==================== vga_timing_gen
vga_timing_gen, signal metal coverage by tile:
Scale bar: 20 um. 12 x 12 tiles, from dark blue (low) to red (high), scaled to the fullest tile. Values are wire area over tile area, all layers added.
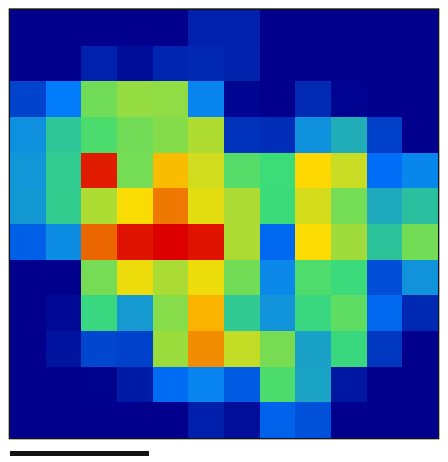

==> config.mk <==
export PLATFORM = sky130hd
export DESIGN_NAME = vga_timing_gen
export DESIGN_NICKNAME = d
export VERILOG_FILES = /design/src/rtl/vga_pkg.sv /design/src/rtl/wrap_counter.sv /design/src/rtl/vga_timing_gen.sv
export SDC_FILE = /design/constraint.sdc
export NUM_CORES = 1
export LEC_CHECK = 0
export CORE_MARGIN = 5
export CORE_UTILIZATION = 49
export CTS_CLUSTER_DIAMETER = 150
export DETAILED_ROUTE_END_ITERATION = 16
export GPL_ROUTABILITY_DRIVEN = 0
export PLACE_DENSITY = 0.86
export SYNTH_ARGS = -nofsm -noshare
export SYNTH_HDL_FRONTEND = slang
export SYNTH_SLANG_ARGS = --single-unit
==> constraint.sdc <==
create_clock -name vga_clk -period 4.65 [get_ports vga_clk]
set_clock_uncertainty 0.05 [all_clocks]
set_input_delay 0.93 -clock vga_clk [delete_from_list [all_inputs] [get_ports vga_clk]]
set_output_delay 0.93 -clock vga_clk [all_outputs]
set_load 0.05 [all_outputs]
==> src/rtl/vga_pkg.sv <==
// Shared timing constants and types for the VGA raster generator.
// Defaults describe 640x480 @ 60 Hz with a 25 MHz pixel clock.
package vga_pkg;

    localparam int unsigned VGA_H_VISIBLE = 640;
    localparam int unsigned VGA_H_FP      = 16;
    localparam int unsigned VGA_H_SYNC    = 96;
    localparam int unsigned VGA_H_BP      = 48;
    localparam int unsigned VGA_V_VISIBLE = 480;
    localparam int unsigned VGA_V_FP      = 10;
    localparam int unsigned VGA_V_SYNC    = 2;
    localparam int unsigned VGA_V_BP      = 33;

    localparam int unsigned VGA_H_TOTAL =
        VGA_H_VISIBLE + VGA_H_FP + VGA_H_SYNC + VGA_H_BP;
    localparam int unsigned VGA_V_TOTAL =
        VGA_V_VISIBLE + VGA_V_FP + VGA_V_SYNC + VGA_V_BP;

    // Both syncs are asserted low.
    localparam logic SYNC_ACTIVE = 1'b0;

    typedef logic [9:0] coord_t;

    // Counter width for a modulus; a modulus of 1 still needs one storage bit.
    function automatic int unsigned cnt_width(input int unsigned modulus);
        int unsigned w;
        w = 1;
        while ((1 << w) < modulus) begin
            w = w + 1;
        end
        return w;
    endfunction

endpackage

==> src/rtl/wrap_counter.sv <==
// Modulo counter with increment enable and synchronous active-high reset.
// wrap flags the increment that returns the count to zero.
module wrap_counter #(
    parameter int unsigned Mod   = 2,
    parameter int unsigned Width = 1
) (
    input  logic             clk,
    input  logic             reset,
    input  logic             inc,
    output logic [Width-1:0] count,
    output logic             wrap
);

    localparam logic [Width-1:0] Last = Width'(Mod - 1);

    logic [Width-1:0] count_d;
    logic [Width-1:0] count_q;

    always_comb begin
        count_d = count_q;
        wrap    = inc && (count_q == Last);
        if (wrap) begin
            count_d = '0;
        end else if (inc) begin
            count_d = count_q + Width'(1);
        end
    end

    always_ff @(posedge clk) begin
        if (reset) begin
            count_q <= '0;
        end else begin
            count_q <= count_d;
        end
    end

    assign count = count_q;

endmodule

==> src/rtl/vga_timing_gen.sv <==
// VGA raster timing: coordinates, syncs, visible-area flag, frame-end strobe
// and a slow animation index that advances every ANIM_DIV enabled frames.
module vga_timing_gen
    import vga_pkg::*;
#(
    parameter int unsigned H_VISIBLE = VGA_H_VISIBLE,
    parameter int unsigned H_FP      = VGA_H_FP,
    parameter int unsigned H_SYNC    = VGA_H_SYNC,
    parameter int unsigned H_BP      = VGA_H_BP,
    parameter int unsigned V_VISIBLE = VGA_V_VISIBLE,
    parameter int unsigned V_FP      = VGA_V_FP,
    parameter int unsigned V_SYNC    = VGA_V_SYNC,
    parameter int unsigned V_BP      = VGA_V_BP,
    parameter int unsigned ANIM_DIV  = 8,
    parameter int unsigned ANIM_W    = 2
) (
    input  logic              vga_clk,
    input  logic              reset,
    input  logic              anim_en,
    output coord_t            DrawX,
    output coord_t            DrawY,
    output logic              hs,
    output logic              vs,
    output logic              blank,
    output logic              sync,
    output logic              frame_end,
    output logic [ANIM_W-1:0] anim_frame
);

    localparam int unsigned H_TOTAL = H_VISIBLE + H_FP + H_SYNC + H_BP;
    localparam int unsigned V_TOTAL = V_VISIBLE + V_FP + V_SYNC + V_BP;
    localparam int unsigned FDIV_W  = cnt_width(ANIM_DIV);

    localparam coord_t HS_START = coord_t'(H_VISIBLE + H_FP);
    localparam coord_t HS_END   = coord_t'(H_VISIBLE + H_FP + H_SYNC);
    localparam coord_t VS_START = coord_t'(V_VISIBLE + V_FP);
    localparam coord_t VS_END   = coord_t'(V_VISIBLE + V_FP + V_SYNC);
    localparam coord_t H_VIS_C  = coord_t'(H_VISIBLE);
    localparam coord_t V_VIS_C  = coord_t'(V_VISIBLE);

    coord_t              hc;
    coord_t              vc;
    logic                hc_wrap;
    logic                vc_wrap;
    logic                fdiv_inc;
    logic                fdiv_wrap;
    logic [FDIV_W-1:0]   fdiv;
    logic [ANIM_W-1:0]   anim_frame_d;
    logic [ANIM_W-1:0]   anim_frame_q;

    wrap_counter #(
        .Mod   (H_TOTAL),
        .Width (10)
    ) u_hc (
        .clk   (vga_clk),
        .reset (reset),
        .inc   (1'b1),
        .count (hc),
        .wrap  (hc_wrap)
    );

    wrap_counter #(
        .Mod   (V_TOTAL),
        .Width (10)
    ) u_vc (
        .clk   (vga_clk),
        .reset (reset),
        .inc   (hc_wrap),
        .count (vc),
        .wrap  (vc_wrap)
    );

    wrap_counter #(
        .Mod   (ANIM_DIV),
        .Width (FDIV_W)
    ) u_fdiv (
        .clk   (vga_clk),
        .reset (reset),
        .inc   (fdiv_inc),
        .count (fdiv),
        .wrap  (fdiv_wrap)
    );

    // vc_wrap is exactly the last pixel of the last line; masked so the
    // strobe never appears while reset is held.
    assign frame_end = vc_wrap && !reset;
    assign fdiv_inc  = frame_end && anim_en;

    always_comb begin
        anim_frame_d = anim_frame_q;
        if (fdiv_wrap) begin
            anim_frame_d = anim_frame_q + ANIM_W'(1);
        end
    end

    always_ff @(posedge vga_clk) begin
        if (reset) begin
            anim_frame_q <= '0;
        end else begin
            anim_frame_q <= anim_frame_d;
        end
    end

    always_comb begin
        DrawX = hc;
        DrawY = vc;
        hs    = ((hc >= HS_START) && (hc < HS_END)) ? SYNC_ACTIVE : ~SYNC_ACTIVE;
        vs    = ((vc >= VS_START) && (vc < VS_END)) ? SYNC_ACTIVE : ~SYNC_ACTIVE;
        blank = (hc < H_VIS_C) && (vc < V_VIS_C);
        sync  = 1'b0;
    end

    assign anim_frame = anim_frame_q;

    fdiv_in_range: assert property (@(posedge vga_clk) disable iff (reset)
        32'(fdiv) < ANIM_DIV);

endmodule

==================== rv32i_iterative_multiplier
--- config.mk ---
export PLATFORM = sky130hd
export DESIGN_NAME = rv32i_iterative_multiplier
export DESIGN_NICKNAME = d
export VERILOG_FILES = /design/src/rtl/rv32i_iterative_multiplier.sv
export SDC_FILE = /design/constraint.sdc
export NUM_CORES = 1
export LEC_CHECK = 0
export CAP_MARGIN = 20
export CORE_AREA = 10 10 137 189
export CTS_BUF_LIST = sky130_fd_sc_hd__clkbuf_4
export DETAILED_ROUTE_END_ITERATION = 10
export DIE_AREA = 0 0 147 199
export GPL_TIMING_DRIVEN = 1
export PLACE_DENSITY = 0.47
export SETUP_SLACK_MARGIN = 0.15
export SYNTH_ARGS = -nofsm -noshare
export SYNTH_HDL_FRONTEND = slang
export SYNTH_SLANG_ARGS = --single-unit
--- constraint.sdc ---
create_clock -name i_clk -period 6.4 [get_ports i_clk]
set_input_delay 1.92 -clock i_clk [delete_from_list [all_inputs] [get_ports i_clk]]
set_output_delay 1.92 -clock i_clk [all_outputs]
set_load 0.01 [all_outputs]
--- src/rtl/rv32i_iterative_multiplier.sv ---
// Iterative shift-add 16x16 -> 32 unsigned multiplier for the execute-stage multiply path.
// Latency: en sampled in IDLE at edge E -> o_multiplier_valid high for exactly one cycle after edge E+N, N = 16/BITS_PER_CYCLE.
// Backpressure: none; the initiator holds en and operands until valid, and dropping en mid-operation aborts it.
//
// Ports:
//   i_clk                     clock, all state changes on posedge
//   i_rst                     synchronous, active-high reset
//   i_multiplier_en           request, held high with stable operands until valid is sampled
//   i_multiplier_operand_one  multiplicand, unsigned 16 bits
//   i_multiplier_operand_two  multiplier, unsigned 16 bits
//   o_multiplier_valid        one-cycle completion pulse
//   o_multiplier_result       32-bit product, updated only on completion (and cleared by reset)
//   o_multiplier_busy         high in BUSY and DONE, for debug/perf counters
module rv32i_iterative_multiplier #(
    parameter int BITS_PER_CYCLE = 2
) (
    input  logic        i_clk,
    input  logic        i_rst,
    input  logic        i_multiplier_en,
    input  logic [15:0] i_multiplier_operand_one,
    input  logic [15:0] i_multiplier_operand_two,
    output logic        o_multiplier_valid,
    output logic [31:0] o_multiplier_result,
    output logic        o_multiplier_busy
);

    localparam int N     = 16 / BITS_PER_CYCLE;
    // N never exceeds 16, so a 4-bit counter covers 0..N-1.
    localparam int CNT_W = 4;

    typedef enum logic [1:0] {
        S_IDLE     = 2'd0,
        S_BUSY     = 2'd1,
        S_DONE     = 2'd2,
        S_WAIT_LOW = 2'd3
    } state_t;

    state_t             state;
    state_t             state_nxt;

    logic [31:0]        mcand;
    logic [15:0]        mplier;
    logic [31:0]        acc;
    logic [CNT_W-1:0]   cnt;

    logic [31:0]        partial;
    logic [31:0]        acc_sum;
    logic               last_iter;

    logic               do_capture;
    logic               do_step;
    logic               do_finish;

    // The multiplicand register is 32 bits wide and is shifted left by
    // BITS_PER_CYCLE each step, so every partial product is already aligned
    // to its final weight. The largest product 0xFFFF*0xFFFF still fits in
    // 32 bits, so no carry out of the accumulator is ever lost.
    always_comb begin
        partial   = mcand * {{(32-BITS_PER_CYCLE){1'b0}}, mplier[BITS_PER_CYCLE-1:0]};
        acc_sum   = acc + partial;
        last_iter = (cnt == CNT_W'(N - 1));
    end

    always_ff @(posedge i_clk) begin
        if (i_rst) begin
            state <= S_IDLE;
        end else begin
            state <= state_nxt;
        end
    end

    always_comb begin
        state_nxt  = state;
        do_capture = 1'b0;
        do_step    = 1'b0;
        do_finish  = 1'b0;
        case (state)
            S_IDLE: begin
                if (i_multiplier_en) begin
                    do_capture = 1'b1;
                    state_nxt  = S_BUSY;
                end
            end
            S_BUSY: begin
                // Initiator withdrawing en aborts the operation; the
                // previous result stays on the output untouched.
                if (!i_multiplier_en) begin
                    state_nxt = S_IDLE;
                end else begin
                    do_step = 1'b1;
                    if (last_iter) begin
                        do_finish = 1'b1;
                        state_nxt = S_DONE;
                    end
                end
            end
            S_DONE: begin
                // The initiator's en is registered, so it is normally still
                // high here; park in WAIT_LOW instead of re-triggering.
                state_nxt = i_multiplier_en ? S_WAIT_LOW : S_IDLE;
            end
            S_WAIT_LOW: begin
                if (!i_multiplier_en) begin
                    state_nxt = S_IDLE;
                end
            end
            default: begin
                state_nxt = S_IDLE;
            end
        endcase
    end

    always_ff @(posedge i_clk) begin
        if (i_rst) begin
            mcand               <= '0;
            mplier              <= '0;
            acc                 <= '0;
            cnt                 <= '0;
            o_multiplier_valid  <= 1'b0;
            o_multiplier_result <= '0;
        end else begin
            o_multiplier_valid <= do_finish;
            if (do_capture) begin
                mcand  <= {16'h0000, i_multiplier_operand_one};
                mplier <= i_multiplier_operand_two;
                acc    <= '0;
                cnt    <= '0;
            end else if (do_step) begin
                acc    <= acc_sum;
                mcand  <= mcand << BITS_PER_CYCLE;
                mplier <= mplier >> BITS_PER_CYCLE;
                cnt    <= cnt + CNT_W'(1);
            end
            if (do_finish) begin
                o_multiplier_result <= acc_sum;
            end
        end
    end

    assign o_multiplier_busy = (state == S_BUSY) || (state == S_DONE);

endmodule

==================== i2c_bus_monitor
**src/rtl/i2c_pkg.sv**
```systemverilog
// Shared types and default parameters for the I2C bus monitor.
//   i2c_bus_state_t     : bus-level state (IDLE / BUSY / FREE_WAIT)
//   DEF_FILTER_CYCLES   : default deglitch depth in clk samples
//   DEF_BUS_FREE_CYCLES : default tBUF interval in clk cycles after STOP
package i2c_pkg;

    typedef enum logic [1:0] {
        IDLE      = 2'd0,
        BUSY      = 2'd1,
        FREE_WAIT = 2'd2
    } i2c_bus_state_t;

    localparam int DEF_FILTER_CYCLES   = 3;
    localparam int DEF_BUS_FREE_CYCLES = 64;

endpackage

```
**src/rtl/i2c_line_filter.sv**
```systemverilog
// Deglitch filter and edge detector for one synchronised I2C line.
//   clk, n_rst : clock, asynchronous active-low reset
//   in_i       : synchronised line sample
//   filt_o     : deglitched line (resets high, the idle bus level)
//   rise_o     : 1-cycle pulse when filt_o goes 0->1
//   fall_o     : 1-cycle pulse when filt_o goes 1->0
// A change must be present for FILTER_CYCLES consecutive samples before it
// is accepted; it then shows on filt_o FILTER_CYCLES clk edges after it first
// appeared on in_i. Shorter glitches clear the counter and never propagate.
module i2c_line_filter
    import i2c_pkg::*;
#(
    parameter int FILTER_CYCLES = DEF_FILTER_CYCLES
) (
    input  logic clk,
    input  logic n_rst,
    input  logic in_i,
    output logic filt_o,
    output logic rise_o,
    output logic fall_o
);

    localparam int CW = $clog2(FILTER_CYCLES + 1);

    logic [CW-1:0] cnt_q, cnt_d;
    logic          filt_q, filt_d;
    logic          dly_q;

    always_comb begin
        filt_d = filt_q;
        cnt_d  = '0;
        if (in_i != filt_q) begin
            if (cnt_q == CW'(FILTER_CYCLES - 1)) begin
                filt_d = in_i;
                cnt_d  = '0;
            end else if (cnt_q != CW'(FILTER_CYCLES)) begin
                cnt_d = cnt_q + 1'b1;
            end else begin
                // Saturate rather than wrap.
                cnt_d = cnt_q;
            end
        end
    end

    always_ff @(posedge clk or negedge n_rst) begin
        if (!n_rst) begin
            cnt_q  <= '0;
            filt_q <= 1'b1;
            dly_q  <= 1'b1;
        end else begin
            cnt_q  <= cnt_d;
            filt_q <= filt_d;
            dly_q  <= filt_q;
        end
    end

    assign filt_o = filt_q;
    assign rise_o = filt_q & ~dly_q;
    assign fall_o = ~filt_q & dly_q;

endmodule

```
**src/rtl/i2c_bus_monitor.sv**
```systemverilog
// I2C bus monitor: deglitches SCL/SDA, produces edge pulses, detects
// START / repeated START / STOP and tracks bus-busy including tBUF.
//   clk, n_rst           : clock, asynchronous active-low reset
//   en                   : 0 forces IDLE and suppresses start/stop strobes
//   scl_sync, sda_sync   : synchronised line samples
//   scl_filt, sda_filt   : deglitched lines
//   scl_rise, scl_fall   : SCL edge pulses (independent of en)
//   sda_rise, sda_fall   : SDA edge pulses (internal, also exposed)
//   start_det            : START from IDLE or FREE_WAIT (1 cycle)
//   rstart_det           : START while BUSY (1 cycle)
//   stop_det             : STOP seen (1 cycle)
//   bus_busy             : high in BUSY and FREE_WAIT
//   dbg_state_o          : current bus state, for observation
// Handshake: none; all outputs are level/pulse, every pulse lasts exactly one
// clk cycle and strobes follow their causing SDA edge pulse by one cycle.
module i2c_bus_monitor
    import i2c_pkg::*;
#(
    parameter int FILTER_CYCLES   = DEF_FILTER_CYCLES,
    parameter int BUS_FREE_CYCLES = DEF_BUS_FREE_CYCLES
) (
    input  logic           clk,
    input  logic           n_rst,
    input  logic           en,
    input  logic           scl_sync,
    input  logic           sda_sync,
    output logic           scl_filt,
    output logic           sda_filt,
    output logic           scl_rise,
    output logic           scl_fall,
    output logic           sda_rise,
    output logic           sda_fall,
    output logic           start_det,
    output logic           rstart_det,
    output logic           stop_det,
    output logic           bus_busy,
    output i2c_bus_state_t dbg_state_o
);

    localparam int FW = $clog2(BUS_FREE_CYCLES + 1);

    i2c_line_filter #(.FILTER_CYCLES(FILTER_CYCLES)) u_scl_filter (
        .clk    (clk),
        .n_rst  (n_rst),
        .in_i   (scl_sync),
        .filt_o (scl_filt),
        .rise_o (scl_rise),
        .fall_o (scl_fall)
    );

    i2c_line_filter #(.FILTER_CYCLES(FILTER_CYCLES)) u_sda_filter (
        .clk    (clk),
        .n_rst  (n_rst),
        .in_i   (sda_sync),
        .filt_o (sda_filt),
        .rise_o (sda_rise),
        .fall_o (sda_fall)
    );

    // SCL high now and in the previous cycle (scl_d = 1) is the same as
    // scl_filt high without a rise pulse. A simultaneous SCL edge thus
    // disqualifies the SDA edge as a bus condition.
    logic scl_stable_high;
    logic start_cond;
    logic stop_cond;

    assign scl_stable_high = scl_filt & ~scl_rise;
    assign start_cond      = sda_fall & scl_stable_high;
    assign stop_cond       = sda_rise & scl_stable_high;

    i2c_bus_state_t state_q;
    logic [FW-1:0]  free_cnt_q;
    logic           start_det_q;
    logic           rstart_det_q;
    logic           stop_det_q;
    logic           bus_busy_q;

    always_ff @(posedge clk or negedge n_rst) begin
        if (!n_rst) begin
            state_q      <= IDLE;
            free_cnt_q   <= '0;
            start_det_q  <= 1'b0;
            rstart_det_q <= 1'b0;
            stop_det_q   <= 1'b0;
            bus_busy_q   <= 1'b0;
        end else if (!en) begin
            state_q      <= IDLE;
            free_cnt_q   <= '0;
            start_det_q  <= 1'b0;
            rstart_det_q <= 1'b0;
            stop_det_q   <= 1'b0;
            bus_busy_q   <= 1'b0;
        end else begin
            start_det_q  <= 1'b0;
            rstart_det_q <= 1'b0;
            stop_det_q   <= 1'b0;
            case (state_q)
                IDLE: begin
                    if (start_cond) begin
                        start_det_q <= 1'b1;
                        state_q     <= BUSY;
                        bus_busy_q  <= 1'b1;
                    end else if (stop_cond) begin
                        stop_det_q  <= 1'b1;
                    end
                end
                BUSY: begin
                    if (start_cond) begin
                        rstart_det_q <= 1'b1;
                    end else if (stop_cond) begin
                        stop_det_q   <= 1'b1;
                        state_q      <= FREE_WAIT;
                        free_cnt_q   <= '0;
                    end
                end
                FREE_WAIT: begin
                    // START wins over tBUF expiry in the same cycle.
                    if (start_cond) begin
                        start_det_q <= 1'b1;
                        state_q     <= BUSY;
                        free_cnt_q  <= '0;
                    end else if (free_cnt_q == FW'(BUS_FREE_CYCLES - 1)) begin
                        state_q     <= IDLE;
                        free_cnt_q  <= '0;
                        bus_busy_q  <= 1'b0;
                    end else begin
                        free_cnt_q  <= free_cnt_q + 1'b1;
                    end
                    if (stop_cond) begin
                        stop_det_q  <= 1'b1;
                    end
                end
                default: begin
                    state_q    <= IDLE;
                    free_cnt_q <= '0;
                    bus_busy_q <= 1'b0;
                end
            endcase
        end
    end

    assign start_det   = start_det_q;
    assign rstart_det  = rstart_det_q;
    assign stop_det    = stop_det_q;
    assign bus_busy    = bus_busy_q;
    assign dbg_state_o = state_q;

endmodule

```
**config.mk**
```make
export PLATFORM = sky130hd
export DESIGN_NAME = i2c_bus_monitor
export DESIGN_NICKNAME = d
export VERILOG_FILES = /design/src/rtl/i2c_pkg.sv /design/src/rtl/i2c_line_filter.sv /design/src/rtl/i2c_bus_monitor.sv
export SDC_FILE = /design/constraint.sdc
export NUM_CORES = 1
export LEC_CHECK = 0
export ABC_AREA = 1
export CAP_MARGIN = 20
export CORE_AREA = 2 2 52 54
export CTS_CLUSTER_DIAMETER = 30
export DETAILED_ROUTE_END_ITERATION = 10
export DIE_AREA = 0 0 54 56
export GPL_TIMING_DRIVEN = 0
export HOLD_SLACK_MARGIN = 0.12
export PLACE_DENSITY = 0.75
export SKIP_LAST_GASP = 1
export SYNTH_ARGS = -nofsm -noshare
export SYNTH_HDL_FRONTEND = slang
export SYNTH_SLANG_ARGS = --single-unit
export TNS_END_PERCENT = 20
```
**constraint.sdc**
```tcl
create_clock -name clk -period 2.7 [get_ports clk]
set_input_delay 0.54 -clock clk [delete_from_list [all_inputs] [get_ports clk]]
set_output_delay 0.54 -clock clk [all_outputs]
set_load 0.1 [all_outputs]
```
==================== seq_booth_multiplier
$ cat src/rtl/seq_booth_multiplier.sv
// Iterative Booth multiplier that reuses one add/subtract row across cycles, with valid/ready on both sides.
// Radix-2 by default; define SEQ_BOOTH_RADIX4_EN to select radix-4 (modified Booth) recoding.
module seq_booth_multiplier #(
  parameter int X_WIDTH = 8,
  parameter int Y_WIDTH = 8
) (
  input  logic                       clk,
  input  logic                       reset,
  input  logic                       in_valid,
  output logic                       in_ready,
  input  logic [X_WIDTH-1:0]         x_in,
  input  logic [Y_WIDTH-1:0]         y_in,
  input  logic                       signed_op,
  output logic                       out_valid,
  input  logic                       out_ready,
  output logic [X_WIDTH+Y_WIDTH-1:0] z_out,
  output logic                       busy
);

  localparam int ZW = X_WIDTH + Y_WIDTH;
  localparam int PW = ZW + 2;
  localparam int YE = Y_WIDTH + 1;
`ifdef SEQ_BOOTH_RADIX4_EN
  localparam int YR   = YE + (YE % 2);
  localparam int ITER = YR / 2;
`else
  localparam int YR   = YE;
  localparam int ITER = YE;
`endif
  localparam int CW = $clog2(ITER + 1);

  typedef enum logic [1:0] {IDLE, BUSY, DONE} state_t;

  state_t          state_q, state_d;
  logic [PW-1:0]   p_q, p_d, m_q, m_d, p_step;
  logic [YR-1:0]   y_q, y_d;
  logic            hist_q, hist_d;
  logic [CW-1:0]   cnt_q, cnt_d;
  logic [ZW-1:0]   z_q, z_d;
  logic            accept, last_step, x_sx, y_sx;

  assign accept    = (state_q == IDLE) && in_valid;
  assign last_step = (state_q == BUSY) && (cnt_q == CW'(ITER - 1));
  assign x_sx      = signed_op & x_in[X_WIDTH-1];
  assign y_sx      = signed_op & y_in[Y_WIDTH-1];

  // NOTE: sequential state uses non-blocking assignments so every register samples pre-edge values.
  always_ff @(posedge clk) begin
    if (reset) state_q <= IDLE;
    else       state_q <= state_d;
  end

  // NOTE: every combinational output gets a default first, so no path leaves it unassigned (no latch).
  always_comb begin
    state_d = state_q;
    case (state_q)
      IDLE:    if (in_valid)  state_d = BUSY;
      BUSY:    if (last_step) state_d = DONE;
      DONE:    if (out_ready) state_d = IDLE;
      default: state_d = IDLE;
    endcase
  end

  always_comb begin
    in_ready  = 1'b0;
    out_valid = 1'b0;
    busy      = 1'b0;
    case (state_q)
      IDLE:    in_ready  = 1'b1;
      BUSY:    busy      = 1'b1;
      DONE:    out_valid = 1'b1;
      default: in_ready  = 1'b0;
    endcase
  end

  // One Booth step: m_q already holds the extended X shifted to the current digit position.
  always_comb begin
    p_step = p_q;
`ifdef SEQ_BOOTH_RADIX4_EN
    case ({y_q[1], y_q[0], hist_q})
      3'b001, 3'b010: p_step = p_q + m_q;
      3'b011:         p_step = p_q + (m_q << 1);
      3'b100:         p_step = p_q - (m_q << 1);
      3'b101, 3'b110: p_step = p_q - m_q;
      default:        p_step = p_q;
    endcase
`else
    case ({y_q[0], hist_q})
      2'b01:   p_step = p_q + m_q;
      2'b10:   p_step = p_q - m_q;
      default: p_step = p_q;
    endcase
`endif
  end

  always_comb begin
    p_d    = p_q;
    m_d    = m_q;
    y_d    = y_q;
    hist_d = hist_q;
    cnt_d  = cnt_q;
    z_d    = z_q;
    if (accept) begin
      p_d    = '0;
      m_d    = {{(PW - X_WIDTH){x_sx}}, x_in};
      y_d    = {{(YR - Y_WIDTH){y_sx}}, y_in};
      hist_d = 1'b0;
      cnt_d  = '0;
    end else if (state_q == BUSY) begin
      p_d   = p_step;
      cnt_d = cnt_q + CW'(1);
`ifdef SEQ_BOOTH_RADIX4_EN
      m_d    = m_q << 2;
      y_d    = y_q >> 2;
      hist_d = y_q[1];
`else
      m_d    = m_q << 1;
      y_d    = y_q >> 1;
      hist_d = y_q[0];
`endif
      if (last_step) z_d = p_step[ZW-1:0];
    end
  end

  always_ff @(posedge clk) begin
    if (reset) begin
      p_q    <= '0;
      m_q    <= '0;
      y_q    <= '0;
      hist_q <= 1'b0;
      cnt_q  <= '0;
      z_q    <= '0;
    end else begin
      p_q    <= p_d;
      m_q    <= m_d;
      y_q    <= y_d;
      hist_q <= hist_d;
      cnt_q  <= cnt_d;
      z_q    <= z_d;
    end
  end

  assign z_out = z_q;

endmodule

$ cat config.mk
export PLATFORM = sky130hd
export DESIGN_NAME = seq_booth_multiplier
export DESIGN_NICKNAME = d
export VERILOG_FILES = /design/src/rtl/seq_booth_multiplier.sv
export SDC_FILE = /design/constraint.sdc
export NUM_CORES = 1
export LEC_CHECK = 0
export CAP_MARGIN = 20
export CORE_UTILIZATION = 54
export DETAILED_ROUTE_END_ITERATION = 10
export DONT_BUFFER_PORTS = 1
export PLACE_DENSITY = 0.79
export SYNTH_ARGS = -nofsm -noshare
export SYNTH_HDL_FRONTEND = slang
export SYNTH_SLANG_ARGS = --single-unit
$ cat constraint.sdc
create_clock -name clk -period 4.3 [get_ports clk]
set_clock_uncertainty 0.05 [all_clocks]
set_input_delay 1.075 -clock clk [delete_from_list [all_inputs] [get_ports clk]]
set_output_delay 1.075 -clock clk [all_outputs]
set_load 0.02 [all_outputs]
i2c_bus_monitor, wiring by layer:
Scale bar: 20 um.
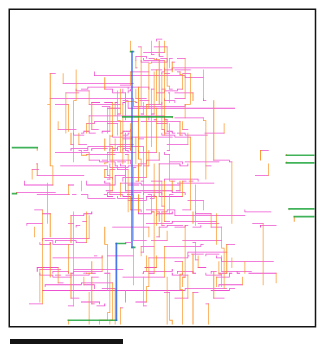
layer	color	wire length
met1	magenta	889 um
met2	orange	832 um
met4	blue	48.3 um
met3	green	41.9 um

==> flow_metrics.tcl, i2c_bus_monitor <==
# collected from the flow reports
set metrics [dict create \
    run_status "finished clean" \
    fraction_of_final_layout_cells_with_drive_strength_greater_than_1_pct 18.00 \
    reg2reg_setup_slack_ns 1.37 \
    flop_cell "dfrtp_1" \
    routed_wire_length_per_instance_um 10.06 \
    total_chip_power_mw 1.473 \
    place.detailed.instances 176 \
    total_stage_count_of_the_critical_path 3 \
    hpwl_mm 1.423 \
    sequential_group_power_mw 0.468 \
    post-route-worst-setup-slack_ns 0.008091 \
    top_cells_by_count "nand2_1 (22), inv_1 (20), nor2_1 (19)" \
    antenna_violations_before_repair 0 \
    adder_share_pct 1.160 \
    netlist-cell-type-count 21 \
    nFlopsAndLatches 21 \
    grtUsageMet2_pct 21.43 \
    post_synth_main_logic_family "simple AND/OR/NAND/NOR gates" \
    hold_slack_ns 0.4026 \
]
rv32i_iterative_multiplier, signal metal coverage by tile:
Scale bar: 50 um. 29 x 40 tiles, from dark blue (low) to red (high), scaled to the fullest tile. Values are wire area over tile area, all layers added.
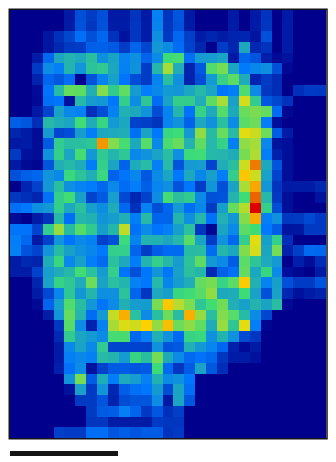
emptiest ninth of the die	south-east
fullest tile	0.49
tiles over half the peak	9.3%
mean over tiles	0.11
nearly empty tiles	25%

==> flow_metrics.tcl, rv32i_iterative_multiplier <==
# collected from the flow reports
set metrics [dict create \
    core_area_um2 22370 \
    run_status "finished clean" \
    tritoncts.num_buffers 17 \
    drt_first_pass_iters 4 \
    insertion_delay_ns 0.56 \
    enable_flop_cells 0 \
    switching_power_mw 0.4977 \
    grt-ovfl-total 0 \
    dr_wl_met2_mm 11.03 \
    nFlopsAndLatches 119 \
    timing.clock.skew_ns 0.03334 \
    port-buffer-count 68 \
    hold_depth 2 \
    cts_resized 0 \
    hold_slack_ns 0.4574 \
    grt.met1_usage_pct 16.19 \
    antenna_violations_before_repair 1 \
    worst_hold_path.endpoint "acc[27]" \
    clockBufferCount 18 \
    critical_path.endpoint "acc[27]" \
    hold_start "acc[27]" \
    aoi_share_pct 19.35 \
    setup_viol 0 \
    worst-r2r-cell-count 13 \
    routed-via-count 6328 \
    critPathCaptureType "flop" \
    core_util_floorplan_pct 32.60 \
]
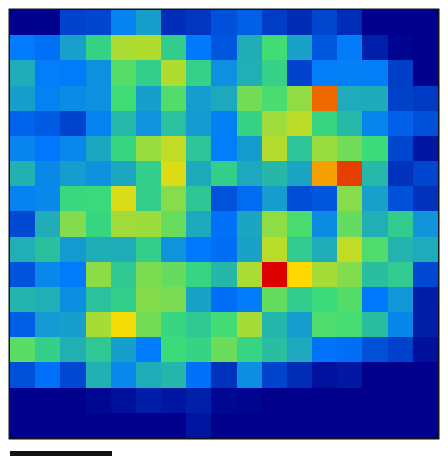
seq_booth_multiplier: signal metal coverage by tile
Scale bar: 20 um. 17 x 17 tiles, from dark blue (low) to red (high), scaled to the fullest tile. Values are wire area over tile area, all layers added.
emptiest ninth of the die	south-east
nearly empty tiles	14%
tiles over half the peak	19%
mean over tiles	0.21

==> flow_metrics.tcl, seq_booth_multiplier <==
# collected from the flow reports
set metrics [dict create \
    grt-ovfl-total 0 \
    seq_area_um2 1281 \
    tap_cells 77 \
    clock_tree.buffer_depth 2 \
    synth_instances 464 \
    cell_chosen_for_the_clock_root "clkbuf_8" \
    most_common_logic_cell_in_the_routed_design "dfxtp_1" \
    seq_share_pct 32.85 \
    post-cts-setup-buffer-count 0 \
    post_synth_main_logic_family "AND-OR/OR-AND gates" \
    run_status "finished with violations" \
    reg2reg_setup_slack_ns 1.03 \
    timing.rr.start "m_q[0]" \
    path_buffers 1 \
    critPathCaptureType "flop" \
    violations "DRC" \
    pre_cts_ws_ns 1.092 \
    routed_via_density 5.898 \
    drtIter0Drc 172 \
    post-route-drc-count 4 \
    insertion_delay_ns 0.37 \
    cts_tree "built" \
    wirelength_met1_mm 4.024 \
]
vga_timing_gen, routing congestion:
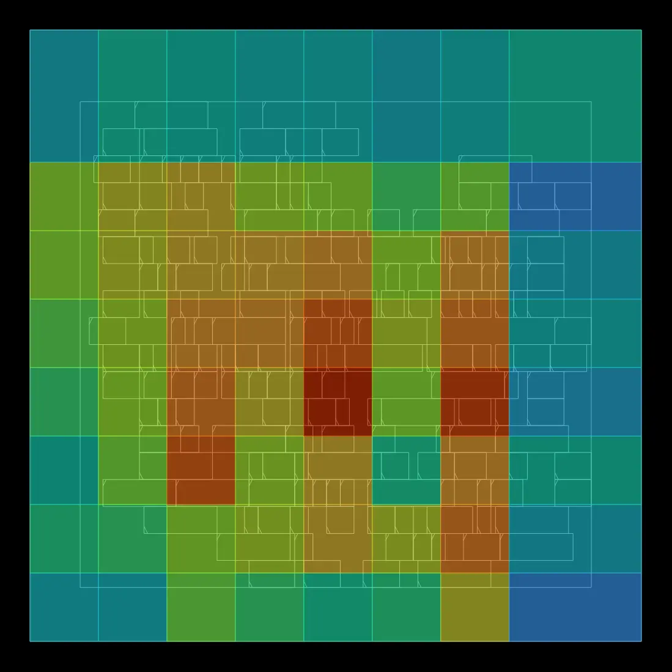
fraction of the core area covered by cells at the end of the flow: 64.04%
routed wirelength normalized by instance count: 13.53 um
met1 Resource Use GR: 20.36%
Global Route met2 Usage: 28.85%
total routing usage reported by global routing: 16.34%

## Picture notes: 'signal metal coverage by tile' of vga_timing_gen
densest ninth of the die	center
emptiest ninth of the die	north-east
fullest tile	0.39

==> flow_metrics.tcl, vga_timing_gen <==
# collected from the flow reports
set metrics [dict create \
    slew_viol_final 0 \
    comb_share_pct 46.24 \
    adder_share_pct 6.705 \
    run_status "finished clean" \
    final.signal_inverter_count 6 \
    route.antenna.remaining_nets 0 \
    total_stage_count_of_the_critical_path 3 \
    synthDominantAreaCellType "dfxtp_1" \
    synth_area_per_cell_um2 8.594 \
    syn-num-nets 162 \
    die_width_um 61.63 \
    final.period_utilization_pct 76.04 \
    required_ns 3.67 \
    clock_network_share_of_area_pct 1.704 \
    route.final.wire_length_mm 2.815 \
    buffer_share_of_cell_area_pct 17.35 \
    yosys_cells 152 \
    insertion_delay_ns 0.31 \
    final_cells 208 \
    seq_share_pct 30.98 \
    synthXorXnorAreaFrac_pct 7.375 \
    port-buffer-count 28 \
    setup_tns_final_ns 0 \
]

## Gallery

Placed cells, one color a class.
Plate I
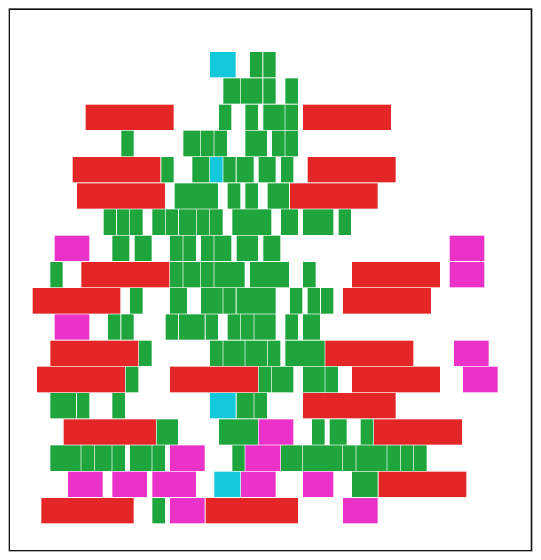
Plate II
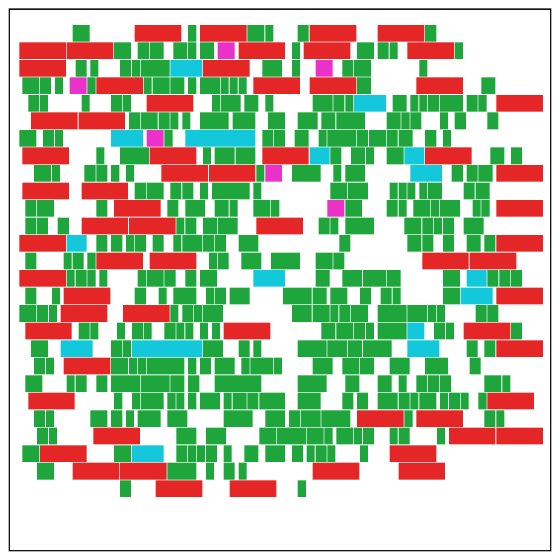
Plate III
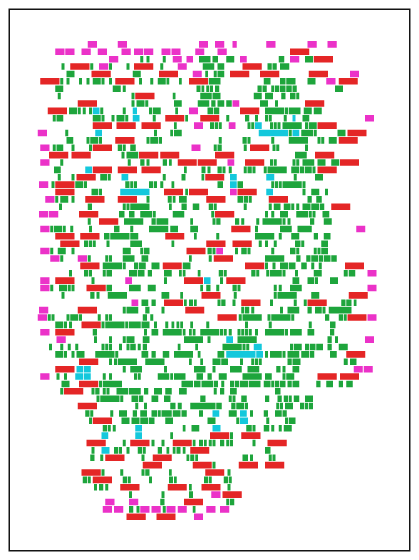
Plate IV
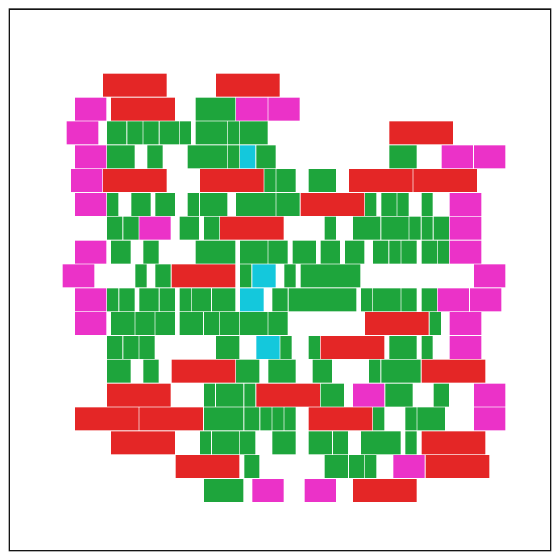
Of these, most sequential cells: Plate III
Of these, most cells: Plate III
Plate I: i2c_bus_monitor
Plate IV: vga_timing_gen
Plate II: seq_booth_multiplier
Plate III: rv32i_iterative_multiplier

Key to Plate IV:
class	color	cells	share of their area
clock drivers and dummy loads	cyan	4	1.7%
flip-flops	red	25	32%
all other logic	green	121	49%
other buffers and delay cells	magenta	28	18%


==================== cpu_control_fsm
cpu_control_fsm, signal metal coverage by tile:
Scale bar: 20 um. 13 x 13 tiles, from dark blue (low) to red (high), scaled to the fullest tile. Values are wire area over tile area, all layers added.
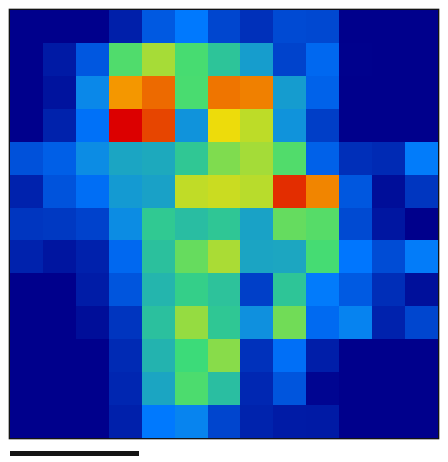

--- src/rtl/cpu_control_fsm.sv ---
// Multi-cycle FETCH/DECODE/EXECUTE/MEM/WB sequencer for the RV32I core.
// Drives datapath strobes and mux selects from the state and the opcode latched in DECODE.
module cpu_control_fsm #(
    parameter int unsigned ACK_TIMEOUT     = 16,
    parameter bit          TRAP_ON_ILLEGAL = 1'b1
) (
    input  logic       clk,
    input  logic       rst_n,
    input  logic [6:0] ir_opcode,
    input  logic [2:0] ir_funct3,
    input  logic       branch_taken,
    output logic       imem_req,
    input  logic       imem_ack,
    output logic       dmem_req,
    output logic       dmem_we,
    input  logic       dmem_ack,
    output logic       ir_we,
    output logic       pc_we,
    output logic [1:0] pc_sel,
    output logic       alu_a_sel,
    output logic       alu_b_sel,
    output logic [1:0] alu_op_sel,
    output logic       reg_we,
    output logic [1:0] wb_sel,
    output logic       instr_retired,
    output logic       fault,
    output logic [1:0] fault_cause
);

    typedef enum logic [6:0] {
        OPC_LOAD     = 7'b0000011,
        OPC_MISC_MEM = 7'b0001111,
        OPC_OP_IMM   = 7'b0010011,
        OPC_AUIPC    = 7'b0010111,
        OPC_STORE    = 7'b0100011,
        OPC_OP       = 7'b0110011,
        OPC_LUI      = 7'b0110111,
        OPC_BRANCH   = 7'b1100011,
        OPC_JALR     = 7'b1100111,
        OPC_JAL      = 7'b1101111,
        OPC_SYSTEM   = 7'b1110011
    } opcode_e;

    typedef enum logic [2:0] {
        F3_BYTE  = 3'b000,
        F3_HALF  = 3'b001,
        F3_WORD  = 3'b010
    } funct3_e;

    typedef enum logic [2:0] {
        S_RESET,
        S_FETCH,
        S_DECODE,
        S_EXECUTE,
        S_MEM,
        S_WB,
        S_FAULT
    } state_e;

    typedef enum logic [1:0] {
        CAUSE_NONE    = 2'd0,
        CAUSE_ILLEGAL = 2'd1,
        CAUSE_IMEM    = 2'd2,
        CAUSE_DMEM    = 2'd3
    } cause_e;

    localparam int unsigned CW = (ACK_TIMEOUT > 1) ? $clog2(ACK_TIMEOUT) : 1;

    state_e          state;
    opcode_e         opc_q;
    cause_e          cause_q;
    logic [CW-1:0]   cnt;

    opcode_e         opc_in;
    logic            known_opc;
    logic            illegal;
    logic            nop_decode;
    logic            ack_last;
    logic            is_ls;
    logic            sel_a;
    logic            sel_b;
    logic [1:0]      sel_op;

    // Decode of the raw IR opcode; only meaningful while in DECODE.
    always_comb begin
        opc_in    = opcode_e'(ir_opcode);
        known_opc = 1'b0;
        case (opc_in)
            OPC_LOAD, OPC_MISC_MEM, OPC_OP_IMM, OPC_AUIPC, OPC_STORE, OPC_OP,
            OPC_LUI, OPC_BRANCH, OPC_JALR, OPC_JAL, OPC_SYSTEM: known_opc = 1'b1;
            default:                                            known_opc = 1'b0;
        endcase
        illegal = !known_opc ||
                  (((opc_in == OPC_LOAD) || (opc_in == OPC_STORE)) &&
                   (funct3_e'(ir_funct3) != F3_WORD));
        nop_decode = (known_opc && ((opc_in == OPC_MISC_MEM) || (opc_in == OPC_SYSTEM)) && !illegal) ||
                     (illegal && !TRAP_ON_ILLEGAL);
    end

    // Final allowed wait cycle; an ack in this cycle still wins.
    always_comb begin
        ack_last = (ACK_TIMEOUT != 0) && (cnt == CW'(ACK_TIMEOUT - 1));
    end

    always_comb begin
        is_ls  = (opc_q == OPC_LOAD) || (opc_q == OPC_STORE);
        sel_a  = 1'b0;
        sel_b  = 1'b0;
        sel_op = 2'd0;
        case (opc_q)
            OPC_OP:     sel_op = 2'd1;
            OPC_OP_IMM: begin sel_b = 1'b1; sel_op = 2'd1; end
            OPC_LUI:    begin sel_b = 1'b1; sel_op = 2'd2; end
            OPC_AUIPC:  begin sel_a = 1'b1; sel_b = 1'b1; end
            OPC_LOAD,
            OPC_STORE:  sel_b = 1'b1;
            default:    ;
        endcase
    end

    always_ff @(posedge clk or negedge rst_n) begin
        if (!rst_n) begin
            state   <= S_RESET;
            opc_q   <= OPC_OP;
            cause_q <= CAUSE_NONE;
            cnt     <= '0;
        end else begin
            case (state)
                S_RESET: begin
                    state <= S_FETCH;
                    cnt   <= '0;
                end
                S_FETCH: begin
                    if (imem_ack) begin
                        state <= S_DECODE;
                    end else if (ack_last) begin
                        state   <= S_FAULT;
                        cause_q <= CAUSE_IMEM;
                    end else begin
                        cnt <= cnt + 1'b1;
                    end
                end
                S_DECODE: begin
                    opc_q <= opc_in;
                    if (illegal && TRAP_ON_ILLEGAL) begin
                        state   <= S_FAULT;
                        cause_q <= CAUSE_ILLEGAL;
                    end else if (nop_decode) begin
                        state <= S_FETCH;
                        cnt   <= '0;
                    end else begin
                        state <= S_EXECUTE;
                    end
                end
                S_EXECUTE: begin
                    if (opc_q == OPC_BRANCH) begin
                        state <= S_FETCH;
                        cnt   <= '0;
                    end else if (is_ls) begin
                        state <= S_MEM;
                        cnt   <= '0;
                    end else begin
                        state <= S_WB;
                    end
                end
                S_MEM: begin
                    if (dmem_ack) begin
                        if (opc_q == OPC_STORE) begin
                            state <= S_FETCH;
                            cnt   <= '0;
                        end else begin
                            state <= S_WB;
                        end
                    end else if (ack_last) begin
                        state   <= S_FAULT;
                        cause_q <= CAUSE_DMEM;
                    end else begin
                        cnt <= cnt + 1'b1;
                    end
                end
                S_WB: begin
                    state <= S_FETCH;
                    cnt   <= '0;
                end
                S_FAULT: state <= S_FAULT;
                default: state <= S_RESET;
            endcase
        end
    end

    always_comb begin
        imem_req      = 1'b0;
        dmem_req      = 1'b0;
        dmem_we       = 1'b0;
        ir_we         = 1'b0;
        pc_we         = 1'b0;
        pc_sel        = 2'd0;
        alu_a_sel     = 1'b0;
        alu_b_sel     = 1'b0;
        alu_op_sel    = 2'd0;
        reg_we        = 1'b0;
        wb_sel        = 2'd0;
        instr_retired = 1'b0;
        fault         = (state == S_FAULT);
        fault_cause   = cause_q;
        case (state)
            S_FETCH: begin
                imem_req = 1'b1;
                ir_we    = imem_ack;
            end
            S_DECODE: begin
                if (nop_decode) begin
                    pc_we         = 1'b1;
                    instr_retired = 1'b1;
                end
            end
            S_EXECUTE: begin
                alu_a_sel  = sel_a;
                alu_b_sel  = sel_b;
                alu_op_sel = sel_op;
                if (opc_q == OPC_BRANCH) begin
                    pc_we         = 1'b1;
                    pc_sel        = branch_taken ? 2'd1 : 2'd0;
                    instr_retired = 1'b1;
                end
            end
            S_MEM: begin
                alu_a_sel  = sel_a;
                alu_b_sel  = sel_b;
                alu_op_sel = sel_op;
                dmem_req   = 1'b1;
                dmem_we    = (opc_q == OPC_STORE);
                if (dmem_ack && (opc_q == OPC_STORE)) begin
                    pc_we         = 1'b1;
                    instr_retired = 1'b1;
                end
            end
            S_WB: begin
                reg_we        = 1'b1;
                pc_we         = 1'b1;
                instr_retired = 1'b1;
                case (opc_q)
                    OPC_LOAD: wb_sel = 2'd1;
                    OPC_JAL:  begin wb_sel = 2'd2; pc_sel = 2'd1; end
                    OPC_JALR: begin wb_sel = 2'd2; pc_sel = 2'd2; end
                    default:  ;
                endcase
            end
            default: ;
        endcase
    end

endmodule
--- config.mk ---
export PLATFORM = sky130hd
export DESIGN_NAME = cpu_control_fsm
export DESIGN_NICKNAME = d
export VERILOG_FILES = /design/src/rtl/cpu_control_fsm.sv
export SDC_FILE = /design/constraint.sdc
export NUM_CORES = 1
export LEC_CHECK = 0
export CORE_UTILIZATION = 30
export CTS_BUF_LIST = sky130_fd_sc_hd__clkbuf_16
export CTS_CLUSTER_SIZE = 16
export DETAILED_ROUTE_END_ITERATION = 16
export PLACE_DENSITY = 0.61
export SYNTH_ARGS = -nofsm -noshare
export SYNTH_HDL_FRONTEND = slang
export SYNTH_SLANG_ARGS = --single-unit
--- constraint.sdc ---
create_clock -name clk -period 4.1 [get_ports clk]
set_clock_uncertainty 0.2 [all_clocks]
set_input_delay 1.025 -clock clk [delete_from_list [all_inputs] [get_ports clk]]
set_output_delay 1.025 -clock clk [all_outputs]
set_load 0.005 [all_outputs]
==================== i2c_slave
## config.mk

```make
export PLATFORM = sky130hd
export DESIGN_NAME = i2c_slave
export DESIGN_NICKNAME = d
export VERILOG_FILES = /design/src/rtl/i2c_slave.sv
export SDC_FILE = /design/constraint.sdc
export NUM_CORES = 1
export LEC_CHECK = 0
export CAP_MARGIN = 15
export CORE_ASPECT_RATIO = 0.8
export CORE_MARGIN = 2
export CORE_UTILIZATION = 65
export DETAILED_ROUTE_END_ITERATION = 10
export PLACE_DENSITY = 0.88
export SLEW_MARGIN = 10
export SYNTH_ARGS = -nofsm -noshare
export SYNTH_HDL_FRONTEND = slang
export SYNTH_SLANG_ARGS = --single-unit
```

## constraint.sdc

```tcl
create_clock -name clk -period 8.95 [get_ports clk]
set_input_delay 2.2375 -clock clk [delete_from_list [all_inputs] [get_ports clk]]
set_output_delay 2.2375 -clock clk [all_outputs]
set_load 0.1 [all_outputs]
```

## src/rtl/i2c_slave.sv

```systemverilog
// i2c_slave: 7-bit addressed I2C target with a 16x8 register file and an
// auto-incrementing register pointer. SCL/SDA are oversampled on clk; the
// target never stretches SCL and only ever pulls SDA low (open-drain).
//
// Bus protocol: START, {addr,R/W}, ACK; for writes the first byte loads the
// pointer and following bytes are stored at the pointer (pointer increments
// with wrap). For reads the target returns reg[ptr] bytes until the master
// NACKs. The pointer persists across transactions.
//
// Ports:
//   clk        system clock (>= 8x SCL rate)
//   rst        asynchronous active-high reset
//   scl_i      bus SCL level
//   sda_i      bus SDA level
//   sda_oe     1 = pull SDA low, 0 = release
//   reg_addr   host-side read address
//   reg_rdata  combinational reg[reg_addr]
//   wr_strobe  one-clk pulse when a bus write updates a register
//   wr_addr    register written, valid with wr_strobe
//   busy       high from START until STOP
//
// Optional feature macro: I2C_SLAVE_GLITCH_FILTER_EN
//   defined   : 3-sample majority filter on synchronized SCL/SDA (single-clk
//               pulses rejected, 2 clk extra input latency)
//   undefined : edge detection runs directly on the synchronizer output
`timescale 1ns/1ps
module i2c_slave #(
    parameter logic [6:0] SLAVE_ADDR     = 7'h3C,
    parameter int         REG_DEPTH_LOG2 = 4
) (
    input  logic                      clk,
    input  logic                      rst,
    input  logic                      scl_i,
    input  logic                      sda_i,
    output logic                      sda_oe,
    input  logic [REG_DEPTH_LOG2-1:0] reg_addr,
    output logic [7:0]                reg_rdata,
    output logic                      wr_strobe,
    output logic [REG_DEPTH_LOG2-1:0] wr_addr,
    output logic                      busy
);
    localparam int NREGS = 1 << REG_DEPTH_LOG2;

    typedef enum logic [2:0] {
        ST_IDLE, ST_ADDR, ST_ADDR_ACK, ST_PTR,
        ST_WR_DATA, ST_WR_ACK, ST_RD_DATA, ST_RD_ACK
    } state_t;

    // ---------------- input conditioning ----------------
    // Synchronizers reset to 1 (idle bus level) so reset release never
    // looks like a bus edge.
    logic [1:0] scl_sync_q, sda_sync_q;
    logic       scl_f, sda_f;
    logic       scl_prev_q, sda_prev_q;

    always_ff @(posedge clk or posedge rst) begin
        if (rst) begin
            scl_sync_q <= 2'b11;
            sda_sync_q <= 2'b11;
        end else begin
            scl_sync_q <= {scl_sync_q[0], scl_i};
            sda_sync_q <= {sda_sync_q[0], sda_i};
        end
    end

`ifdef I2C_SLAVE_GLITCH_FILTER_EN
    logic [2:0] scl_hist_q, sda_hist_q;

    function automatic logic maj3(input logic [2:0] v);
        return (v[0] & v[1]) | (v[0] & v[2]) | (v[1] & v[2]);
    endfunction

    always_ff @(posedge clk or posedge rst) begin
        if (rst) begin
            scl_hist_q <= 3'b111;
            sda_hist_q <= 3'b111;
        end else begin
            scl_hist_q <= {scl_hist_q[1:0], scl_sync_q[1]};
            sda_hist_q <= {sda_hist_q[1:0], sda_sync_q[1]};
        end
    end

    assign scl_f = maj3(scl_hist_q);
    assign sda_f = maj3(sda_hist_q);
`else
    assign scl_f = scl_sync_q[1];
    assign sda_f = sda_sync_q[1];
`endif

    always_ff @(posedge clk or posedge rst) begin
        if (rst) begin
            scl_prev_q <= 1'b1;
            sda_prev_q <= 1'b1;
        end else begin
            scl_prev_q <= scl_f;
            sda_prev_q <= sda_f;
        end
    end

    logic scl_rise, scl_fall, start_det, stop_det;
    assign scl_rise  = scl_f & ~scl_prev_q;
    assign scl_fall  = ~scl_f & scl_prev_q;
    // SCL must be high in both samples so an SDA change right at an SCL
    // edge is treated as data, not as a bus condition.
    assign start_det = scl_f & scl_prev_q & sda_prev_q & ~sda_f;
    assign stop_det  = scl_f & scl_prev_q & ~sda_prev_q & sda_f;

    // ---------------- protocol FSM ----------------
    state_t                    state_q, state_d;
    logic [3:0]                cnt_q, cnt_d;
    logic [7:0]                shift_q, shift_d;
    logic                      rw_q, rw_d;
    logic [REG_DEPTH_LOG2-1:0] ptr_q, ptr_d;
    logic                      sda_oe_q, sda_oe_d;
    logic                      busy_q, busy_d;
    logic                      wr_strobe_q, wr_strobe_d;
    logic [REG_DEPTH_LOG2-1:0] wr_addr_q, wr_addr_d;
    logic [7:0]                regs_q [NREGS];
    logic [7:0]                regs_d [NREGS];

    always_ff @(posedge clk or posedge rst) begin
        if (rst) begin
            state_q     <= ST_IDLE;
            cnt_q       <= '0;
            shift_q     <= '0;
            rw_q        <= 1'b0;
            ptr_q       <= '0;
            sda_oe_q    <= 1'b0;
            busy_q      <= 1'b0;
            wr_strobe_q <= 1'b0;
            wr_addr_q   <= '0;
            for (int i = 0; i < NREGS; i++) regs_q[i] <= '0;
        end else begin
            state_q     <= state_d;
            cnt_q       <= cnt_d;
            shift_q     <= shift_d;
            rw_q        <= rw_d;
            ptr_q       <= ptr_d;
            sda_oe_q    <= sda_oe_d;
            busy_q      <= busy_d;
            wr_strobe_q <= wr_strobe_d;
            wr_addr_q   <= wr_addr_d;
            regs_q      <= regs_d;
        end
    end

    always_comb begin
        state_d     = state_q;
        cnt_d       = cnt_q;
        shift_d     = shift_q;
        rw_d        = rw_q;
        ptr_d       = ptr_q;
        sda_oe_d    = sda_oe_q;
        busy_d      = busy_q;
        wr_strobe_d = 1'b0;
        wr_addr_d   = wr_addr_q;
        regs_d      = regs_q;

        if (start_det) begin
            state_d  = ST_ADDR;
            cnt_d    = '0;
            sda_oe_d = 1'b0;
            busy_d   = 1'b1;
        end else if (stop_det) begin
            state_d  = ST_IDLE;
            sda_oe_d = 1'b0;
            busy_d   = 1'b0;
        end else begin
            case (state_q)
                ST_ADDR, ST_PTR, ST_WR_DATA: begin
                    if (scl_rise && cnt_q != 4'd8) begin
                        shift_d = {shift_q[6:0], sda_f};
                        cnt_d   = cnt_q + 4'd1;
                    end else if (scl_fall && cnt_q == 4'd8) begin
                        // Full byte received; act on it as the ACK slot opens.
                        if (state_q == ST_ADDR) begin
                            if (shift_q[7:1] == SLAVE_ADDR) begin
                                rw_d     = shift_q[0];
                                sda_oe_d = 1'b1;
                                state_d  = ST_ADDR_ACK;
                            end else begin
                                state_d  = ST_IDLE;
                            end
                        end else if (state_q == ST_PTR) begin
                            ptr_d    = shift_q[REG_DEPTH_LOG2-1:0];
                            sda_oe_d = 1'b1;
                            state_d  = ST_WR_ACK;
                        end else begin
                            regs_d[ptr_q] = shift_q;
                            wr_strobe_d   = 1'b1;
                            wr_addr_d     = ptr_q;
                            ptr_d         = ptr_q + 1'b1;
                            sda_oe_d      = 1'b1;
                            state_d       = ST_WR_ACK;
                        end
                    end
                end
                ST_ADDR_ACK: begin
                    if (scl_fall) begin
                        if (rw_q) begin
                            // Read: the ACK release edge also presents bit 7.
                            shift_d  = regs_q[ptr_q];
                            sda_oe_d = ~regs_q[ptr_q][7];
                            cnt_d    = 4'd1;
                            state_d  = ST_RD_DATA;
                        end else begin
                            sda_oe_d = 1'b0;
                            cnt_d    = '0;
                            state_d  = ST_PTR;
                        end
                    end
                end
                ST_WR_ACK: begin
                    if (scl_fall) begin
                        sda_oe_d = 1'b0;
                        cnt_d    = '0;
                        state_d  = ST_WR_DATA;
                    end
                end
                ST_RD_DATA: begin
                    // cnt_q counts bits already presented on the bus.
                    if (scl_fall) begin
                        if (cnt_q == 4'd0) begin
                            shift_d  = regs_q[ptr_q];
                            sda_oe_d = ~regs_q[ptr_q][7];
                            cnt_d    = 4'd1;
                        end else if (cnt_q == 4'd8) begin
                            sda_oe_d = 1'b0;
                            state_d  = ST_RD_ACK;
                        end else begin
                            shift_d  = {shift_q[6:0], 1'b0};
                            sda_oe_d = ~shift_q[6];
                            cnt_d    = cnt_q + 4'd1;
                        end
                    end
                end
                ST_RD_ACK: begin
                    if (scl_rise) begin
                        ptr_d = ptr_q + 1'b1;
                        if (!sda_f) begin
                            cnt_d   = '0;
                            state_d = ST_RD_DATA;
                        end else begin
                            state_d = ST_IDLE;
                        end
                    end
                end
                default: ;
            endcase
        end
    end

    assign sda_oe    = sda_oe_q;
    assign busy      = busy_q;
    assign wr_strobe = wr_strobe_q;
    assign wr_addr   = wr_addr_q;
    assign reg_rdata = regs_q[reg_addr];

endmodule
```

==================== debounce_sync
`src/rtl/debounce_pkg.sv`:
```
`default_nettype none
// +----------------------------------------------------------------------+
// | Module      : debounce_pkg                                           |
// | Description : Shared types and default constants for debounce_sync.  |
// |               Holds the debounce FSM state enum and the default      |
// |               values of the SYNC_STAGES, DEBOUNCE_CYCLES and CNT_W   |
// |               parameters.                                            |
// | Revision    : 1.0 - initial release                                  |
// +----------------------------------------------------------------------+
package debounce_pkg;

    localparam int c_sync_stages_default     = 2;
    localparam int c_debounce_cycles_default = 4;
    localparam int c_cnt_w_default           = 8;

    // STABLE_* : level accepted; WAIT_* : candidate new level being qualified
    typedef enum logic [1:0] {
        STABLE_LO = 2'd0,
        WAIT_HI   = 2'd1,
        STABLE_HI = 2'd2,
        WAIT_LO   = 2'd3
    } state_t;

endpackage
`default_nettype wire

```
`src/rtl/sync_chain.sv`:
```
`default_nettype none
// +----------------------------------------------------------------------+
// | Module      : sync_chain                                             |
// | Description : Multi-flop synchronizer bringing an asynchronous level |
// |               into the CLK domain.                                   |
// | Ports       : CLK - clock, rising edge                               |
// |               RST - asynchronous active-high reset, clears all flops |
// |               D   - asynchronous input level                         |
// |               Q   - synchronized level (last flop of the chain)      |
// | Revision    : 1.0 - initial release                                  |
// +----------------------------------------------------------------------+
module sync_chain
    import debounce_pkg::*;
#(
    parameter int SYNC_STAGES = c_sync_stages_default
) (
    input  logic CLK,
    input  logic RST,
    input  logic D,
    output logic Q
);

    generate
        if (SYNC_STAGES < 2 || SYNC_STAGES > 4) begin : g_bad_sync_stages
            $error("sync_chain: SYNC_STAGES must be in 2..4");
        end
    endgenerate

    // Bit 0 is the metastability-exposed flop; the top bit is the output
    logic [SYNC_STAGES-1:0] r_stage;

    always_ff @(posedge CLK or posedge RST) begin
        if (RST) begin
            r_stage <= '0;
        end else begin
            r_stage <= {r_stage[SYNC_STAGES-2:0], D};
        end
    end

    assign Q = r_stage[SYNC_STAGES-1];

endmodule
`default_nettype wire

```
`src/rtl/debounce_sync.sv`:
```
`default_nettype none
// +----------------------------------------------------------------------+
// | Module      : debounce_sync                                          |
// | Description : Synchronizes a raw asynchronous level (switch/button)  |
// |               and accepts a new level only after it has been stable  |
// |               for DEBOUNCE_CYCLES further synchronized samples.      |
// |               Emits one-cycle RISE/FALL pulses on accepted changes.  |
// | Ports       : CLK  - clock, rising edge                              |
// |               RST  - asynchronous active-high reset                  |
// |               D    - raw asynchronous input level                    |
// |               Q    - debounced registered level                      |
// |               Qn   - inverse of Q                                    |
// |               RISE - one-cycle pulse in the first cycle Q is 1       |
// |               FALL - one-cycle pulse in the first cycle Q is 0       |
// | Revision    : 1.0 - initial release                                  |
// +----------------------------------------------------------------------+
module debounce_sync
    import debounce_pkg::*;
#(
    parameter int SYNC_STAGES     = c_sync_stages_default,
    parameter int DEBOUNCE_CYCLES = c_debounce_cycles_default,
    parameter int CNT_W           = c_cnt_w_default
) (
    input  logic CLK,
    input  logic RST,
    input  logic D,
    output logic Q,
    output logic Qn,
    output logic RISE,
    output logic FALL
);

    generate
        if (SYNC_STAGES < 2 || SYNC_STAGES > 4) begin : g_bad_sync_stages
            $error("debounce_sync: SYNC_STAGES must be in 2..4");
        end
        if (CNT_W < 1 || CNT_W > 31) begin : g_bad_cnt_w
            $error("debounce_sync: CNT_W must be in 1..31");
        end
        if (DEBOUNCE_CYCLES < 1 ||
            longint'(DEBOUNCE_CYCLES) > ((longint'(1) << CNT_W) - 1)) begin : g_bad_debounce_cycles
            $error("debounce_sync: DEBOUNCE_CYCLES must be in 1..2**CNT_W-1");
        end
    endgenerate

    // Terminal count: the transition happens on the sample that finds cnt here,
    // so cnt never exceeds this value and never wraps.
    localparam logic [CNT_W-1:0] c_cnt_last = CNT_W'(DEBOUNCE_CYCLES - 1);

    logic             w_d_sync;
    state_t           r_state;
    logic [CNT_W-1:0] r_cnt;
    logic             r_q;
    logic             r_rise;
    logic             r_fall;

    sync_chain #(
        .SYNC_STAGES (SYNC_STAGES)
    ) u_sync_chain (
        .CLK (CLK),
        .RST (RST),
        .D   (D),
        .Q   (w_d_sync)
    );

    // Q, RISE and FALL are loaded together with the state change so they are
    // registered and line up exactly with the accepted transition.
    always_ff @(posedge CLK or posedge RST) begin
        if (RST) begin
            r_state <= STABLE_LO;
            r_cnt   <= '0;
            r_q     <= 1'b0;
            r_rise  <= 1'b0;
            r_fall  <= 1'b0;
        end else begin
            r_rise <= 1'b0;
            r_fall <= 1'b0;
            case (r_state)
                STABLE_LO: begin
                    if (w_d_sync) begin
                        r_state <= WAIT_HI;
                        r_cnt   <= '0;
                    end
                end
                WAIT_HI: begin
                    if (!w_d_sync) begin
                        // glitch rejected: fall back silently
                        r_state <= STABLE_LO;
                        r_cnt   <= '0;
                    end else if (r_cnt == c_cnt_last) begin
                        r_state <= STABLE_HI;
                        r_cnt   <= '0;
                        r_q     <= 1'b1;
                        r_rise  <= 1'b1;
                    end else begin
                        r_cnt <= r_cnt + CNT_W'(1);
                    end
                end
                STABLE_HI: begin
                    if (!w_d_sync) begin
                        r_state <= WAIT_LO;
                        r_cnt   <= '0;
                    end
                end
                WAIT_LO: begin
                    if (w_d_sync) begin
                        r_state <= STABLE_HI;
                        r_cnt   <= '0;
                    end else if (r_cnt == c_cnt_last) begin
                        r_state <= STABLE_LO;
                        r_cnt   <= '0;
                        r_q     <= 1'b0;
                        r_fall  <= 1'b1;
                    end else begin
                        r_cnt <= r_cnt + CNT_W'(1);
                    end
                end
                default: begin
                    r_state <= STABLE_LO;
                    r_cnt   <= '0;
                    r_q     <= 1'b0;
                end
            endcase
        end
    end

    assign Q    = r_q;
    assign Qn   = ~r_q;
    assign RISE = r_rise;
    assign FALL = r_fall;

endmodule
`default_nettype wire

```
`config.mk`:
```
export PLATFORM = sky130hd
export DESIGN_NAME = debounce_sync
export DESIGN_NICKNAME = d
export VERILOG_FILES = /design/src/rtl/debounce_pkg.sv /design/src/rtl/sync_chain.sv /design/src/rtl/debounce_sync.sv
export SDC_FILE = /design/constraint.sdc
export NUM_CORES = 1
export LEC_CHECK = 0
export CORE_AREA = 2 2 39 41
export DETAILED_ROUTE_END_ITERATION = 8
export DIE_AREA = 0 0 41 43
export GPL_ROUTABILITY_DRIVEN = 0
export PLACE_DENSITY = 0.74
export SLEW_MARGIN = 10
export SYNTH_ARGS = -nofsm -noshare
export SYNTH_HDL_FRONTEND = slang
export SYNTH_SLANG_ARGS = --single-unit
```
`constraint.sdc`:
```
create_clock -name CLK -period 4.95 [get_ports CLK]
set_input_delay 0.7425 -clock CLK [delete_from_list [all_inputs] [get_ports CLK]]
set_output_delay 0.7425 -clock CLK [all_outputs]
set_load 0.02 [all_outputs]
```
==================== fetch_unit_flat
`config.mk`:
```
export PLATFORM = sky130hd
export DESIGN_NAME = fetch_unit_flat
export DESIGN_NICKNAME = d
export VERILOG_FILES = /design/src/rtl/fetch_unit_if.sv /design/src/rtl/fetch_unit.sv /design/src/flat_wrapper.sv
export SDC_FILE = /design/constraint.sdc
export NUM_CORES = 1
export LEC_CHECK = 0
export CORE_UTILIZATION = 37
export CTS_BUF_LIST = sky130_fd_sc_hd__clkbuf_8
export DETAILED_ROUTE_END_ITERATION = 10
export HOLD_SLACK_MARGIN = 0.12
export MAX_ROUTING_LAYER = met4
export PLACE_DENSITY_LB_ADDON = 0.2
export SLEW_MARGIN = 20
export SYNTH_ARGS = -nofsm -noshare
export SYNTH_HDL_FRONTEND = slang
export SYNTH_SLANG_ARGS = --single-unit
```
`constraint.sdc`:
```
create_clock -name clk -period 1.9 [get_ports clk]
set_input_delay 0.285 -clock clk [delete_from_list [all_inputs] [get_ports clk]]
set_output_delay 0.285 -clock clk [all_outputs]
set_load 0.01 [all_outputs]
```
`src/rtl/fetch_unit_if.sv`:
```
// Fetch-stage bus: program-memory read port plus the decoder-facing IR handshake.
// The master side is the fetch unit; the slave side is memory and decoder.
interface fetch_unit_if #(
    parameter int PC_WIDTH = 12
);
    logic                pmem_req;
    logic [PC_WIDTH-1:0] pmem_addr;
    logic [15:0]         pmem_rdata;
    logic                pmem_rvalid;

    logic [15:0]         instruction;
    logic [7:0]          OP_dk;
    logic [3:0]          OP_s;
    logic                instr_valid;
    logic                instr_ready;
    logic [1:0]          pcInMux_ctrl;
    logic [PC_WIDTH-1:0] pc_target;
    logic [PC_WIDTH-1:0] accum_lo;
    logic [PC_WIDTH-1:0] pc_out;
    logic                fetch_err;

    modport master (
        output pmem_req, pmem_addr, instruction, OP_dk, OP_s,
               instr_valid, pc_out, fetch_err,
        input  pmem_rdata, pmem_rvalid, instr_ready, pcInMux_ctrl,
               pc_target, accum_lo
    );

    modport slave (
        input  pmem_req, pmem_addr, instruction, OP_dk, OP_s,
               instr_valid, pc_out, fetch_err,
        output pmem_rdata, pmem_rvalid, instr_ready, pcInMux_ctrl,
               pc_target, accum_lo
    );
endinterface

```
`src/rtl/fetch_unit.sv`:
```
// Instruction fetch: PC, single-word program-memory reads with timeout/retry,
// and an instruction register handed to the decoder with valid/ready.
//
//   state   | meaning
//   --------+-----------------------------------------------------------
//   S_FETCH | read strobe issued at PC
//   S_WAIT  | waiting for pmem_rvalid; timeout counter running
//   S_VALID | IR holds an instruction offered to the decoder
module fetch_unit #(
    parameter int                    PC_WIDTH     = 12,
    parameter logic [PC_WIDTH-1:0]   RESET_VECTOR = '0,
    parameter int unsigned           TIMEOUT      = 15
) (
    input  logic          clk,
    input  logic          reset,
    fetch_unit_if.master  bus
);
    localparam int CNT_W = (TIMEOUT > 1) ? $clog2(TIMEOUT) : 1;

    typedef enum logic [1:0] {
        S_FETCH = 2'b00,
        S_WAIT  = 2'b01,
        S_VALID = 2'b10
    } state_t;

    state_t              state;
    logic [PC_WIDTH-1:0] pc;
    logic [15:0]         ir;
    logic [CNT_W-1:0]    wait_cnt;
    logic                fetch_err_q;

    always_ff @(posedge clk) begin
        if (reset) begin
            state       <= S_FETCH;
            pc          <= RESET_VECTOR;
            ir          <= '0;
            wait_cnt    <= '0;
            fetch_err_q <= 1'b0;
        end else begin
            fetch_err_q <= 1'b0;
            case (state)
                S_FETCH: begin
                    // Down-counter: reaching zero marks the last permitted wait cycle.
                    wait_cnt <= CNT_W'(TIMEOUT - 1);
                    state    <= S_WAIT;
                end
                S_WAIT: begin
                    if (bus.pmem_rvalid) begin
                        ir    <= bus.pmem_rdata;
                        state <= S_VALID;
                    end else if (wait_cnt == '0) begin
                        fetch_err_q <= 1'b1;
                        state       <= S_FETCH;
                    end else begin
                        wait_cnt <= wait_cnt - 1'b1;
                    end
                end
                S_VALID: begin
                    if (bus.instr_ready) begin
                        case (bus.pcInMux_ctrl)
                            2'b11: begin
                                pc    <= pc + 1'b1;
                                state <= S_FETCH;
                            end
                            2'b01: begin
                                pc    <= bus.pc_target;
                                state <= S_FETCH;
                            end
                            2'b10: begin
                                pc    <= bus.accum_lo;
                                state <= S_FETCH;
                            end
                            default: state <= S_VALID;
                        endcase
                    end
                end
                default: state <= S_FETCH;
            endcase
        end
    end

    // Strobes are decoded from the state register and masked while reset is held.
    assign bus.pmem_req    = (state == S_FETCH) && !reset;
    assign bus.instr_valid = (state == S_VALID) && !reset;
    assign bus.fetch_err   = fetch_err_q && !reset;

    assign bus.pmem_addr   = pc;
    assign bus.pc_out      = pc;
    assign bus.instruction = ir;
    assign bus.OP_dk       = ir[15:8];
    assign bus.OP_s        = ir[15:12];
endmodule
```
`src/flat_wrapper.sv`:
```
// flat-port wrapper written by rule: the top's interface ports become plain ports
module fetch_unit_flat 
#(
    parameter int                    PC_WIDTH     = 12,
    parameter logic [PC_WIDTH-1:0]   RESET_VECTOR = '0,
    parameter int unsigned           TIMEOUT      = 15
)
  (clk, reset, bus_pmem_req, bus_pmem_addr, bus_instruction, bus_OP_dk, bus_OP_s, bus_instr_valid, bus_pc_out, bus_fetch_err, bus_pmem_rdata, bus_pmem_rvalid, bus_instr_ready, bus_pcInMux_ctrl, bus_pc_target, bus_accum_lo);
  fetch_unit_if #(.PC_WIDTH(PC_WIDTH)) bus_i ();
  input  logic clk;
  input  logic reset;
  output wire logic [$bits(bus_i.pmem_req)-1:0] bus_pmem_req;
  output wire logic [$bits(bus_i.pmem_addr)-1:0] bus_pmem_addr;
  output wire logic [$bits(bus_i.instruction)-1:0] bus_instruction;
  output wire logic [$bits(bus_i.OP_dk)-1:0] bus_OP_dk;
  output wire logic [$bits(bus_i.OP_s)-1:0] bus_OP_s;
  output wire logic [$bits(bus_i.instr_valid)-1:0] bus_instr_valid;
  output wire logic [$bits(bus_i.pc_out)-1:0] bus_pc_out;
  output wire logic [$bits(bus_i.fetch_err)-1:0] bus_fetch_err;
  input wire logic [$bits(bus_i.pmem_rdata)-1:0] bus_pmem_rdata;
  input wire logic [$bits(bus_i.pmem_rvalid)-1:0] bus_pmem_rvalid;
  input wire logic [$bits(bus_i.instr_ready)-1:0] bus_instr_ready;
  input wire logic [$bits(bus_i.pcInMux_ctrl)-1:0] bus_pcInMux_ctrl;
  input wire logic [$bits(bus_i.pc_target)-1:0] bus_pc_target;
  input wire logic [$bits(bus_i.accum_lo)-1:0] bus_accum_lo;
  assign bus_pmem_req = bus_i.pmem_req;
  assign bus_pmem_addr = bus_i.pmem_addr;
  assign bus_instruction = bus_i.instruction;
  assign bus_OP_dk = bus_i.OP_dk;
  assign bus_OP_s = bus_i.OP_s;
  assign bus_instr_valid = bus_i.instr_valid;
  assign bus_pc_out = bus_i.pc_out;
  assign bus_fetch_err = bus_i.fetch_err;
  assign bus_i.pmem_rdata = bus_pmem_rdata;
  assign bus_i.pmem_rvalid = bus_pmem_rvalid;
  assign bus_i.instr_ready = bus_instr_ready;
  assign bus_i.pcInMux_ctrl = bus_pcInMux_ctrl;
  assign bus_i.pc_target = bus_pc_target;
  assign bus_i.accum_lo = bus_accum_lo;
  fetch_unit #(.PC_WIDTH(PC_WIDTH), .RESET_VECTOR(RESET_VECTOR), .TIMEOUT(TIMEOUT)) u_core (.clk(clk), .reset(reset), .bus(bus_i));
endmodule
```
fetch_unit_flat, routing congestion:
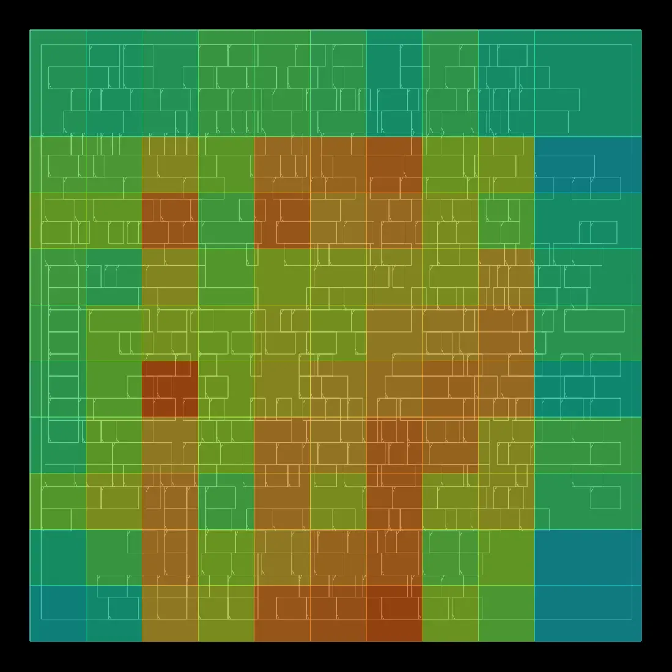
Global Route met2 Usage: 35.14%
routed wirelength normalized by instance count: 13.51 um
fraction of the core area covered by cells at the end of the flow: 62.46%
Global Route met3 Usage: 4.016%
total routing usage reported by global routing: 21.52%

==> flow_metrics.tcl, fetch_unit_flat <==
# collected from the flow reports
set metrics [dict create \
    fp.dieH_um 75.24 \
    pwr_density_cell_nw_per_um2 568.1 \
    routed-via-count 2102 \
    worst_ir_drop_vdd_mv 0.4734 \
    synth.yosys.seq_area_share_pct 35.31 \
    post-route-drc-count 0 \
    total_chip_power_mw 1.824 \
    ys_seq_elements 35 \
    timing.rr.start "u_core.bus.pc_out[6]" \
    required_ns 2.12 \
    aoi_share_pct 24.15 \
    most_common_logic_cell_in_the_routed_design "clkdlybuf4s50_1" \
    logic_area_um2 1018 \
    synthDominantAreaCellType "dfxtp_1" \
    cts_max_level 2 \
    run_status "finished clean" \
    number_of_warnings_the_tools_reported 28 \
    final.signal_inverter_count 8 \
]
cpu_control_fsm, routing congestion:
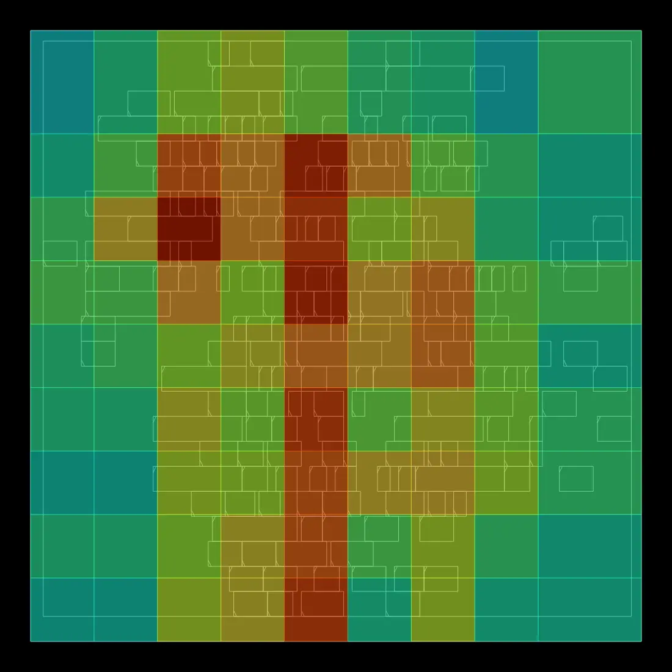
gr busiest metal: met2
Global Route met3 Usage: 2.069%
Global Route met2 Usage: 27.93%
routed wirelength normalized by instance count: 13.79 um

About 'signal metal coverage by tile' of cpu_control_fsm:
nearly empty tiles	25%
fullest tile	0.49
tiles over half the peak	17%

==> flow_metrics.tcl, cpu_control_fsm <==
# collected from the flow reports
set metrics [dict create \
    run_status "finished clean" \
    grt_start_max_net_pins 17 \
    path_buffers 2 \
    seq_share_pct 22.64 \
    sequential_group_power_mw 0.262 \
    drtIter0Drc 78 \
    core_area_um2 4000 \
    critPathCaptureType "output port" \
    most_common_logic_cell_in_the_routed_design "clkdlybuf4s50_1" \
    synthXorXnorAreaFrac_pct 0.7035 \
    final.signal_buffer_count 46 \
    fraction_of_final_layout_cells_with_drive_strength_greater_than_1_pct 20.21 \
    critPathMaxFanout 3 \
    setup_viol 0 \
    insertedDiodeCount 0 \
    aoi_share_pct 22.21 \
    multiInputCombCellCount 116 \
    layout_top_registers "opc_q x7, cnt x4, state x3" \
    filler_cell_count 375 \
    total_stage_count_of_the_critical_path 7 \
    syn-num-nets 169 \
    lay_top_cells "clkdlybuf4s50_1 (29), nand2_1 (16), buf_4 (14)" \
    dr_wl_met2_mm 1.650 \
]
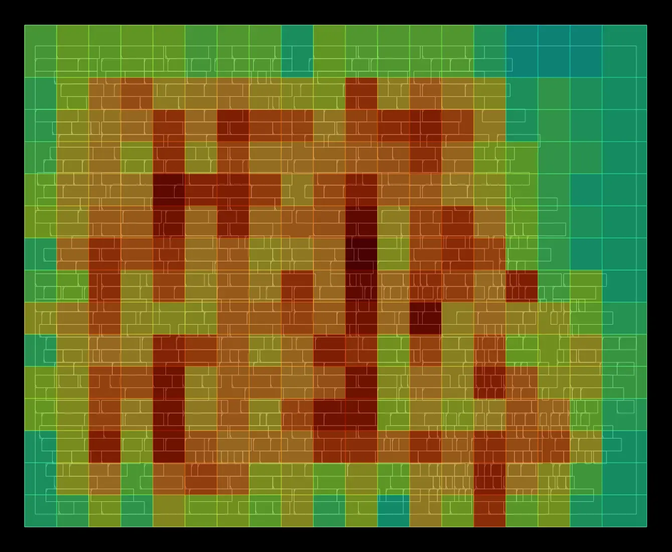
i2c_slave: routing congestion
Global Route met3 Usage: 7.392%
routed wirelength normalized by instance count: 25.98 um
Global Route met2 Usage: 47.91%
fraction of the core area covered by cells at the end of the flow: 73.50%
gr busiest metal: met2

i2c_slave, signal metal coverage by tile:
Scale bar: 50 um. 27 x 22 tiles, from dark blue (low) to red (high), scaled to the fullest tile. Values are wire area over tile area, all layers added.
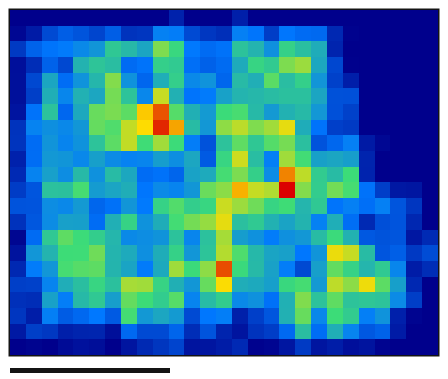
emptiest ninth of the die	north-east
mean over tiles	0.24
densest ninth of the die	center
nearly empty tiles	16%
fullest tile	0.84
tiles over half the peak	15%

==> flow_metrics.tcl, i2c_slave <==
# collected from the flow reports
set metrics [dict create \
    drtIter0Drc 697 \
    comb_cell_power_mw 0.417 \
    required_ns 6.71 \
    adder_share_pct 0.8569 \
    critPathMaxFanout 32 \
    critical_path.endpoint "reg_rdata[0]" \
    timing.clock.skew_ns 0.007957 \
    cpPeakStageDelay_ns 0.99 \
    hold_start "sda_sync_q[0]" \
    worst_pin_slew_ns 1.143 \
    run_status "finished clean" \
    timing.critical_path.from "reg_addr[1]" \
    maxPowerGroup "registers" \
    power_frac_comb_pct 20.8 \
    post_synthesis_cell_area_um2 8761 \
]
debounce_sync, wiring by layer:
Scale bar: 10 um.
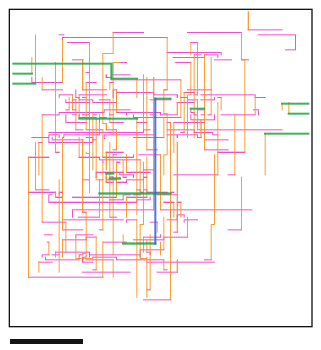
layer	color	wire length
met4	blue	19.7 um
met1	magenta	557 um
met2	orange	631 um
met3	green	64.5 um

==> flow_metrics.tcl, debounce_sync <==
# collected from the flow reports
set metrics [dict create \
    drtIter0Drc 14 \
    post-synth-top-count-cell "dfrtp_1" \
    adder_share_pct 1.805 \
    post_synth_main_area_contributors "dfrtp_1 (54%), nand3_1 (7.9%), nand2_1 (6.5%), or4_1 (4.3%), and2_1 (2.7%)" \
    worst_hold_path.endpoint "u_sync_chain.r_stage[1]" \
    rows 14 \
    syn-num-nets 74 \
    synth.yosys.seq_area_share_pct 54.15 \
    filler_cell_count 124 \
    post-route-worst-setup-slack_ns 2.870 \
    run_status "finished clean" \
    sequential_group_power_mw 0.153 \
    timing.critical_path.from "Q" \
    cp_slowest_cell "clkdlybuf4s50_1" \
    top_cells_by_count "dfrtp_1 (15), nand2_1 (12), nand3_1 (11)" \
    insertedDiodeCount 0 \
    setup_tns_final_ns 0 \
    largest_reg_by_ff_count "r_cnt" \
    synthMuxAreaShare_pct 0 \
    slew_viol_final 0 \
    finalNetCount 85 \
    hpwl_um 908 \
]

==> layout pictures side by side <==
Placed cells, one color a class.
picture 1
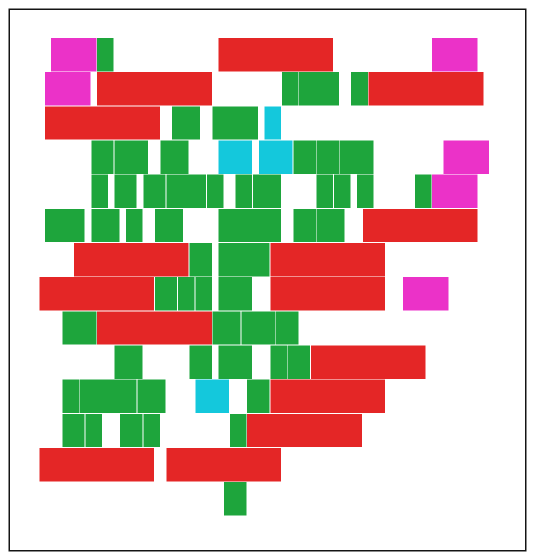
picture 2
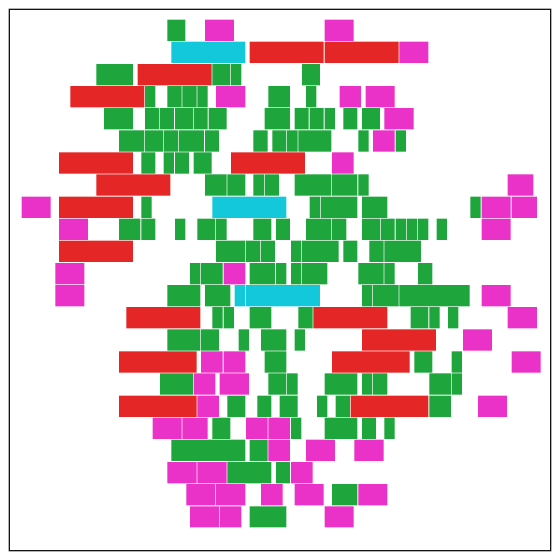
picture 3
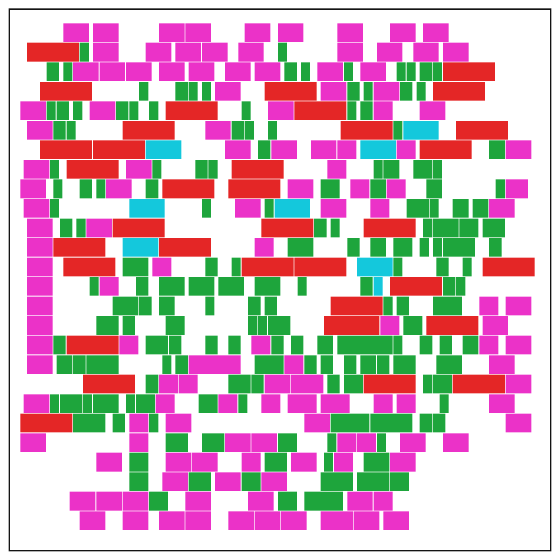
picture 4
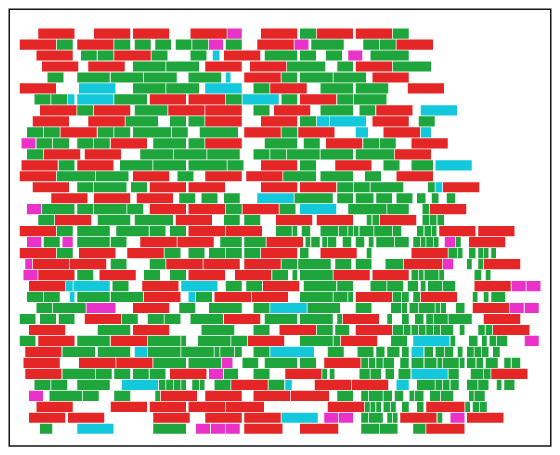
- picture 3 = fetch_unit_flat
- picture 4 = i2c_slave
- picture 2 = cpu_control_fsm
- picture 1 = debounce_sync
Of these, lowest utilization: picture 2
Of these, fewest cells: picture 1

Key to picture 2:
class	color	cells	share of their area
clock drivers and dummy loads	cyan	4	4.6%
all other logic	green	127	48%
other buffers and delay cells	magenta	46	24%
flip-flops	red	16	23%


==================== design_mux_ctrl_flat
<file path="src/rtl/design_mux_pkg.sv">
// Shared types and register map for the multi-design pad multiplexer.
// FSM states, WB register offsets and bit positions used by the regs block and the top.
package design_mux_pkg;

    typedef enum logic [1:0] {
        IDLE    = 2'd0,
        ISOLATE = 2'd1,
        HOLD    = 2'd2,
        RUN     = 2'd3
    } state_t;

    localparam int SEL_W     = 8;
    localparam int EXT_SEL_W = 5;
    localparam int CNT_BITS  = 8;

    localparam logic [31:0] CTRL_OFS   = 32'h0000_0000;
    localparam logic [31:0] STATUS_OFS = 32'h0000_0004;

    localparam int CTRL_EN_BIT    = 31;
    localparam int STAT_BUSY_BIT  = 8;
    localparam int STAT_ERR_BIT   = 9;
    localparam int STAT_STRAP_BIT = 10;
    localparam int STAT_CNT_LSB   = 16;

endpackage

</file>
<file path="src/rtl/design_mux_if.sv">
// Wishbone slave bus between the Caravel management core and the design multiplexer.
interface design_mux_if;
    logic        wbs_cyc_i;
    logic        wbs_stb_i;
    logic        wbs_we_i;
    logic [3:0]  wbs_sel_i;
    logic [31:0] wbs_adr_i;
    logic [31:0] wbs_dat_i;
    logic        wbs_ack_o;
    logic [31:0] wbs_dat_o;

    modport master (
        output wbs_cyc_i, wbs_stb_i, wbs_we_i, wbs_sel_i, wbs_adr_i, wbs_dat_i,
        input  wbs_ack_o, wbs_dat_o
    );

    modport slave (
        input  wbs_cyc_i, wbs_stb_i, wbs_we_i, wbs_sel_i, wbs_adr_i, wbs_dat_i,
        output wbs_ack_o, wbs_dat_o
    );
endinterface

</file>
<file path="src/rtl/design_mux_wb_regs.sv">
// WB decode for the multiplexer: single-cycle ack, CTRL/STATUS registers, sticky err, pending selection.
// When the external strap is active the synced ext_sel drives pend_sel instead of CTRL writes.
module design_mux_wb_regs
    import design_mux_pkg::*;
#(
    parameter int          NUM_DESIGNS = 16,
    parameter logic [31:0] WB_BASE     = 32'h3000_0000
) (
    input  logic                 clk,
    input  logic                 rst,
    design_mux_if.slave          wb,
    input  logic [SEL_W-1:0]     cur_sel,
    input  logic                 busy,
    input  logic [CNT_BITS-1:0]  sw_cnt,
    input  logic                 strap,
    input  logic [EXT_SEL_W-1:0] ext_sel,
    output logic                 en,
    output logic [SEL_W-1:0]     pend_sel,
    output logic                 err
);

    localparam logic [SEL_W:0] NUM_D = (SEL_W+1)'(NUM_DESIGNS);

    function automatic logic in_range(input logic [SEL_W-1:0] s);
        return {1'b0, s} < NUM_D;
    endfunction

    logic        hit_ctrl, hit_stat, acc;
    logic        wr_ctrl, wr_stat, sel_byte, bad_sel, ext_bad;
    logic [31:0] ctrl_rd, stat_rd;
    logic        unused_wb;

    assign hit_ctrl = wb.wbs_adr_i == (WB_BASE + CTRL_OFS);
    assign hit_stat = wb.wbs_adr_i == (WB_BASE + STATUS_OFS);
    // The !ack term keeps a held strobe from producing a second, back-to-back ack.
    assign acc      = wb.wbs_cyc_i & wb.wbs_stb_i & (hit_ctrl | hit_stat) & ~wb.wbs_ack_o;
    assign wr_ctrl  = acc & wb.wbs_we_i & hit_ctrl;
    assign wr_stat  = acc & wb.wbs_we_i & hit_stat;
    assign sel_byte = wb.wbs_sel_i[0] & ~strap;
    assign bad_sel  = wr_ctrl & sel_byte & ~in_range(wb.wbs_dat_i[SEL_W-1:0]);
    assign ext_bad  = strap & ~in_range(SEL_W'(ext_sel));

    assign unused_wb = ^{wb.wbs_dat_i[30:10], wb.wbs_dat_i[8], wb.wbs_sel_i[2]};

    always_comb begin
        ctrl_rd                 = '0;
        ctrl_rd[SEL_W-1:0]      = pend_sel;
        ctrl_rd[CTRL_EN_BIT]    = en;
        stat_rd                 = '0;
        stat_rd[SEL_W-1:0]      = cur_sel;
        stat_rd[STAT_BUSY_BIT]  = busy;
        stat_rd[STAT_ERR_BIT]   = err;
        stat_rd[STAT_STRAP_BIT] = strap;
        stat_rd[STAT_CNT_LSB +: CNT_BITS] = sw_cnt;
    end

    always_ff @(posedge clk or posedge rst) begin
        if (rst) begin
            wb.wbs_ack_o <= 1'b0;
            wb.wbs_dat_o <= '0;
            en           <= 1'b0;
            pend_sel     <= '0;
            err          <= 1'b0;
        end else begin
            wb.wbs_ack_o <= acc;
            wb.wbs_dat_o <= '0;
            if (acc && !wb.wbs_we_i)
                wb.wbs_dat_o <= hit_ctrl ? ctrl_rd : stat_rd;
            if (wr_ctrl && !bad_sel) begin
                if (sel_byte)          pend_sel <= wb.wbs_dat_i[SEL_W-1:0];
                if (wb.wbs_sel_i[3])   en       <= wb.wbs_dat_i[CTRL_EN_BIT];
            end
            if (strap && !ext_bad)
                pend_sel <= SEL_W'(ext_sel);
            if (wr_stat && wb.wbs_sel_i[1] && wb.wbs_dat_i[STAT_ERR_BIT])
                err <= 1'b0;
            if (bad_sel || ext_bad)
                err <= 1'b1;
        end
    end

endmodule

</file>
<file path="src/rtl/design_mux_ctrl.sv">
// Hosts NUM_DESIGNS user designs behind one pad ring; a switch FSM isolates, resets and releases them in turn.
// Optional `EXT_SEL_EN: pad strap + 5-bit ext_sel (2-flop synchronised) override the WB selection.
module design_mux_ctrl
    import design_mux_pkg::*;
#(
    parameter int          NUM_DESIGNS     = 16,
    parameter int          IO_W            = 38,
    parameter int          RST_HOLD_CYCLES = 8,
    parameter logic [31:0] WB_BASE         = 32'h3000_0000
) (
    input  logic                        wb_clk_i,
    input  logic                        wb_rst_i,
    design_mux_if.slave                 wb,
    input  logic [IO_W-1:0]             io_in,
    output logic [IO_W-1:0]             io_out,
    output logic [IO_W-1:0]             io_oeb,
    input  logic [NUM_DESIGNS*IO_W-1:0] des_io_out,
    input  logic [NUM_DESIGNS*IO_W-1:0] des_io_oeb,
    output logic [NUM_DESIGNS-1:0]      des_rst_o
);

    localparam int IDX_W = (NUM_DESIGNS > 1) ? $clog2(NUM_DESIGNS) : 1;
    localparam int CNT_W = (RST_HOLD_CYCLES > 1) ? $clog2(RST_HOLD_CYCLES) : 1;
    localparam logic [CNT_W-1:0] HOLD_LAST = CNT_W'(RST_HOLD_CYCLES - 1);

    state_t                state, state_nxt;
    logic [SEL_W-1:0]      cur_sel, cur_sel_nxt, pend_sel;
    logic [CNT_W-1:0]      hold_cnt, hold_cnt_nxt;
    logic [CNT_BITS-1:0]   sw_cnt, sw_cnt_nxt;
    logic                  en, err, busy, strap;
    logic [EXT_SEL_W-1:0]  ext_sel;
    logic [NUM_DESIGNS-1:0] rst_nxt;
    logic [IO_W-1:0]       out_sl [NUM_DESIGNS];
    logic [IO_W-1:0]       oeb_sl [NUM_DESIGNS];
    logic                  unused_io;

`ifdef EXT_SEL_EN
    logic [EXT_SEL_W:0] ext_s1, ext_s2;

    always_ff @(posedge wb_clk_i or posedge wb_rst_i) begin
        if (wb_rst_i) begin
            ext_s1 <= '0;
            ext_s2 <= '0;
        end else begin
            ext_s1 <= io_in[IO_W-1 -: EXT_SEL_W+1];
            ext_s2 <= ext_s1;
        end
    end

    assign strap     = ext_s2[EXT_SEL_W];
    assign ext_sel   = ext_s2[EXT_SEL_W-1:0];
    assign unused_io = ^io_in[IO_W-EXT_SEL_W-2:0];
`else
    assign strap     = 1'b0;
    assign ext_sel   = '0;
    assign unused_io = ^io_in;
`endif

    design_mux_wb_regs #(
        .NUM_DESIGNS (NUM_DESIGNS),
        .WB_BASE     (WB_BASE)
    ) u_regs (
        .clk      (wb_clk_i),
        .rst      (wb_rst_i),
        .wb       (wb),
        .cur_sel  (cur_sel),
        .busy     (busy),
        .sw_cnt   (sw_cnt),
        .strap    (strap),
        .ext_sel  (ext_sel),
        .en       (en),
        .pend_sel (pend_sel),
        .err      (err)
    );

    assign busy = (state == ISOLATE) || (state == HOLD);

    always_ff @(posedge wb_clk_i or posedge wb_rst_i) begin
        if (wb_rst_i) begin
            state    <= IDLE;
            cur_sel  <= '0;
            hold_cnt <= '0;
            sw_cnt   <= '0;
        end else begin
            state    <= state_nxt;
            cur_sel  <= cur_sel_nxt;
            hold_cnt <= hold_cnt_nxt;
            sw_cnt   <= sw_cnt_nxt;
        end
    end

    // A re-pass after HOLD counts as a switch, as does leaving RUN; starting from IDLE does not.
    always_comb begin
        state_nxt    = state;
        cur_sel_nxt  = cur_sel;
        hold_cnt_nxt = hold_cnt;
        sw_cnt_nxt   = sw_cnt;
        case (state)
            IDLE: if (en) state_nxt = ISOLATE;
            ISOLATE: begin
                cur_sel_nxt  = pend_sel;
                hold_cnt_nxt = '0;
                state_nxt    = HOLD;
            end
            HOLD: begin
                if (hold_cnt == HOLD_LAST) begin
                    if (!en) begin
                        state_nxt = IDLE;
                    end else if (pend_sel != cur_sel) begin
                        state_nxt  = ISOLATE;
                        sw_cnt_nxt = sw_cnt + 1'b1;
                    end else begin
                        state_nxt = RUN;
                    end
                end else begin
                    hold_cnt_nxt = hold_cnt + 1'b1;
                end
            end
            RUN: begin
                if (!en) begin
                    state_nxt = IDLE;
                end else if (pend_sel != cur_sel) begin
                    state_nxt  = ISOLATE;
                    sw_cnt_nxt = sw_cnt + 1'b1;
                end
            end
            default: state_nxt = IDLE;
        endcase
    end

    always_comb begin
        rst_nxt = '1;
        for (int d = 0; d < NUM_DESIGNS; d++)
            if (state_nxt == RUN && cur_sel_nxt == SEL_W'(d))
                rst_nxt[d] = 1'b0;
    end

    for (genvar d = 0; d < NUM_DESIGNS; d++) begin : g_slice
        assign out_sl[d] = des_io_out[d*IO_W +: IO_W];
        assign oeb_sl[d] = des_io_oeb[d*IO_W +: IO_W];
    end

    // Outputs follow state_nxt so pads are isolated on the very edge that leaves RUN.
    always_ff @(posedge wb_clk_i or posedge wb_rst_i) begin
        if (wb_rst_i) begin
            io_out    <= '0;
            io_oeb    <= '1;
            des_rst_o <= '1;
        end else begin
            des_rst_o <= rst_nxt;
            if (state_nxt == RUN) begin
                io_out <= out_sl[cur_sel[IDX_W-1:0]];
                io_oeb <= oeb_sl[cur_sel[IDX_W-1:0]];
            end else begin
                io_out <= '0;
                io_oeb <= '1;
            end
        end
    end

endmodule

</file>
<file path="src/flat_wrapper.sv">
// flat-port wrapper written by rule: the top's interface ports become plain ports
module design_mux_ctrl_flat import design_mux_pkg::*;
#(
    parameter int          NUM_DESIGNS     = 16,
    parameter int          IO_W            = 38,
    parameter int          RST_HOLD_CYCLES = 8,
    parameter logic [31:0] WB_BASE         = 32'h3000_0000
)
  (wb_clk_i, wb_rst_i, io_in, io_out, io_oeb, des_io_out, des_io_oeb, des_rst_o, wb_wbs_cyc_i, wb_wbs_stb_i, wb_wbs_we_i, wb_wbs_sel_i, wb_wbs_adr_i, wb_wbs_dat_i, wb_wbs_ack_o, wb_wbs_dat_o);
  design_mux_if wb_i ();
  input  logic wb_clk_i;
  input  logic wb_rst_i;
  input  logic [IO_W-1:0] io_in;
  output logic [IO_W-1:0] io_out;
  output logic [IO_W-1:0] io_oeb;
  input  logic [NUM_DESIGNS*IO_W-1:0] des_io_out;
  input  logic [NUM_DESIGNS*IO_W-1:0] des_io_oeb;
  output logic [NUM_DESIGNS-1:0] des_rst_o;
  input wire logic [$bits(wb_i.wbs_cyc_i)-1:0] wb_wbs_cyc_i;
  input wire logic [$bits(wb_i.wbs_stb_i)-1:0] wb_wbs_stb_i;
  input wire logic [$bits(wb_i.wbs_we_i)-1:0] wb_wbs_we_i;
  input wire logic [$bits(wb_i.wbs_sel_i)-1:0] wb_wbs_sel_i;
  input wire logic [$bits(wb_i.wbs_adr_i)-1:0] wb_wbs_adr_i;
  input wire logic [$bits(wb_i.wbs_dat_i)-1:0] wb_wbs_dat_i;
  output wire logic [$bits(wb_i.wbs_ack_o)-1:0] wb_wbs_ack_o;
  output wire logic [$bits(wb_i.wbs_dat_o)-1:0] wb_wbs_dat_o;
  assign wb_i.wbs_cyc_i = wb_wbs_cyc_i;
  assign wb_i.wbs_stb_i = wb_wbs_stb_i;
  assign wb_i.wbs_we_i = wb_wbs_we_i;
  assign wb_i.wbs_sel_i = wb_wbs_sel_i;
  assign wb_i.wbs_adr_i = wb_wbs_adr_i;
  assign wb_i.wbs_dat_i = wb_wbs_dat_i;
  assign wb_wbs_ack_o = wb_i.wbs_ack_o;
  assign wb_wbs_dat_o = wb_i.wbs_dat_o;
  design_mux_ctrl #(.NUM_DESIGNS(NUM_DESIGNS), .IO_W(IO_W), .RST_HOLD_CYCLES(RST_HOLD_CYCLES), .WB_BASE(WB_BASE)) u_core (.wb_clk_i(wb_clk_i), .wb_rst_i(wb_rst_i), .wb(wb_i), .io_in(io_in), .io_out(io_out), .io_oeb(io_oeb), .des_io_out(des_io_out), .des_io_oeb(des_io_oeb), .des_rst_o(des_rst_o));
endmodule
</file>
<file path="config.mk">
export PLATFORM = sky130hd
export DESIGN_NAME = design_mux_ctrl_flat
export DESIGN_NICKNAME = d
export VERILOG_FILES = /design/src/rtl/design_mux_pkg.sv /design/src/rtl/design_mux_if.sv /design/src/rtl/design_mux_wb_regs.sv /design/src/rtl/design_mux_ctrl.sv /design/src/flat_wrapper.sv
export SDC_FILE = /design/constraint.sdc
export NUM_CORES = 1
export LEC_CHECK = 0
export ABC_AREA = 1
export CORE_AREA = 2 2 565 567
export DETAILED_ROUTE_END_ITERATION = 6
export DIE_AREA = 0 0 567 569
export HOLD_SLACK_MARGIN = 0.02
export SYNTH_ARGS = -nofsm -noshare
export SYNTH_HDL_FRONTEND = slang
export SYNTH_HIERARCHICAL = 1
export SYNTH_SLANG_ARGS = --single-unit
export TNS_END_PERCENT = 30
</file>
<file path="constraint.sdc">
create_clock -name wb_clk_i -period 4.2 [get_ports wb_clk_i]
set_input_delay 1.05 -clock wb_clk_i [delete_from_list [all_inputs] [get_ports wb_clk_i]]
set_output_delay 1.05 -clock wb_clk_i [all_outputs]
set_load 0.02 [all_outputs]
</file>
==================== acq_run_controller
$ cat src/rtl/acq_ctrl_pkg.sv
// Shared definitions for the acquisition run controller.
//   - acq_state_e         : FSM state encoding, also driven on the state output
//   - ARM_CYCLES_DEFAULT  : default number of cycles acq_resetn is held low in ARM
//   - CNT_W / TIME_W      : widths of packet/run fields and of cycle-count fields
//   - last_packet_index() : converts a packet count into the acquisition block's
//                           "number_of_packet" encoding (count - 1, 0 treated as 1)
package acq_ctrl_pkg;

    localparam int ARM_CYCLES_DEFAULT = 16;
    localparam int CNT_W              = 16;
    localparam int TIME_W             = 32;

    typedef enum logic [2:0] {
        ST_IDLE  = 3'd0,
        ST_ARM   = 3'd1,
        ST_RUN   = 3'd2,
        ST_GAP   = 3'd3,
        ST_ERROR = 3'd4
    } acq_state_e;

    function automatic logic [CNT_W-1:0] last_packet_index(input logic [CNT_W-1:0] packets);
        return (packets == '0) ? '0 : packets - CNT_W'(1);
    endfunction

endpackage

$ cat src/rtl/acq_watchdog.sv
// Stall watchdog for the RUN phase.
// Ports:
//   master_clock, resetn : clock and synchronous active-low reset
//   clear                : zero the counter (outside RUN and on every beat)
//   tick                 : count one idle cycle
//   limit                : stall limit in cycles, 0 disables the watchdog
//   expired              : the count reaches limit on this clock edge
// expired is asserted in the cycle whose edge would bring the count to limit,
// so the controller leaves RUN exactly limit cycles after the last beat.
module acq_watchdog
    import acq_ctrl_pkg::*;
(
    input  logic              master_clock,
    input  logic              resetn,
    input  logic              clear,
    input  logic              tick,
    input  logic [TIME_W-1:0] limit,
    output logic              expired
);

    logic [TIME_W-1:0] count_q;
    logic [TIME_W-1:0] count_d;

    always_comb begin
        count_d = count_q;
        if (clear) begin
            count_d = '0;
        end else if (tick) begin
            count_d = count_q + TIME_W'(1);
        end
    end

    always_ff @(posedge master_clock) begin
        if (!resetn) begin
            count_q <= '0;
        end else begin
            count_q <= count_d;
        end
    end

    assign expired = tick && !clear && (limit != '0) && (count_q + TIME_W'(1) == limit);

endmodule

$ cat src/rtl/acq_run_controller.sv
// Sequences repeated acquisition runs: ARM (acquisition held in reset),
// RUN (acquisition released until a tlast beat), GAP (pause between runs).
// Ports:
//   master_clock, resetn            : clock, synchronous active-low reset
//   start, stop                     : single-cycle command pulses
//   cfg_raw/packets/runs/gap/timeout: run configuration, latched on start
//   mon_tvalid/tready/tlast         : passive tap of the acquisition AXIS output
//   acq_resetn, send_raw_data,
//   number_of_packet                : controls for the acquisition block
//   busy, done, timeout_err,
//   run_index, state                : status; state is the raw FSM encoding
// The monitor tap follows AXIS valid/ready rules: a beat is transferred only in
// a cycle with mon_tvalid and mon_tready both high; mon_tlast is meaningful only
// on such a beat. The controller never drives the stream, it only observes it.
module acq_run_controller
    import acq_ctrl_pkg::*;
#(
    parameter int ARM_CYCLES = ARM_CYCLES_DEFAULT
) (
    input  logic              master_clock,
    input  logic              resetn,
    input  logic              start,
    input  logic              stop,
    input  logic              cfg_raw,
    input  logic [CNT_W-1:0]  cfg_packets,
    input  logic [CNT_W-1:0]  cfg_runs,
    input  logic [TIME_W-1:0] cfg_gap,
    input  logic [TIME_W-1:0] cfg_timeout,
    input  logic              mon_tvalid,
    input  logic              mon_tready,
    input  logic              mon_tlast,
    output logic              acq_resetn,
    output logic              send_raw_data,
    output logic [CNT_W-1:0]  number_of_packet,
    output logic              busy,
    output logic              done,
    output logic              timeout_err,
    output logic [CNT_W-1:0]  run_index,
    output logic [2:0]        state
);

    acq_state_e        state_q, state_d;
    logic [TIME_W-1:0] phase_cnt_q, phase_cnt_d;   // shared by ARM and GAP
    logic [CNT_W-1:0]  run_index_q, run_index_d;
    logic              stop_pending_q, stop_pending_d;
    logic              done_q, done_d;
    logic              timeout_err_q, timeout_err_d;
    logic              raw_q, raw_d;
    logic [CNT_W-1:0]  last_pkt_q, last_pkt_d;
    logic [CNT_W-1:0]  runs_q, runs_d;
    logic [TIME_W-1:0] gap_q, gap_d;
    logic [TIME_W-1:0] timeout_q, timeout_d;

    logic              beat;
    logic              run_end;
    logic              wd_expired;
    logic [TIME_W-1:0] gap_last;
    logic              final_run;

    assign beat     = mon_tvalid && mon_tready;
    assign run_end  = beat && mon_tlast && (state_q == ST_RUN);
    assign gap_last = (gap_q == '0) ? '0 : gap_q - TIME_W'(1);
    // Completing run number run_index_q+1 exhausts a finite run budget.
    assign final_run = (runs_q != '0) && (run_index_q + CNT_W'(1) == runs_q);

    acq_watchdog u_watchdog (
        .master_clock (master_clock),
        .resetn       (resetn),
        .clear        ((state_q != ST_RUN) || beat),
        .tick         (state_q == ST_RUN),
        .limit        (timeout_q),
        .expired      (wd_expired)
    );

    always_comb begin
        state_d        = state_q;
        phase_cnt_d    = phase_cnt_q;
        run_index_d    = run_index_q;
        stop_pending_d = stop_pending_q;
        done_d         = 1'b0;
        timeout_err_d  = timeout_err_q;
        raw_d          = raw_q;
        last_pkt_d     = last_pkt_q;
        runs_d         = runs_q;
        gap_d          = gap_q;
        timeout_d      = timeout_q;

        case (state_q)
            ST_IDLE, ST_ERROR: begin
                // stop beats start; from ERROR it returns to IDLE keeping timeout_err.
                if (stop) begin
                    state_d = ST_IDLE;
                end else if (start) begin
                    raw_d         = cfg_raw;
                    last_pkt_d    = last_packet_index(cfg_packets);
                    runs_d        = cfg_runs;
                    gap_d         = cfg_gap;
                    timeout_d     = cfg_timeout;
                    run_index_d   = '0;
                    timeout_err_d = 1'b0;
                    phase_cnt_d   = '0;
                    state_d       = ST_ARM;
                end
            end
            ST_ARM: begin
                if (stop) begin
                    done_d  = 1'b1;
                    state_d = ST_IDLE;
                end else if (phase_cnt_q == TIME_W'(ARM_CYCLES - 1)) begin
                    phase_cnt_d = '0;
                    state_d     = ST_RUN;
                end else begin
                    phase_cnt_d = phase_cnt_q + TIME_W'(1);
                end
            end
            ST_RUN: begin
                // A run end takes priority over a watchdog expiry in the same cycle.
                if (run_end) begin
                    run_index_d    = run_index_q + CNT_W'(1);
                    stop_pending_d = 1'b0;
                    phase_cnt_d    = '0;
                    if (stop || stop_pending_q || final_run) begin
                        done_d  = 1'b1;
                        state_d = ST_IDLE;
                    end else begin
                        state_d = ST_GAP;
                    end
                end else if (wd_expired) begin
                    stop_pending_d = 1'b0;
                    timeout_err_d  = 1'b1;
                    state_d        = ST_ERROR;
                end else if (stop) begin
                    stop_pending_d = 1'b1;
                end
            end
            ST_GAP: begin
                if (stop) begin
                    done_d  = 1'b1;
                    state_d = ST_IDLE;
                end else if (phase_cnt_q == gap_last) begin
                    phase_cnt_d = '0;
                    state_d     = ST_ARM;
                end else begin
                    phase_cnt_d = phase_cnt_q + TIME_W'(1);
                end
            end
            default: begin
                state_d = ST_IDLE;
            end
        endcase
    end

    always_ff @(posedge master_clock) begin
        if (!resetn) begin
            state_q        <= ST_IDLE;
            phase_cnt_q    <= '0;
            run_index_q    <= '0;
            stop_pending_q <= 1'b0;
            done_q         <= 1'b0;
            timeout_err_q  <= 1'b0;
            raw_q          <= 1'b0;
            last_pkt_q     <= '0;
            runs_q         <= '0;
            gap_q          <= '0;
            timeout_q      <= '0;
        end else begin
            state_q        <= state_d;
            phase_cnt_q    <= phase_cnt_d;
            run_index_q    <= run_index_d;
            stop_pending_q <= stop_pending_d;
            done_q         <= done_d;
            timeout_err_q  <= timeout_err_d;
            raw_q          <= raw_d;
            last_pkt_q     <= last_pkt_d;
            runs_q         <= runs_d;
            gap_q          <= gap_d;
            timeout_q      <= timeout_d;
        end
    end

    assign acq_resetn       = (state_q == ST_RUN);
    assign busy             = (state_q == ST_ARM) || (state_q == ST_RUN) || (state_q == ST_GAP);
    assign send_raw_data    = raw_q;
    assign number_of_packet = last_pkt_q;
    assign done             = done_q;
    assign timeout_err      = timeout_err_q;
    assign run_index        = run_index_q;
    assign state            = state_q;

endmodule

$ cat config.mk
export PLATFORM = sky130hd
export DESIGN_NAME = acq_run_controller
export DESIGN_NICKNAME = d
export VERILOG_FILES = /design/src/rtl/acq_ctrl_pkg.sv /design/src/rtl/acq_watchdog.sv /design/src/rtl/acq_run_controller.sv
export SDC_FILE = /design/constraint.sdc
export NUM_CORES = 1
export LEC_CHECK = 0
export ABC_CLOCK_PERIOD_IN_PS = 10850
export CORE_UTILIZATION = 48
export DETAILED_ROUTE_END_ITERATION = 6
export GPL_TIMING_DRIVEN = 1
export HOLD_SLACK_MARGIN = 0.1
export PLACE_DENSITY = 0.77
export SLEW_MARGIN = 10
export SYNTH_ARGS = -nofsm -noshare
export SYNTH_HDL_FRONTEND = slang
export SYNTH_SLANG_ARGS = --single-unit
$ cat constraint.sdc
create_clock -name master_clock -period 10.85 [get_ports master_clock]
set_clock_uncertainty 0.2 [all_clocks]
set_input_delay 2.17 -clock master_clock [delete_from_list [all_inputs] [get_ports master_clock]]
set_output_delay 2.17 -clock master_clock [all_outputs]
set_load 0.02 [all_outputs]
==================== pc_sequencer
**src/rtl/pc_sequencer.sv**
```systemverilog
// pc_sequencer: MiniMIPS program-counter owner; fetch/execute/update sequencing with halt/jump/branch priority and retired-instruction count.
module pc_sequencer #(
  parameter logic [31:0] RESET_PC = 32'h0000_0000,
  parameter int unsigned PC_STEP  = 4
) (
  input  logic        clock,
  input  logic        reset,
  output logic        imem_req,
  output logic [31:0] imem_addr,
  input  logic        imem_ready,
  output logic        instr_valid,
  input  logic        branch,
  input  logic        zero,
  input  logic [31:0] branch_offset,
  input  logic        jump,
  input  logic [25:0] jump_target,
  input  logic        halt,
  input  logic        stall,
  output logic [31:0] pc,
  output logic [2:0]  state,
  output logic        halted,
  output logic [31:0] instr_count
);
  typedef enum logic [2:0] {IDLE, FETCH, EXECUTE, UPDATE, HALT} state_t;
  state_t      state_q, state_d;
  logic [31:0] pc_q, pc_d, next_pc_q, next_pc_d, count_q, count_d;
  logic [31:0] pc_plus, jump_pc, branch_pc;
  assign pc_plus   = pc_q + 32'(PC_STEP);
  assign jump_pc   = {pc_plus[31:28], jump_target, 2'b00};
  assign branch_pc = pc_plus + (branch_offset << 2);
  always_comb begin
    state_d   = state_q;
    pc_d      = pc_q;
    next_pc_d = next_pc_q;
    count_d   = count_q;
    unique case (state_q)
      IDLE:    state_d = FETCH;
      FETCH:   state_d = imem_ready ? EXECUTE : FETCH;
      EXECUTE: if (!stall) begin
        state_d   = halt ? HALT : UPDATE;
        next_pc_d = jump ? jump_pc : (branch && zero) ? branch_pc : pc_plus;
      end
      UPDATE: begin
        state_d = FETCH;
        pc_d    = next_pc_q;
        count_d = count_q + 32'd1;
      end
      HALT:    state_d = HALT;
      default: state_d = IDLE;
    endcase
  end
  always_ff @(posedge clock or negedge reset) begin
    if (!reset) begin
      state_q   <= IDLE;
      pc_q      <= RESET_PC;
      next_pc_q <= 32'd0;
      count_q   <= 32'd0;
    end else begin
      state_q   <= state_d;
      pc_q      <= pc_d;
      next_pc_q <= next_pc_d;
      count_q   <= count_d;
    end
  end
  // Handshake outputs decode the state directly so reset clears them without waiting for a clock.
  assign imem_req    = state_q == FETCH;
  assign imem_addr   = pc_q;
  assign instr_valid = state_q == EXECUTE;
  assign halted      = state_q == HALT;
  assign pc          = pc_q;
  assign state       = state_q;
  assign instr_count = count_q;
endmodule

```
**config.mk**
```make
export PLATFORM = sky130hd
export DESIGN_NAME = pc_sequencer
export DESIGN_NICKNAME = d
export VERILOG_FILES = /design/src/rtl/pc_sequencer.sv
export SDC_FILE = /design/constraint.sdc
export NUM_CORES = 1
export LEC_CHECK = 0
export CAP_MARGIN = 20
export CORE_AREA = 10 10 134 136
export CTS_BUF_LIST = sky130_fd_sc_hd__clkbuf_2 sky130_fd_sc_hd__clkbuf_4 sky130_fd_sc_hd__clkbuf_8
export DETAILED_ROUTE_END_ITERATION = 7
export DIE_AREA = 0 0 144 146
export PLACE_DENSITY_LB_ADDON = 0.12
export SETUP_SLACK_MARGIN = 0.3
export SLEW_MARGIN = 10
export SYNTH_ARGS = -nofsm -noshare
export SYNTH_HDL_FRONTEND = slang
export SYNTH_SLANG_ARGS = --single-unit
```
**constraint.sdc**
```tcl
create_clock -name clock -period 3.3 [get_ports clock]
set_input_delay 0.495 -clock clock [delete_from_list [all_inputs] [get_ports clock]]
set_output_delay 0.495 -clock clock [all_outputs]
set_load 0.02 [all_outputs]
```
acq_run_controller, sequential cells grouped by signal name:
Scale bar: 50 um. Other sequential cells in the stronger gray, the rest of the logic in the fainter gray.
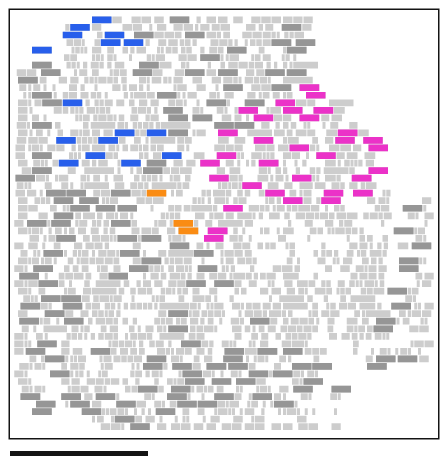
netlist name	color	placed flops
phase_cnt_q	magenta	32
run_index	blue	16
state	orange	3
not colored	132

acq_run_controller, wiring by layer:
Scale bar: 50 um.
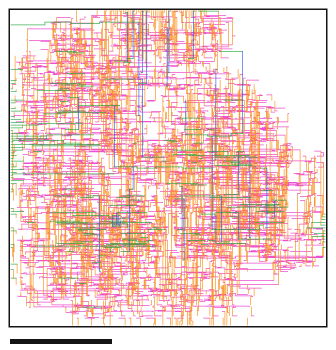
layer	color	wire length
met3	green	1760 um
met1	magenta	13100 um
met2	orange	14700 um
met4	blue	765 um

==> flow_metrics.tcl, acq_run_controller <==
# collected from the flow reports
set metrics [dict create \
    setup_viol 0 \
    flop_cell "dfxtp_1" \
    synth_area_per_cell_um2 7.905 \
    port-buffer-count 143 \
    insertion_delay_ns 0.46 \
    core_util_floorplan_pct 49.18 \
    place.gp.congestion 0.9345 \
    logic_area_um2 7017 \
    tap_cells 285 \
    post-route-worst-setup-slack_ns 5.684 \
    critical_path.endpoint "phase_cnt_q[29]" \
    crit_reg_reg_endpoint "phase_cnt_q[11]" \
    finalNetCount 1605 \
    cts_resized 0 \
    dieArea_um2 23880 \
    power_frac_comb_pct 18.1 \
    run_status "finished clean" \
    netlist-cell-type-count 88 \
    pre_cts_ws_ns 5.293 \
    syn-num-nets 1522 \
]
Design_mux_ctrl_flat, sequential cells grouped by signal name:
Scale bar: 200 um. Other sequential cells in the stronger gray, the rest of the logic in the fainter gray.
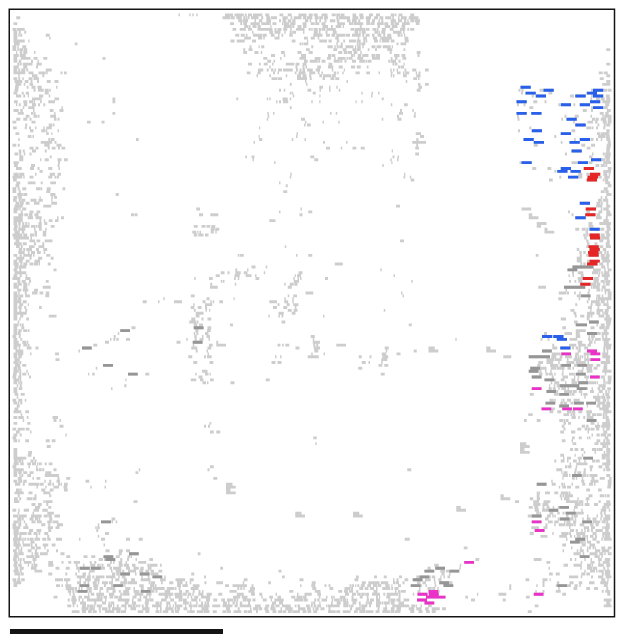
netlist name	color	placed flops
u_core/io_oeb	blue	38
u_core/des_rst_o	red	16
u_core/u_regs/wb.wbs_dat_o	magenta	20
not colored	70

==> flow_metrics.tcl, design_mux_ctrl_flat <==
# collected from the flow reports
set metrics [dict create \
    filler_cell_count 37040 \
    post-route-worst-setup-slack_ns 0.8056 \
    finalNetCount 5416 \
    synth_area_per_cell_um2 5.867 \
    flow.area_growth_from_synthesis_pct 118.5 \
    routed-via-count 27140 \
    insertion_delay_ns 0.55 \
    timing.rr.start "u_core/cur_sel[0]" \
    grt.met3_usage_pct 6.227 \
    flop_cell "dfrtp_1" \
    seq_area_um2 3686 \
    synthMuxAreaShare_pct 0.3385 \
    final_cells 8361 \
    timing.clock.skew_ns 0.05182 \
    place.detailed.instances 8243 \
    post_synthesis_cell_area_um2 16630 \
    yosys.stat.chipArea_um2 16630 \
    hold_depth 1 \
    final.signal_buffer_count 1494 \
    run_status "finished clean" \
    worst_hold_path.endpoint "u_core/sw_cnt[7]" \
    hold_viol_final 0 \
    grt.met1_usage_pct 18.07 \
    crit_path_frequent_cell "buf_4" \
]
pc_sequencer, wiring by layer:
Scale bar: 50 um.
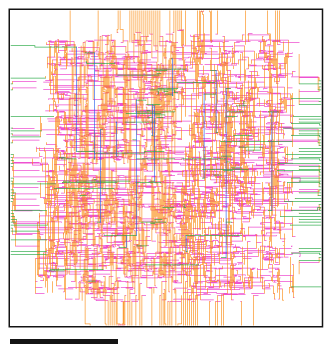
layer	color	wire length
met4	blue	488 um
met3	green	1360 um
met2	orange	12300 um
met1	magenta	10100 um

==> flow_metrics.tcl, pc_sequencer <==
# collected from the flow reports
set metrics [dict create \
    pg_clk_mw 0.810 \
    yosys_warnings 0 \
    sequential_group_power_mw 1.87 \
    route.antenna.remaining_nets 0 \
    run_status "finished with violations" \
    post-cts-setup-buffer-count 12 \
    post-route-worst-setup-slack_ns -0.1488 \
    syn-num-nets 898 \
    violations "setup timing" \
    setup_viol 15 \
    drt_first_pass_iters 5 \
    logic_area_um2 4581 \
    synth_instances 793 \
    fp.dieH_um 146 \
    part_of_the_power_in_the_clock_network_pct 9.9 \
]

==> notes/layouts.md <==
Pictures saved along the way, in no particular order.

Signal metal coverage by tile.
panel A
Scale bar: 200 um. 28 x 28 tiles, from dark blue (low) to red (high), scaled to the fullest tile. Values are wire area over tile area, all layers added.
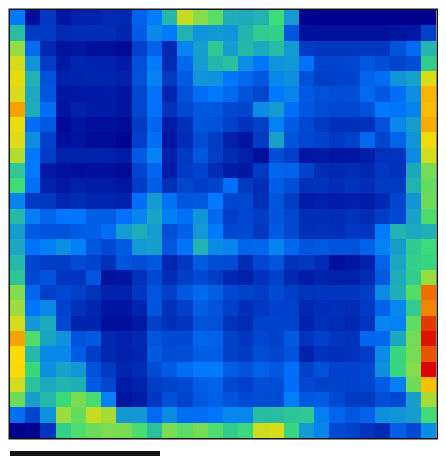
panel B
Scale bar: 50 um. 29 x 29 tiles, from dark blue (low) to red (high), scaled to the fullest tile. Values are wire area over tile area, all layers added.
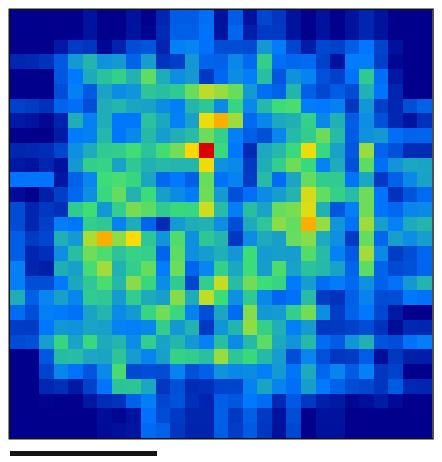
panel C
Scale bar: 50 um. 31 x 31 tiles, from dark blue (low) to red (high), scaled to the fullest tile. Values are wire area over tile area, all layers added.
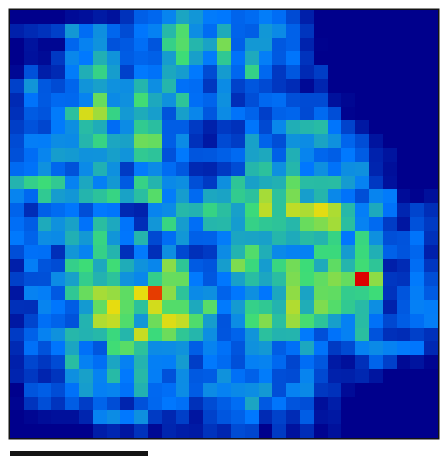
panel C -> acq_run_controller
panel B -> pc_sequencer
panel A -> design_mux_ctrl_flat

Key to panel C:
densest ninth of the die	center
mean over tiles	0.20
fullest tile	0.85


==================== demux_stripe_1x4
**src/rtl/demux_stripe_1x4_pkg.sv**
```systemverilog
// Shared constants and state encoding for the 1-to-4 byte striping demux.
package demux_stripe_1x4_pkg;

    localparam int         NUM_LANES        = 4;
    localparam int         LANE_IDX_W       = 2;
    localparam logic [7:0] PAD_BYTE_DEFAULT = 8'hF7;

    typedef enum logic {
        IDLE = 1'b0,
        FILL = 1'b1
    } state_t;

endpackage

```
**src/rtl/demux_stripe_1x4.sv**
```systemverilog
// Stripes a serial byte stream across four lanes, emitting one registered word
// per four accepted bytes or per end-of-packet flush, with padded lanes flagged.
module demux_stripe_1x4 #(
    parameter logic [7:0] PAD_BYTE  = demux_stripe_1x4_pkg::PAD_BYTE_DEFAULT,
    parameter int         NUM_LANES = demux_stripe_1x4_pkg::NUM_LANES
) (
    input  logic       clk,
    input  logic       reset,
    input  logic [7:0] in_data,
    input  logic       in_valid,
    input  logic       in_end,
    output logic [7:0] out0,
    output logic [7:0] out1,
    output logic [7:0] out2,
    output logic [7:0] out3,
    output logic       out_valid,
    output logic [3:0] out_pad_mask
);
    import demux_stripe_1x4_pkg::*;

    state_t                  state, state_d;
    logic [LANE_IDX_W-1:0]   idx, idx_d;
    logic [7:0]              hold_p0 [NUM_LANES];

    logic                    emit;
    logic [7:0]              word_d  [NUM_LANES];
    logic [NUM_LANES-1:0]    mask_d;

    logic [7:0]              word_p1 [NUM_LANES];
    logic [NUM_LANES-1:0]    mask_p1;
    logic                    vld_p1;

    // State register
    always_ff @(posedge clk) begin
        if (reset) begin
            state <= IDLE;
            idx   <= '0;
        end else begin
            state <= state_d;
            idx   <= idx_d;
        end
    end

    // Next-state logic: any emitted word returns the lane index to zero
    always_comb begin
        state_d = state;
        idx_d   = idx;
        if (emit) begin
            state_d = IDLE;
            idx_d   = '0;
        end else if (in_valid) begin
            state_d = FILL;
            idx_d   = idx + 1'b1;
        end
    end

    // Output decode: builds the candidate word from held lanes, the incoming
    // byte at idx (if any), and pad bytes everywhere above that point.
    always_comb begin
        emit = (in_valid && (in_end || idx == LANE_IDX_W'(NUM_LANES - 1))) ||
               (!in_valid && in_end && state == FILL);
        for (int l = 0; l < NUM_LANES; l++) begin
            word_d[l] = PAD_BYTE;
            mask_d[l] = 1'b1;
            if (l < int'(idx)) begin
                word_d[l] = hold_p0[l];
                mask_d[l] = 1'b0;
            end else if (l == int'(idx) && in_valid) begin
                word_d[l] = in_data;
                mask_d[l] = 1'b0;
            end
        end
    end

    // Stage p0: holding registers capture each accepted byte at its lane
    always_ff @(posedge clk) begin
        if (reset) begin
            for (int l = 0; l < NUM_LANES; l++) begin
                hold_p0[l] <= '0;
            end
        end else if (in_valid && !emit) begin
            hold_p0[idx] <= in_data;
        end
    end

    // Stage p1: output word, pad mask and one-cycle valid pulse
    always_ff @(posedge clk) begin
        if (reset) begin
            vld_p1  <= 1'b0;
            mask_p1 <= '0;
            for (int l = 0; l < NUM_LANES; l++) begin
                word_p1[l] <= '0;
            end
        end else begin
            vld_p1 <= emit;
            if (emit) begin
                mask_p1 <= mask_d;
                for (int l = 0; l < NUM_LANES; l++) begin
                    word_p1[l] <= word_d[l];
                end
            end
        end
    end

    assign out0         = word_p1[0];
    assign out1         = word_p1[1];
    assign out2         = word_p1[2];
    assign out3         = word_p1[3];
    assign out_valid    = vld_p1;
    assign out_pad_mask = mask_p1;

endmodule

```
**config.mk**
```make
export PLATFORM = sky130hd
export DESIGN_NAME = demux_stripe_1x4
export DESIGN_NICKNAME = d
export VERILOG_FILES = /design/src/rtl/demux_stripe_1x4_pkg.sv /design/src/rtl/demux_stripe_1x4.sv
export SDC_FILE = /design/constraint.sdc
export NUM_CORES = 1
export LEC_CHECK = 0
export ABC_AREA = 1
export CORE_UTILIZATION = 30
export CTS_CLUSTER_DIAMETER = 50
export DETAILED_ROUTE_END_ITERATION = 10
export HOLD_SLACK_MARGIN = 0.05
export PLACE_DENSITY = 0.47
export SLEW_MARGIN = 10
export SYNTH_ARGS = -nofsm -noshare
export SYNTH_HDL_FRONTEND = slang
export SYNTH_SLANG_ARGS = --single-unit
```
**constraint.sdc**
```tcl
create_clock -name clk -period 4.6 [get_ports clk]
set_clock_uncertainty 0.05 [all_clocks]
set_input_delay 0.92 -clock clk [delete_from_list [all_inputs] [get_ports clk]]
set_output_delay 0.92 -clock clk [all_outputs]
set_load 0.01 [all_outputs]
```
==================== ebpf_host_ctl
[src/rtl/ebpf_pkg.sv]
// Shared definitions for the eBPF host controller: CSR bit positions,
// result codes, register geometry and the controller state encoding.
package ebpf_pkg;

   // r_ctl / r_status bit positions
   localparam int CTL_RSTN = 0;
   localparam int ST_RSTN  = 0;
   localparam int ST_HALT  = 1;
   localparam int ST_ERR   = 2;
   localparam int ST_DBG   = 7;

   // Result codes returned with each result beat
   localparam logic [1:0] RES_OK      = 2'b00;
   localparam logic [1:0] RES_ERR     = 2'b01;
   localparam logic [1:0] RES_TIMEOUT = 2'b10;

   // CPU register geometry: r1-r5 in, r6-r10 out, 64-bit registers
   localparam int NUM_ARGS = 5;
   localparam int NUM_OUTS = 5;
   localparam int REG_W    = 64;

   // Controller states
   typedef enum logic [1:0] {
      S_IDLE = 2'd0,
      S_HOLD = 2'd1,
      S_RUN  = 2'd2,
      S_RESP = 2'd3
   } state_e;

endpackage

[src/rtl/ebpf_run_timer.sv]
// Cycle counters for the host controller: a loadable down-counter that
// times the CPU reset pulse, and an up-counter that measures the run
// and flags the last permitted run cycle.
module ebpf_run_timer #(
   parameter int CNT_W          = 32,
   parameter int TIMEOUT_CYCLES = 1000000
) (
   input  logic             clk,
   input  logic             rst,
   input  logic             hold_load_i,
   input  logic [CNT_W-1:0] hold_val_i,
   input  logic             hold_dec_i,
   input  logic             run_clr_i,
   input  logic             run_inc_i,
   output logic             hold_zero_o,
   output logic [CNT_W-1:0] run_cnt_o,
   output logic             run_last_o
);

   localparam logic [CNT_W-1:0] RUN_LAST = CNT_W'(TIMEOUT_CYCLES - 1);

   logic [CNT_W-1:0] hold_q, hold_d;
   logic [CNT_W-1:0] run_q, run_d;

   // Next-state for both counters; load/clear take priority over counting
   always_comb begin
      hold_d = hold_q;
      run_d  = run_q;
      if (hold_load_i) begin
         hold_d = hold_val_i;
      end else if (hold_dec_i && (hold_q != '0)) begin
         hold_d = hold_q - 1'b1;
      end
      if (run_clr_i) begin
         run_d = '0;
      end else if (run_inc_i) begin
         run_d = run_q + 1'b1;
      end
   end

   // Counter registers with synchronous reset
   always_ff @(posedge clk) begin
      if (rst) begin
         hold_q <= '0;
         run_q  <= '0;
      end else begin
         hold_q <= hold_d;
         run_q  <= run_d;
      end
   end

   assign hold_zero_o = (hold_q == '0);
   assign run_cnt_o   = run_q;
   assign run_last_o  = (run_q == RUN_LAST);

endmodule

[src/rtl/ebpf_host_ctl.sv]
// Host-side driver for the eBPF CPU CSR interface. Loads a job's five
// arguments into r1-r5, pulses the CPU reset for RST_HOLD cycles, runs
// until halt, error or timeout, then returns r0, r6-r10, ticks and the
// run length as a single result beat.
//
// Handshakes: a transfer happens on a rising edge where valid and ready
// are both high. job_ready is high only in IDLE; res_valid is high only
// in RESP and res_* hold steady until res_ready is seen.
module ebpf_host_ctl
   import ebpf_pkg::*;
#(
   parameter int RST_HOLD       = 4,
   parameter int TIMEOUT_CYCLES = 1000000,
   parameter int CNT_W          = 32
) (
   input  logic                      clk,
   input  logic                      rst,
   input  logic                      job_valid,
   output logic                      job_ready,
   input  logic [NUM_ARGS*REG_W-1:0] job_args,
   output logic                      res_valid,
   input  logic                      res_ready,
   output logic [1:0]                res_code,
   output logic [REG_W-1:0]          res_r0,
   output logic [NUM_OUTS*REG_W-1:0] res_outs,
   output logic [REG_W-1:0]          res_ticks,
   output logic [CNT_W-1:0]          res_cycles,
   output logic [NUM_ARGS*REG_W-1:0] cpu_args,
   output logic [7:0]                cpu_ctl,
   input  logic [7:0]                cpu_status,
   input  logic [REG_W-1:0]          cpu_r0,
   input  logic [NUM_OUTS*REG_W-1:0] cpu_outs,
   input  logic [REG_W-1:0]          cpu_ticks
);

   localparam logic [CNT_W-1:0] HOLD_INIT = CNT_W'(RST_HOLD - 1);

   state_e                      state_q, state_d;
   logic [NUM_ARGS*REG_W-1:0]   args_q, args_d;
   logic [1:0]                  res_code_q, res_code_d;
   logic [REG_W-1:0]            res_r0_q, res_r0_d;
   logic [NUM_OUTS*REG_W-1:0]   res_outs_q, res_outs_d;
   logic [REG_W-1:0]            res_ticks_q, res_ticks_d;
   logic [CNT_W-1:0]            res_cycles_q, res_cycles_d;

   logic                        hold_load, hold_dec, run_clr, run_inc;
   logic                        hold_zero, run_last;
   logic [CNT_W-1:0]            run_cnt;
   logic                        term;
   logic [1:0]                  term_code;

   // Debug bit and reserved status bits carry no meaning for this block
   logic unused_status;
   assign unused_status = ^{cpu_status[ST_DBG], cpu_status[6:3]};

   ebpf_run_timer #(
      .CNT_W          (CNT_W),
      .TIMEOUT_CYCLES (TIMEOUT_CYCLES)
   ) u_timer (
      .clk         (clk),
      .rst         (rst),
      .hold_load_i (hold_load),
      .hold_val_i  (HOLD_INIT),
      .hold_dec_i  (hold_dec),
      .run_clr_i   (run_clr),
      .run_inc_i   (run_inc),
      .hold_zero_o (hold_zero),
      .run_cnt_o   (run_cnt),
      .run_last_o  (run_last)
   );

   // Run termination: status only counts once the CPU echoes rst_n, so a
   // halt left over from the previous run is ignored; error beats halt,
   // and both beat timeout
   always_comb begin
      term      = 1'b0;
      term_code = RES_OK;
      if (cpu_status[ST_RSTN] && cpu_status[ST_ERR]) begin
         term      = 1'b1;
         term_code = RES_ERR;
      end else if (cpu_status[ST_RSTN] && cpu_status[ST_HALT]) begin
         term      = 1'b1;
         term_code = RES_OK;
      end else if (run_last) begin
         term      = 1'b1;
         term_code = RES_TIMEOUT;
      end
   end

   // Next-state and datapath control for the job/run/response sequence
   always_comb begin
      state_d      = state_q;
      args_d       = args_q;
      res_code_d   = res_code_q;
      res_r0_d     = res_r0_q;
      res_outs_d   = res_outs_q;
      res_ticks_d  = res_ticks_q;
      res_cycles_d = res_cycles_q;
      hold_load    = 1'b0;
      hold_dec     = 1'b0;
      run_clr      = 1'b0;
      run_inc      = 1'b0;
      case (state_q)
         S_IDLE: begin
            if (job_valid) begin
               args_d    = job_args;
               hold_load = 1'b1;
               state_d   = S_HOLD;
            end
         end
         S_HOLD: begin
            if (hold_zero) begin
               run_clr = 1'b1;
               state_d = S_RUN;
            end else begin
               hold_dec = 1'b1;
            end
         end
         S_RUN: begin
            run_inc = 1'b1;
            if (term) begin
               res_code_d   = term_code;
               res_r0_d     = cpu_r0;
               res_outs_d   = cpu_outs;
               res_ticks_d  = cpu_ticks;
               res_cycles_d = run_cnt + 1'b1;
               state_d      = S_RESP;
            end
         end
         S_RESP: begin
            if (res_ready) begin
               state_d = S_IDLE;
            end
         end
         default: begin
            state_d = S_IDLE;
         end
      endcase
   end

   // State and result registers; reset discards any pending result
   always_ff @(posedge clk) begin
      if (rst) begin
         state_q      <= S_IDLE;
         args_q       <= '0;
         res_code_q   <= RES_OK;
         res_r0_q     <= '0;
         res_outs_q   <= '0;
         res_ticks_q  <= '0;
         res_cycles_q <= '0;
      end else begin
         state_q      <= state_d;
         args_q       <= args_d;
         res_code_q   <= res_code_d;
         res_r0_q     <= res_r0_d;
         res_outs_q   <= res_outs_d;
         res_ticks_q  <= res_ticks_d;
         res_cycles_q <= res_cycles_d;
      end
   end

   // CPU is held in reset everywhere except RUN
   always_comb begin
      cpu_ctl           = '0;
      cpu_ctl[CTL_RSTN] = (state_q == S_RUN);
   end

   assign job_ready  = (state_q == S_IDLE);
   assign res_valid  = (state_q == S_RESP);
   assign cpu_args   = args_q;
   assign res_code   = res_code_q;
   assign res_r0     = res_r0_q;
   assign res_outs   = res_outs_q;
   assign res_ticks  = res_ticks_q;
   assign res_cycles = res_cycles_q;

endmodule

[config.mk]
export PLATFORM = sky130hd
export DESIGN_NAME = ebpf_host_ctl
export DESIGN_NICKNAME = d
export VERILOG_FILES = /design/src/rtl/ebpf_pkg.sv /design/src/rtl/ebpf_run_timer.sv /design/src/rtl/ebpf_host_ctl.sv
export SDC_FILE = /design/constraint.sdc
export NUM_CORES = 2
export LEC_CHECK = 0
export ABC_AREA = 0
export CAP_MARGIN = 5
export CORE_AREA = 3 3 619 621
export CTS_CLUSTER_SIZE = 40
export DETAILED_ROUTE_END_ITERATION = 7
export DIE_AREA = 0 0 622 624
export GPL_ROUTABILITY_DRIVEN = 0
export PLACE_DENSITY = 0.3
export SYNTH_ARGS = -nofsm -noshare
export SYNTH_HDL_FRONTEND = slang
export SYNTH_SLANG_ARGS = --single-unit
[constraint.sdc]
create_clock -name clk -period 7.1 [get_ports clk]
set_clock_uncertainty 0.05 [all_clocks]
set_input_delay 2.13 -clock clk [delete_from_list [all_inputs] [get_ports clk]]
set_output_delay 2.13 -clock clk [all_outputs]
set_load 0.03 [all_outputs]
==================== id_ex_reg
### src/rtl/id_ex_reg.sv
// id_ex_reg: ID/EX pipeline register with stall, flush, sticky halt/err and load-use detection.
// Optional operand forwarding is enabled by defining ID_EX_FWD_EN.
module id_ex_reg #(
    parameter int WIDTH = 16,
    parameter int RA_W  = 3
) (
    input  logic             clk,
    input  logic             rst,
    input  logic             stall,
    input  logic             flush,
    input  logic             id_valid,
    input  logic [4:0]       id_aluOp,
    input  logic [1:0]       id_last2Bits,
    input  logic [WIDTH-1:0] id_rsData,
    input  logic [WIDTH-1:0] id_rtData,
    input  logic [WIDTH-1:0] id_imm,
    input  logic             id_aluSrc,
    input  logic [RA_W-1:0]  id_rs,
    input  logic [RA_W-1:0]  id_rt,
    input  logic [RA_W-1:0]  id_wrReg,
    input  logic             id_regWrite,
    input  logic             id_memRead,
    input  logic             id_memWrite,
`ifdef ID_EX_FWD_EN
    input  logic             mem_regWrite,
    input  logic [RA_W-1:0]  mem_wrReg,
    input  logic [WIDTH-1:0] mem_result,
    input  logic             wb_regWrite,
    input  logic [RA_W-1:0]  wb_wrReg,
    input  logic [WIDTH-1:0] wb_result,
`endif
    output logic             ex_valid,
    output logic [4:0]       ex_aluOp,
    output logic [1:0]       ex_last2Bits,
    output logic [WIDTH-1:0] ex_A,
    output logic [WIDTH-1:0] ex_B,
    output logic [WIDTH-1:0] ex_stData,
    output logic [RA_W-1:0]  ex_wrReg,
    output logic             ex_regWrite,
    output logic             ex_memRead,
    output logic             ex_memWrite,
    output logic             ld_use_stall,
    output logic             ex_halt,
    output logic             err
);

    localparam logic [4:0] OP_HALT = 5'b00000;
    localparam logic [4:0] OP_NOP  = 5'b00001;
    localparam logic [4:0] OP_BAD0 = 5'b00010;
    localparam logic [4:0] OP_BAD1 = 5'b00011;

    logic [WIDTH-1:0] reg_a;
    logic [WIDTH-1:0] reg_b;
    logic [WIDTH-1:0] reg_st;
    logic             bubble;
    logic             load;

    // Decide between inserting a bubble, capturing ID, or holding
    always_comb begin
        bubble = 1'b0;
        load   = 1'b0;
        if (rst || flush || ex_halt) begin
            bubble = 1'b1;
        end else if (!stall) begin
            bubble = !id_valid;
            load   = id_valid;
        end
    end

    // EX-side instruction registers
    always_ff @(posedge clk) begin
        if (bubble) begin
            ex_valid     <= 1'b0;
            ex_aluOp     <= OP_NOP;
            ex_last2Bits <= '0;
            ex_wrReg     <= '0;
            ex_regWrite  <= 1'b0;
            ex_memRead   <= 1'b0;
            ex_memWrite  <= 1'b0;
            reg_a        <= '0;
            reg_b        <= '0;
            reg_st       <= '0;
        end else if (load) begin
            ex_valid     <= 1'b1;
            ex_aluOp     <= id_aluOp;
            ex_last2Bits <= id_last2Bits;
            ex_wrReg     <= id_wrReg;
            ex_regWrite  <= id_regWrite;
            ex_memRead   <= id_memRead;
            ex_memWrite  <= id_memWrite;
            reg_a        <= id_rsData;
            reg_b        <= id_aluSrc ? id_imm : id_rtData;
            reg_st       <= id_rtData;
        end
    end

    // Sticky halt/err, set only when the offending op actually enters EX
    always_ff @(posedge clk) begin
        if (rst) begin
            ex_halt <= 1'b0;
            err     <= 1'b0;
        end else if (load) begin
            if (id_aluOp == OP_HALT)
                ex_halt <= 1'b1;
            if (id_aluOp == OP_BAD0 || id_aluOp == OP_BAD1)
                err <= 1'b1;
        end
    end

    // Load-use hazard: rt only matters when used as B operand or store data
    always_comb begin
        ld_use_stall = ex_valid & ex_memRead & id_valid & !ex_halt &
                       ((ex_wrReg == id_rs) |
                        ((ex_wrReg == id_rt) & (!id_aluSrc | id_memWrite)));
    end

`ifdef ID_EX_FWD_EN
    logic [RA_W-1:0] reg_rs;
    logic [RA_W-1:0] reg_rt;
    logic            reg_aluSrc;

    function automatic logic [WIDTH-1:0] fwd(
        input logic [RA_W-1:0]  r,
        input logic [WIDTH-1:0] d
    );
        if (mem_regWrite && mem_wrReg == r)
            return mem_result;
        else if (wb_regWrite && wb_wrReg == r)
            return wb_result;
        else
            return d;
    endfunction

    // Source register numbers kept for forwarding comparisons
    always_ff @(posedge clk) begin
        if (bubble) begin
            reg_rs     <= '0;
            reg_rt     <= '0;
            reg_aluSrc <= 1'b0;
        end else if (load) begin
            reg_rs     <= id_rs;
            reg_rt     <= id_rt;
            reg_aluSrc <= id_aluSrc;
        end
    end

    // Forwarded operands, EX/MEM result wins over MEM/WB
    always_comb begin
        ex_A      = fwd(reg_rs, reg_a);
        ex_B      = reg_aluSrc ? reg_b : fwd(reg_rt, reg_b);
        ex_stData = fwd(reg_rt, reg_st);
    end
`else
    // Registered operands straight to EX
    always_comb begin
        ex_A      = reg_a;
        ex_B      = reg_b;
        ex_stData = reg_st;
    end
`endif

endmodule

### config.mk
export PLATFORM = sky130hd
export DESIGN_NAME = id_ex_reg
export DESIGN_NICKNAME = d
export VERILOG_FILES = /design/src/rtl/id_ex_reg.sv
export SDC_FILE = /design/constraint.sdc
export NUM_CORES = 1
export LEC_CHECK = 0
export CAP_MARGIN = 10
export CORE_MARGIN = 10
export CORE_UTILIZATION = 41
export DETAILED_ROUTE_END_ITERATION = 7
export GPL_TIMING_DRIVEN = 0
export PLACE_DENSITY = 0.83
export SYNTH_ARGS = -nofsm -noshare
export SYNTH_HDL_FRONTEND = slang
export SYNTH_SLANG_ARGS = --single-unit
### constraint.sdc
create_clock -name clk -period 4.7 [get_ports clk]
set_input_delay 0.94 -clock clk [delete_from_list [all_inputs] [get_ports clk]]
set_output_delay 0.94 -clock clk [all_outputs]
set_load 0.02 [all_outputs]

==> screenshots <==
Signal metal coverage by tile.
shot_01.png
Scale bar: 200 um. 31 x 31 tiles, from dark blue (low) to red (high), scaled to the fullest tile. Values are wire area over tile area, all layers added.
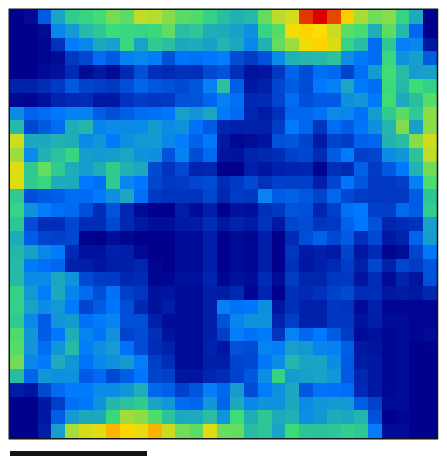
shot_02.png
Scale bar: 20 um. 19 x 19 tiles, from dark blue (low) to red (high), scaled to the fullest tile. Values are wire area over tile area, all layers added.
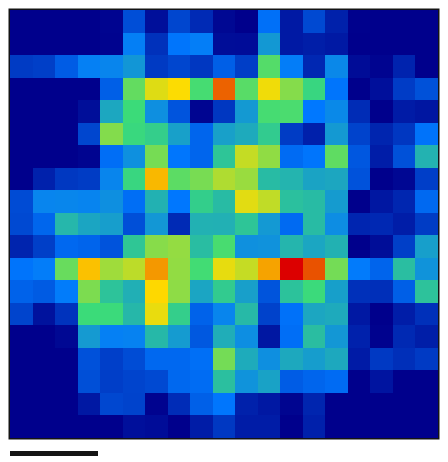
shot_03.png
Scale bar: 20 um. 19 x 19 tiles, from dark blue (low) to red (high), scaled to the fullest tile. Values are wire area over tile area, all layers added.
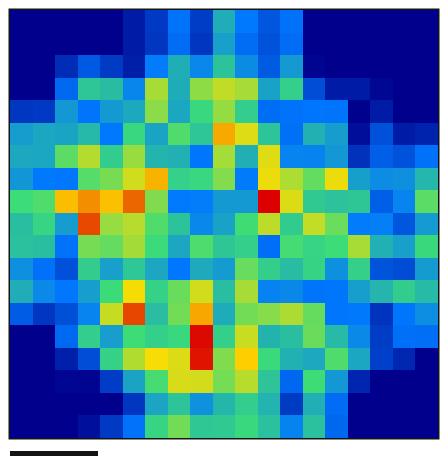
shot_02.png is demux_stripe_1x4.
shot_03.png is id_ex_reg.
shot_01.png is ebpf_host_ctl.
Of these, largest die: shot_01.png

demux_stripe_1x4, routing congestion:
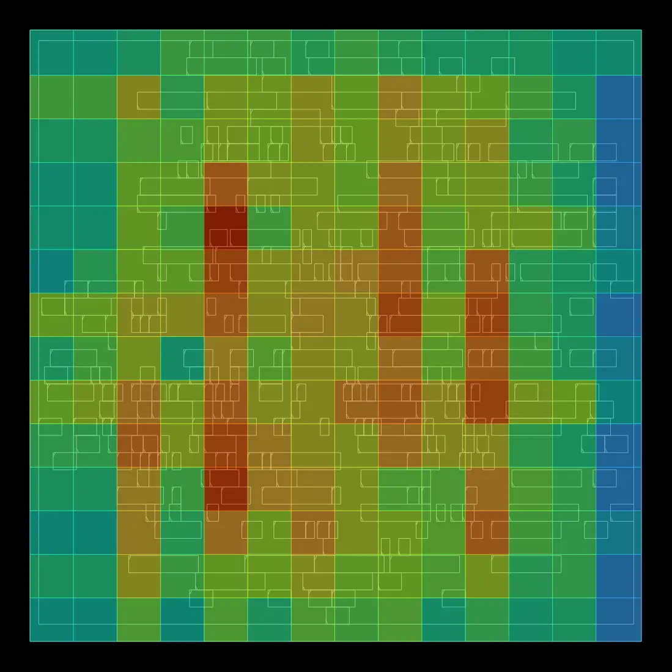
gr busiest metal: met2
total routing usage reported by global routing: 14.07%
Global Route met2 Usage: 21.40%

==> flow_metrics.tcl, demux_stripe_1x4 <==
# collected from the flow reports
set metrics [dict create \
    yosys.stat.chipArea_um2 2701 \
    clock_tree.buffer_depth 2 \
    crit_path_frequent_cell "nand2_1" \
    simple_gate_area_share_pct 15.28 \
    yosys_cells 234 \
    drt_first_pass_iters 5 \
    cell_chosen_for_the_clock_root "clkbuf_8" \
    filler_cell_count 854 \
    flop_cell "edfxtp_1" \
    post-synth-top-count-cell "edfxtp_1" \
    routed_via_density 4.637 \
    final.period_utilization_pct 59.55 \
    top_cells_by_count "edfxtp_1 (56), nand2_1 (36), nor2_1 (34)" \
    grt_pass1_vias 1827 \
    grt-ovfl-total 0 \
    run_status "finished clean" \
    worst-setup-path-type "in2reg" \
    grt.met1_usage_pct 18.76 \
]
ebpf_host_ctl, wiring by layer:
Scale bar: 200 um.
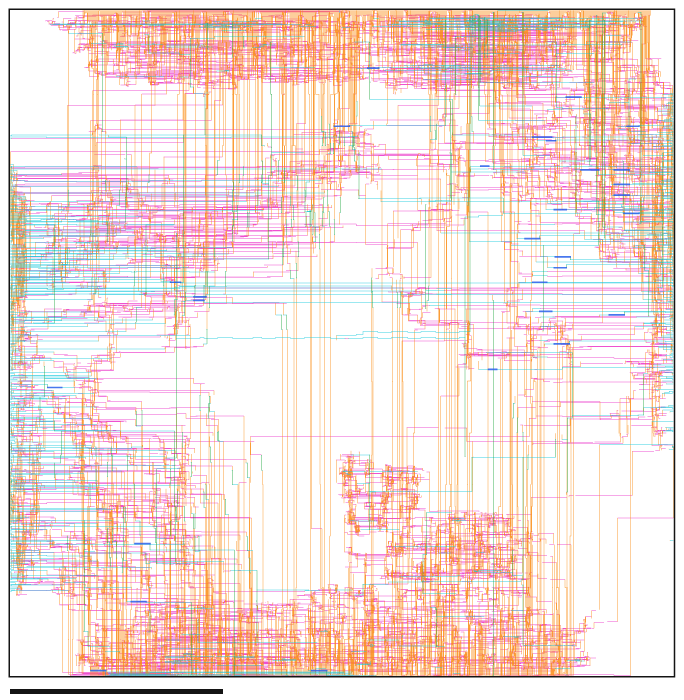
layer	color	wire length
met2	orange	135 mm
met1	magenta	108 mm
met3	cyan	31.5 mm
met4	green	7940 um
met5	blue	360 um

==> flow_metrics.tcl, ebpf_host_ctl <==
# collected from the flow reports
set metrics [dict create \
    grt.met1_usage_pct 15.52 \
    grtUsageMet2_pct 23.61 \
    timing.rr.start "u_timer.hold_q[0]" \
    ys_seq_elements 868 \
    routed_wire_length_per_instance_um 26.84 \
    timing.critical_path.from "state_q[0]" \
    post-synth-top-count-cell "nand2_1" \
    cts_max_level 4 \
    cpLargestDelayFamily "buffers and inverters" \
    post-route-drc-count 0 \
    run_status "finished clean" \
    port-buffer-count 1579 \
    multiInputCombCellCount 2751 \
    cpPeakStageDelay_ns 0.81 \
    logic_area_um2 12440 \
    seq_share_pct 30.43 \
    clock_tree.buffer_depth 4 \
    clk_pin_slew_worst_paths_ns 0.06 \
]
id_ex_reg, sequential cells grouped by signal name:
Scale bar: 20 um. Other sequential cells in the stronger gray, the rest of the logic in the fainter gray.
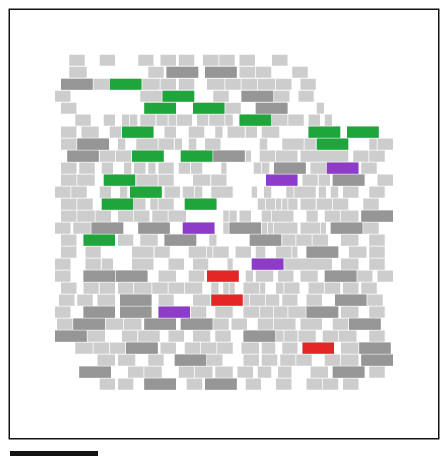
netlist name	color	placed flops
ex_aluOp	purple	5
ex_wrReg	red	3
ex_B	green	16

==> flow_metrics.tcl, id_ex_reg <==
# collected from the flow reports
set metrics [dict create \
    crit_reg_reg_endpoint "ex_B[6]" \
    p_seq_share_pct 42.9 \
    worst-setup-path-type "in2out" \
    largestClassByArea "buffers" \
    worst-r2r-cell-count 4 \
    simple_gate_area_share_pct 3.903 \
    final.signal_inverter_count 2 \
    routed-via-count 2407 \
    final.period_utilization_pct 72.58 \
    post-synth-top-count-cell "dfxtp_1" \
    worst_hold_path.endpoint "ex_aluOp[1]" \
    yosys_cells 206 \
    pg_clk_mw 0.560 \
    cts_tree "built" \
    crit_path_frequent_cell "buf_2" \
    rows 28 \
    port-buffer-count 136 \
    place.detailed.instances 417 \
    timing.hold.worst.class "reg2reg" \
    post-cts-setup-buffer-count 0 \
    total_chip_power_mw 1.334 \
    run_status "finished clean" \
    timing.rr.start "ex_halt" \
    power.share.switching_pct 22.87 \
    timing.slew.headroom_pct 53.05 \
    hold_viol_final 0 \
    required_ns 3.76 \
]

==================== inst_fetch
### src/rtl/inst_fetch.sv
// -----------------------------------------------------------------------------
// inst_fetch -- instruction-fetch initiator for the MIPS core.
//
// Owns the PC, drives the instruction-memory port toward a combinational ROM
// and registers the returned word into the IF/ID pipeline register. It
// handles stalls, taken branches with one delay slot (including branches that
// resolve while the pipeline is stalled) and flush redirects from the
// exception unit. Flush has the highest priority.
//
// Optional feature macro: INST_FETCH_ADDR_ERR_EN
//   defined   : a misaligned PC raises id_adel and parks the block in S_ERR
//               until a flush.
//   undefined : the misaligned PC fetches the aligned word; id_adel stays 0.
//
// Ports
//   clk, rst_n          clock, asynchronous active-low reset
//   stall               hold PC, IF/ID and FSM state
//   flush, flush_pc     exception/eret redirect (highest priority)
//   branch_en,
//   branch_target       taken branch/jump resolved in ID
//   inst_ce, inst_addr  instruction-memory enable and byte address
//   inst                fetched word, valid in the same cycle as inst_ce
//   id_pc, id_inst,
//   id_valid, id_adel   IF/ID pipeline register
// -----------------------------------------------------------------------------
module inst_fetch #(
  parameter logic [31:0] RESET_PC = 32'hBFC0_0000
) (
  input  logic        clk,
  input  logic        rst_n,
  input  logic        stall,
  input  logic        flush,
  input  logic [31:0] flush_pc,
  input  logic        branch_en,
  input  logic [31:0] branch_target,
  output logic        inst_ce,
  output logic [31:0] inst_addr,
  input  logic [31:0] inst,
  output logic [31:0] id_pc,
  output logic [31:0] id_inst,
  output logic        id_valid,
  output logic        id_adel
);

`ifdef INST_FETCH_ADDR_ERR_EN
  typedef enum logic [1:0] {
    S_IDLE  = 2'd0,
    S_FETCH = 2'd1,
    S_ERR   = 2'd2
  } state_e;
`else
  typedef enum logic [1:0] {
    S_IDLE  = 2'd0,
    S_FETCH = 2'd1
  } state_e;
`endif

  state_e      state_q, state_d;
  logic [31:0] pc_q, pc_d;
  logic        br_pend_q, br_pend_d;
  logic [31:0] br_tgt_q, br_tgt_d;
  logic [31:0] id_pc_q, id_pc_d;
  logic [31:0] id_inst_q, id_inst_d;
  logic        id_valid_q, id_valid_d;
  logic        id_adel_q, id_adel_d;
  logic [31:0] pc_next_s;

  // Memory port driven straight from the PC/state registers.
`ifdef INST_FETCH_ADDR_ERR_EN
  assign inst_addr = pc_q;
  assign inst_ce   = (state_q == S_FETCH) && (pc_q[1:0] == 2'b00);
`else
  assign inst_addr = {pc_q[31:2], 2'b00};
  assign inst_ce   = (state_q == S_FETCH);
`endif

  assign id_pc    = id_pc_q;
  assign id_inst  = id_inst_q;
  assign id_valid = id_valid_q;
  assign id_adel  = id_adel_q;

  // Sequential PC on an unstalled advance: a branch caught during a stall
  // (br_pend) takes precedence over one arriving on the release cycle.
  always_comb begin
    if (br_pend_q) begin
      pc_next_s = br_tgt_q;
    end else if (branch_en) begin
      pc_next_s = branch_target;
    end else begin
      pc_next_s = pc_q + 32'd4;
    end
  end

  // Next-state logic for the FSM, PC, pending branch and IF/ID register.
  always_comb begin
    state_d    = state_q;
    pc_d       = pc_q;
    br_pend_d  = br_pend_q;
    br_tgt_d   = br_tgt_q;
    id_pc_d    = id_pc_q;
    id_inst_d  = id_inst_q;
    id_valid_d = id_valid_q;
    id_adel_d  = id_adel_q;

    if (flush) begin
      pc_d       = flush_pc;
      br_pend_d  = 1'b0;
      id_pc_d    = 32'd0;
      id_inst_d  = 32'd0;
      id_valid_d = 1'b0;
      id_adel_d  = 1'b0;
      state_d    = S_FETCH;
    end else begin
      case (state_q)
        S_IDLE: begin
          state_d = S_FETCH;
        end
        S_FETCH: begin
          if (stall) begin
            // Remember a branch resolved while frozen; the latest one wins.
            if (branch_en) begin
              br_pend_d = 1'b1;
              br_tgt_d  = branch_target;
            end else begin
              br_pend_d = br_pend_q;
            end
          end
`ifdef INST_FETCH_ADDR_ERR_EN
          else if (pc_q[1:0] != 2'b00) begin
            id_pc_d    = pc_q;
            id_inst_d  = 32'd0;
            id_valid_d = 1'b1;
            id_adel_d  = 1'b1;
            br_pend_d  = 1'b0;
            state_d    = S_ERR;
          end
`endif
          else begin
            id_pc_d    = pc_q;
            id_inst_d  = inst;
            id_valid_d = 1'b1;
            id_adel_d  = 1'b0;
            pc_d       = pc_next_s;
            br_pend_d  = 1'b0;
          end
        end
`ifdef INST_FETCH_ADDR_ERR_EN
        S_ERR: begin
          // Parked: only a flush leaves; branches are ignored.
          id_valid_d = 1'b0;
        end
`endif
        default: begin
          state_d = S_IDLE;
        end
      endcase
    end
  end

  // State and pipeline registers with asynchronous reset.
  always_ff @(posedge clk or negedge rst_n) begin
    if (!rst_n) begin
      state_q    <= S_IDLE;
      pc_q       <= RESET_PC;
      br_pend_q  <= 1'b0;
      br_tgt_q   <= 32'd0;
      id_pc_q    <= 32'd0;
      id_inst_q  <= 32'd0;
      id_valid_q <= 1'b0;
      id_adel_q  <= 1'b0;
    end else begin
      state_q    <= state_d;
      pc_q       <= pc_d;
      br_pend_q  <= br_pend_d;
      br_tgt_q   <= br_tgt_d;
      id_pc_q    <= id_pc_d;
      id_inst_q  <= id_inst_d;
      id_valid_q <= id_valid_d;
      id_adel_q  <= id_adel_d;
    end
  end

endmodule

### config.mk
export PLATFORM = sky130hd
export DESIGN_NAME = inst_fetch
export DESIGN_NICKNAME = d
export VERILOG_FILES = /design/src/rtl/inst_fetch.sv
export SDC_FILE = /design/constraint.sdc
export NUM_CORES = 1
export LEC_CHECK = 0
export ABC_AREA = 1
export CORE_MARGIN = 4
export CORE_UTILIZATION = 41
export CTS_BUF_LIST = sky130_fd_sc_hd__clkbuf_4 sky130_fd_sc_hd__clkbuf_8
export CTS_CLUSTER_DIAMETER = 50
export DETAILED_ROUTE_END_ITERATION = 16
export PLACE_DENSITY = 0.74
export SKIP_CTS_REPAIR_TIMING = 1
export SYNTH_ARGS = -nofsm -noshare
export SYNTH_HDL_FRONTEND = slang
export SYNTH_SLANG_ARGS = --single-unit
### constraint.sdc
create_clock -name clk -period 1.85 [get_ports clk]
set_input_delay 0.37 -clock clk [delete_from_list [all_inputs] [get_ports clk]]
set_output_delay 0.37 -clock clk [all_outputs]
set_load 0.1 [all_outputs]
==================== multi_cycle_controller
`config.mk`:
```
export PLATFORM = sky130hd
export DESIGN_NAME = multi_cycle_controller
export DESIGN_NICKNAME = d
export VERILOG_FILES = /design/src/rtl/multi_cycle_controller.sv
export SDC_FILE = /design/constraint.sdc
export NUM_CORES = 1
export LEC_CHECK = 0
export ABC_CLOCK_PERIOD_IN_PS = 3100
export CORE_MARGIN = 3
export CORE_UTILIZATION = 40
export CTS_CLUSTER_DIAMETER = 120
export DETAILED_ROUTE_END_ITERATION = 8
export PLACE_DENSITY = 0.67
export SLEW_MARGIN = 0
export SYNTH_ARGS = -nofsm -noshare
export SYNTH_HDL_FRONTEND = slang
export SYNTH_SLANG_ARGS = --single-unit
```
`constraint.sdc`:
```
create_clock -name clk_i -period 3.1 [get_ports clk_i]
set_input_delay 0.31 -clock clk_i [delete_from_list [all_inputs] [get_ports clk_i]]
set_output_delay 0.31 -clock clk_i [all_outputs]
set_load 0.05 [all_outputs]
```
`src/rtl/multi_cycle_controller.sv`:
```
// multi_cycle_controller: multi-cycle RISC-V style control FSM with a memory-wait
// timeout trap, sticky error reporting and a retired-instruction counter.
module multi_cycle_controller #(
    parameter int unsigned MEM_WAIT_MAX = 15
) (
    input  logic        clk_i,
    input  logic        rst_i,
    input  logic [6:0]  instr_op_i,
    input  logic        mem_ready_i,
    output logic        PCWrite_o,
    output logic        PCWriteCond_o,
    output logic        IorD_o,
    output logic        IRWrite_o,
    output logic        MemRead_o,
    output logic        MemWrite_o,
    output logic        MemtoReg_o,
    output logic        RegWrite_o,
    output logic        ALUSrcA_o,
    output logic        PCSource_o,
    output logic [1:0]  ALUSrcB_o,
    output logic [1:0]  ALU_op_o,
    output logic [3:0]  state_o,
    output logic        trap_o,
    output logic [1:0]  err_code_o,
    output logic [31:0] instr_cnt_o
);
    typedef enum logic [3:0] {
        FETCH    = 4'd0,
        DECODE   = 4'd1,
        MEM_ADDR = 4'd2,
        MEM_RD   = 4'd3,
        MEM_WB   = 4'd4,
        MEM_WR   = 4'd5,
        EXEC_R   = 4'd6,
        EXEC_I   = 4'd7,
        ALU_WB   = 4'd8,
        BRANCH   = 4'd9,
        TRAP     = 4'd10
    } state_t;

    localparam logic [6:0] OP_R  = 7'b0110011;
    localparam logic [6:0] OP_I  = 7'b0010011;
    localparam logic [6:0] OP_LD = 7'b0000011;
    localparam logic [6:0] OP_ST = 7'b0100011;
    localparam logic [6:0] OP_BR = 7'b1100011;
    localparam logic [7:0] WAIT_MAX = 8'(MEM_WAIT_MAX);

    state_t      r_state;
    state_t      w_next;
    state_t      w_cur;
    logic [7:0]  r_wait;
    logic        r_trap;
    logic [1:0]  r_err;
    logic [1:0]  w_err_next;
    logic [31:0] r_instr_cnt;
    logic        w_wait_state;
    logic        w_timeout;
    logic        w_retire;
    logic        w_fetch_go;

    assign w_wait_state = (r_state == FETCH) || (r_state == MEM_RD) || (r_state == MEM_WR);
    // ready in the same cycle the counter hits the limit still wins over the timeout
    assign w_timeout = w_wait_state && !mem_ready_i && (r_wait == WAIT_MAX);
    assign w_retire = (w_next == FETCH) &&
                      ((r_state == MEM_WB) || (r_state == MEM_WR) ||
                       (r_state == ALU_WB) || (r_state == BRANCH));

    always_comb begin
        w_next     = r_state;
        w_err_next = 2'b00;
        case (r_state)
            FETCH:    w_next = mem_ready_i ? DECODE : FETCH;
            DECODE: begin
                case (instr_op_i)
                    OP_R:         w_next = EXEC_R;
                    OP_I:         w_next = EXEC_I;
                    OP_LD, OP_ST: w_next = MEM_ADDR;
                    OP_BR:        w_next = BRANCH;
                    default: begin
                        w_next     = TRAP;
                        w_err_next = 2'b01;
                    end
                endcase
            end
            MEM_ADDR: w_next = (instr_op_i == OP_LD) ? MEM_RD : MEM_WR;
            MEM_RD:   w_next = mem_ready_i ? MEM_WB : MEM_RD;
            MEM_WR:   w_next = mem_ready_i ? FETCH : MEM_WR;
            MEM_WB, ALU_WB, BRANCH: w_next = FETCH;
            EXEC_R, EXEC_I:         w_next = ALU_WB;
            TRAP:     w_next = TRAP;
            default: begin
                w_next     = TRAP;
                w_err_next = 2'b01;
            end
        endcase
        if (w_timeout) begin
            w_next     = TRAP;
            w_err_next = 2'b10;
        end
    end

    always_ff @(posedge clk_i) begin
        if (!rst_i) begin
            r_state     <= FETCH;
            r_wait      <= 8'd0;
            r_trap      <= 1'b0;
            r_err       <= 2'b00;
            r_instr_cnt <= 32'd0;
        end else begin
            r_state <= w_next;
            r_wait  <= (w_wait_state && !mem_ready_i) ? r_wait + 8'd1 : 8'd0;
            if (w_next == TRAP && r_state != TRAP) begin
                r_trap <= 1'b1;
                r_err  <= w_err_next;
            end
            if (w_retire)
                r_instr_cnt <= r_instr_cnt + 32'd1;
        end
    end

    // while reset is held the outputs present FETCH, with the ready strobe ignored
    assign w_cur      = rst_i ? r_state : FETCH;
    assign w_fetch_go = rst_i && mem_ready_i;

    always_comb begin
        PCWrite_o     = 1'b0;
        PCWriteCond_o = 1'b0;
        IorD_o        = 1'b0;
        IRWrite_o     = 1'b0;
        MemRead_o     = 1'b0;
        MemWrite_o    = 1'b0;
        MemtoReg_o    = 1'b0;
        RegWrite_o    = 1'b0;
        ALUSrcA_o     = 1'b0;
        PCSource_o    = 1'b0;
        ALUSrcB_o     = 2'b00;
        ALU_op_o      = 2'b00;
        case (w_cur)
            FETCH: begin
                MemRead_o = 1'b1;
                ALUSrcB_o = 2'b01;
                IRWrite_o = w_fetch_go;
                PCWrite_o = w_fetch_go;
            end
            DECODE:   ALUSrcB_o = 2'b10;
            MEM_ADDR: begin
                ALUSrcA_o = 1'b1;
                ALUSrcB_o = 2'b10;
            end
            MEM_RD: begin
                MemRead_o = 1'b1;
                IorD_o    = 1'b1;
            end
            MEM_WB: begin
                RegWrite_o = 1'b1;
                MemtoReg_o = 1'b1;
            end
            MEM_WR: begin
                MemWrite_o = 1'b1;
                IorD_o     = 1'b1;
            end
            EXEC_R: begin
                ALUSrcA_o = 1'b1;
                ALU_op_o  = 2'b10;
            end
            EXEC_I: begin
                ALUSrcA_o = 1'b1;
                ALUSrcB_o = 2'b10;
                ALU_op_o  = 2'b11;
            end
            ALU_WB:   RegWrite_o = 1'b1;
            BRANCH: begin
                ALUSrcA_o     = 1'b1;
                ALU_op_o      = 2'b01;
                PCWriteCond_o = 1'b1;
                PCSource_o    = 1'b1;
            end
            default: ;
        endcase
    end

    assign state_o     = w_cur;
    assign trap_o      = rst_i && r_trap;
    assign err_code_o  = rst_i ? r_err : 2'b00;
    assign instr_cnt_o = r_instr_cnt;
endmodule

```
==================== iq_phase_detector_flat
### config.mk
export PLATFORM = sky130hd
export DESIGN_NAME = iq_phase_detector_flat
export DESIGN_NICKNAME = d
export VERILOG_FILES = /design/src/rtl/iq_phase_detector_if.sv /design/src/rtl/iq_phase_detector.sv /design/src/flat_wrapper.sv
export SDC_FILE = /design/constraint.sdc
export NUM_CORES = 1
export LEC_CHECK = 0
export ABC_CLOCK_PERIOD_IN_PS = 5060
export CAP_MARGIN = 20
export CORE_MARGIN = 2
export CORE_UTILIZATION = 25
export CTS_CLUSTER_DIAMETER = 30
export DETAILED_ROUTE_END_ITERATION = 6
export GPL_TIMING_DRIVEN = 0
export PLACE_DENSITY_LB_ADDON = 0.1
export SLEW_MARGIN = 30
export SYNTH_ARGS = -nofsm -noshare
export SYNTH_HDL_FRONTEND = slang
export SYNTH_SLANG_ARGS = --single-unit
### constraint.sdc
create_clock -name i_clk -period 5.06 [get_ports i_clk]
set_clock_uncertainty 0.05 [all_clocks]
set_input_delay 1.012 -clock i_clk [delete_from_list [all_inputs] [get_ports i_clk]]
set_output_delay 1.012 -clock i_clk [all_outputs]
set_load 0.05 [all_outputs]
### src/rtl/iq_phase_detector_if.sv
// Sample-in / result-out handshake bundle for the I/Q phase detector.
// The slave side is the detector; the master side feeds samples and takes results.
interface iq_phase_detector_if #(
    parameter int IW = 16,
    parameter int PW = 12
);
    logic                 i_valid;
    logic                 o_ready;
    logic signed [IW-1:0] i_val_i;
    logic signed [IW-1:0] i_val_q;
    logic                 o_valid;
    logic                 i_ready;
    logic [PW-1:0]        o_phase;
    logic [IW:0]          o_mag;

    modport slave (
        input  i_valid, i_val_i, i_val_q, i_ready,
        output o_ready, o_valid, o_phase, o_mag
    );

    modport master (
        output i_valid, i_val_i, i_val_q, i_ready,
        input  o_ready, o_valid, o_phase, o_mag
    );
endinterface

### src/rtl/iq_phase_detector.sv
// Vectoring-mode iterative CORDIC: one I/Q pair in, phase and scaled magnitude out.
// Phase convention: I = A*sin(th), Q = -A*cos(th), th = 2*pi*o_phase/2^PW.
module iq_phase_detector #(
    parameter int IW   = 16,
    parameter int PW   = 12,
    parameter int ITER = 14
) (
    input  logic           i_clk,
    input  logic           i_reset_n,
    iq_phase_detector_if.slave bus
);
    localparam int XW = IW + 2;
    localparam int ZW = PW + 2;
    localparam int KW = (ITER > 1) ? $clog2(ITER) : 1;
    localparam logic [ZW-1:0] Z_HALF = {2'b10, {PW{1'b0}}};

    // atan(2^-k) in ZW-bit turn units, from an integer Taylor series
    function automatic logic [ZW-1:0] atan_turn(input int k);
        logic [127:0] one;
        logic [127:0] pi_q;
        logic [127:0] term;
        logic [127:0] acc_p;
        logic [127:0] acc_n;
        logic [127:0] num;
        logic [127:0] res;
        logic [ZW-1:0] eighth;
        eighth = '0;
        eighth[ZW-3] = 1'b1;
        if (k == 0) begin
            return eighth;
        end
        one   = 128'd1 << 48;
        pi_q  = 128'h3243F6A8885A3;
        acc_p = '0;
        acc_n = '0;
        for (int n = 0; n < 26; n++) begin
            term = (one >> (k * (2 * n + 1))) / 128'(2 * n + 1);
            if (n % 2 == 0) begin
                acc_p = acc_p + term;
            end else begin
                acc_n = acc_n + term;
            end
        end
        num = (acc_p - acc_n) << (ZW - 1);
        res = (num + (pi_q >> 1)) / pi_q;
        return ZW'(res);
    endfunction

    function automatic logic [ITER*ZW-1:0] atan_table();
        logic [ITER*ZW-1:0] t;
        t = '0;
        for (int k = 0; k < ITER; k++) begin
            t[k*ZW +: ZW] = atan_turn(k);
        end
        return t;
    endfunction

    localparam logic [ITER*ZW-1:0] ATAN_TAB = atan_table();

    typedef enum logic [1:0] {
        S_IDLE,
        S_PRE,
        S_ITER,
        S_DONE
    } state_t;

    state_t               r_state;
    state_t               w_state_nx;
    logic signed [XW-1:0] r_x;
    logic signed [XW-1:0] r_y;
    logic [ZW-1:0]        r_z;
    logic [KW-1:0]        r_k;
    logic                 r_zero;
    logic [PW-1:0]        r_phase;
    logic [IW:0]          r_mag;

    logic [ZW-1:0]        w_atan [ITER];
    logic signed [XW-1:0] w_i_ext;
    logic signed [XW-1:0] w_q_ext;
    logic signed [XW-1:0] w_x_sh;
    logic signed [XW-1:0] w_y_sh;
    logic signed [XW-1:0] w_x_nx;
    logic signed [XW-1:0] w_y_nx;
    logic [ZW-1:0]        w_z_nx;
    logic [PW-1:0]        w_phase;
    logic                 w_d;
    logic                 w_last;
    logic                 w_accept;

    for (genvar g = 0; g < ITER; g++) begin : g_atan
        assign w_atan[g] = ATAN_TAB[g*ZW +: ZW];
    end

    assign w_i_ext  = {{2{bus.i_val_i[IW-1]}}, bus.i_val_i};
    assign w_q_ext  = {{2{bus.i_val_q[IW-1]}}, bus.i_val_q};
    assign w_last   = (r_k == KW'(ITER - 1));
    assign w_accept = bus.i_valid && (r_state == S_IDLE);

    assign bus.o_ready = (r_state == S_IDLE);
    assign bus.o_valid = (r_state == S_DONE);
    assign bus.o_phase = r_phase;
    assign bus.o_mag   = r_mag;

    // One micro-rotation: steer y toward zero, accumulate the angle in z
    always_comb begin
        w_d     = r_y[XW-1];
        w_x_sh  = r_x >>> r_k;
        w_y_sh  = r_y >>> r_k;
        w_x_nx  = w_d ? (r_x - w_y_sh) : (r_x + w_y_sh);
        w_y_nx  = w_d ? (r_y + w_x_sh) : (r_y - w_x_sh);
        w_z_nx  = w_d ? (r_z - w_atan[r_k]) : (r_z + w_atan[r_k]);
        w_phase = PW'((w_z_nx + ZW'(2)) >> 2);
    end

    // Next-state: IDLE -> PRE -> ITER x N -> DONE -> IDLE
    always_comb begin
        w_state_nx = r_state;
        unique case (r_state)
            S_IDLE: if (bus.i_valid) w_state_nx = S_PRE;
            S_PRE:  w_state_nx = S_ITER;
            S_ITER: if (w_last) w_state_nx = S_DONE;
            S_DONE: if (bus.i_ready) w_state_nx = S_IDLE;
            default: w_state_nx = S_IDLE;
        endcase
    end

    // State register; reset drops any sample in flight
    always_ff @(posedge i_clk or negedge i_reset_n) begin
        if (!i_reset_n) begin
            r_state <= S_IDLE;
        end else begin
            r_state <= w_state_nx;
        end
    end

    // Datapath: load, half-plane fold, iterate, latch rounded result
    always_ff @(posedge i_clk or negedge i_reset_n) begin
        if (!i_reset_n) begin
            r_x     <= '0;
            r_y     <= '0;
            r_z     <= '0;
            r_k     <= '0;
            r_zero  <= 1'b0;
            r_phase <= '0;
            r_mag   <= '0;
        end else begin
            unique case (r_state)
                S_IDLE: begin
                    if (w_accept) begin
                        r_x    <= -w_q_ext;
                        r_y    <= w_i_ext;
                        r_zero <= (bus.i_val_i == '0) && (bus.i_val_q == '0);
                    end
                end
                S_PRE: begin
                    r_k <= '0;
                    if (r_x[XW-1]) begin
                        r_x <= -r_x;
                        r_y <= -r_y;
                        r_z <= Z_HALF;
                    end else begin
                        r_z <= '0;
                    end
                end
                S_ITER: begin
                    r_x <= w_x_nx;
                    r_y <= w_y_nx;
                    r_z <= w_z_nx;
                    r_k <= r_k + 1'b1;
                    if (w_last) begin
                        r_phase <= r_zero ? '0 : w_phase;
                        r_mag   <= (IW+1)'(w_x_nx);
                    end
                end
                default: begin
                end
            endcase
        end
    end
endmodule

### src/flat_wrapper.sv
// flat-port wrapper written by rule: the top's interface ports become plain ports
module iq_phase_detector_flat 
#(
    parameter int IW   = 16,
    parameter int PW   = 12,
    parameter int ITER = 14
)
  (i_clk, i_reset_n, bus_i_valid, bus_i_val_i, bus_i_val_q, bus_i_ready, bus_o_ready, bus_o_valid, bus_o_phase, bus_o_mag);
  iq_phase_detector_if #(.IW(IW), .PW(PW)) bus_i ();
  input  logic i_clk;
  input  logic i_reset_n;
  input wire logic [$bits(bus_i.i_valid)-1:0] bus_i_valid;
  input wire logic [$bits(bus_i.i_val_i)-1:0] bus_i_val_i;
  input wire logic [$bits(bus_i.i_val_q)-1:0] bus_i_val_q;
  input wire logic [$bits(bus_i.i_ready)-1:0] bus_i_ready;
  output wire logic [$bits(bus_i.o_ready)-1:0] bus_o_ready;
  output wire logic [$bits(bus_i.o_valid)-1:0] bus_o_valid;
  output wire logic [$bits(bus_i.o_phase)-1:0] bus_o_phase;
  output wire logic [$bits(bus_i.o_mag)-1:0] bus_o_mag;
  assign bus_i.i_valid = bus_i_valid;
  assign bus_i.i_val_i = bus_i_val_i;
  assign bus_i.i_val_q = bus_i_val_q;
  assign bus_i.i_ready = bus_i_ready;
  assign bus_o_ready = bus_i.o_ready;
  assign bus_o_valid = bus_i.o_valid;
  assign bus_o_phase = bus_i.o_phase;
  assign bus_o_mag = bus_i.o_mag;
  iq_phase_detector #(.IW(IW), .PW(PW), .ITER(ITER)) u_core (.i_clk(i_clk), .i_reset_n(i_reset_n), .bus(bus_i));
endmodule
multi_cycle_controller, routing congestion:
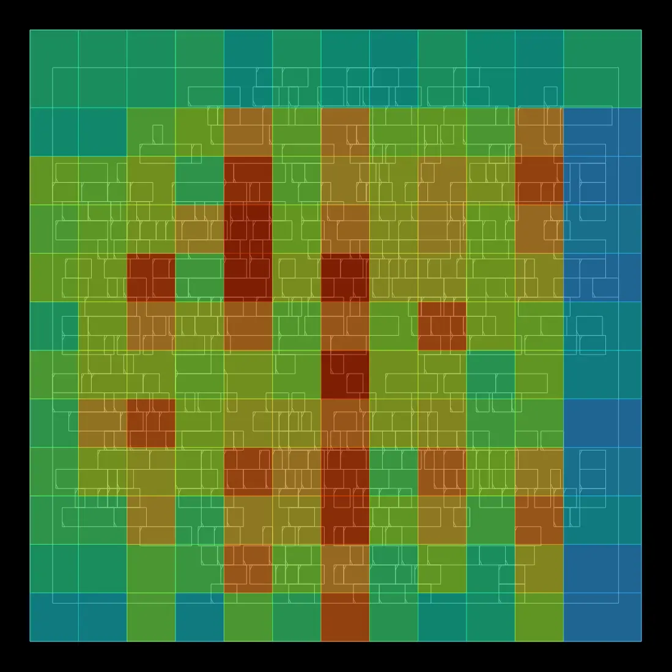
fraction of the core area covered by cells at the end of the flow: 56.08%
Global Route met2 Usage: 28.02%
total routing usage reported by global routing: 18.29%
met1 Resource Use GR: 26.07%
routed wirelength normalized by instance count: 14.26 um

==> flow_metrics.tcl, multi_cycle_controller <==
# collected from the flow reports
set metrics [dict create \
    run_status "finished clean" \
    routed-via-count 2588 \
    clock_sinks 47 \
    fraction_of_final_layout_cells_with_drive_strength_greater_than_1_pct 6.361 \
    tritoncts.num_buffers 5 \
    largest_type_area_fraction_pct 35.88 \
    largestClassByArea "multi-input combinational cells" \
    hold_start "r_wait[0]" \
    cts_tree "built" \
    finalWorstPathRequiredPeriod_ns 2.629 \
    crit_reg_reg_endpoint "instr_cnt_o[31]" \
    nFlopsAndLatches 47 \
    enable_flop_cells 0 \
    final_cells 468 \
    synth_area_per_cell_um2 7.852 \
    synthDominantAreaCellType "dfxtp_1" \
    grt.met3_usage_pct 4.257 \
    required_ns 2.79 \
    aoi_share_pct 15.84 \
    buffer_share_of_cell_area_pct 19.87 \
    clock_tree.buffer_depth 2 \
    grt_pass1_vias 2383 \
    timing.rr.start "r_state[0]" \
    grt_pass1_wl_mm 11.26 \
    cell_chosen_for_the_clock_root "clkbuf_8" \
    cpPeakStageDelay_ns 0.87 \
]
iq_phase_detector_flat, wiring by layer:
Scale bar: 50 um.
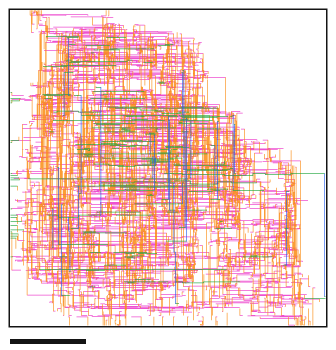
layer	color	wire length
met3	green	2800 um
met1	magenta	21.2 mm
met2	orange	21.1 mm
met4	blue	1240 um

==> flow_metrics.tcl, iq_phase_detector_flat <==
# collected from the flow reports
set metrics [dict create \
    grt.met1_usage_pct 30.36 \
    syn-num-nets 1379 \
    rsz0062_at_grt "true" \
    lay_top_cells "nand2_1 (118), nor2_1 (101), o21ai_0 (85)" \
    grt_pass1_wl_mm 68.12 \
    buffer_share_of_cell_area_pct 11.60 \
    insertion_delay_ns 0.40 \
    fp.dieH_um 206.6 \
    cts_resized 85 \
    route.final.wire_length_mm 46.38 \
    run_status "finished clean" \
    global_route.usage.total_pct 21.88 \
    clock_sinks 86 \
    worst_hold_path.endpoint "u_core.bus.o_mag[14]" \
    post-route-cell-area_um2 12890 \
    pre_cts_ws_ns -2.160 \
]
inst_fetch, routing congestion:
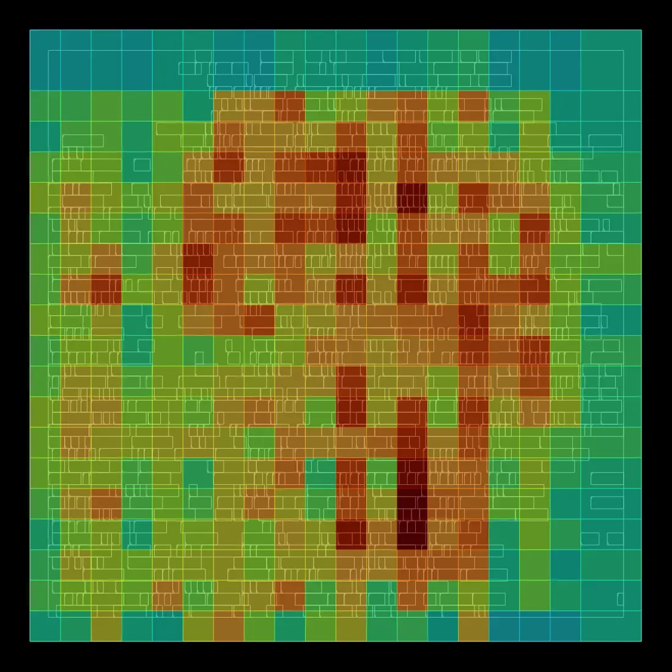
total routing usage reported by global routing: 23.71%
gr busiest metal: met2
Global Route met2 Usage: 37.99%
met1 Resource Use GR: 29.93%

==> flow_metrics.tcl, inst_fetch <==
# collected from the flow reports
set metrics [dict create \
    run_status "finished clean" \
    antenna_violations_before_repair 0 \
    synthXorXnorAreaFrac_pct 0 \
    path_buffers 2 \
    grt.met3_usage_pct 8.237 \
    dr_wl_met2_mm 10.34 \
    enable_flop_cells 0 \
    post-synth-top-count-cell "nand2_1" \
    nFlopsAndLatches 131 \
    buffer_share_of_cell_area_pct 32.63 \
    rows 47 \
    post_synthesis_cell_area_um2 6917 \
    required_ns 1.48 \
    place.gp.congestion 0.9873 \
    grt_pass1_vias 6756 \
    setup_tns_final_ns 0 \
    grt_pass1_wl_mm 34.91 \
    core_area_um2 16580 \
    netlist-cell-type-count 33 \
]

==================== ufm_page_writer
ufm_page_writer, signal metal coverage by tile:
Scale bar: 20 um. 17 x 17 tiles, from dark blue (low) to red (high), scaled to the fullest tile. Values are wire area over tile area, all layers added.
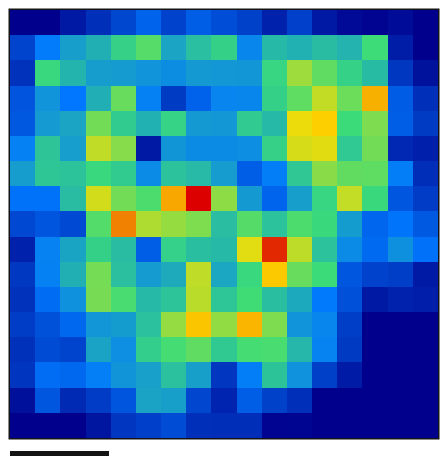

==> src/rtl/ufm_page_writer.sv <==
// ufm_page_writer
//   Programs one 16-byte MachXO2 UFM page through the EFB Wishbone config port.
//   Acts as a self-contained WB master. A job enables config mode, polls busy,
//   optionally erases the UFM, sets the page address, programs the page, polls
//   again, then disables config mode and sends bypass. The 16 page bytes come
//   from the user over a valid/ready handshake.
// Ports
//   clk, rst           clock, asynchronous active-high reset
//   start/erase/page_addr   job request; erase and page latched on accepted start
//   wr_data/wr_valid/wr_ready   page byte handshake (lowest UFM address first)
//   ready              idle, start accepted
//   done               1-cycle pulse at job end
//   error              poll timeout or UFM fail in the last job
//   efb_*              Wishbone master port to the EFB
module ufm_page_writer #(
    parameter logic [15:0] POLL_MAX = 16'd4096
) (
    input  logic        clk,
    input  logic        rst,
    input  logic        start,
    input  logic        erase,
    input  logic [10:0] page_addr,
    input  logic [7:0]  wr_data,
    input  logic        wr_valid,
    output logic        wr_ready,
    output logic        ready,
    output logic        done,
    output logic        error,
    output logic        efb_cyc_o,
    output logic        efb_stb_o,
    output logic        efb_we_o,
    output logic [7:0]  efb_adr_o,
    output logic [7:0]  efb_dat_o,
    input  logic [7:0]  efb_dat_i,
    input  logic        efb_ack_i
);

    typedef enum logic [3:0] {
        J_IDLE, J_EN_CFG, J_POLL_A, J_ERASE, J_POLL_E,
        J_SET_ADDR, J_PROGRAM, J_POLL_P, J_DISABLE, J_BYPASS
    } job_t;

    // Position inside one config frame.
    typedef enum logic [2:0] {P_OPEN, P_CMD, P_OPR, P_DATA, P_CLOSE} phase_t;

    localparam logic [7:0] ADR_CFGCR = 8'h70;
    localparam logic [7:0] ADR_TXDR  = 8'h71;
    localparam logic [7:0] ADR_RXDR  = 8'h73;

    function automatic logic is_poll(input job_t j);
        return (j == J_POLL_A) || (j == J_POLL_E) || (j == J_POLL_P);
    endfunction

    function automatic logic [7:0] cmd_of(input job_t j);
        case (j)
            J_EN_CFG:   return 8'h74;
            J_ERASE:    return 8'hCB;
            J_POLL_A,
            J_POLL_E,
            J_POLL_P:   return 8'h3C;
            J_SET_ADDR: return 8'hB4;
            J_PROGRAM:  return 8'hC9;
            J_DISABLE:  return 8'h26;
            default:    return 8'hFF;
        endcase
    endfunction

    function automatic logic [4:0] n_opr(input job_t j);
        case (j)
            J_DISABLE: return 5'd2;
            J_BYPASS:  return 5'd0;
            default:   return 5'd3;
        endcase
    endfunction

    function automatic logic [4:0] n_data(input job_t j);
        case (j)
            J_POLL_A, J_POLL_E, J_POLL_P, J_SET_ADDR: return 5'd4;
            J_PROGRAM: return 5'd16;
            default:   return 5'd0;
        endcase
    endfunction

    function automatic logic [7:0] opr_of(input job_t j, input logic [1:0] idx);
        if ((j == J_EN_CFG) && (idx == 2'd0)) begin
            return 8'h08;
        end else if ((j == J_PROGRAM) && (idx == 2'd2)) begin
            return 8'h01;
        end else begin
            return 8'h00;
        end
    endfunction

    function automatic logic [7:0] addr_byte(input logic [10:0] pg, input logic [1:0] idx);
        case (idx)
            2'd0:    return 8'h40;
            2'd1:    return 8'h00;
            2'd2:    return {5'b00000, pg[10:8]};
            default: return pg[7:0];
        endcase
    endfunction

    job_t        job_q, job_d;
    phase_t      phase_q, phase_d;
    logic [4:0]  cnt_q, cnt_d;
    logic [15:0] poll_cnt_q, poll_cnt_d;
    logic        erase_q, erase_d;
    logic [10:0] page_q, page_d;
    logic        busy_q, busy_d, fail_q, fail_d;
    logic        ready_q, ready_d, done_q, done_d, error_q, error_d;
    logic        wr_ready_q, wr_ready_d;
    logic        cyc_q, cyc_d, stb_q, stb_d, we_q, we_d;
    logic [7:0]  adr_q, adr_d, dat_q, dat_d;

    // Only busy and fail are meaningful in the status byte.
    logic status_unused_s;
    assign status_unused_s = ^{efb_dat_i[7:6], efb_dat_i[3:0]};

    // State and output registers.
    always_ff @(posedge clk or posedge rst) begin
        if (rst) begin
            job_q      <= J_IDLE;
            phase_q    <= P_OPEN;
            cnt_q      <= 5'd0;
            poll_cnt_q <= 16'd0;
            erase_q    <= 1'b0;
            page_q     <= 11'd0;
            busy_q     <= 1'b0;
            fail_q     <= 1'b0;
            ready_q    <= 1'b1;
            done_q     <= 1'b0;
            error_q    <= 1'b0;
            wr_ready_q <= 1'b0;
            cyc_q      <= 1'b0;
            stb_q      <= 1'b0;
            we_q       <= 1'b0;
            adr_q      <= 8'h00;
            dat_q      <= 8'h00;
        end else begin
            job_q      <= job_d;
            phase_q    <= phase_d;
            cnt_q      <= cnt_d;
            poll_cnt_q <= poll_cnt_d;
            erase_q    <= erase_d;
            page_q     <= page_d;
            busy_q     <= busy_d;
            fail_q     <= fail_d;
            ready_q    <= ready_d;
            done_q     <= done_d;
            error_q    <= error_d;
            wr_ready_q <= wr_ready_d;
            cyc_q      <= cyc_d;
            stb_q      <= stb_d;
            we_q       <= we_d;
            adr_q      <= adr_d;
            dat_q      <= dat_d;
        end
    end

    // Job sequencing, frame stepping and next bus access.
    always_comb begin
        job_d      = job_q;
        phase_d    = phase_q;
        cnt_d      = cnt_q;
        poll_cnt_d = poll_cnt_q;
        erase_d    = erase_q;
        page_d     = page_q;
        busy_d     = busy_q;
        fail_d     = fail_q;
        ready_d    = ready_q;
        done_d     = 1'b0;
        error_d    = error_q;
        wr_ready_d = wr_ready_q;
        cyc_d      = cyc_q;
        stb_d      = stb_q;
        we_d       = we_q;
        adr_d      = adr_q;
        dat_d      = dat_q;

        if (job_q == J_IDLE) begin
            // The done cycle already shows ready; a start there is not taken.
            if (start && ready_q && !done_q) begin
                job_d   = J_EN_CFG;
                phase_d = P_OPEN;
                cnt_d   = 5'd0;
                erase_d = erase;
                page_d  = page_addr;
                ready_d = 1'b0;
                error_d = 1'b0;
            end else begin
                job_d = J_IDLE;
            end
        end else if (cyc_q) begin
            // Access in flight: step the frame on ack, leaving one idle cycle after it.
            if (efb_ack_i) begin
                cyc_d = 1'b0;
                stb_d = 1'b0;
                we_d  = 1'b0;
                case (phase_q)
                    P_OPEN: begin
                        phase_d = P_CMD;
                    end
                    P_CMD: begin
                        cnt_d = 5'd0;
                        if (n_opr(job_q) != 5'd0) begin
                            phase_d = P_OPR;
                        end else if (n_data(job_q) != 5'd0) begin
                            phase_d = P_DATA;
                        end else begin
                            phase_d = P_CLOSE;
                        end
                    end
                    P_OPR: begin
                        if (cnt_q == n_opr(job_q) - 5'd1) begin
                            cnt_d   = 5'd0;
                            phase_d = (n_data(job_q) != 5'd0) ? P_DATA : P_CLOSE;
                        end else begin
                            cnt_d = cnt_q + 5'd1;
                        end
                    end
                    P_DATA: begin
                        if (is_poll(job_q) && (cnt_q == 5'd2)) begin
                            busy_d = efb_dat_i[4];
                            fail_d = efb_dat_i[5];
                        end else begin
                            busy_d = busy_q;
                        end
                        if (cnt_q == n_data(job_q) - 5'd1) begin
                            cnt_d   = 5'd0;
                            phase_d = P_CLOSE;
                        end else begin
                            cnt_d = cnt_q + 5'd1;
                        end
                    end
                    P_CLOSE: begin
                        phase_d = P_OPEN;
                        cnt_d   = 5'd0;
                        case (job_q)
                            J_EN_CFG: begin
                                job_d      = J_POLL_A;
                                poll_cnt_d = 16'd0;
                            end
                            J_POLL_A, J_POLL_E, J_POLL_P: begin
                                if (fail_q) begin
                                    error_d = 1'b1;
                                    job_d   = J_DISABLE;
                                end else if (busy_q) begin
                                    if (poll_cnt_q + 16'd1 >= POLL_MAX) begin
                                        error_d    = 1'b1;
                                        job_d      = J_DISABLE;
                                        poll_cnt_d = 16'd0;
                                    end else begin
                                        poll_cnt_d = poll_cnt_q + 16'd1;
                                    end
                                end else begin
                                    poll_cnt_d = 16'd0;
                                    case (job_q)
                                        J_POLL_A: job_d = erase_q ? J_ERASE : J_SET_ADDR;
                                        J_POLL_E: job_d = J_SET_ADDR;
                                        default:  job_d = J_DISABLE;
                                    endcase
                                end
                            end
                            J_ERASE: begin
                                job_d      = J_POLL_E;
                                poll_cnt_d = 16'd0;
                            end
                            J_SET_ADDR: job_d = J_PROGRAM;
                            J_PROGRAM: begin
                                job_d      = J_POLL_P;
                                poll_cnt_d = 16'd0;
                            end
                            J_DISABLE: job_d = J_BYPASS;
                            J_BYPASS: begin
                                job_d   = J_IDLE;
                                done_d  = 1'b1;
                                ready_d = 1'b1;
                            end
                            default: begin
                                job_d   = J_IDLE;
                                ready_d = 1'b1;
                            end
                        endcase
                    end
                    default: begin
                        phase_d = P_OPEN;
                    end
                endcase
            end else begin
                cyc_d = 1'b1;
            end
        end else if (wr_ready_q) begin
            // Waiting on the user; the accepted byte goes out on the next cycle.
            if (wr_valid) begin
                wr_ready_d = 1'b0;
                cyc_d      = 1'b1;
                stb_d      = 1'b1;
                we_d       = 1'b1;
                adr_d      = ADR_TXDR;
                dat_d      = wr_data;
            end else begin
                wr_ready_d = 1'b1;
            end
        end else if ((job_q == J_PROGRAM) && (phase_q == P_DATA)) begin
            wr_ready_d = 1'b1;
        end else begin
            // Idle gap: open the next access of the current frame.
            cyc_d = 1'b1;
            stb_d = 1'b1;
            we_d  = 1'b1;
            case (phase_q)
                P_OPEN: begin
                    adr_d = ADR_CFGCR;
                    dat_d = 8'h80;
                end
                P_CMD: begin
                    adr_d = ADR_TXDR;
                    dat_d = cmd_of(job_q);
                end
                P_OPR: begin
                    adr_d = ADR_TXDR;
                    dat_d = opr_of(job_q, cnt_q[1:0]);
                end
                P_DATA: begin
                    if (is_poll(job_q)) begin
                        we_d  = 1'b0;
                        adr_d = ADR_RXDR;
                        dat_d = 8'h00;
                    end else begin
                        adr_d = ADR_TXDR;
                        dat_d = addr_byte(page_q, cnt_q[1:0]);
                    end
                end
                P_CLOSE: begin
                    adr_d = ADR_CFGCR;
                    dat_d = 8'h00;
                end
                default: begin
                    adr_d = ADR_CFGCR;
                    dat_d = 8'h00;
                end
            endcase
        end
    end

    assign wr_ready  = wr_ready_q;
    assign ready     = ready_q;
    assign done      = done_q;
    assign error     = error_q;
    assign efb_cyc_o = cyc_q;
    assign efb_stb_o = stb_q;
    assign efb_we_o  = we_q;
    assign efb_adr_o = adr_q;
    assign efb_dat_o = dat_q;

endmodule

==> config.mk <==
export PLATFORM = sky130hd
export DESIGN_NAME = ufm_page_writer
export DESIGN_NICKNAME = d
export VERILOG_FILES = /design/src/rtl/ufm_page_writer.sv
export SDC_FILE = /design/constraint.sdc
export NUM_CORES = 1
export LEC_CHECK = 0
export ABC_AREA = 1
export CORE_MARGIN = 1.5
export CORE_UTILIZATION = 55
export CTS_CLUSTER_SIZE = 24
export DETAILED_ROUTE_END_ITERATION = 12
export GPL_TIMING_DRIVEN = 1
export PLACE_DENSITY = 0.85
export SLEW_MARGIN = 10
export SYNTH_ARGS = -nofsm -noshare
export SYNTH_HDL_FRONTEND = slang
export SYNTH_SLANG_ARGS = --single-unit
==> constraint.sdc <==
create_clock -name clk -period 3.25 [get_ports clk]
set_clock_uncertainty 0.15 [all_clocks]
set_input_delay 0.325 -clock clk [delete_from_list [all_inputs] [get_ports clk]]
set_output_delay 0.325 -clock clk [all_outputs]
set_load 0.01 [all_outputs]
==================== mux2_arbiter_flat
==> src/rtl/mux2_arbiter_if.sv <==
// Two-requester shared channel bundle: request/data in, grants, select and the muxed beat out.
// The slave modport is the arbiter's view; the master modport is the producers' and sink's view.
interface mux2_arbiter_if #(
    parameter int WIDTH = 8
);
    logic             req0;
    logic             req1;
    logic [WIDTH-1:0] data0;
    logic [WIDTH-1:0] data1;
    logic             out_ready;
    logic             gnt0;
    logic             gnt1;
    logic             sel;
    logic             out_valid;
    logic [WIDTH-1:0] out_data;
    logic             preempt;

    modport master (
        output req0, req1, data0, data1, out_ready,
        input  gnt0, gnt1, sel, out_valid, out_data, preempt
    );

    modport slave (
        input  req0, req1, data0, data1, out_ready,
        output gnt0, gnt1, sel, out_valid, out_data, preempt
    );
endinterface

==> src/rtl/mux2_arbiter.sv <==
// Round-robin 2:1 channel arbiter with registered grants, 1-cycle grant latency and a per-grant beat cap.
// out_ready low stalls the current grant in place; state and the hold count freeze until it returns.
module mux2_arbiter #(
    parameter int WIDTH    = 8,
    parameter int MAX_HOLD = 4
) (
    input  logic            clk,
    input  logic            rst,
    mux2_arbiter_if.slave   bus
);
    localparam int CNT_W = (MAX_HOLD > 1) ? $clog2(MAX_HOLD) : 1;
    localparam logic [CNT_W-1:0] CNT_MAX = CNT_W'(MAX_HOLD - 1);

    typedef enum logic [1:0] {
        IDLE   = 2'd0,
        GRANT0 = 2'd1,
        GRANT1 = 2'd2
    } state_t;

    state_t           r_state;
    state_t           w_state;
    logic             r_last;
    logic             w_last;
    logic [CNT_W-1:0] r_cnt;
    logic [CNT_W-1:0] w_cnt;
    logic             r_preempt;
    logic             w_preempt;
    logic             w_valid;
    logic             w_beat;
    logic             w_cnt_max;

    assign w_valid   = ((r_state == GRANT0) && bus.req0) || ((r_state == GRANT1) && bus.req1);
    assign w_beat    = w_valid && bus.out_ready;
    assign w_cnt_max = (r_cnt == CNT_MAX);

    always_ff @(posedge clk or posedge rst) begin
        if (rst) begin
            r_state   <= IDLE;
            r_last    <= 1'b1;
            r_cnt     <= '0;
            r_preempt <= 1'b0;
        end else begin
            r_state   <= w_state;
            r_last    <= w_last;
            r_cnt     <= w_cnt;
            r_preempt <= w_preempt;
        end
    end

    // A release hands off without an idle bubble; the cap only bites when the other side is waiting.
    always_comb begin
        w_state   = r_state;
        w_last    = r_last;
        w_cnt     = r_cnt;
        w_preempt = 1'b0;
        case (r_state)
            IDLE: begin
                w_cnt = '0;
                if (bus.req0 && (!bus.req1 || r_last)) begin
                    w_state = GRANT0;
                    w_last  = 1'b0;
                end else if (bus.req1) begin
                    w_state = GRANT1;
                    w_last  = 1'b1;
                end
            end
            GRANT0: begin
                if (!bus.req0) begin
                    w_cnt = '0;
                    if (bus.req1) begin
                        w_state = GRANT1;
                        w_last  = 1'b1;
                    end else begin
                        w_state = IDLE;
                    end
                end else if (w_beat) begin
                    if (w_cnt_max && bus.req1) begin
                        w_state   = GRANT1;
                        w_last    = 1'b1;
                        w_cnt     = '0;
                        w_preempt = 1'b1;
                    end else if (!w_cnt_max) begin
                        w_cnt = r_cnt + CNT_W'(1);
                    end
                end
            end
            GRANT1: begin
                if (!bus.req1) begin
                    w_cnt = '0;
                    if (bus.req0) begin
                        w_state = GRANT0;
                        w_last  = 1'b0;
                    end else begin
                        w_state = IDLE;
                    end
                end else if (w_beat) begin
                    if (w_cnt_max && bus.req0) begin
                        w_state   = GRANT0;
                        w_last    = 1'b0;
                        w_cnt     = '0;
                        w_preempt = 1'b1;
                    end else if (!w_cnt_max) begin
                        w_cnt = r_cnt + CNT_W'(1);
                    end
                end
            end
            default: begin
                w_state = IDLE;
                w_cnt   = '0;
            end
        endcase
    end

    assign bus.gnt0      = (r_state == GRANT0);
    assign bus.gnt1      = (r_state == GRANT1);
    assign bus.sel       = (r_state == GRANT1);
    assign bus.out_valid = w_valid;
    assign bus.out_data  = (r_state == GRANT1) ? bus.data1 : bus.data0;
    assign bus.preempt   = r_preempt;
endmodule
==> src/flat_wrapper.sv <==
// flat-port wrapper written by rule: the top's interface ports become plain ports
module mux2_arbiter_flat 
#(
    parameter int WIDTH    = 8,
    parameter int MAX_HOLD = 4
)
  (clk, rst, bus_req0, bus_req1, bus_data0, bus_data1, bus_out_ready, bus_gnt0, bus_gnt1, bus_sel, bus_out_valid, bus_out_data, bus_preempt);
  mux2_arbiter_if #(.WIDTH(WIDTH)) bus_i ();
  input  logic clk;
  input  logic rst;
  input wire logic [$bits(bus_i.req0)-1:0] bus_req0;
  input wire logic [$bits(bus_i.req1)-1:0] bus_req1;
  input wire logic [$bits(bus_i.data0)-1:0] bus_data0;
  input wire logic [$bits(bus_i.data1)-1:0] bus_data1;
  input wire logic [$bits(bus_i.out_ready)-1:0] bus_out_ready;
  output wire logic [$bits(bus_i.gnt0)-1:0] bus_gnt0;
  output wire logic [$bits(bus_i.gnt1)-1:0] bus_gnt1;
  output wire logic [$bits(bus_i.sel)-1:0] bus_sel;
  output wire logic [$bits(bus_i.out_valid)-1:0] bus_out_valid;
  output wire logic [$bits(bus_i.out_data)-1:0] bus_out_data;
  output wire logic [$bits(bus_i.preempt)-1:0] bus_preempt;
  assign bus_i.req0 = bus_req0;
  assign bus_i.req1 = bus_req1;
  assign bus_i.data0 = bus_data0;
  assign bus_i.data1 = bus_data1;
  assign bus_i.out_ready = bus_out_ready;
  assign bus_gnt0 = bus_i.gnt0;
  assign bus_gnt1 = bus_i.gnt1;
  assign bus_sel = bus_i.sel;
  assign bus_out_valid = bus_i.out_valid;
  assign bus_out_data = bus_i.out_data;
  assign bus_preempt = bus_i.preempt;
  mux2_arbiter #(.WIDTH(WIDTH), .MAX_HOLD(MAX_HOLD)) u_core (.clk(clk), .rst(rst), .bus(bus_i));
endmodule
==> config.mk <==
export PLATFORM = sky130hd
export DESIGN_NAME = mux2_arbiter_flat
export DESIGN_NICKNAME = d
export VERILOG_FILES = /design/src/rtl/mux2_arbiter_if.sv /design/src/rtl/mux2_arbiter.sv /design/src/flat_wrapper.sv
export SDC_FILE = /design/constraint.sdc
export NUM_CORES = 1
export LEC_CHECK = 0
export CORE_AREA = 2 2 45 47
export DETAILED_ROUTE_END_ITERATION = 8
export DIE_AREA = 0 0 47 49
export PLACE_DENSITY_LB_ADDON = 0.12
export SLEW_MARGIN = 25
export SYNTH_ARGS = -nofsm -noshare
export SYNTH_HDL_FRONTEND = slang
export SYNTH_SLANG_ARGS = --single-unit
export TNS_END_PERCENT = 30
==> constraint.sdc <==
create_clock -name clk -period 1.93 [get_ports clk]
set_input_delay 0.386 -clock clk [delete_from_list [all_inputs] [get_ports clk]]
set_output_delay 0.386 -clock clk [all_outputs]
set_load 0.01 [all_outputs]
==================== instr_prefetch_flat
<file path="src/rtl/instr_prefetch_if.sv">
// Prefetch bus bundle: memory read channel, CPU instruction channel and branch flush.
interface instr_prefetch_if;
  logic        flush;
  logic [10:0] flush_addr;
  logic        mem_req;
  logic [10:0] mem_addr;
  logic        mem_rvalid;
  logic [31:0] mem_rdata;
  logic        instr_valid;
  logic [31:0] instr;
  logic [10:0] instr_pc;
  logic        instr_ready;

  modport master (
    input  flush, flush_addr, mem_rvalid, mem_rdata, instr_ready,
    output mem_req, mem_addr, instr_valid, instr, instr_pc
  );

  modport slave (
    output flush, flush_addr, mem_rvalid, mem_rdata, instr_ready,
    input  mem_req, mem_addr, instr_valid, instr, instr_pc
  );
endinterface

</file>
<file path="src/rtl/instr_prefetch.sv">
// Instruction prefetcher: single outstanding memory read feeding a DEPTH-entry
// {pc, instr} FIFO, with branch flush that drops any in-flight read.
module instr_prefetch #(
  parameter int unsigned DEPTH    = 4,
  parameter logic [10:0] RESET_PC = 11'd0
) (
  input logic               clk,
  input logic               resetn,
  instr_prefetch_if.master  bus
);
  localparam int unsigned PW = (DEPTH > 1) ? $clog2(DEPTH) : 1;
  localparam int unsigned CW = PW + 1;

  typedef enum logic [1:0] {IDLE, WAIT, DROP} state_t;

  state_t          state;
  logic [31:0]     fifo_data [DEPTH];
  logic [10:0]     fifo_pc   [DEPTH];
  logic [PW-1:0]   wr_ptr;
  logic [PW-1:0]   rd_ptr;
  logic [CW-1:0]   count;
  logic [10:0]     fetch_pc;
  logic [10:0]     req_pc;
  logic            req;
  logic            push;
  logic            pop;
  logic            head_valid;

  always_comb begin
    head_valid = (count != '0);
    // resetn gate keeps mem_req low while reset is held, since state already reads IDLE
    req  = resetn && (state == IDLE) && !bus.flush && (count < CW'(DEPTH));
    push = (state == WAIT) && bus.mem_rvalid && !bus.flush;
    pop  = head_valid && bus.instr_ready;
  end

  assign bus.mem_req     = req;
  assign bus.mem_addr    = fetch_pc;
  assign bus.instr_valid = head_valid;
  assign bus.instr       = head_valid ? fifo_data[rd_ptr] : '0;
  assign bus.instr_pc    = head_valid ? fifo_pc[rd_ptr]   : '0;

  always_ff @(posedge clk or negedge resetn) begin
    if (!resetn) begin
      state    <= IDLE;
      count    <= '0;
      wr_ptr   <= '0;
      rd_ptr   <= '0;
      fetch_pc <= RESET_PC;
      req_pc   <= '0;
    end else if (bus.flush) begin
      count    <= '0;
      wr_ptr   <= '0;
      rd_ptr   <= '0;
      fetch_pc <= bus.flush_addr;
      // an in-flight read must still be absorbed unless it returns this cycle
      if (state != IDLE) state <= bus.mem_rvalid ? IDLE : DROP;
    end else begin
      unique case (state)
        IDLE: if (req) begin
          state    <= WAIT;
          req_pc   <= fetch_pc;
          fetch_pc <= fetch_pc + 11'd1;
        end
        WAIT, DROP: if (bus.mem_rvalid) state <= IDLE;
        default: state <= IDLE;
      endcase
      if (push) wr_ptr <= wr_ptr + PW'(1);
      if (pop)  rd_ptr <= rd_ptr + PW'(1);
      if (push && !pop)      count <= count + CW'(1);
      else if (!push && pop) count <= count - CW'(1);
    end
  end

  always_ff @(posedge clk) begin
    if (push) begin
      fifo_data[wr_ptr] <= bus.mem_rdata;
      fifo_pc[wr_ptr]   <= req_pc;
    end
  end
endmodule

</file>
<file path="src/flat_wrapper.sv">
// flat-port wrapper written by rule: the top's interface ports become plain ports
module instr_prefetch_flat 
#(
  parameter int unsigned DEPTH    = 4,
  parameter logic [10:0] RESET_PC = 11'd0
)
  (clk, resetn, bus_flush, bus_flush_addr, bus_mem_rvalid, bus_mem_rdata, bus_instr_ready, bus_mem_req, bus_mem_addr, bus_instr_valid, bus_instr, bus_instr_pc);
  instr_prefetch_if bus_i ();
  input logic clk;
  input logic resetn;
  input wire logic [$bits(bus_i.flush)-1:0] bus_flush;
  input wire logic [$bits(bus_i.flush_addr)-1:0] bus_flush_addr;
  input wire logic [$bits(bus_i.mem_rvalid)-1:0] bus_mem_rvalid;
  input wire logic [$bits(bus_i.mem_rdata)-1:0] bus_mem_rdata;
  input wire logic [$bits(bus_i.instr_ready)-1:0] bus_instr_ready;
  output wire logic [$bits(bus_i.mem_req)-1:0] bus_mem_req;
  output wire logic [$bits(bus_i.mem_addr)-1:0] bus_mem_addr;
  output wire logic [$bits(bus_i.instr_valid)-1:0] bus_instr_valid;
  output wire logic [$bits(bus_i.instr)-1:0] bus_instr;
  output wire logic [$bits(bus_i.instr_pc)-1:0] bus_instr_pc;
  assign bus_i.flush = bus_flush;
  assign bus_i.flush_addr = bus_flush_addr;
  assign bus_i.mem_rvalid = bus_mem_rvalid;
  assign bus_i.mem_rdata = bus_mem_rdata;
  assign bus_i.instr_ready = bus_instr_ready;
  assign bus_mem_req = bus_i.mem_req;
  assign bus_mem_addr = bus_i.mem_addr;
  assign bus_instr_valid = bus_i.instr_valid;
  assign bus_instr = bus_i.instr;
  assign bus_instr_pc = bus_i.instr_pc;
  instr_prefetch #(.DEPTH(DEPTH), .RESET_PC(RESET_PC)) u_core (.clk(clk), .resetn(resetn), .bus(bus_i));
endmodule
</file>
<file path="config.mk">
export PLATFORM = sky130hd
export DESIGN_NAME = instr_prefetch_flat
export DESIGN_NICKNAME = d
export VERILOG_FILES = /design/src/rtl/instr_prefetch_if.sv /design/src/rtl/instr_prefetch.sv /design/src/flat_wrapper.sv
export SDC_FILE = /design/constraint.sdc
export NUM_CORES = 1
export LEC_CHECK = 0
export CAP_MARGIN = 30
export CORE_MARGIN = 1.5
export CORE_UTILIZATION = 30
export CTS_BUF_LIST = sky130_fd_sc_hd__clkbuf_8 sky130_fd_sc_hd__clkbuf_16
export DETAILED_ROUTE_END_ITERATION = 8
export GPL_ROUTABILITY_DRIVEN = 0
export HOLD_SLACK_MARGIN = 0.1
export PLACE_DENSITY = 0.5
export SYNTH_ARGS = -nofsm -noshare
export SYNTH_HDL_FRONTEND = slang
export SYNTH_SLANG_ARGS = --single-unit
</file>
<file path="constraint.sdc">
create_clock -name clk -period 5.9 [get_ports clk]
set_clock_uncertainty 0.2 [all_clocks]
set_input_delay 0.59 -clock clk [delete_from_list [all_inputs] [get_ports clk]]
set_output_delay 0.59 -clock clk [all_outputs]
set_load 0.03 [all_outputs]
</file>
==================== dmem_arbiter
--- src/rtl/dmem_arbiter.sv ---
// Round-robin arbiter sharing one 256x8 data memory between the CPU
// datapath (port 0) and the DMA/debug loader (port 1), with bounded bursts.
module dmem_arbiter #(
    parameter int MAX_BURST = 4,
    parameter int CNT_W     = 4
) (
    input  logic       clk,
    input  logic       rst,
    input  logic       req0,
    input  logic       we0,
    input  logic [7:0] addr0,
    input  logic [7:0] wdata0,
    output logic       gnt0,
    output logic [7:0] rdata0,
    input  logic       req1,
    input  logic       we1,
    input  logic [7:0] addr1,
    input  logic [7:0] wdata1,
    output logic       gnt1,
    output logic [7:0] rdata1,
    output logic       mem_we,
    output logic [7:0] mem_addr,
    output logic [7:0] mem_wdata,
    input  logic [7:0] mem_rdata
);

    typedef enum logic [1:0] {
        IDLE = 2'd0,
        OWN0 = 2'd1,
        OWN1 = 2'd2
    } state_t;

    localparam logic [CNT_W-1:0] LP_CNT_MAX = CNT_W'(MAX_BURST - 1);

    state_t           r_state;
    state_t           w_next;
    logic [CNT_W-1:0] r_cnt;
    logic [CNT_W-1:0] w_cnt_next;
    logic             r_last;
    logic             w_last_next;

    always_ff @(posedge clk or posedge rst) begin
        if (rst) begin
            r_state <= IDLE;
            r_cnt   <= '0;
            r_last  <= 1'b1;
        end else begin
            r_state <= w_next;
            r_cnt   <= w_cnt_next;
            r_last  <= w_last_next;
        end
    end

    // r_last names the port that held the most recent tenure; the other wins ties
    always_comb begin
        w_next      = r_state;
        w_cnt_next  = r_cnt;
        w_last_next = r_last;
        unique case (r_state)
            IDLE: begin
                w_cnt_next = '0;
                if (req0 && req1) begin
                    w_next = r_last ? OWN0 : OWN1;
                end else if (req0) begin
                    w_next = OWN0;
                end else if (req1) begin
                    w_next = OWN1;
                end
            end
            OWN0: begin
                if (!req0) begin
                    w_next      = req1 ? OWN1 : IDLE;
                    w_cnt_next  = '0;
                    w_last_next = 1'b0;
                end else if (req1) begin
                    if (r_cnt == LP_CNT_MAX) begin
                        w_next      = OWN1;
                        w_cnt_next  = '0;
                        w_last_next = 1'b0;
                    end else begin
                        w_cnt_next = r_cnt + 1'b1;
                    end
                end else begin
                    w_cnt_next = '0;
                end
            end
            OWN1: begin
                if (!req1) begin
                    w_next      = req0 ? OWN0 : IDLE;
                    w_cnt_next  = '0;
                    w_last_next = 1'b1;
                end else if (req0) begin
                    if (r_cnt == LP_CNT_MAX) begin
                        w_next      = OWN0;
                        w_cnt_next  = '0;
                        w_last_next = 1'b1;
                    end else begin
                        w_cnt_next = r_cnt + 1'b1;
                    end
                end else begin
                    w_cnt_next = '0;
                end
            end
            default: begin
                w_next     = IDLE;
                w_cnt_next = '0;
            end
        endcase
    end

    assign gnt0 = (r_state == OWN0);
    assign gnt1 = (r_state == OWN1);

    // rst also gates writeEn so nothing commits while reset is held
    always_comb begin
        mem_we    = 1'b0;
        mem_addr  = 8'd0;
        mem_wdata = 8'd0;
        unique case (r_state)
            OWN0: begin
                mem_we    = we0 & req0 & ~rst;
                mem_addr  = addr0;
                mem_wdata = wdata0;
            end
            OWN1: begin
                mem_we    = we1 & req1 & ~rst;
                mem_addr  = addr1;
                mem_wdata = wdata1;
            end
            default: begin
                mem_we    = 1'b0;
                mem_addr  = 8'd0;
                mem_wdata = 8'd0;
            end
        endcase
    end

    assign rdata0 = gnt0 ? mem_rdata : 8'd0;
    assign rdata1 = gnt1 ? mem_rdata : 8'd0;

endmodule

--- config.mk ---
export PLATFORM = sky130hd
export DESIGN_NAME = dmem_arbiter
export DESIGN_NICKNAME = d
export VERILOG_FILES = /design/src/rtl/dmem_arbiter.sv
export SDC_FILE = /design/constraint.sdc
export NUM_CORES = 1
export LEC_CHECK = 0
export CORE_MARGIN = 10
export CORE_UTILIZATION = 30
export CTS_BUF_LIST = sky130_fd_sc_hd__clkbuf_8
export DETAILED_ROUTE_END_ITERATION = 10
export PLACE_DENSITY = 0.92
export SYNTH_ARGS = -nofsm -noshare
export SYNTH_HDL_FRONTEND = slang
export SYNTH_SLANG_ARGS = --single-unit
--- constraint.sdc ---
create_clock -name clk -period 2 [get_ports clk]
set_input_delay 0.2 -clock clk [delete_from_list [all_inputs] [get_ports clk]]
set_output_delay 0.2 -clock clk [all_outputs]
set_load 0.02 [all_outputs]
instr_prefetch_flat, routing congestion:
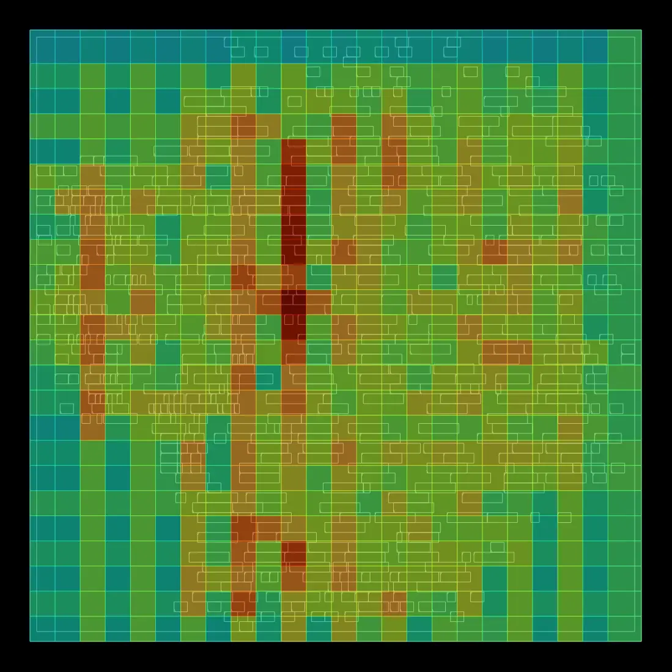
total routing usage reported by global routing: 11.91%
Global Route met3 Usage: 2.374%
Global Route met2 Usage: 19.86%
gr busiest metal: met2

==> flow_metrics.tcl, instr_prefetch_flat <==
# collected from the flow reports
set metrics [dict create \
    insertion_delay_ns 0.49 \
    yosys.stat.chipArea_um2 8157 \
    max_freq_ghz 0.2796 \
    nFlopsAndLatches 203 \
    clock_network_share_of_area_pct 6.937 \
    finalWorstPathRequiredPeriod_ns 3.576 \
    tritoncts.num_buffers 22 \
    grt_pass1_vias 4485 \
    run_status "finished clean" \
    aoi_share_pct 1.396 \
    cpPeakStageDelay_ns 0.62 \
    seq_share_pct 57.63 \
    power.share.switching_pct 30.35 \
    flop_cell "edfxtp_1" \
    routed_wire_length_per_instance_um 18.18 \
    clock_sinks 203 \
    route.met3.wl_um 713 \
    seq_area_um2 5946 \
    post_synth_main_logic_family "multiplexers" \
]
ufm_page_writer, routing congestion:
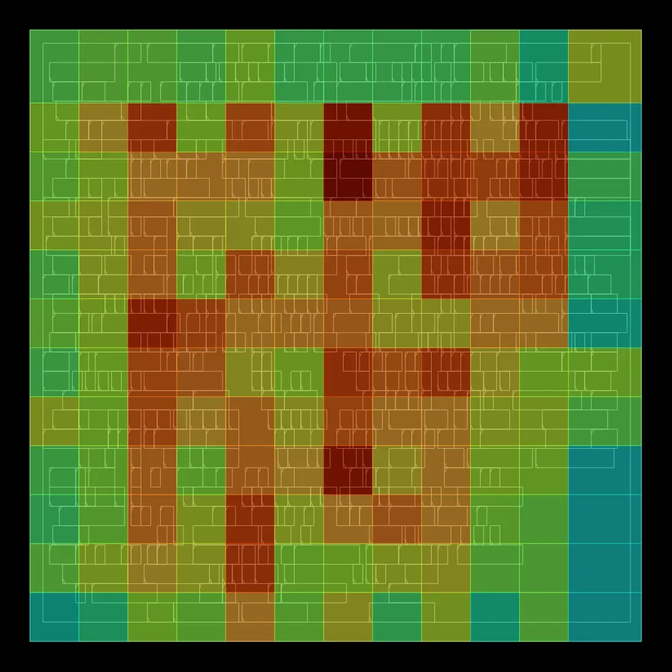
fraction of the core area covered by cells at the end of the flow: 67.39%
routed wirelength normalized by instance count: 14.68 um
gr busiest metal: met2
Global Route met3 Usage: 7.048%
met1 Resource Use GR: 34.91%

ufm_page_writer, placed cells, one color a class:
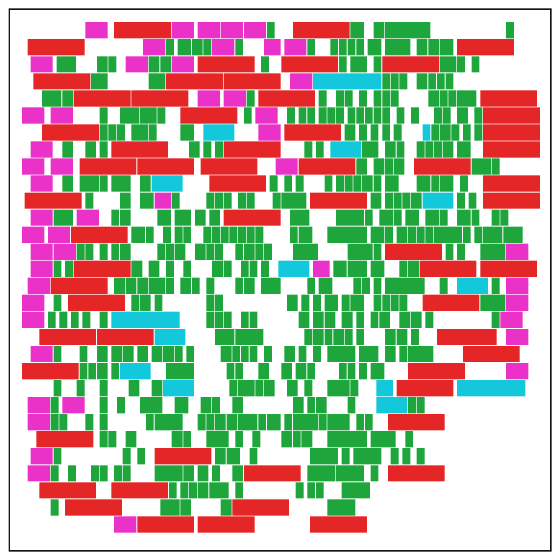
class	color	cells	share of their area
clock drivers and dummy loads	cyan	15	5.4%
all other logic	green	441	50%
other buffers and delay cells	magenta	49	11%
flip-flops	red	60	34%

Notes on 'signal metal coverage by tile' of ufm_page_writer above:
densest ninth of the die	center
nearly empty tiles	10%
fullest tile	0.66
emptiest ninth of the die	south-east
tiles over half the peak	19%
mean over tiles	0.21

==> flow_metrics.tcl, ufm_page_writer <==
# collected from the flow reports
set metrics [dict create \
    run_status "finished clean" \
    netlist-cell-type-count 45 \
    clk_pin_slew_worst_paths_ns 0.07 \
    hpwl_mm 6.994 \
    drt_first_pass_iters 5 \
    enable_flop_cells 0 \
    ys_seq_elements 60 \
    crit_path_frequent_cell "nand2_1" \
    lay_top_cells "nand2_1 (163), dfrtp_1 (59), inv_1 (53)" \
    rsz0062_at_grt "false" \
    yosys.stat.chipArea_um2 3806 \
    final.period_utilization_pct 80.61 \
    pwr_density_cell_nw_per_um2 711.4 \
    tap_cells 80 \
    drv_cap 0 \
    cts_tree "built" \
]
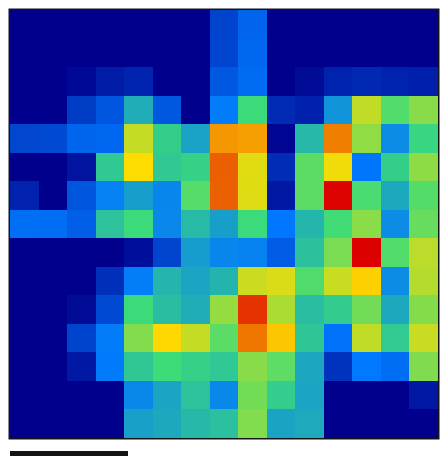
dmem_arbiter: signal metal coverage by tile
Scale bar: 20 um. 15 x 15 tiles, from dark blue (low) to red (high), scaled to the fullest tile. Values are wire area over tile area, all layers added.
emptiest ninth of the die	north-west
fullest tile	0.40
mean over tiles	0.12
nearly empty tiles	30%
tiles over half the peak	24%

dmem_arbiter, routing congestion:
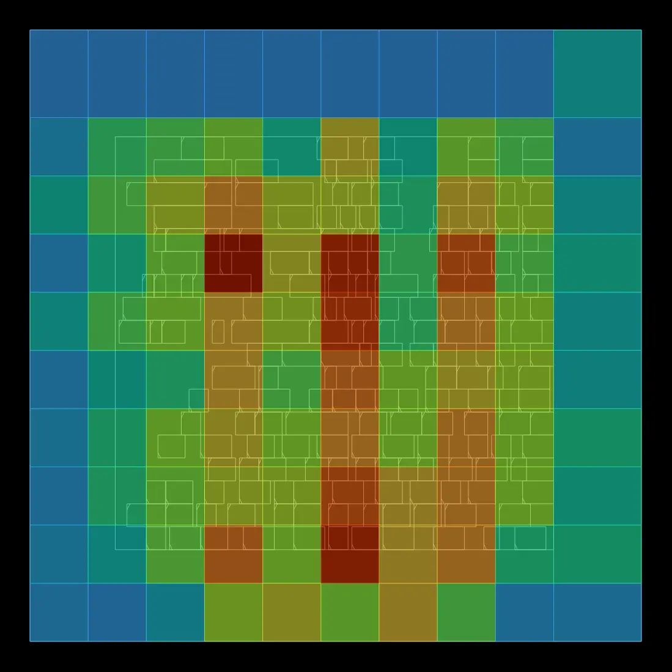
fraction of the core area covered by cells at the end of the flow: 66.42%
gr busiest metal: met2
Global Route met3 Usage: 3.810%

==> flow_metrics.tcl, dmem_arbiter <==
# collected from the flow reports
set metrics [dict create \
    synthXorXnorAreaFrac_pct 1.059 \
    switching_power_mw 0.9053 \
    pg_clk_mw 0.193 \
    run_status "finished clean" \
    routed_wire_length_per_instance_um 17.07 \
    grt.met1_usage_pct 14.12 \
    largest_reg_by_ff_count "r_cnt" \
    dr_wl_met2_mm 1.971 \
    layout_top_registers "r_cnt x4, r_state x2, r_last x1" \
    worst-setup-path-type "reg2out" \
    tap_cells 30 \
    flop_cell "dfrtp_1" \
    hold_slack_ns 0.2810 \
    p_seq_share_pct 10.8 \
    sequential_group_power_mw 0.210 \
    post-route-cell-area_um2 1690 \
    pre_cts_ws_ns 0.03396 \
    ys_seq_elements 7 \
    largestClassByArea "buffers" \
    synthDominantAreaCellType "dfrtp_1" \
    multiInputCombCellCount 85 \
]
mux2_arbiter_flat, pin map:
Pins as bars across the die edge, other pins in gray.
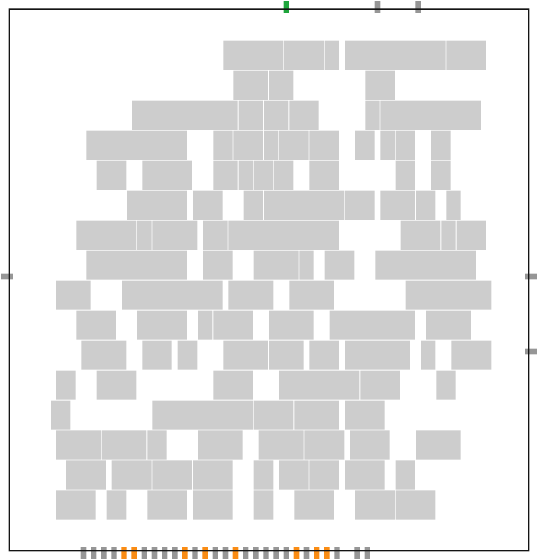
port	color	pins	direction	edge
rst	green	1	input	north
bus_data1	orange	8	input	south
all pins by edge	28 south, 3 north, 2 east, 1 west

==> flow_metrics.tcl, mux2_arbiter_flat <==
# collected from the flow reports
set metrics [dict create \
    setup_viol 3 \
    logic_area_um2 455.4 \
    yosys_cells 61 \
    pg_clk_mw 0.125 \
    comb_cell_power_mw 1.19 \
    tap_cells 27 \
    setup_tns_final_ns -0.07126 \
    enable_flop_cells 0 \
    post-route-worst-setup-slack_ns -0.03234 \
    run_status "finished with violations" \
    cp_data_arrival_time_ns 1.58 \
    rows 16 \
    post_synth_main_area_contributors "dfrtp_1 (21%), mux2_2 (17%), ha_1 (8.4%), mux2_4 (5.0%), dfstp_2 (4.4%)" \
    synthDominantAreaCellType "dfrtp_1" \
    final_cells 139 \
    routed_via_density 4.727 \
    critPathCaptureType "output port" \
    reg2reg_setup_slack_ns -0.01 \
    grt.met1_usage_pct 18.64 \
    violations "setup timing" \
    cpPeakStageDelay_ns 0.52 \
    worst_pin_slew_ns 0.2932 \
    syn-num-nets 86 \
    post-route-cell-area_um2 1152 \
    most_common_logic_cell_in_the_routed_design "clkdlybuf4s50_1" \
    path_cells "inv_2, ha_4, buf_6, buf_12, clkdlybuf4s50_1" \
    clockBufferCount 4 \
]

==> gallery <==
Sequential cells grouped by signal name.
image #1
Scale bar: 50 um. Other sequential cells in the stronger gray, the rest of the logic in the fainter gray.
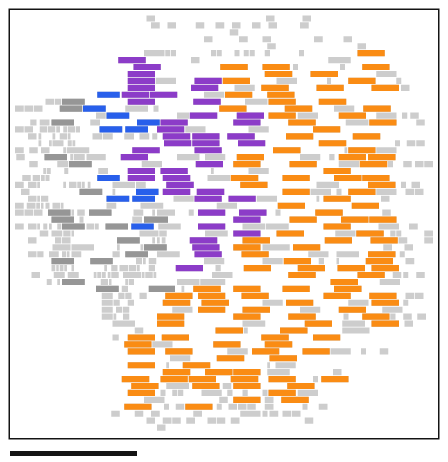
image #2
Scale bar: 20 um. Other sequential cells in the stronger gray, the rest of the logic in the fainter gray.
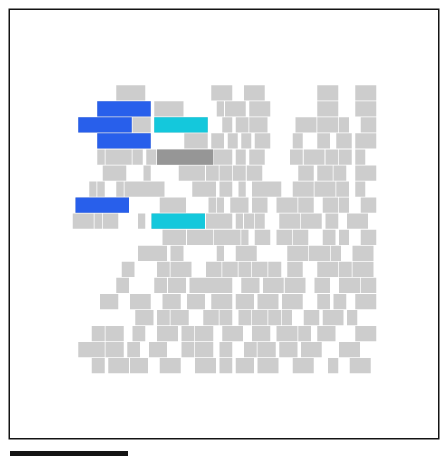
image #3
Scale bar: 20 um. Other sequential cells in the stronger gray, the rest of the logic in the fainter gray.
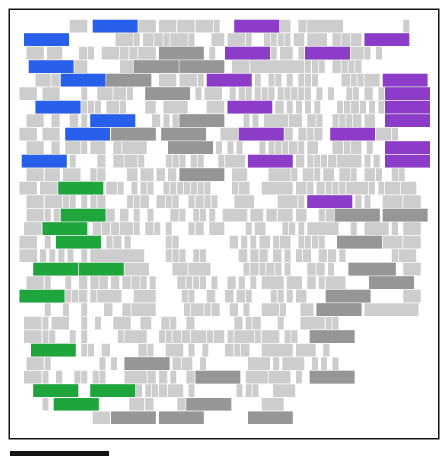
Of these, fewest sequential cells: image #2
Image #2 is dmem_arbiter.
Image #3 is ufm_page_writer.
Image #1 is instr_prefetch_flat.



==> screenshots <==
Sequential cells grouped by signal name.
(a)
Scale bar: 200 um. Other sequential cells in the stronger gray, the rest of the logic in the fainter gray.
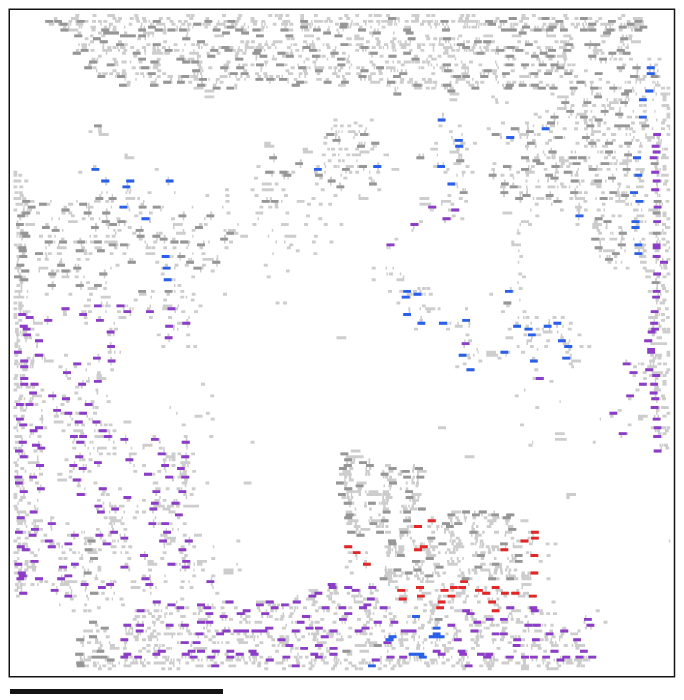
(b)
Scale bar: 20 um. Other sequential cells in the stronger gray, the rest of the logic in the fainter gray.
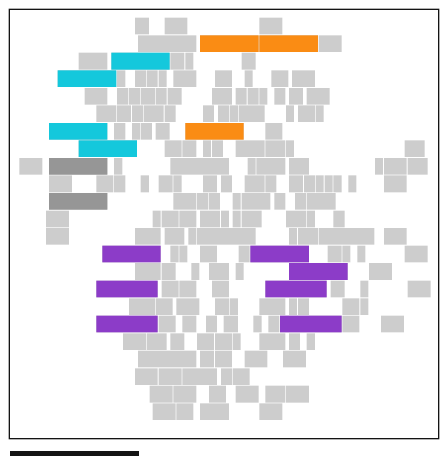
(c)
Scale bar: 20 um. Other sequential cells in the stronger gray, the rest of the logic in the fainter gray.
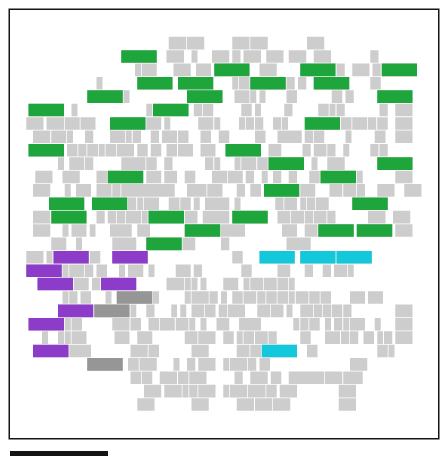
(d)
Scale bar: 50 um. Other sequential cells in the stronger gray, the rest of the logic in the fainter gray.
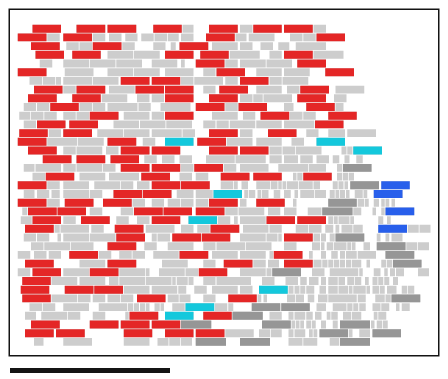
(e)
Scale bar: 20 um. Other sequential cells in the stronger gray, the rest of the logic in the fainter gray.
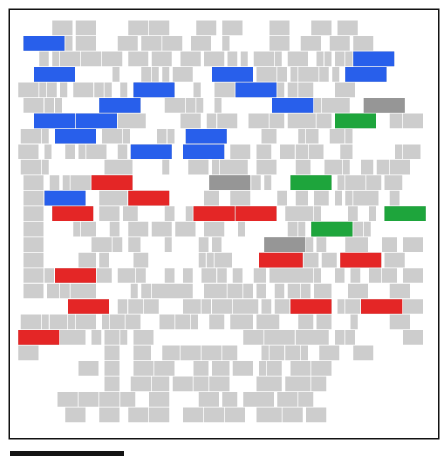
(f)
Scale bar: 10 um. Other sequential cells in the stronger gray, the rest of the logic in the fainter gray.
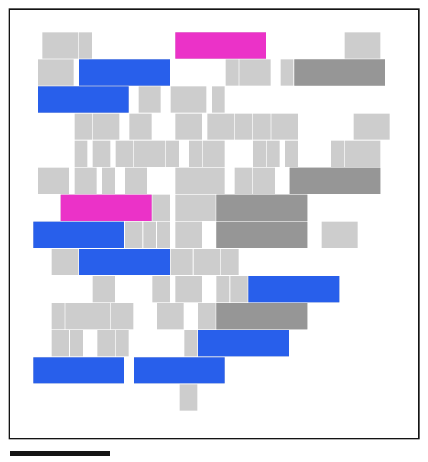
- smallest die: (f)
- largest die: (a)
For fetch_unit_flat, see (e).
For debounce_sync, see (f).
For cpu_control_fsm, see (b).
For i2c_slave, see (d).
For multi_cycle_controller, see (c).
For ebpf_host_ctl, see (a).


## Gallery

Signal metal coverage by tile.
Plate I
Scale bar: 20 um. 11 x 11 tiles, from dark blue (low) to red (high), scaled to the fullest tile. Values are wire area over tile area, all layers added.
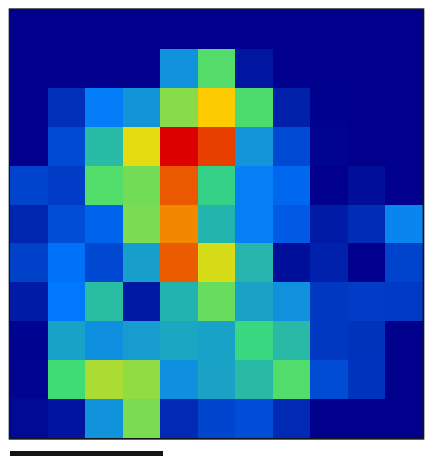
Plate II
Scale bar: 20 um. 17 x 17 tiles, from dark blue (low) to red (high), scaled to the fullest tile. Values are wire area over tile area, all layers added.
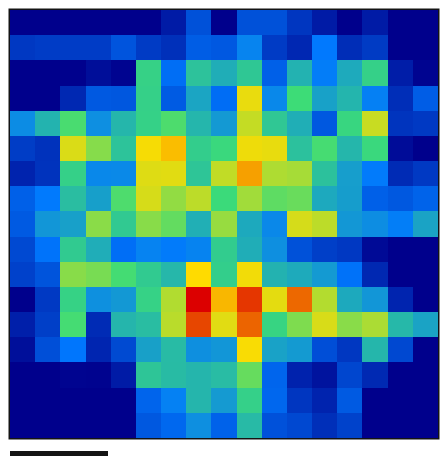
Plate III
Scale bar: 50 um. 28 x 28 tiles, from dark blue (low) to red (high), scaled to the fullest tile. Values are wire area over tile area, all layers added.
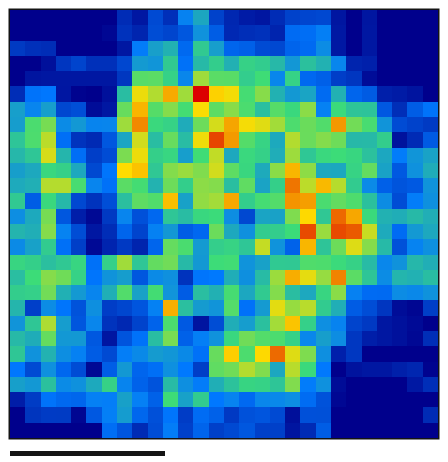
Plate IV
Scale bar: 10 um. 9 x 10 tiles, from dark blue (low) to red (high), scaled to the fullest tile. Values are wire area over tile area, all layers added.
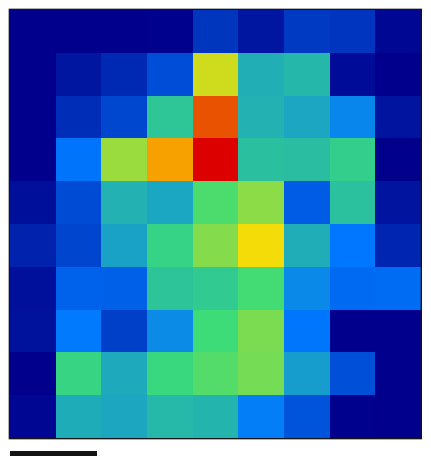
Plate V
Scale bar: 50 um. 21 x 21 tiles, from dark blue (low) to red (high), scaled to the fullest tile. Values are wire area over tile area, all layers added.
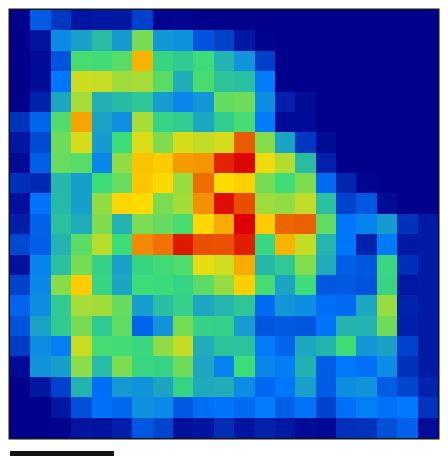
Plate VI
Scale bar: 50 um. 34 x 34 tiles, from dark blue (low) to red (high), scaled to the fullest tile. Values are wire area over tile area, all layers added.
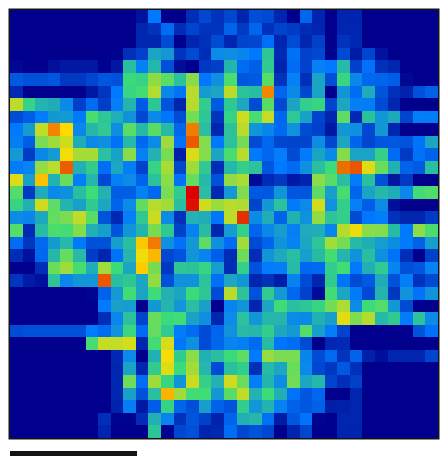
instr_prefetch_flat: Plate VI
multi_cycle_controller: Plate II
inst_fetch: Plate III
i2c_bus_monitor: Plate I
iq_phase_detector_flat: Plate V
mux2_arbiter_flat: Plate IV
The one with the smallest die is Plate IV.

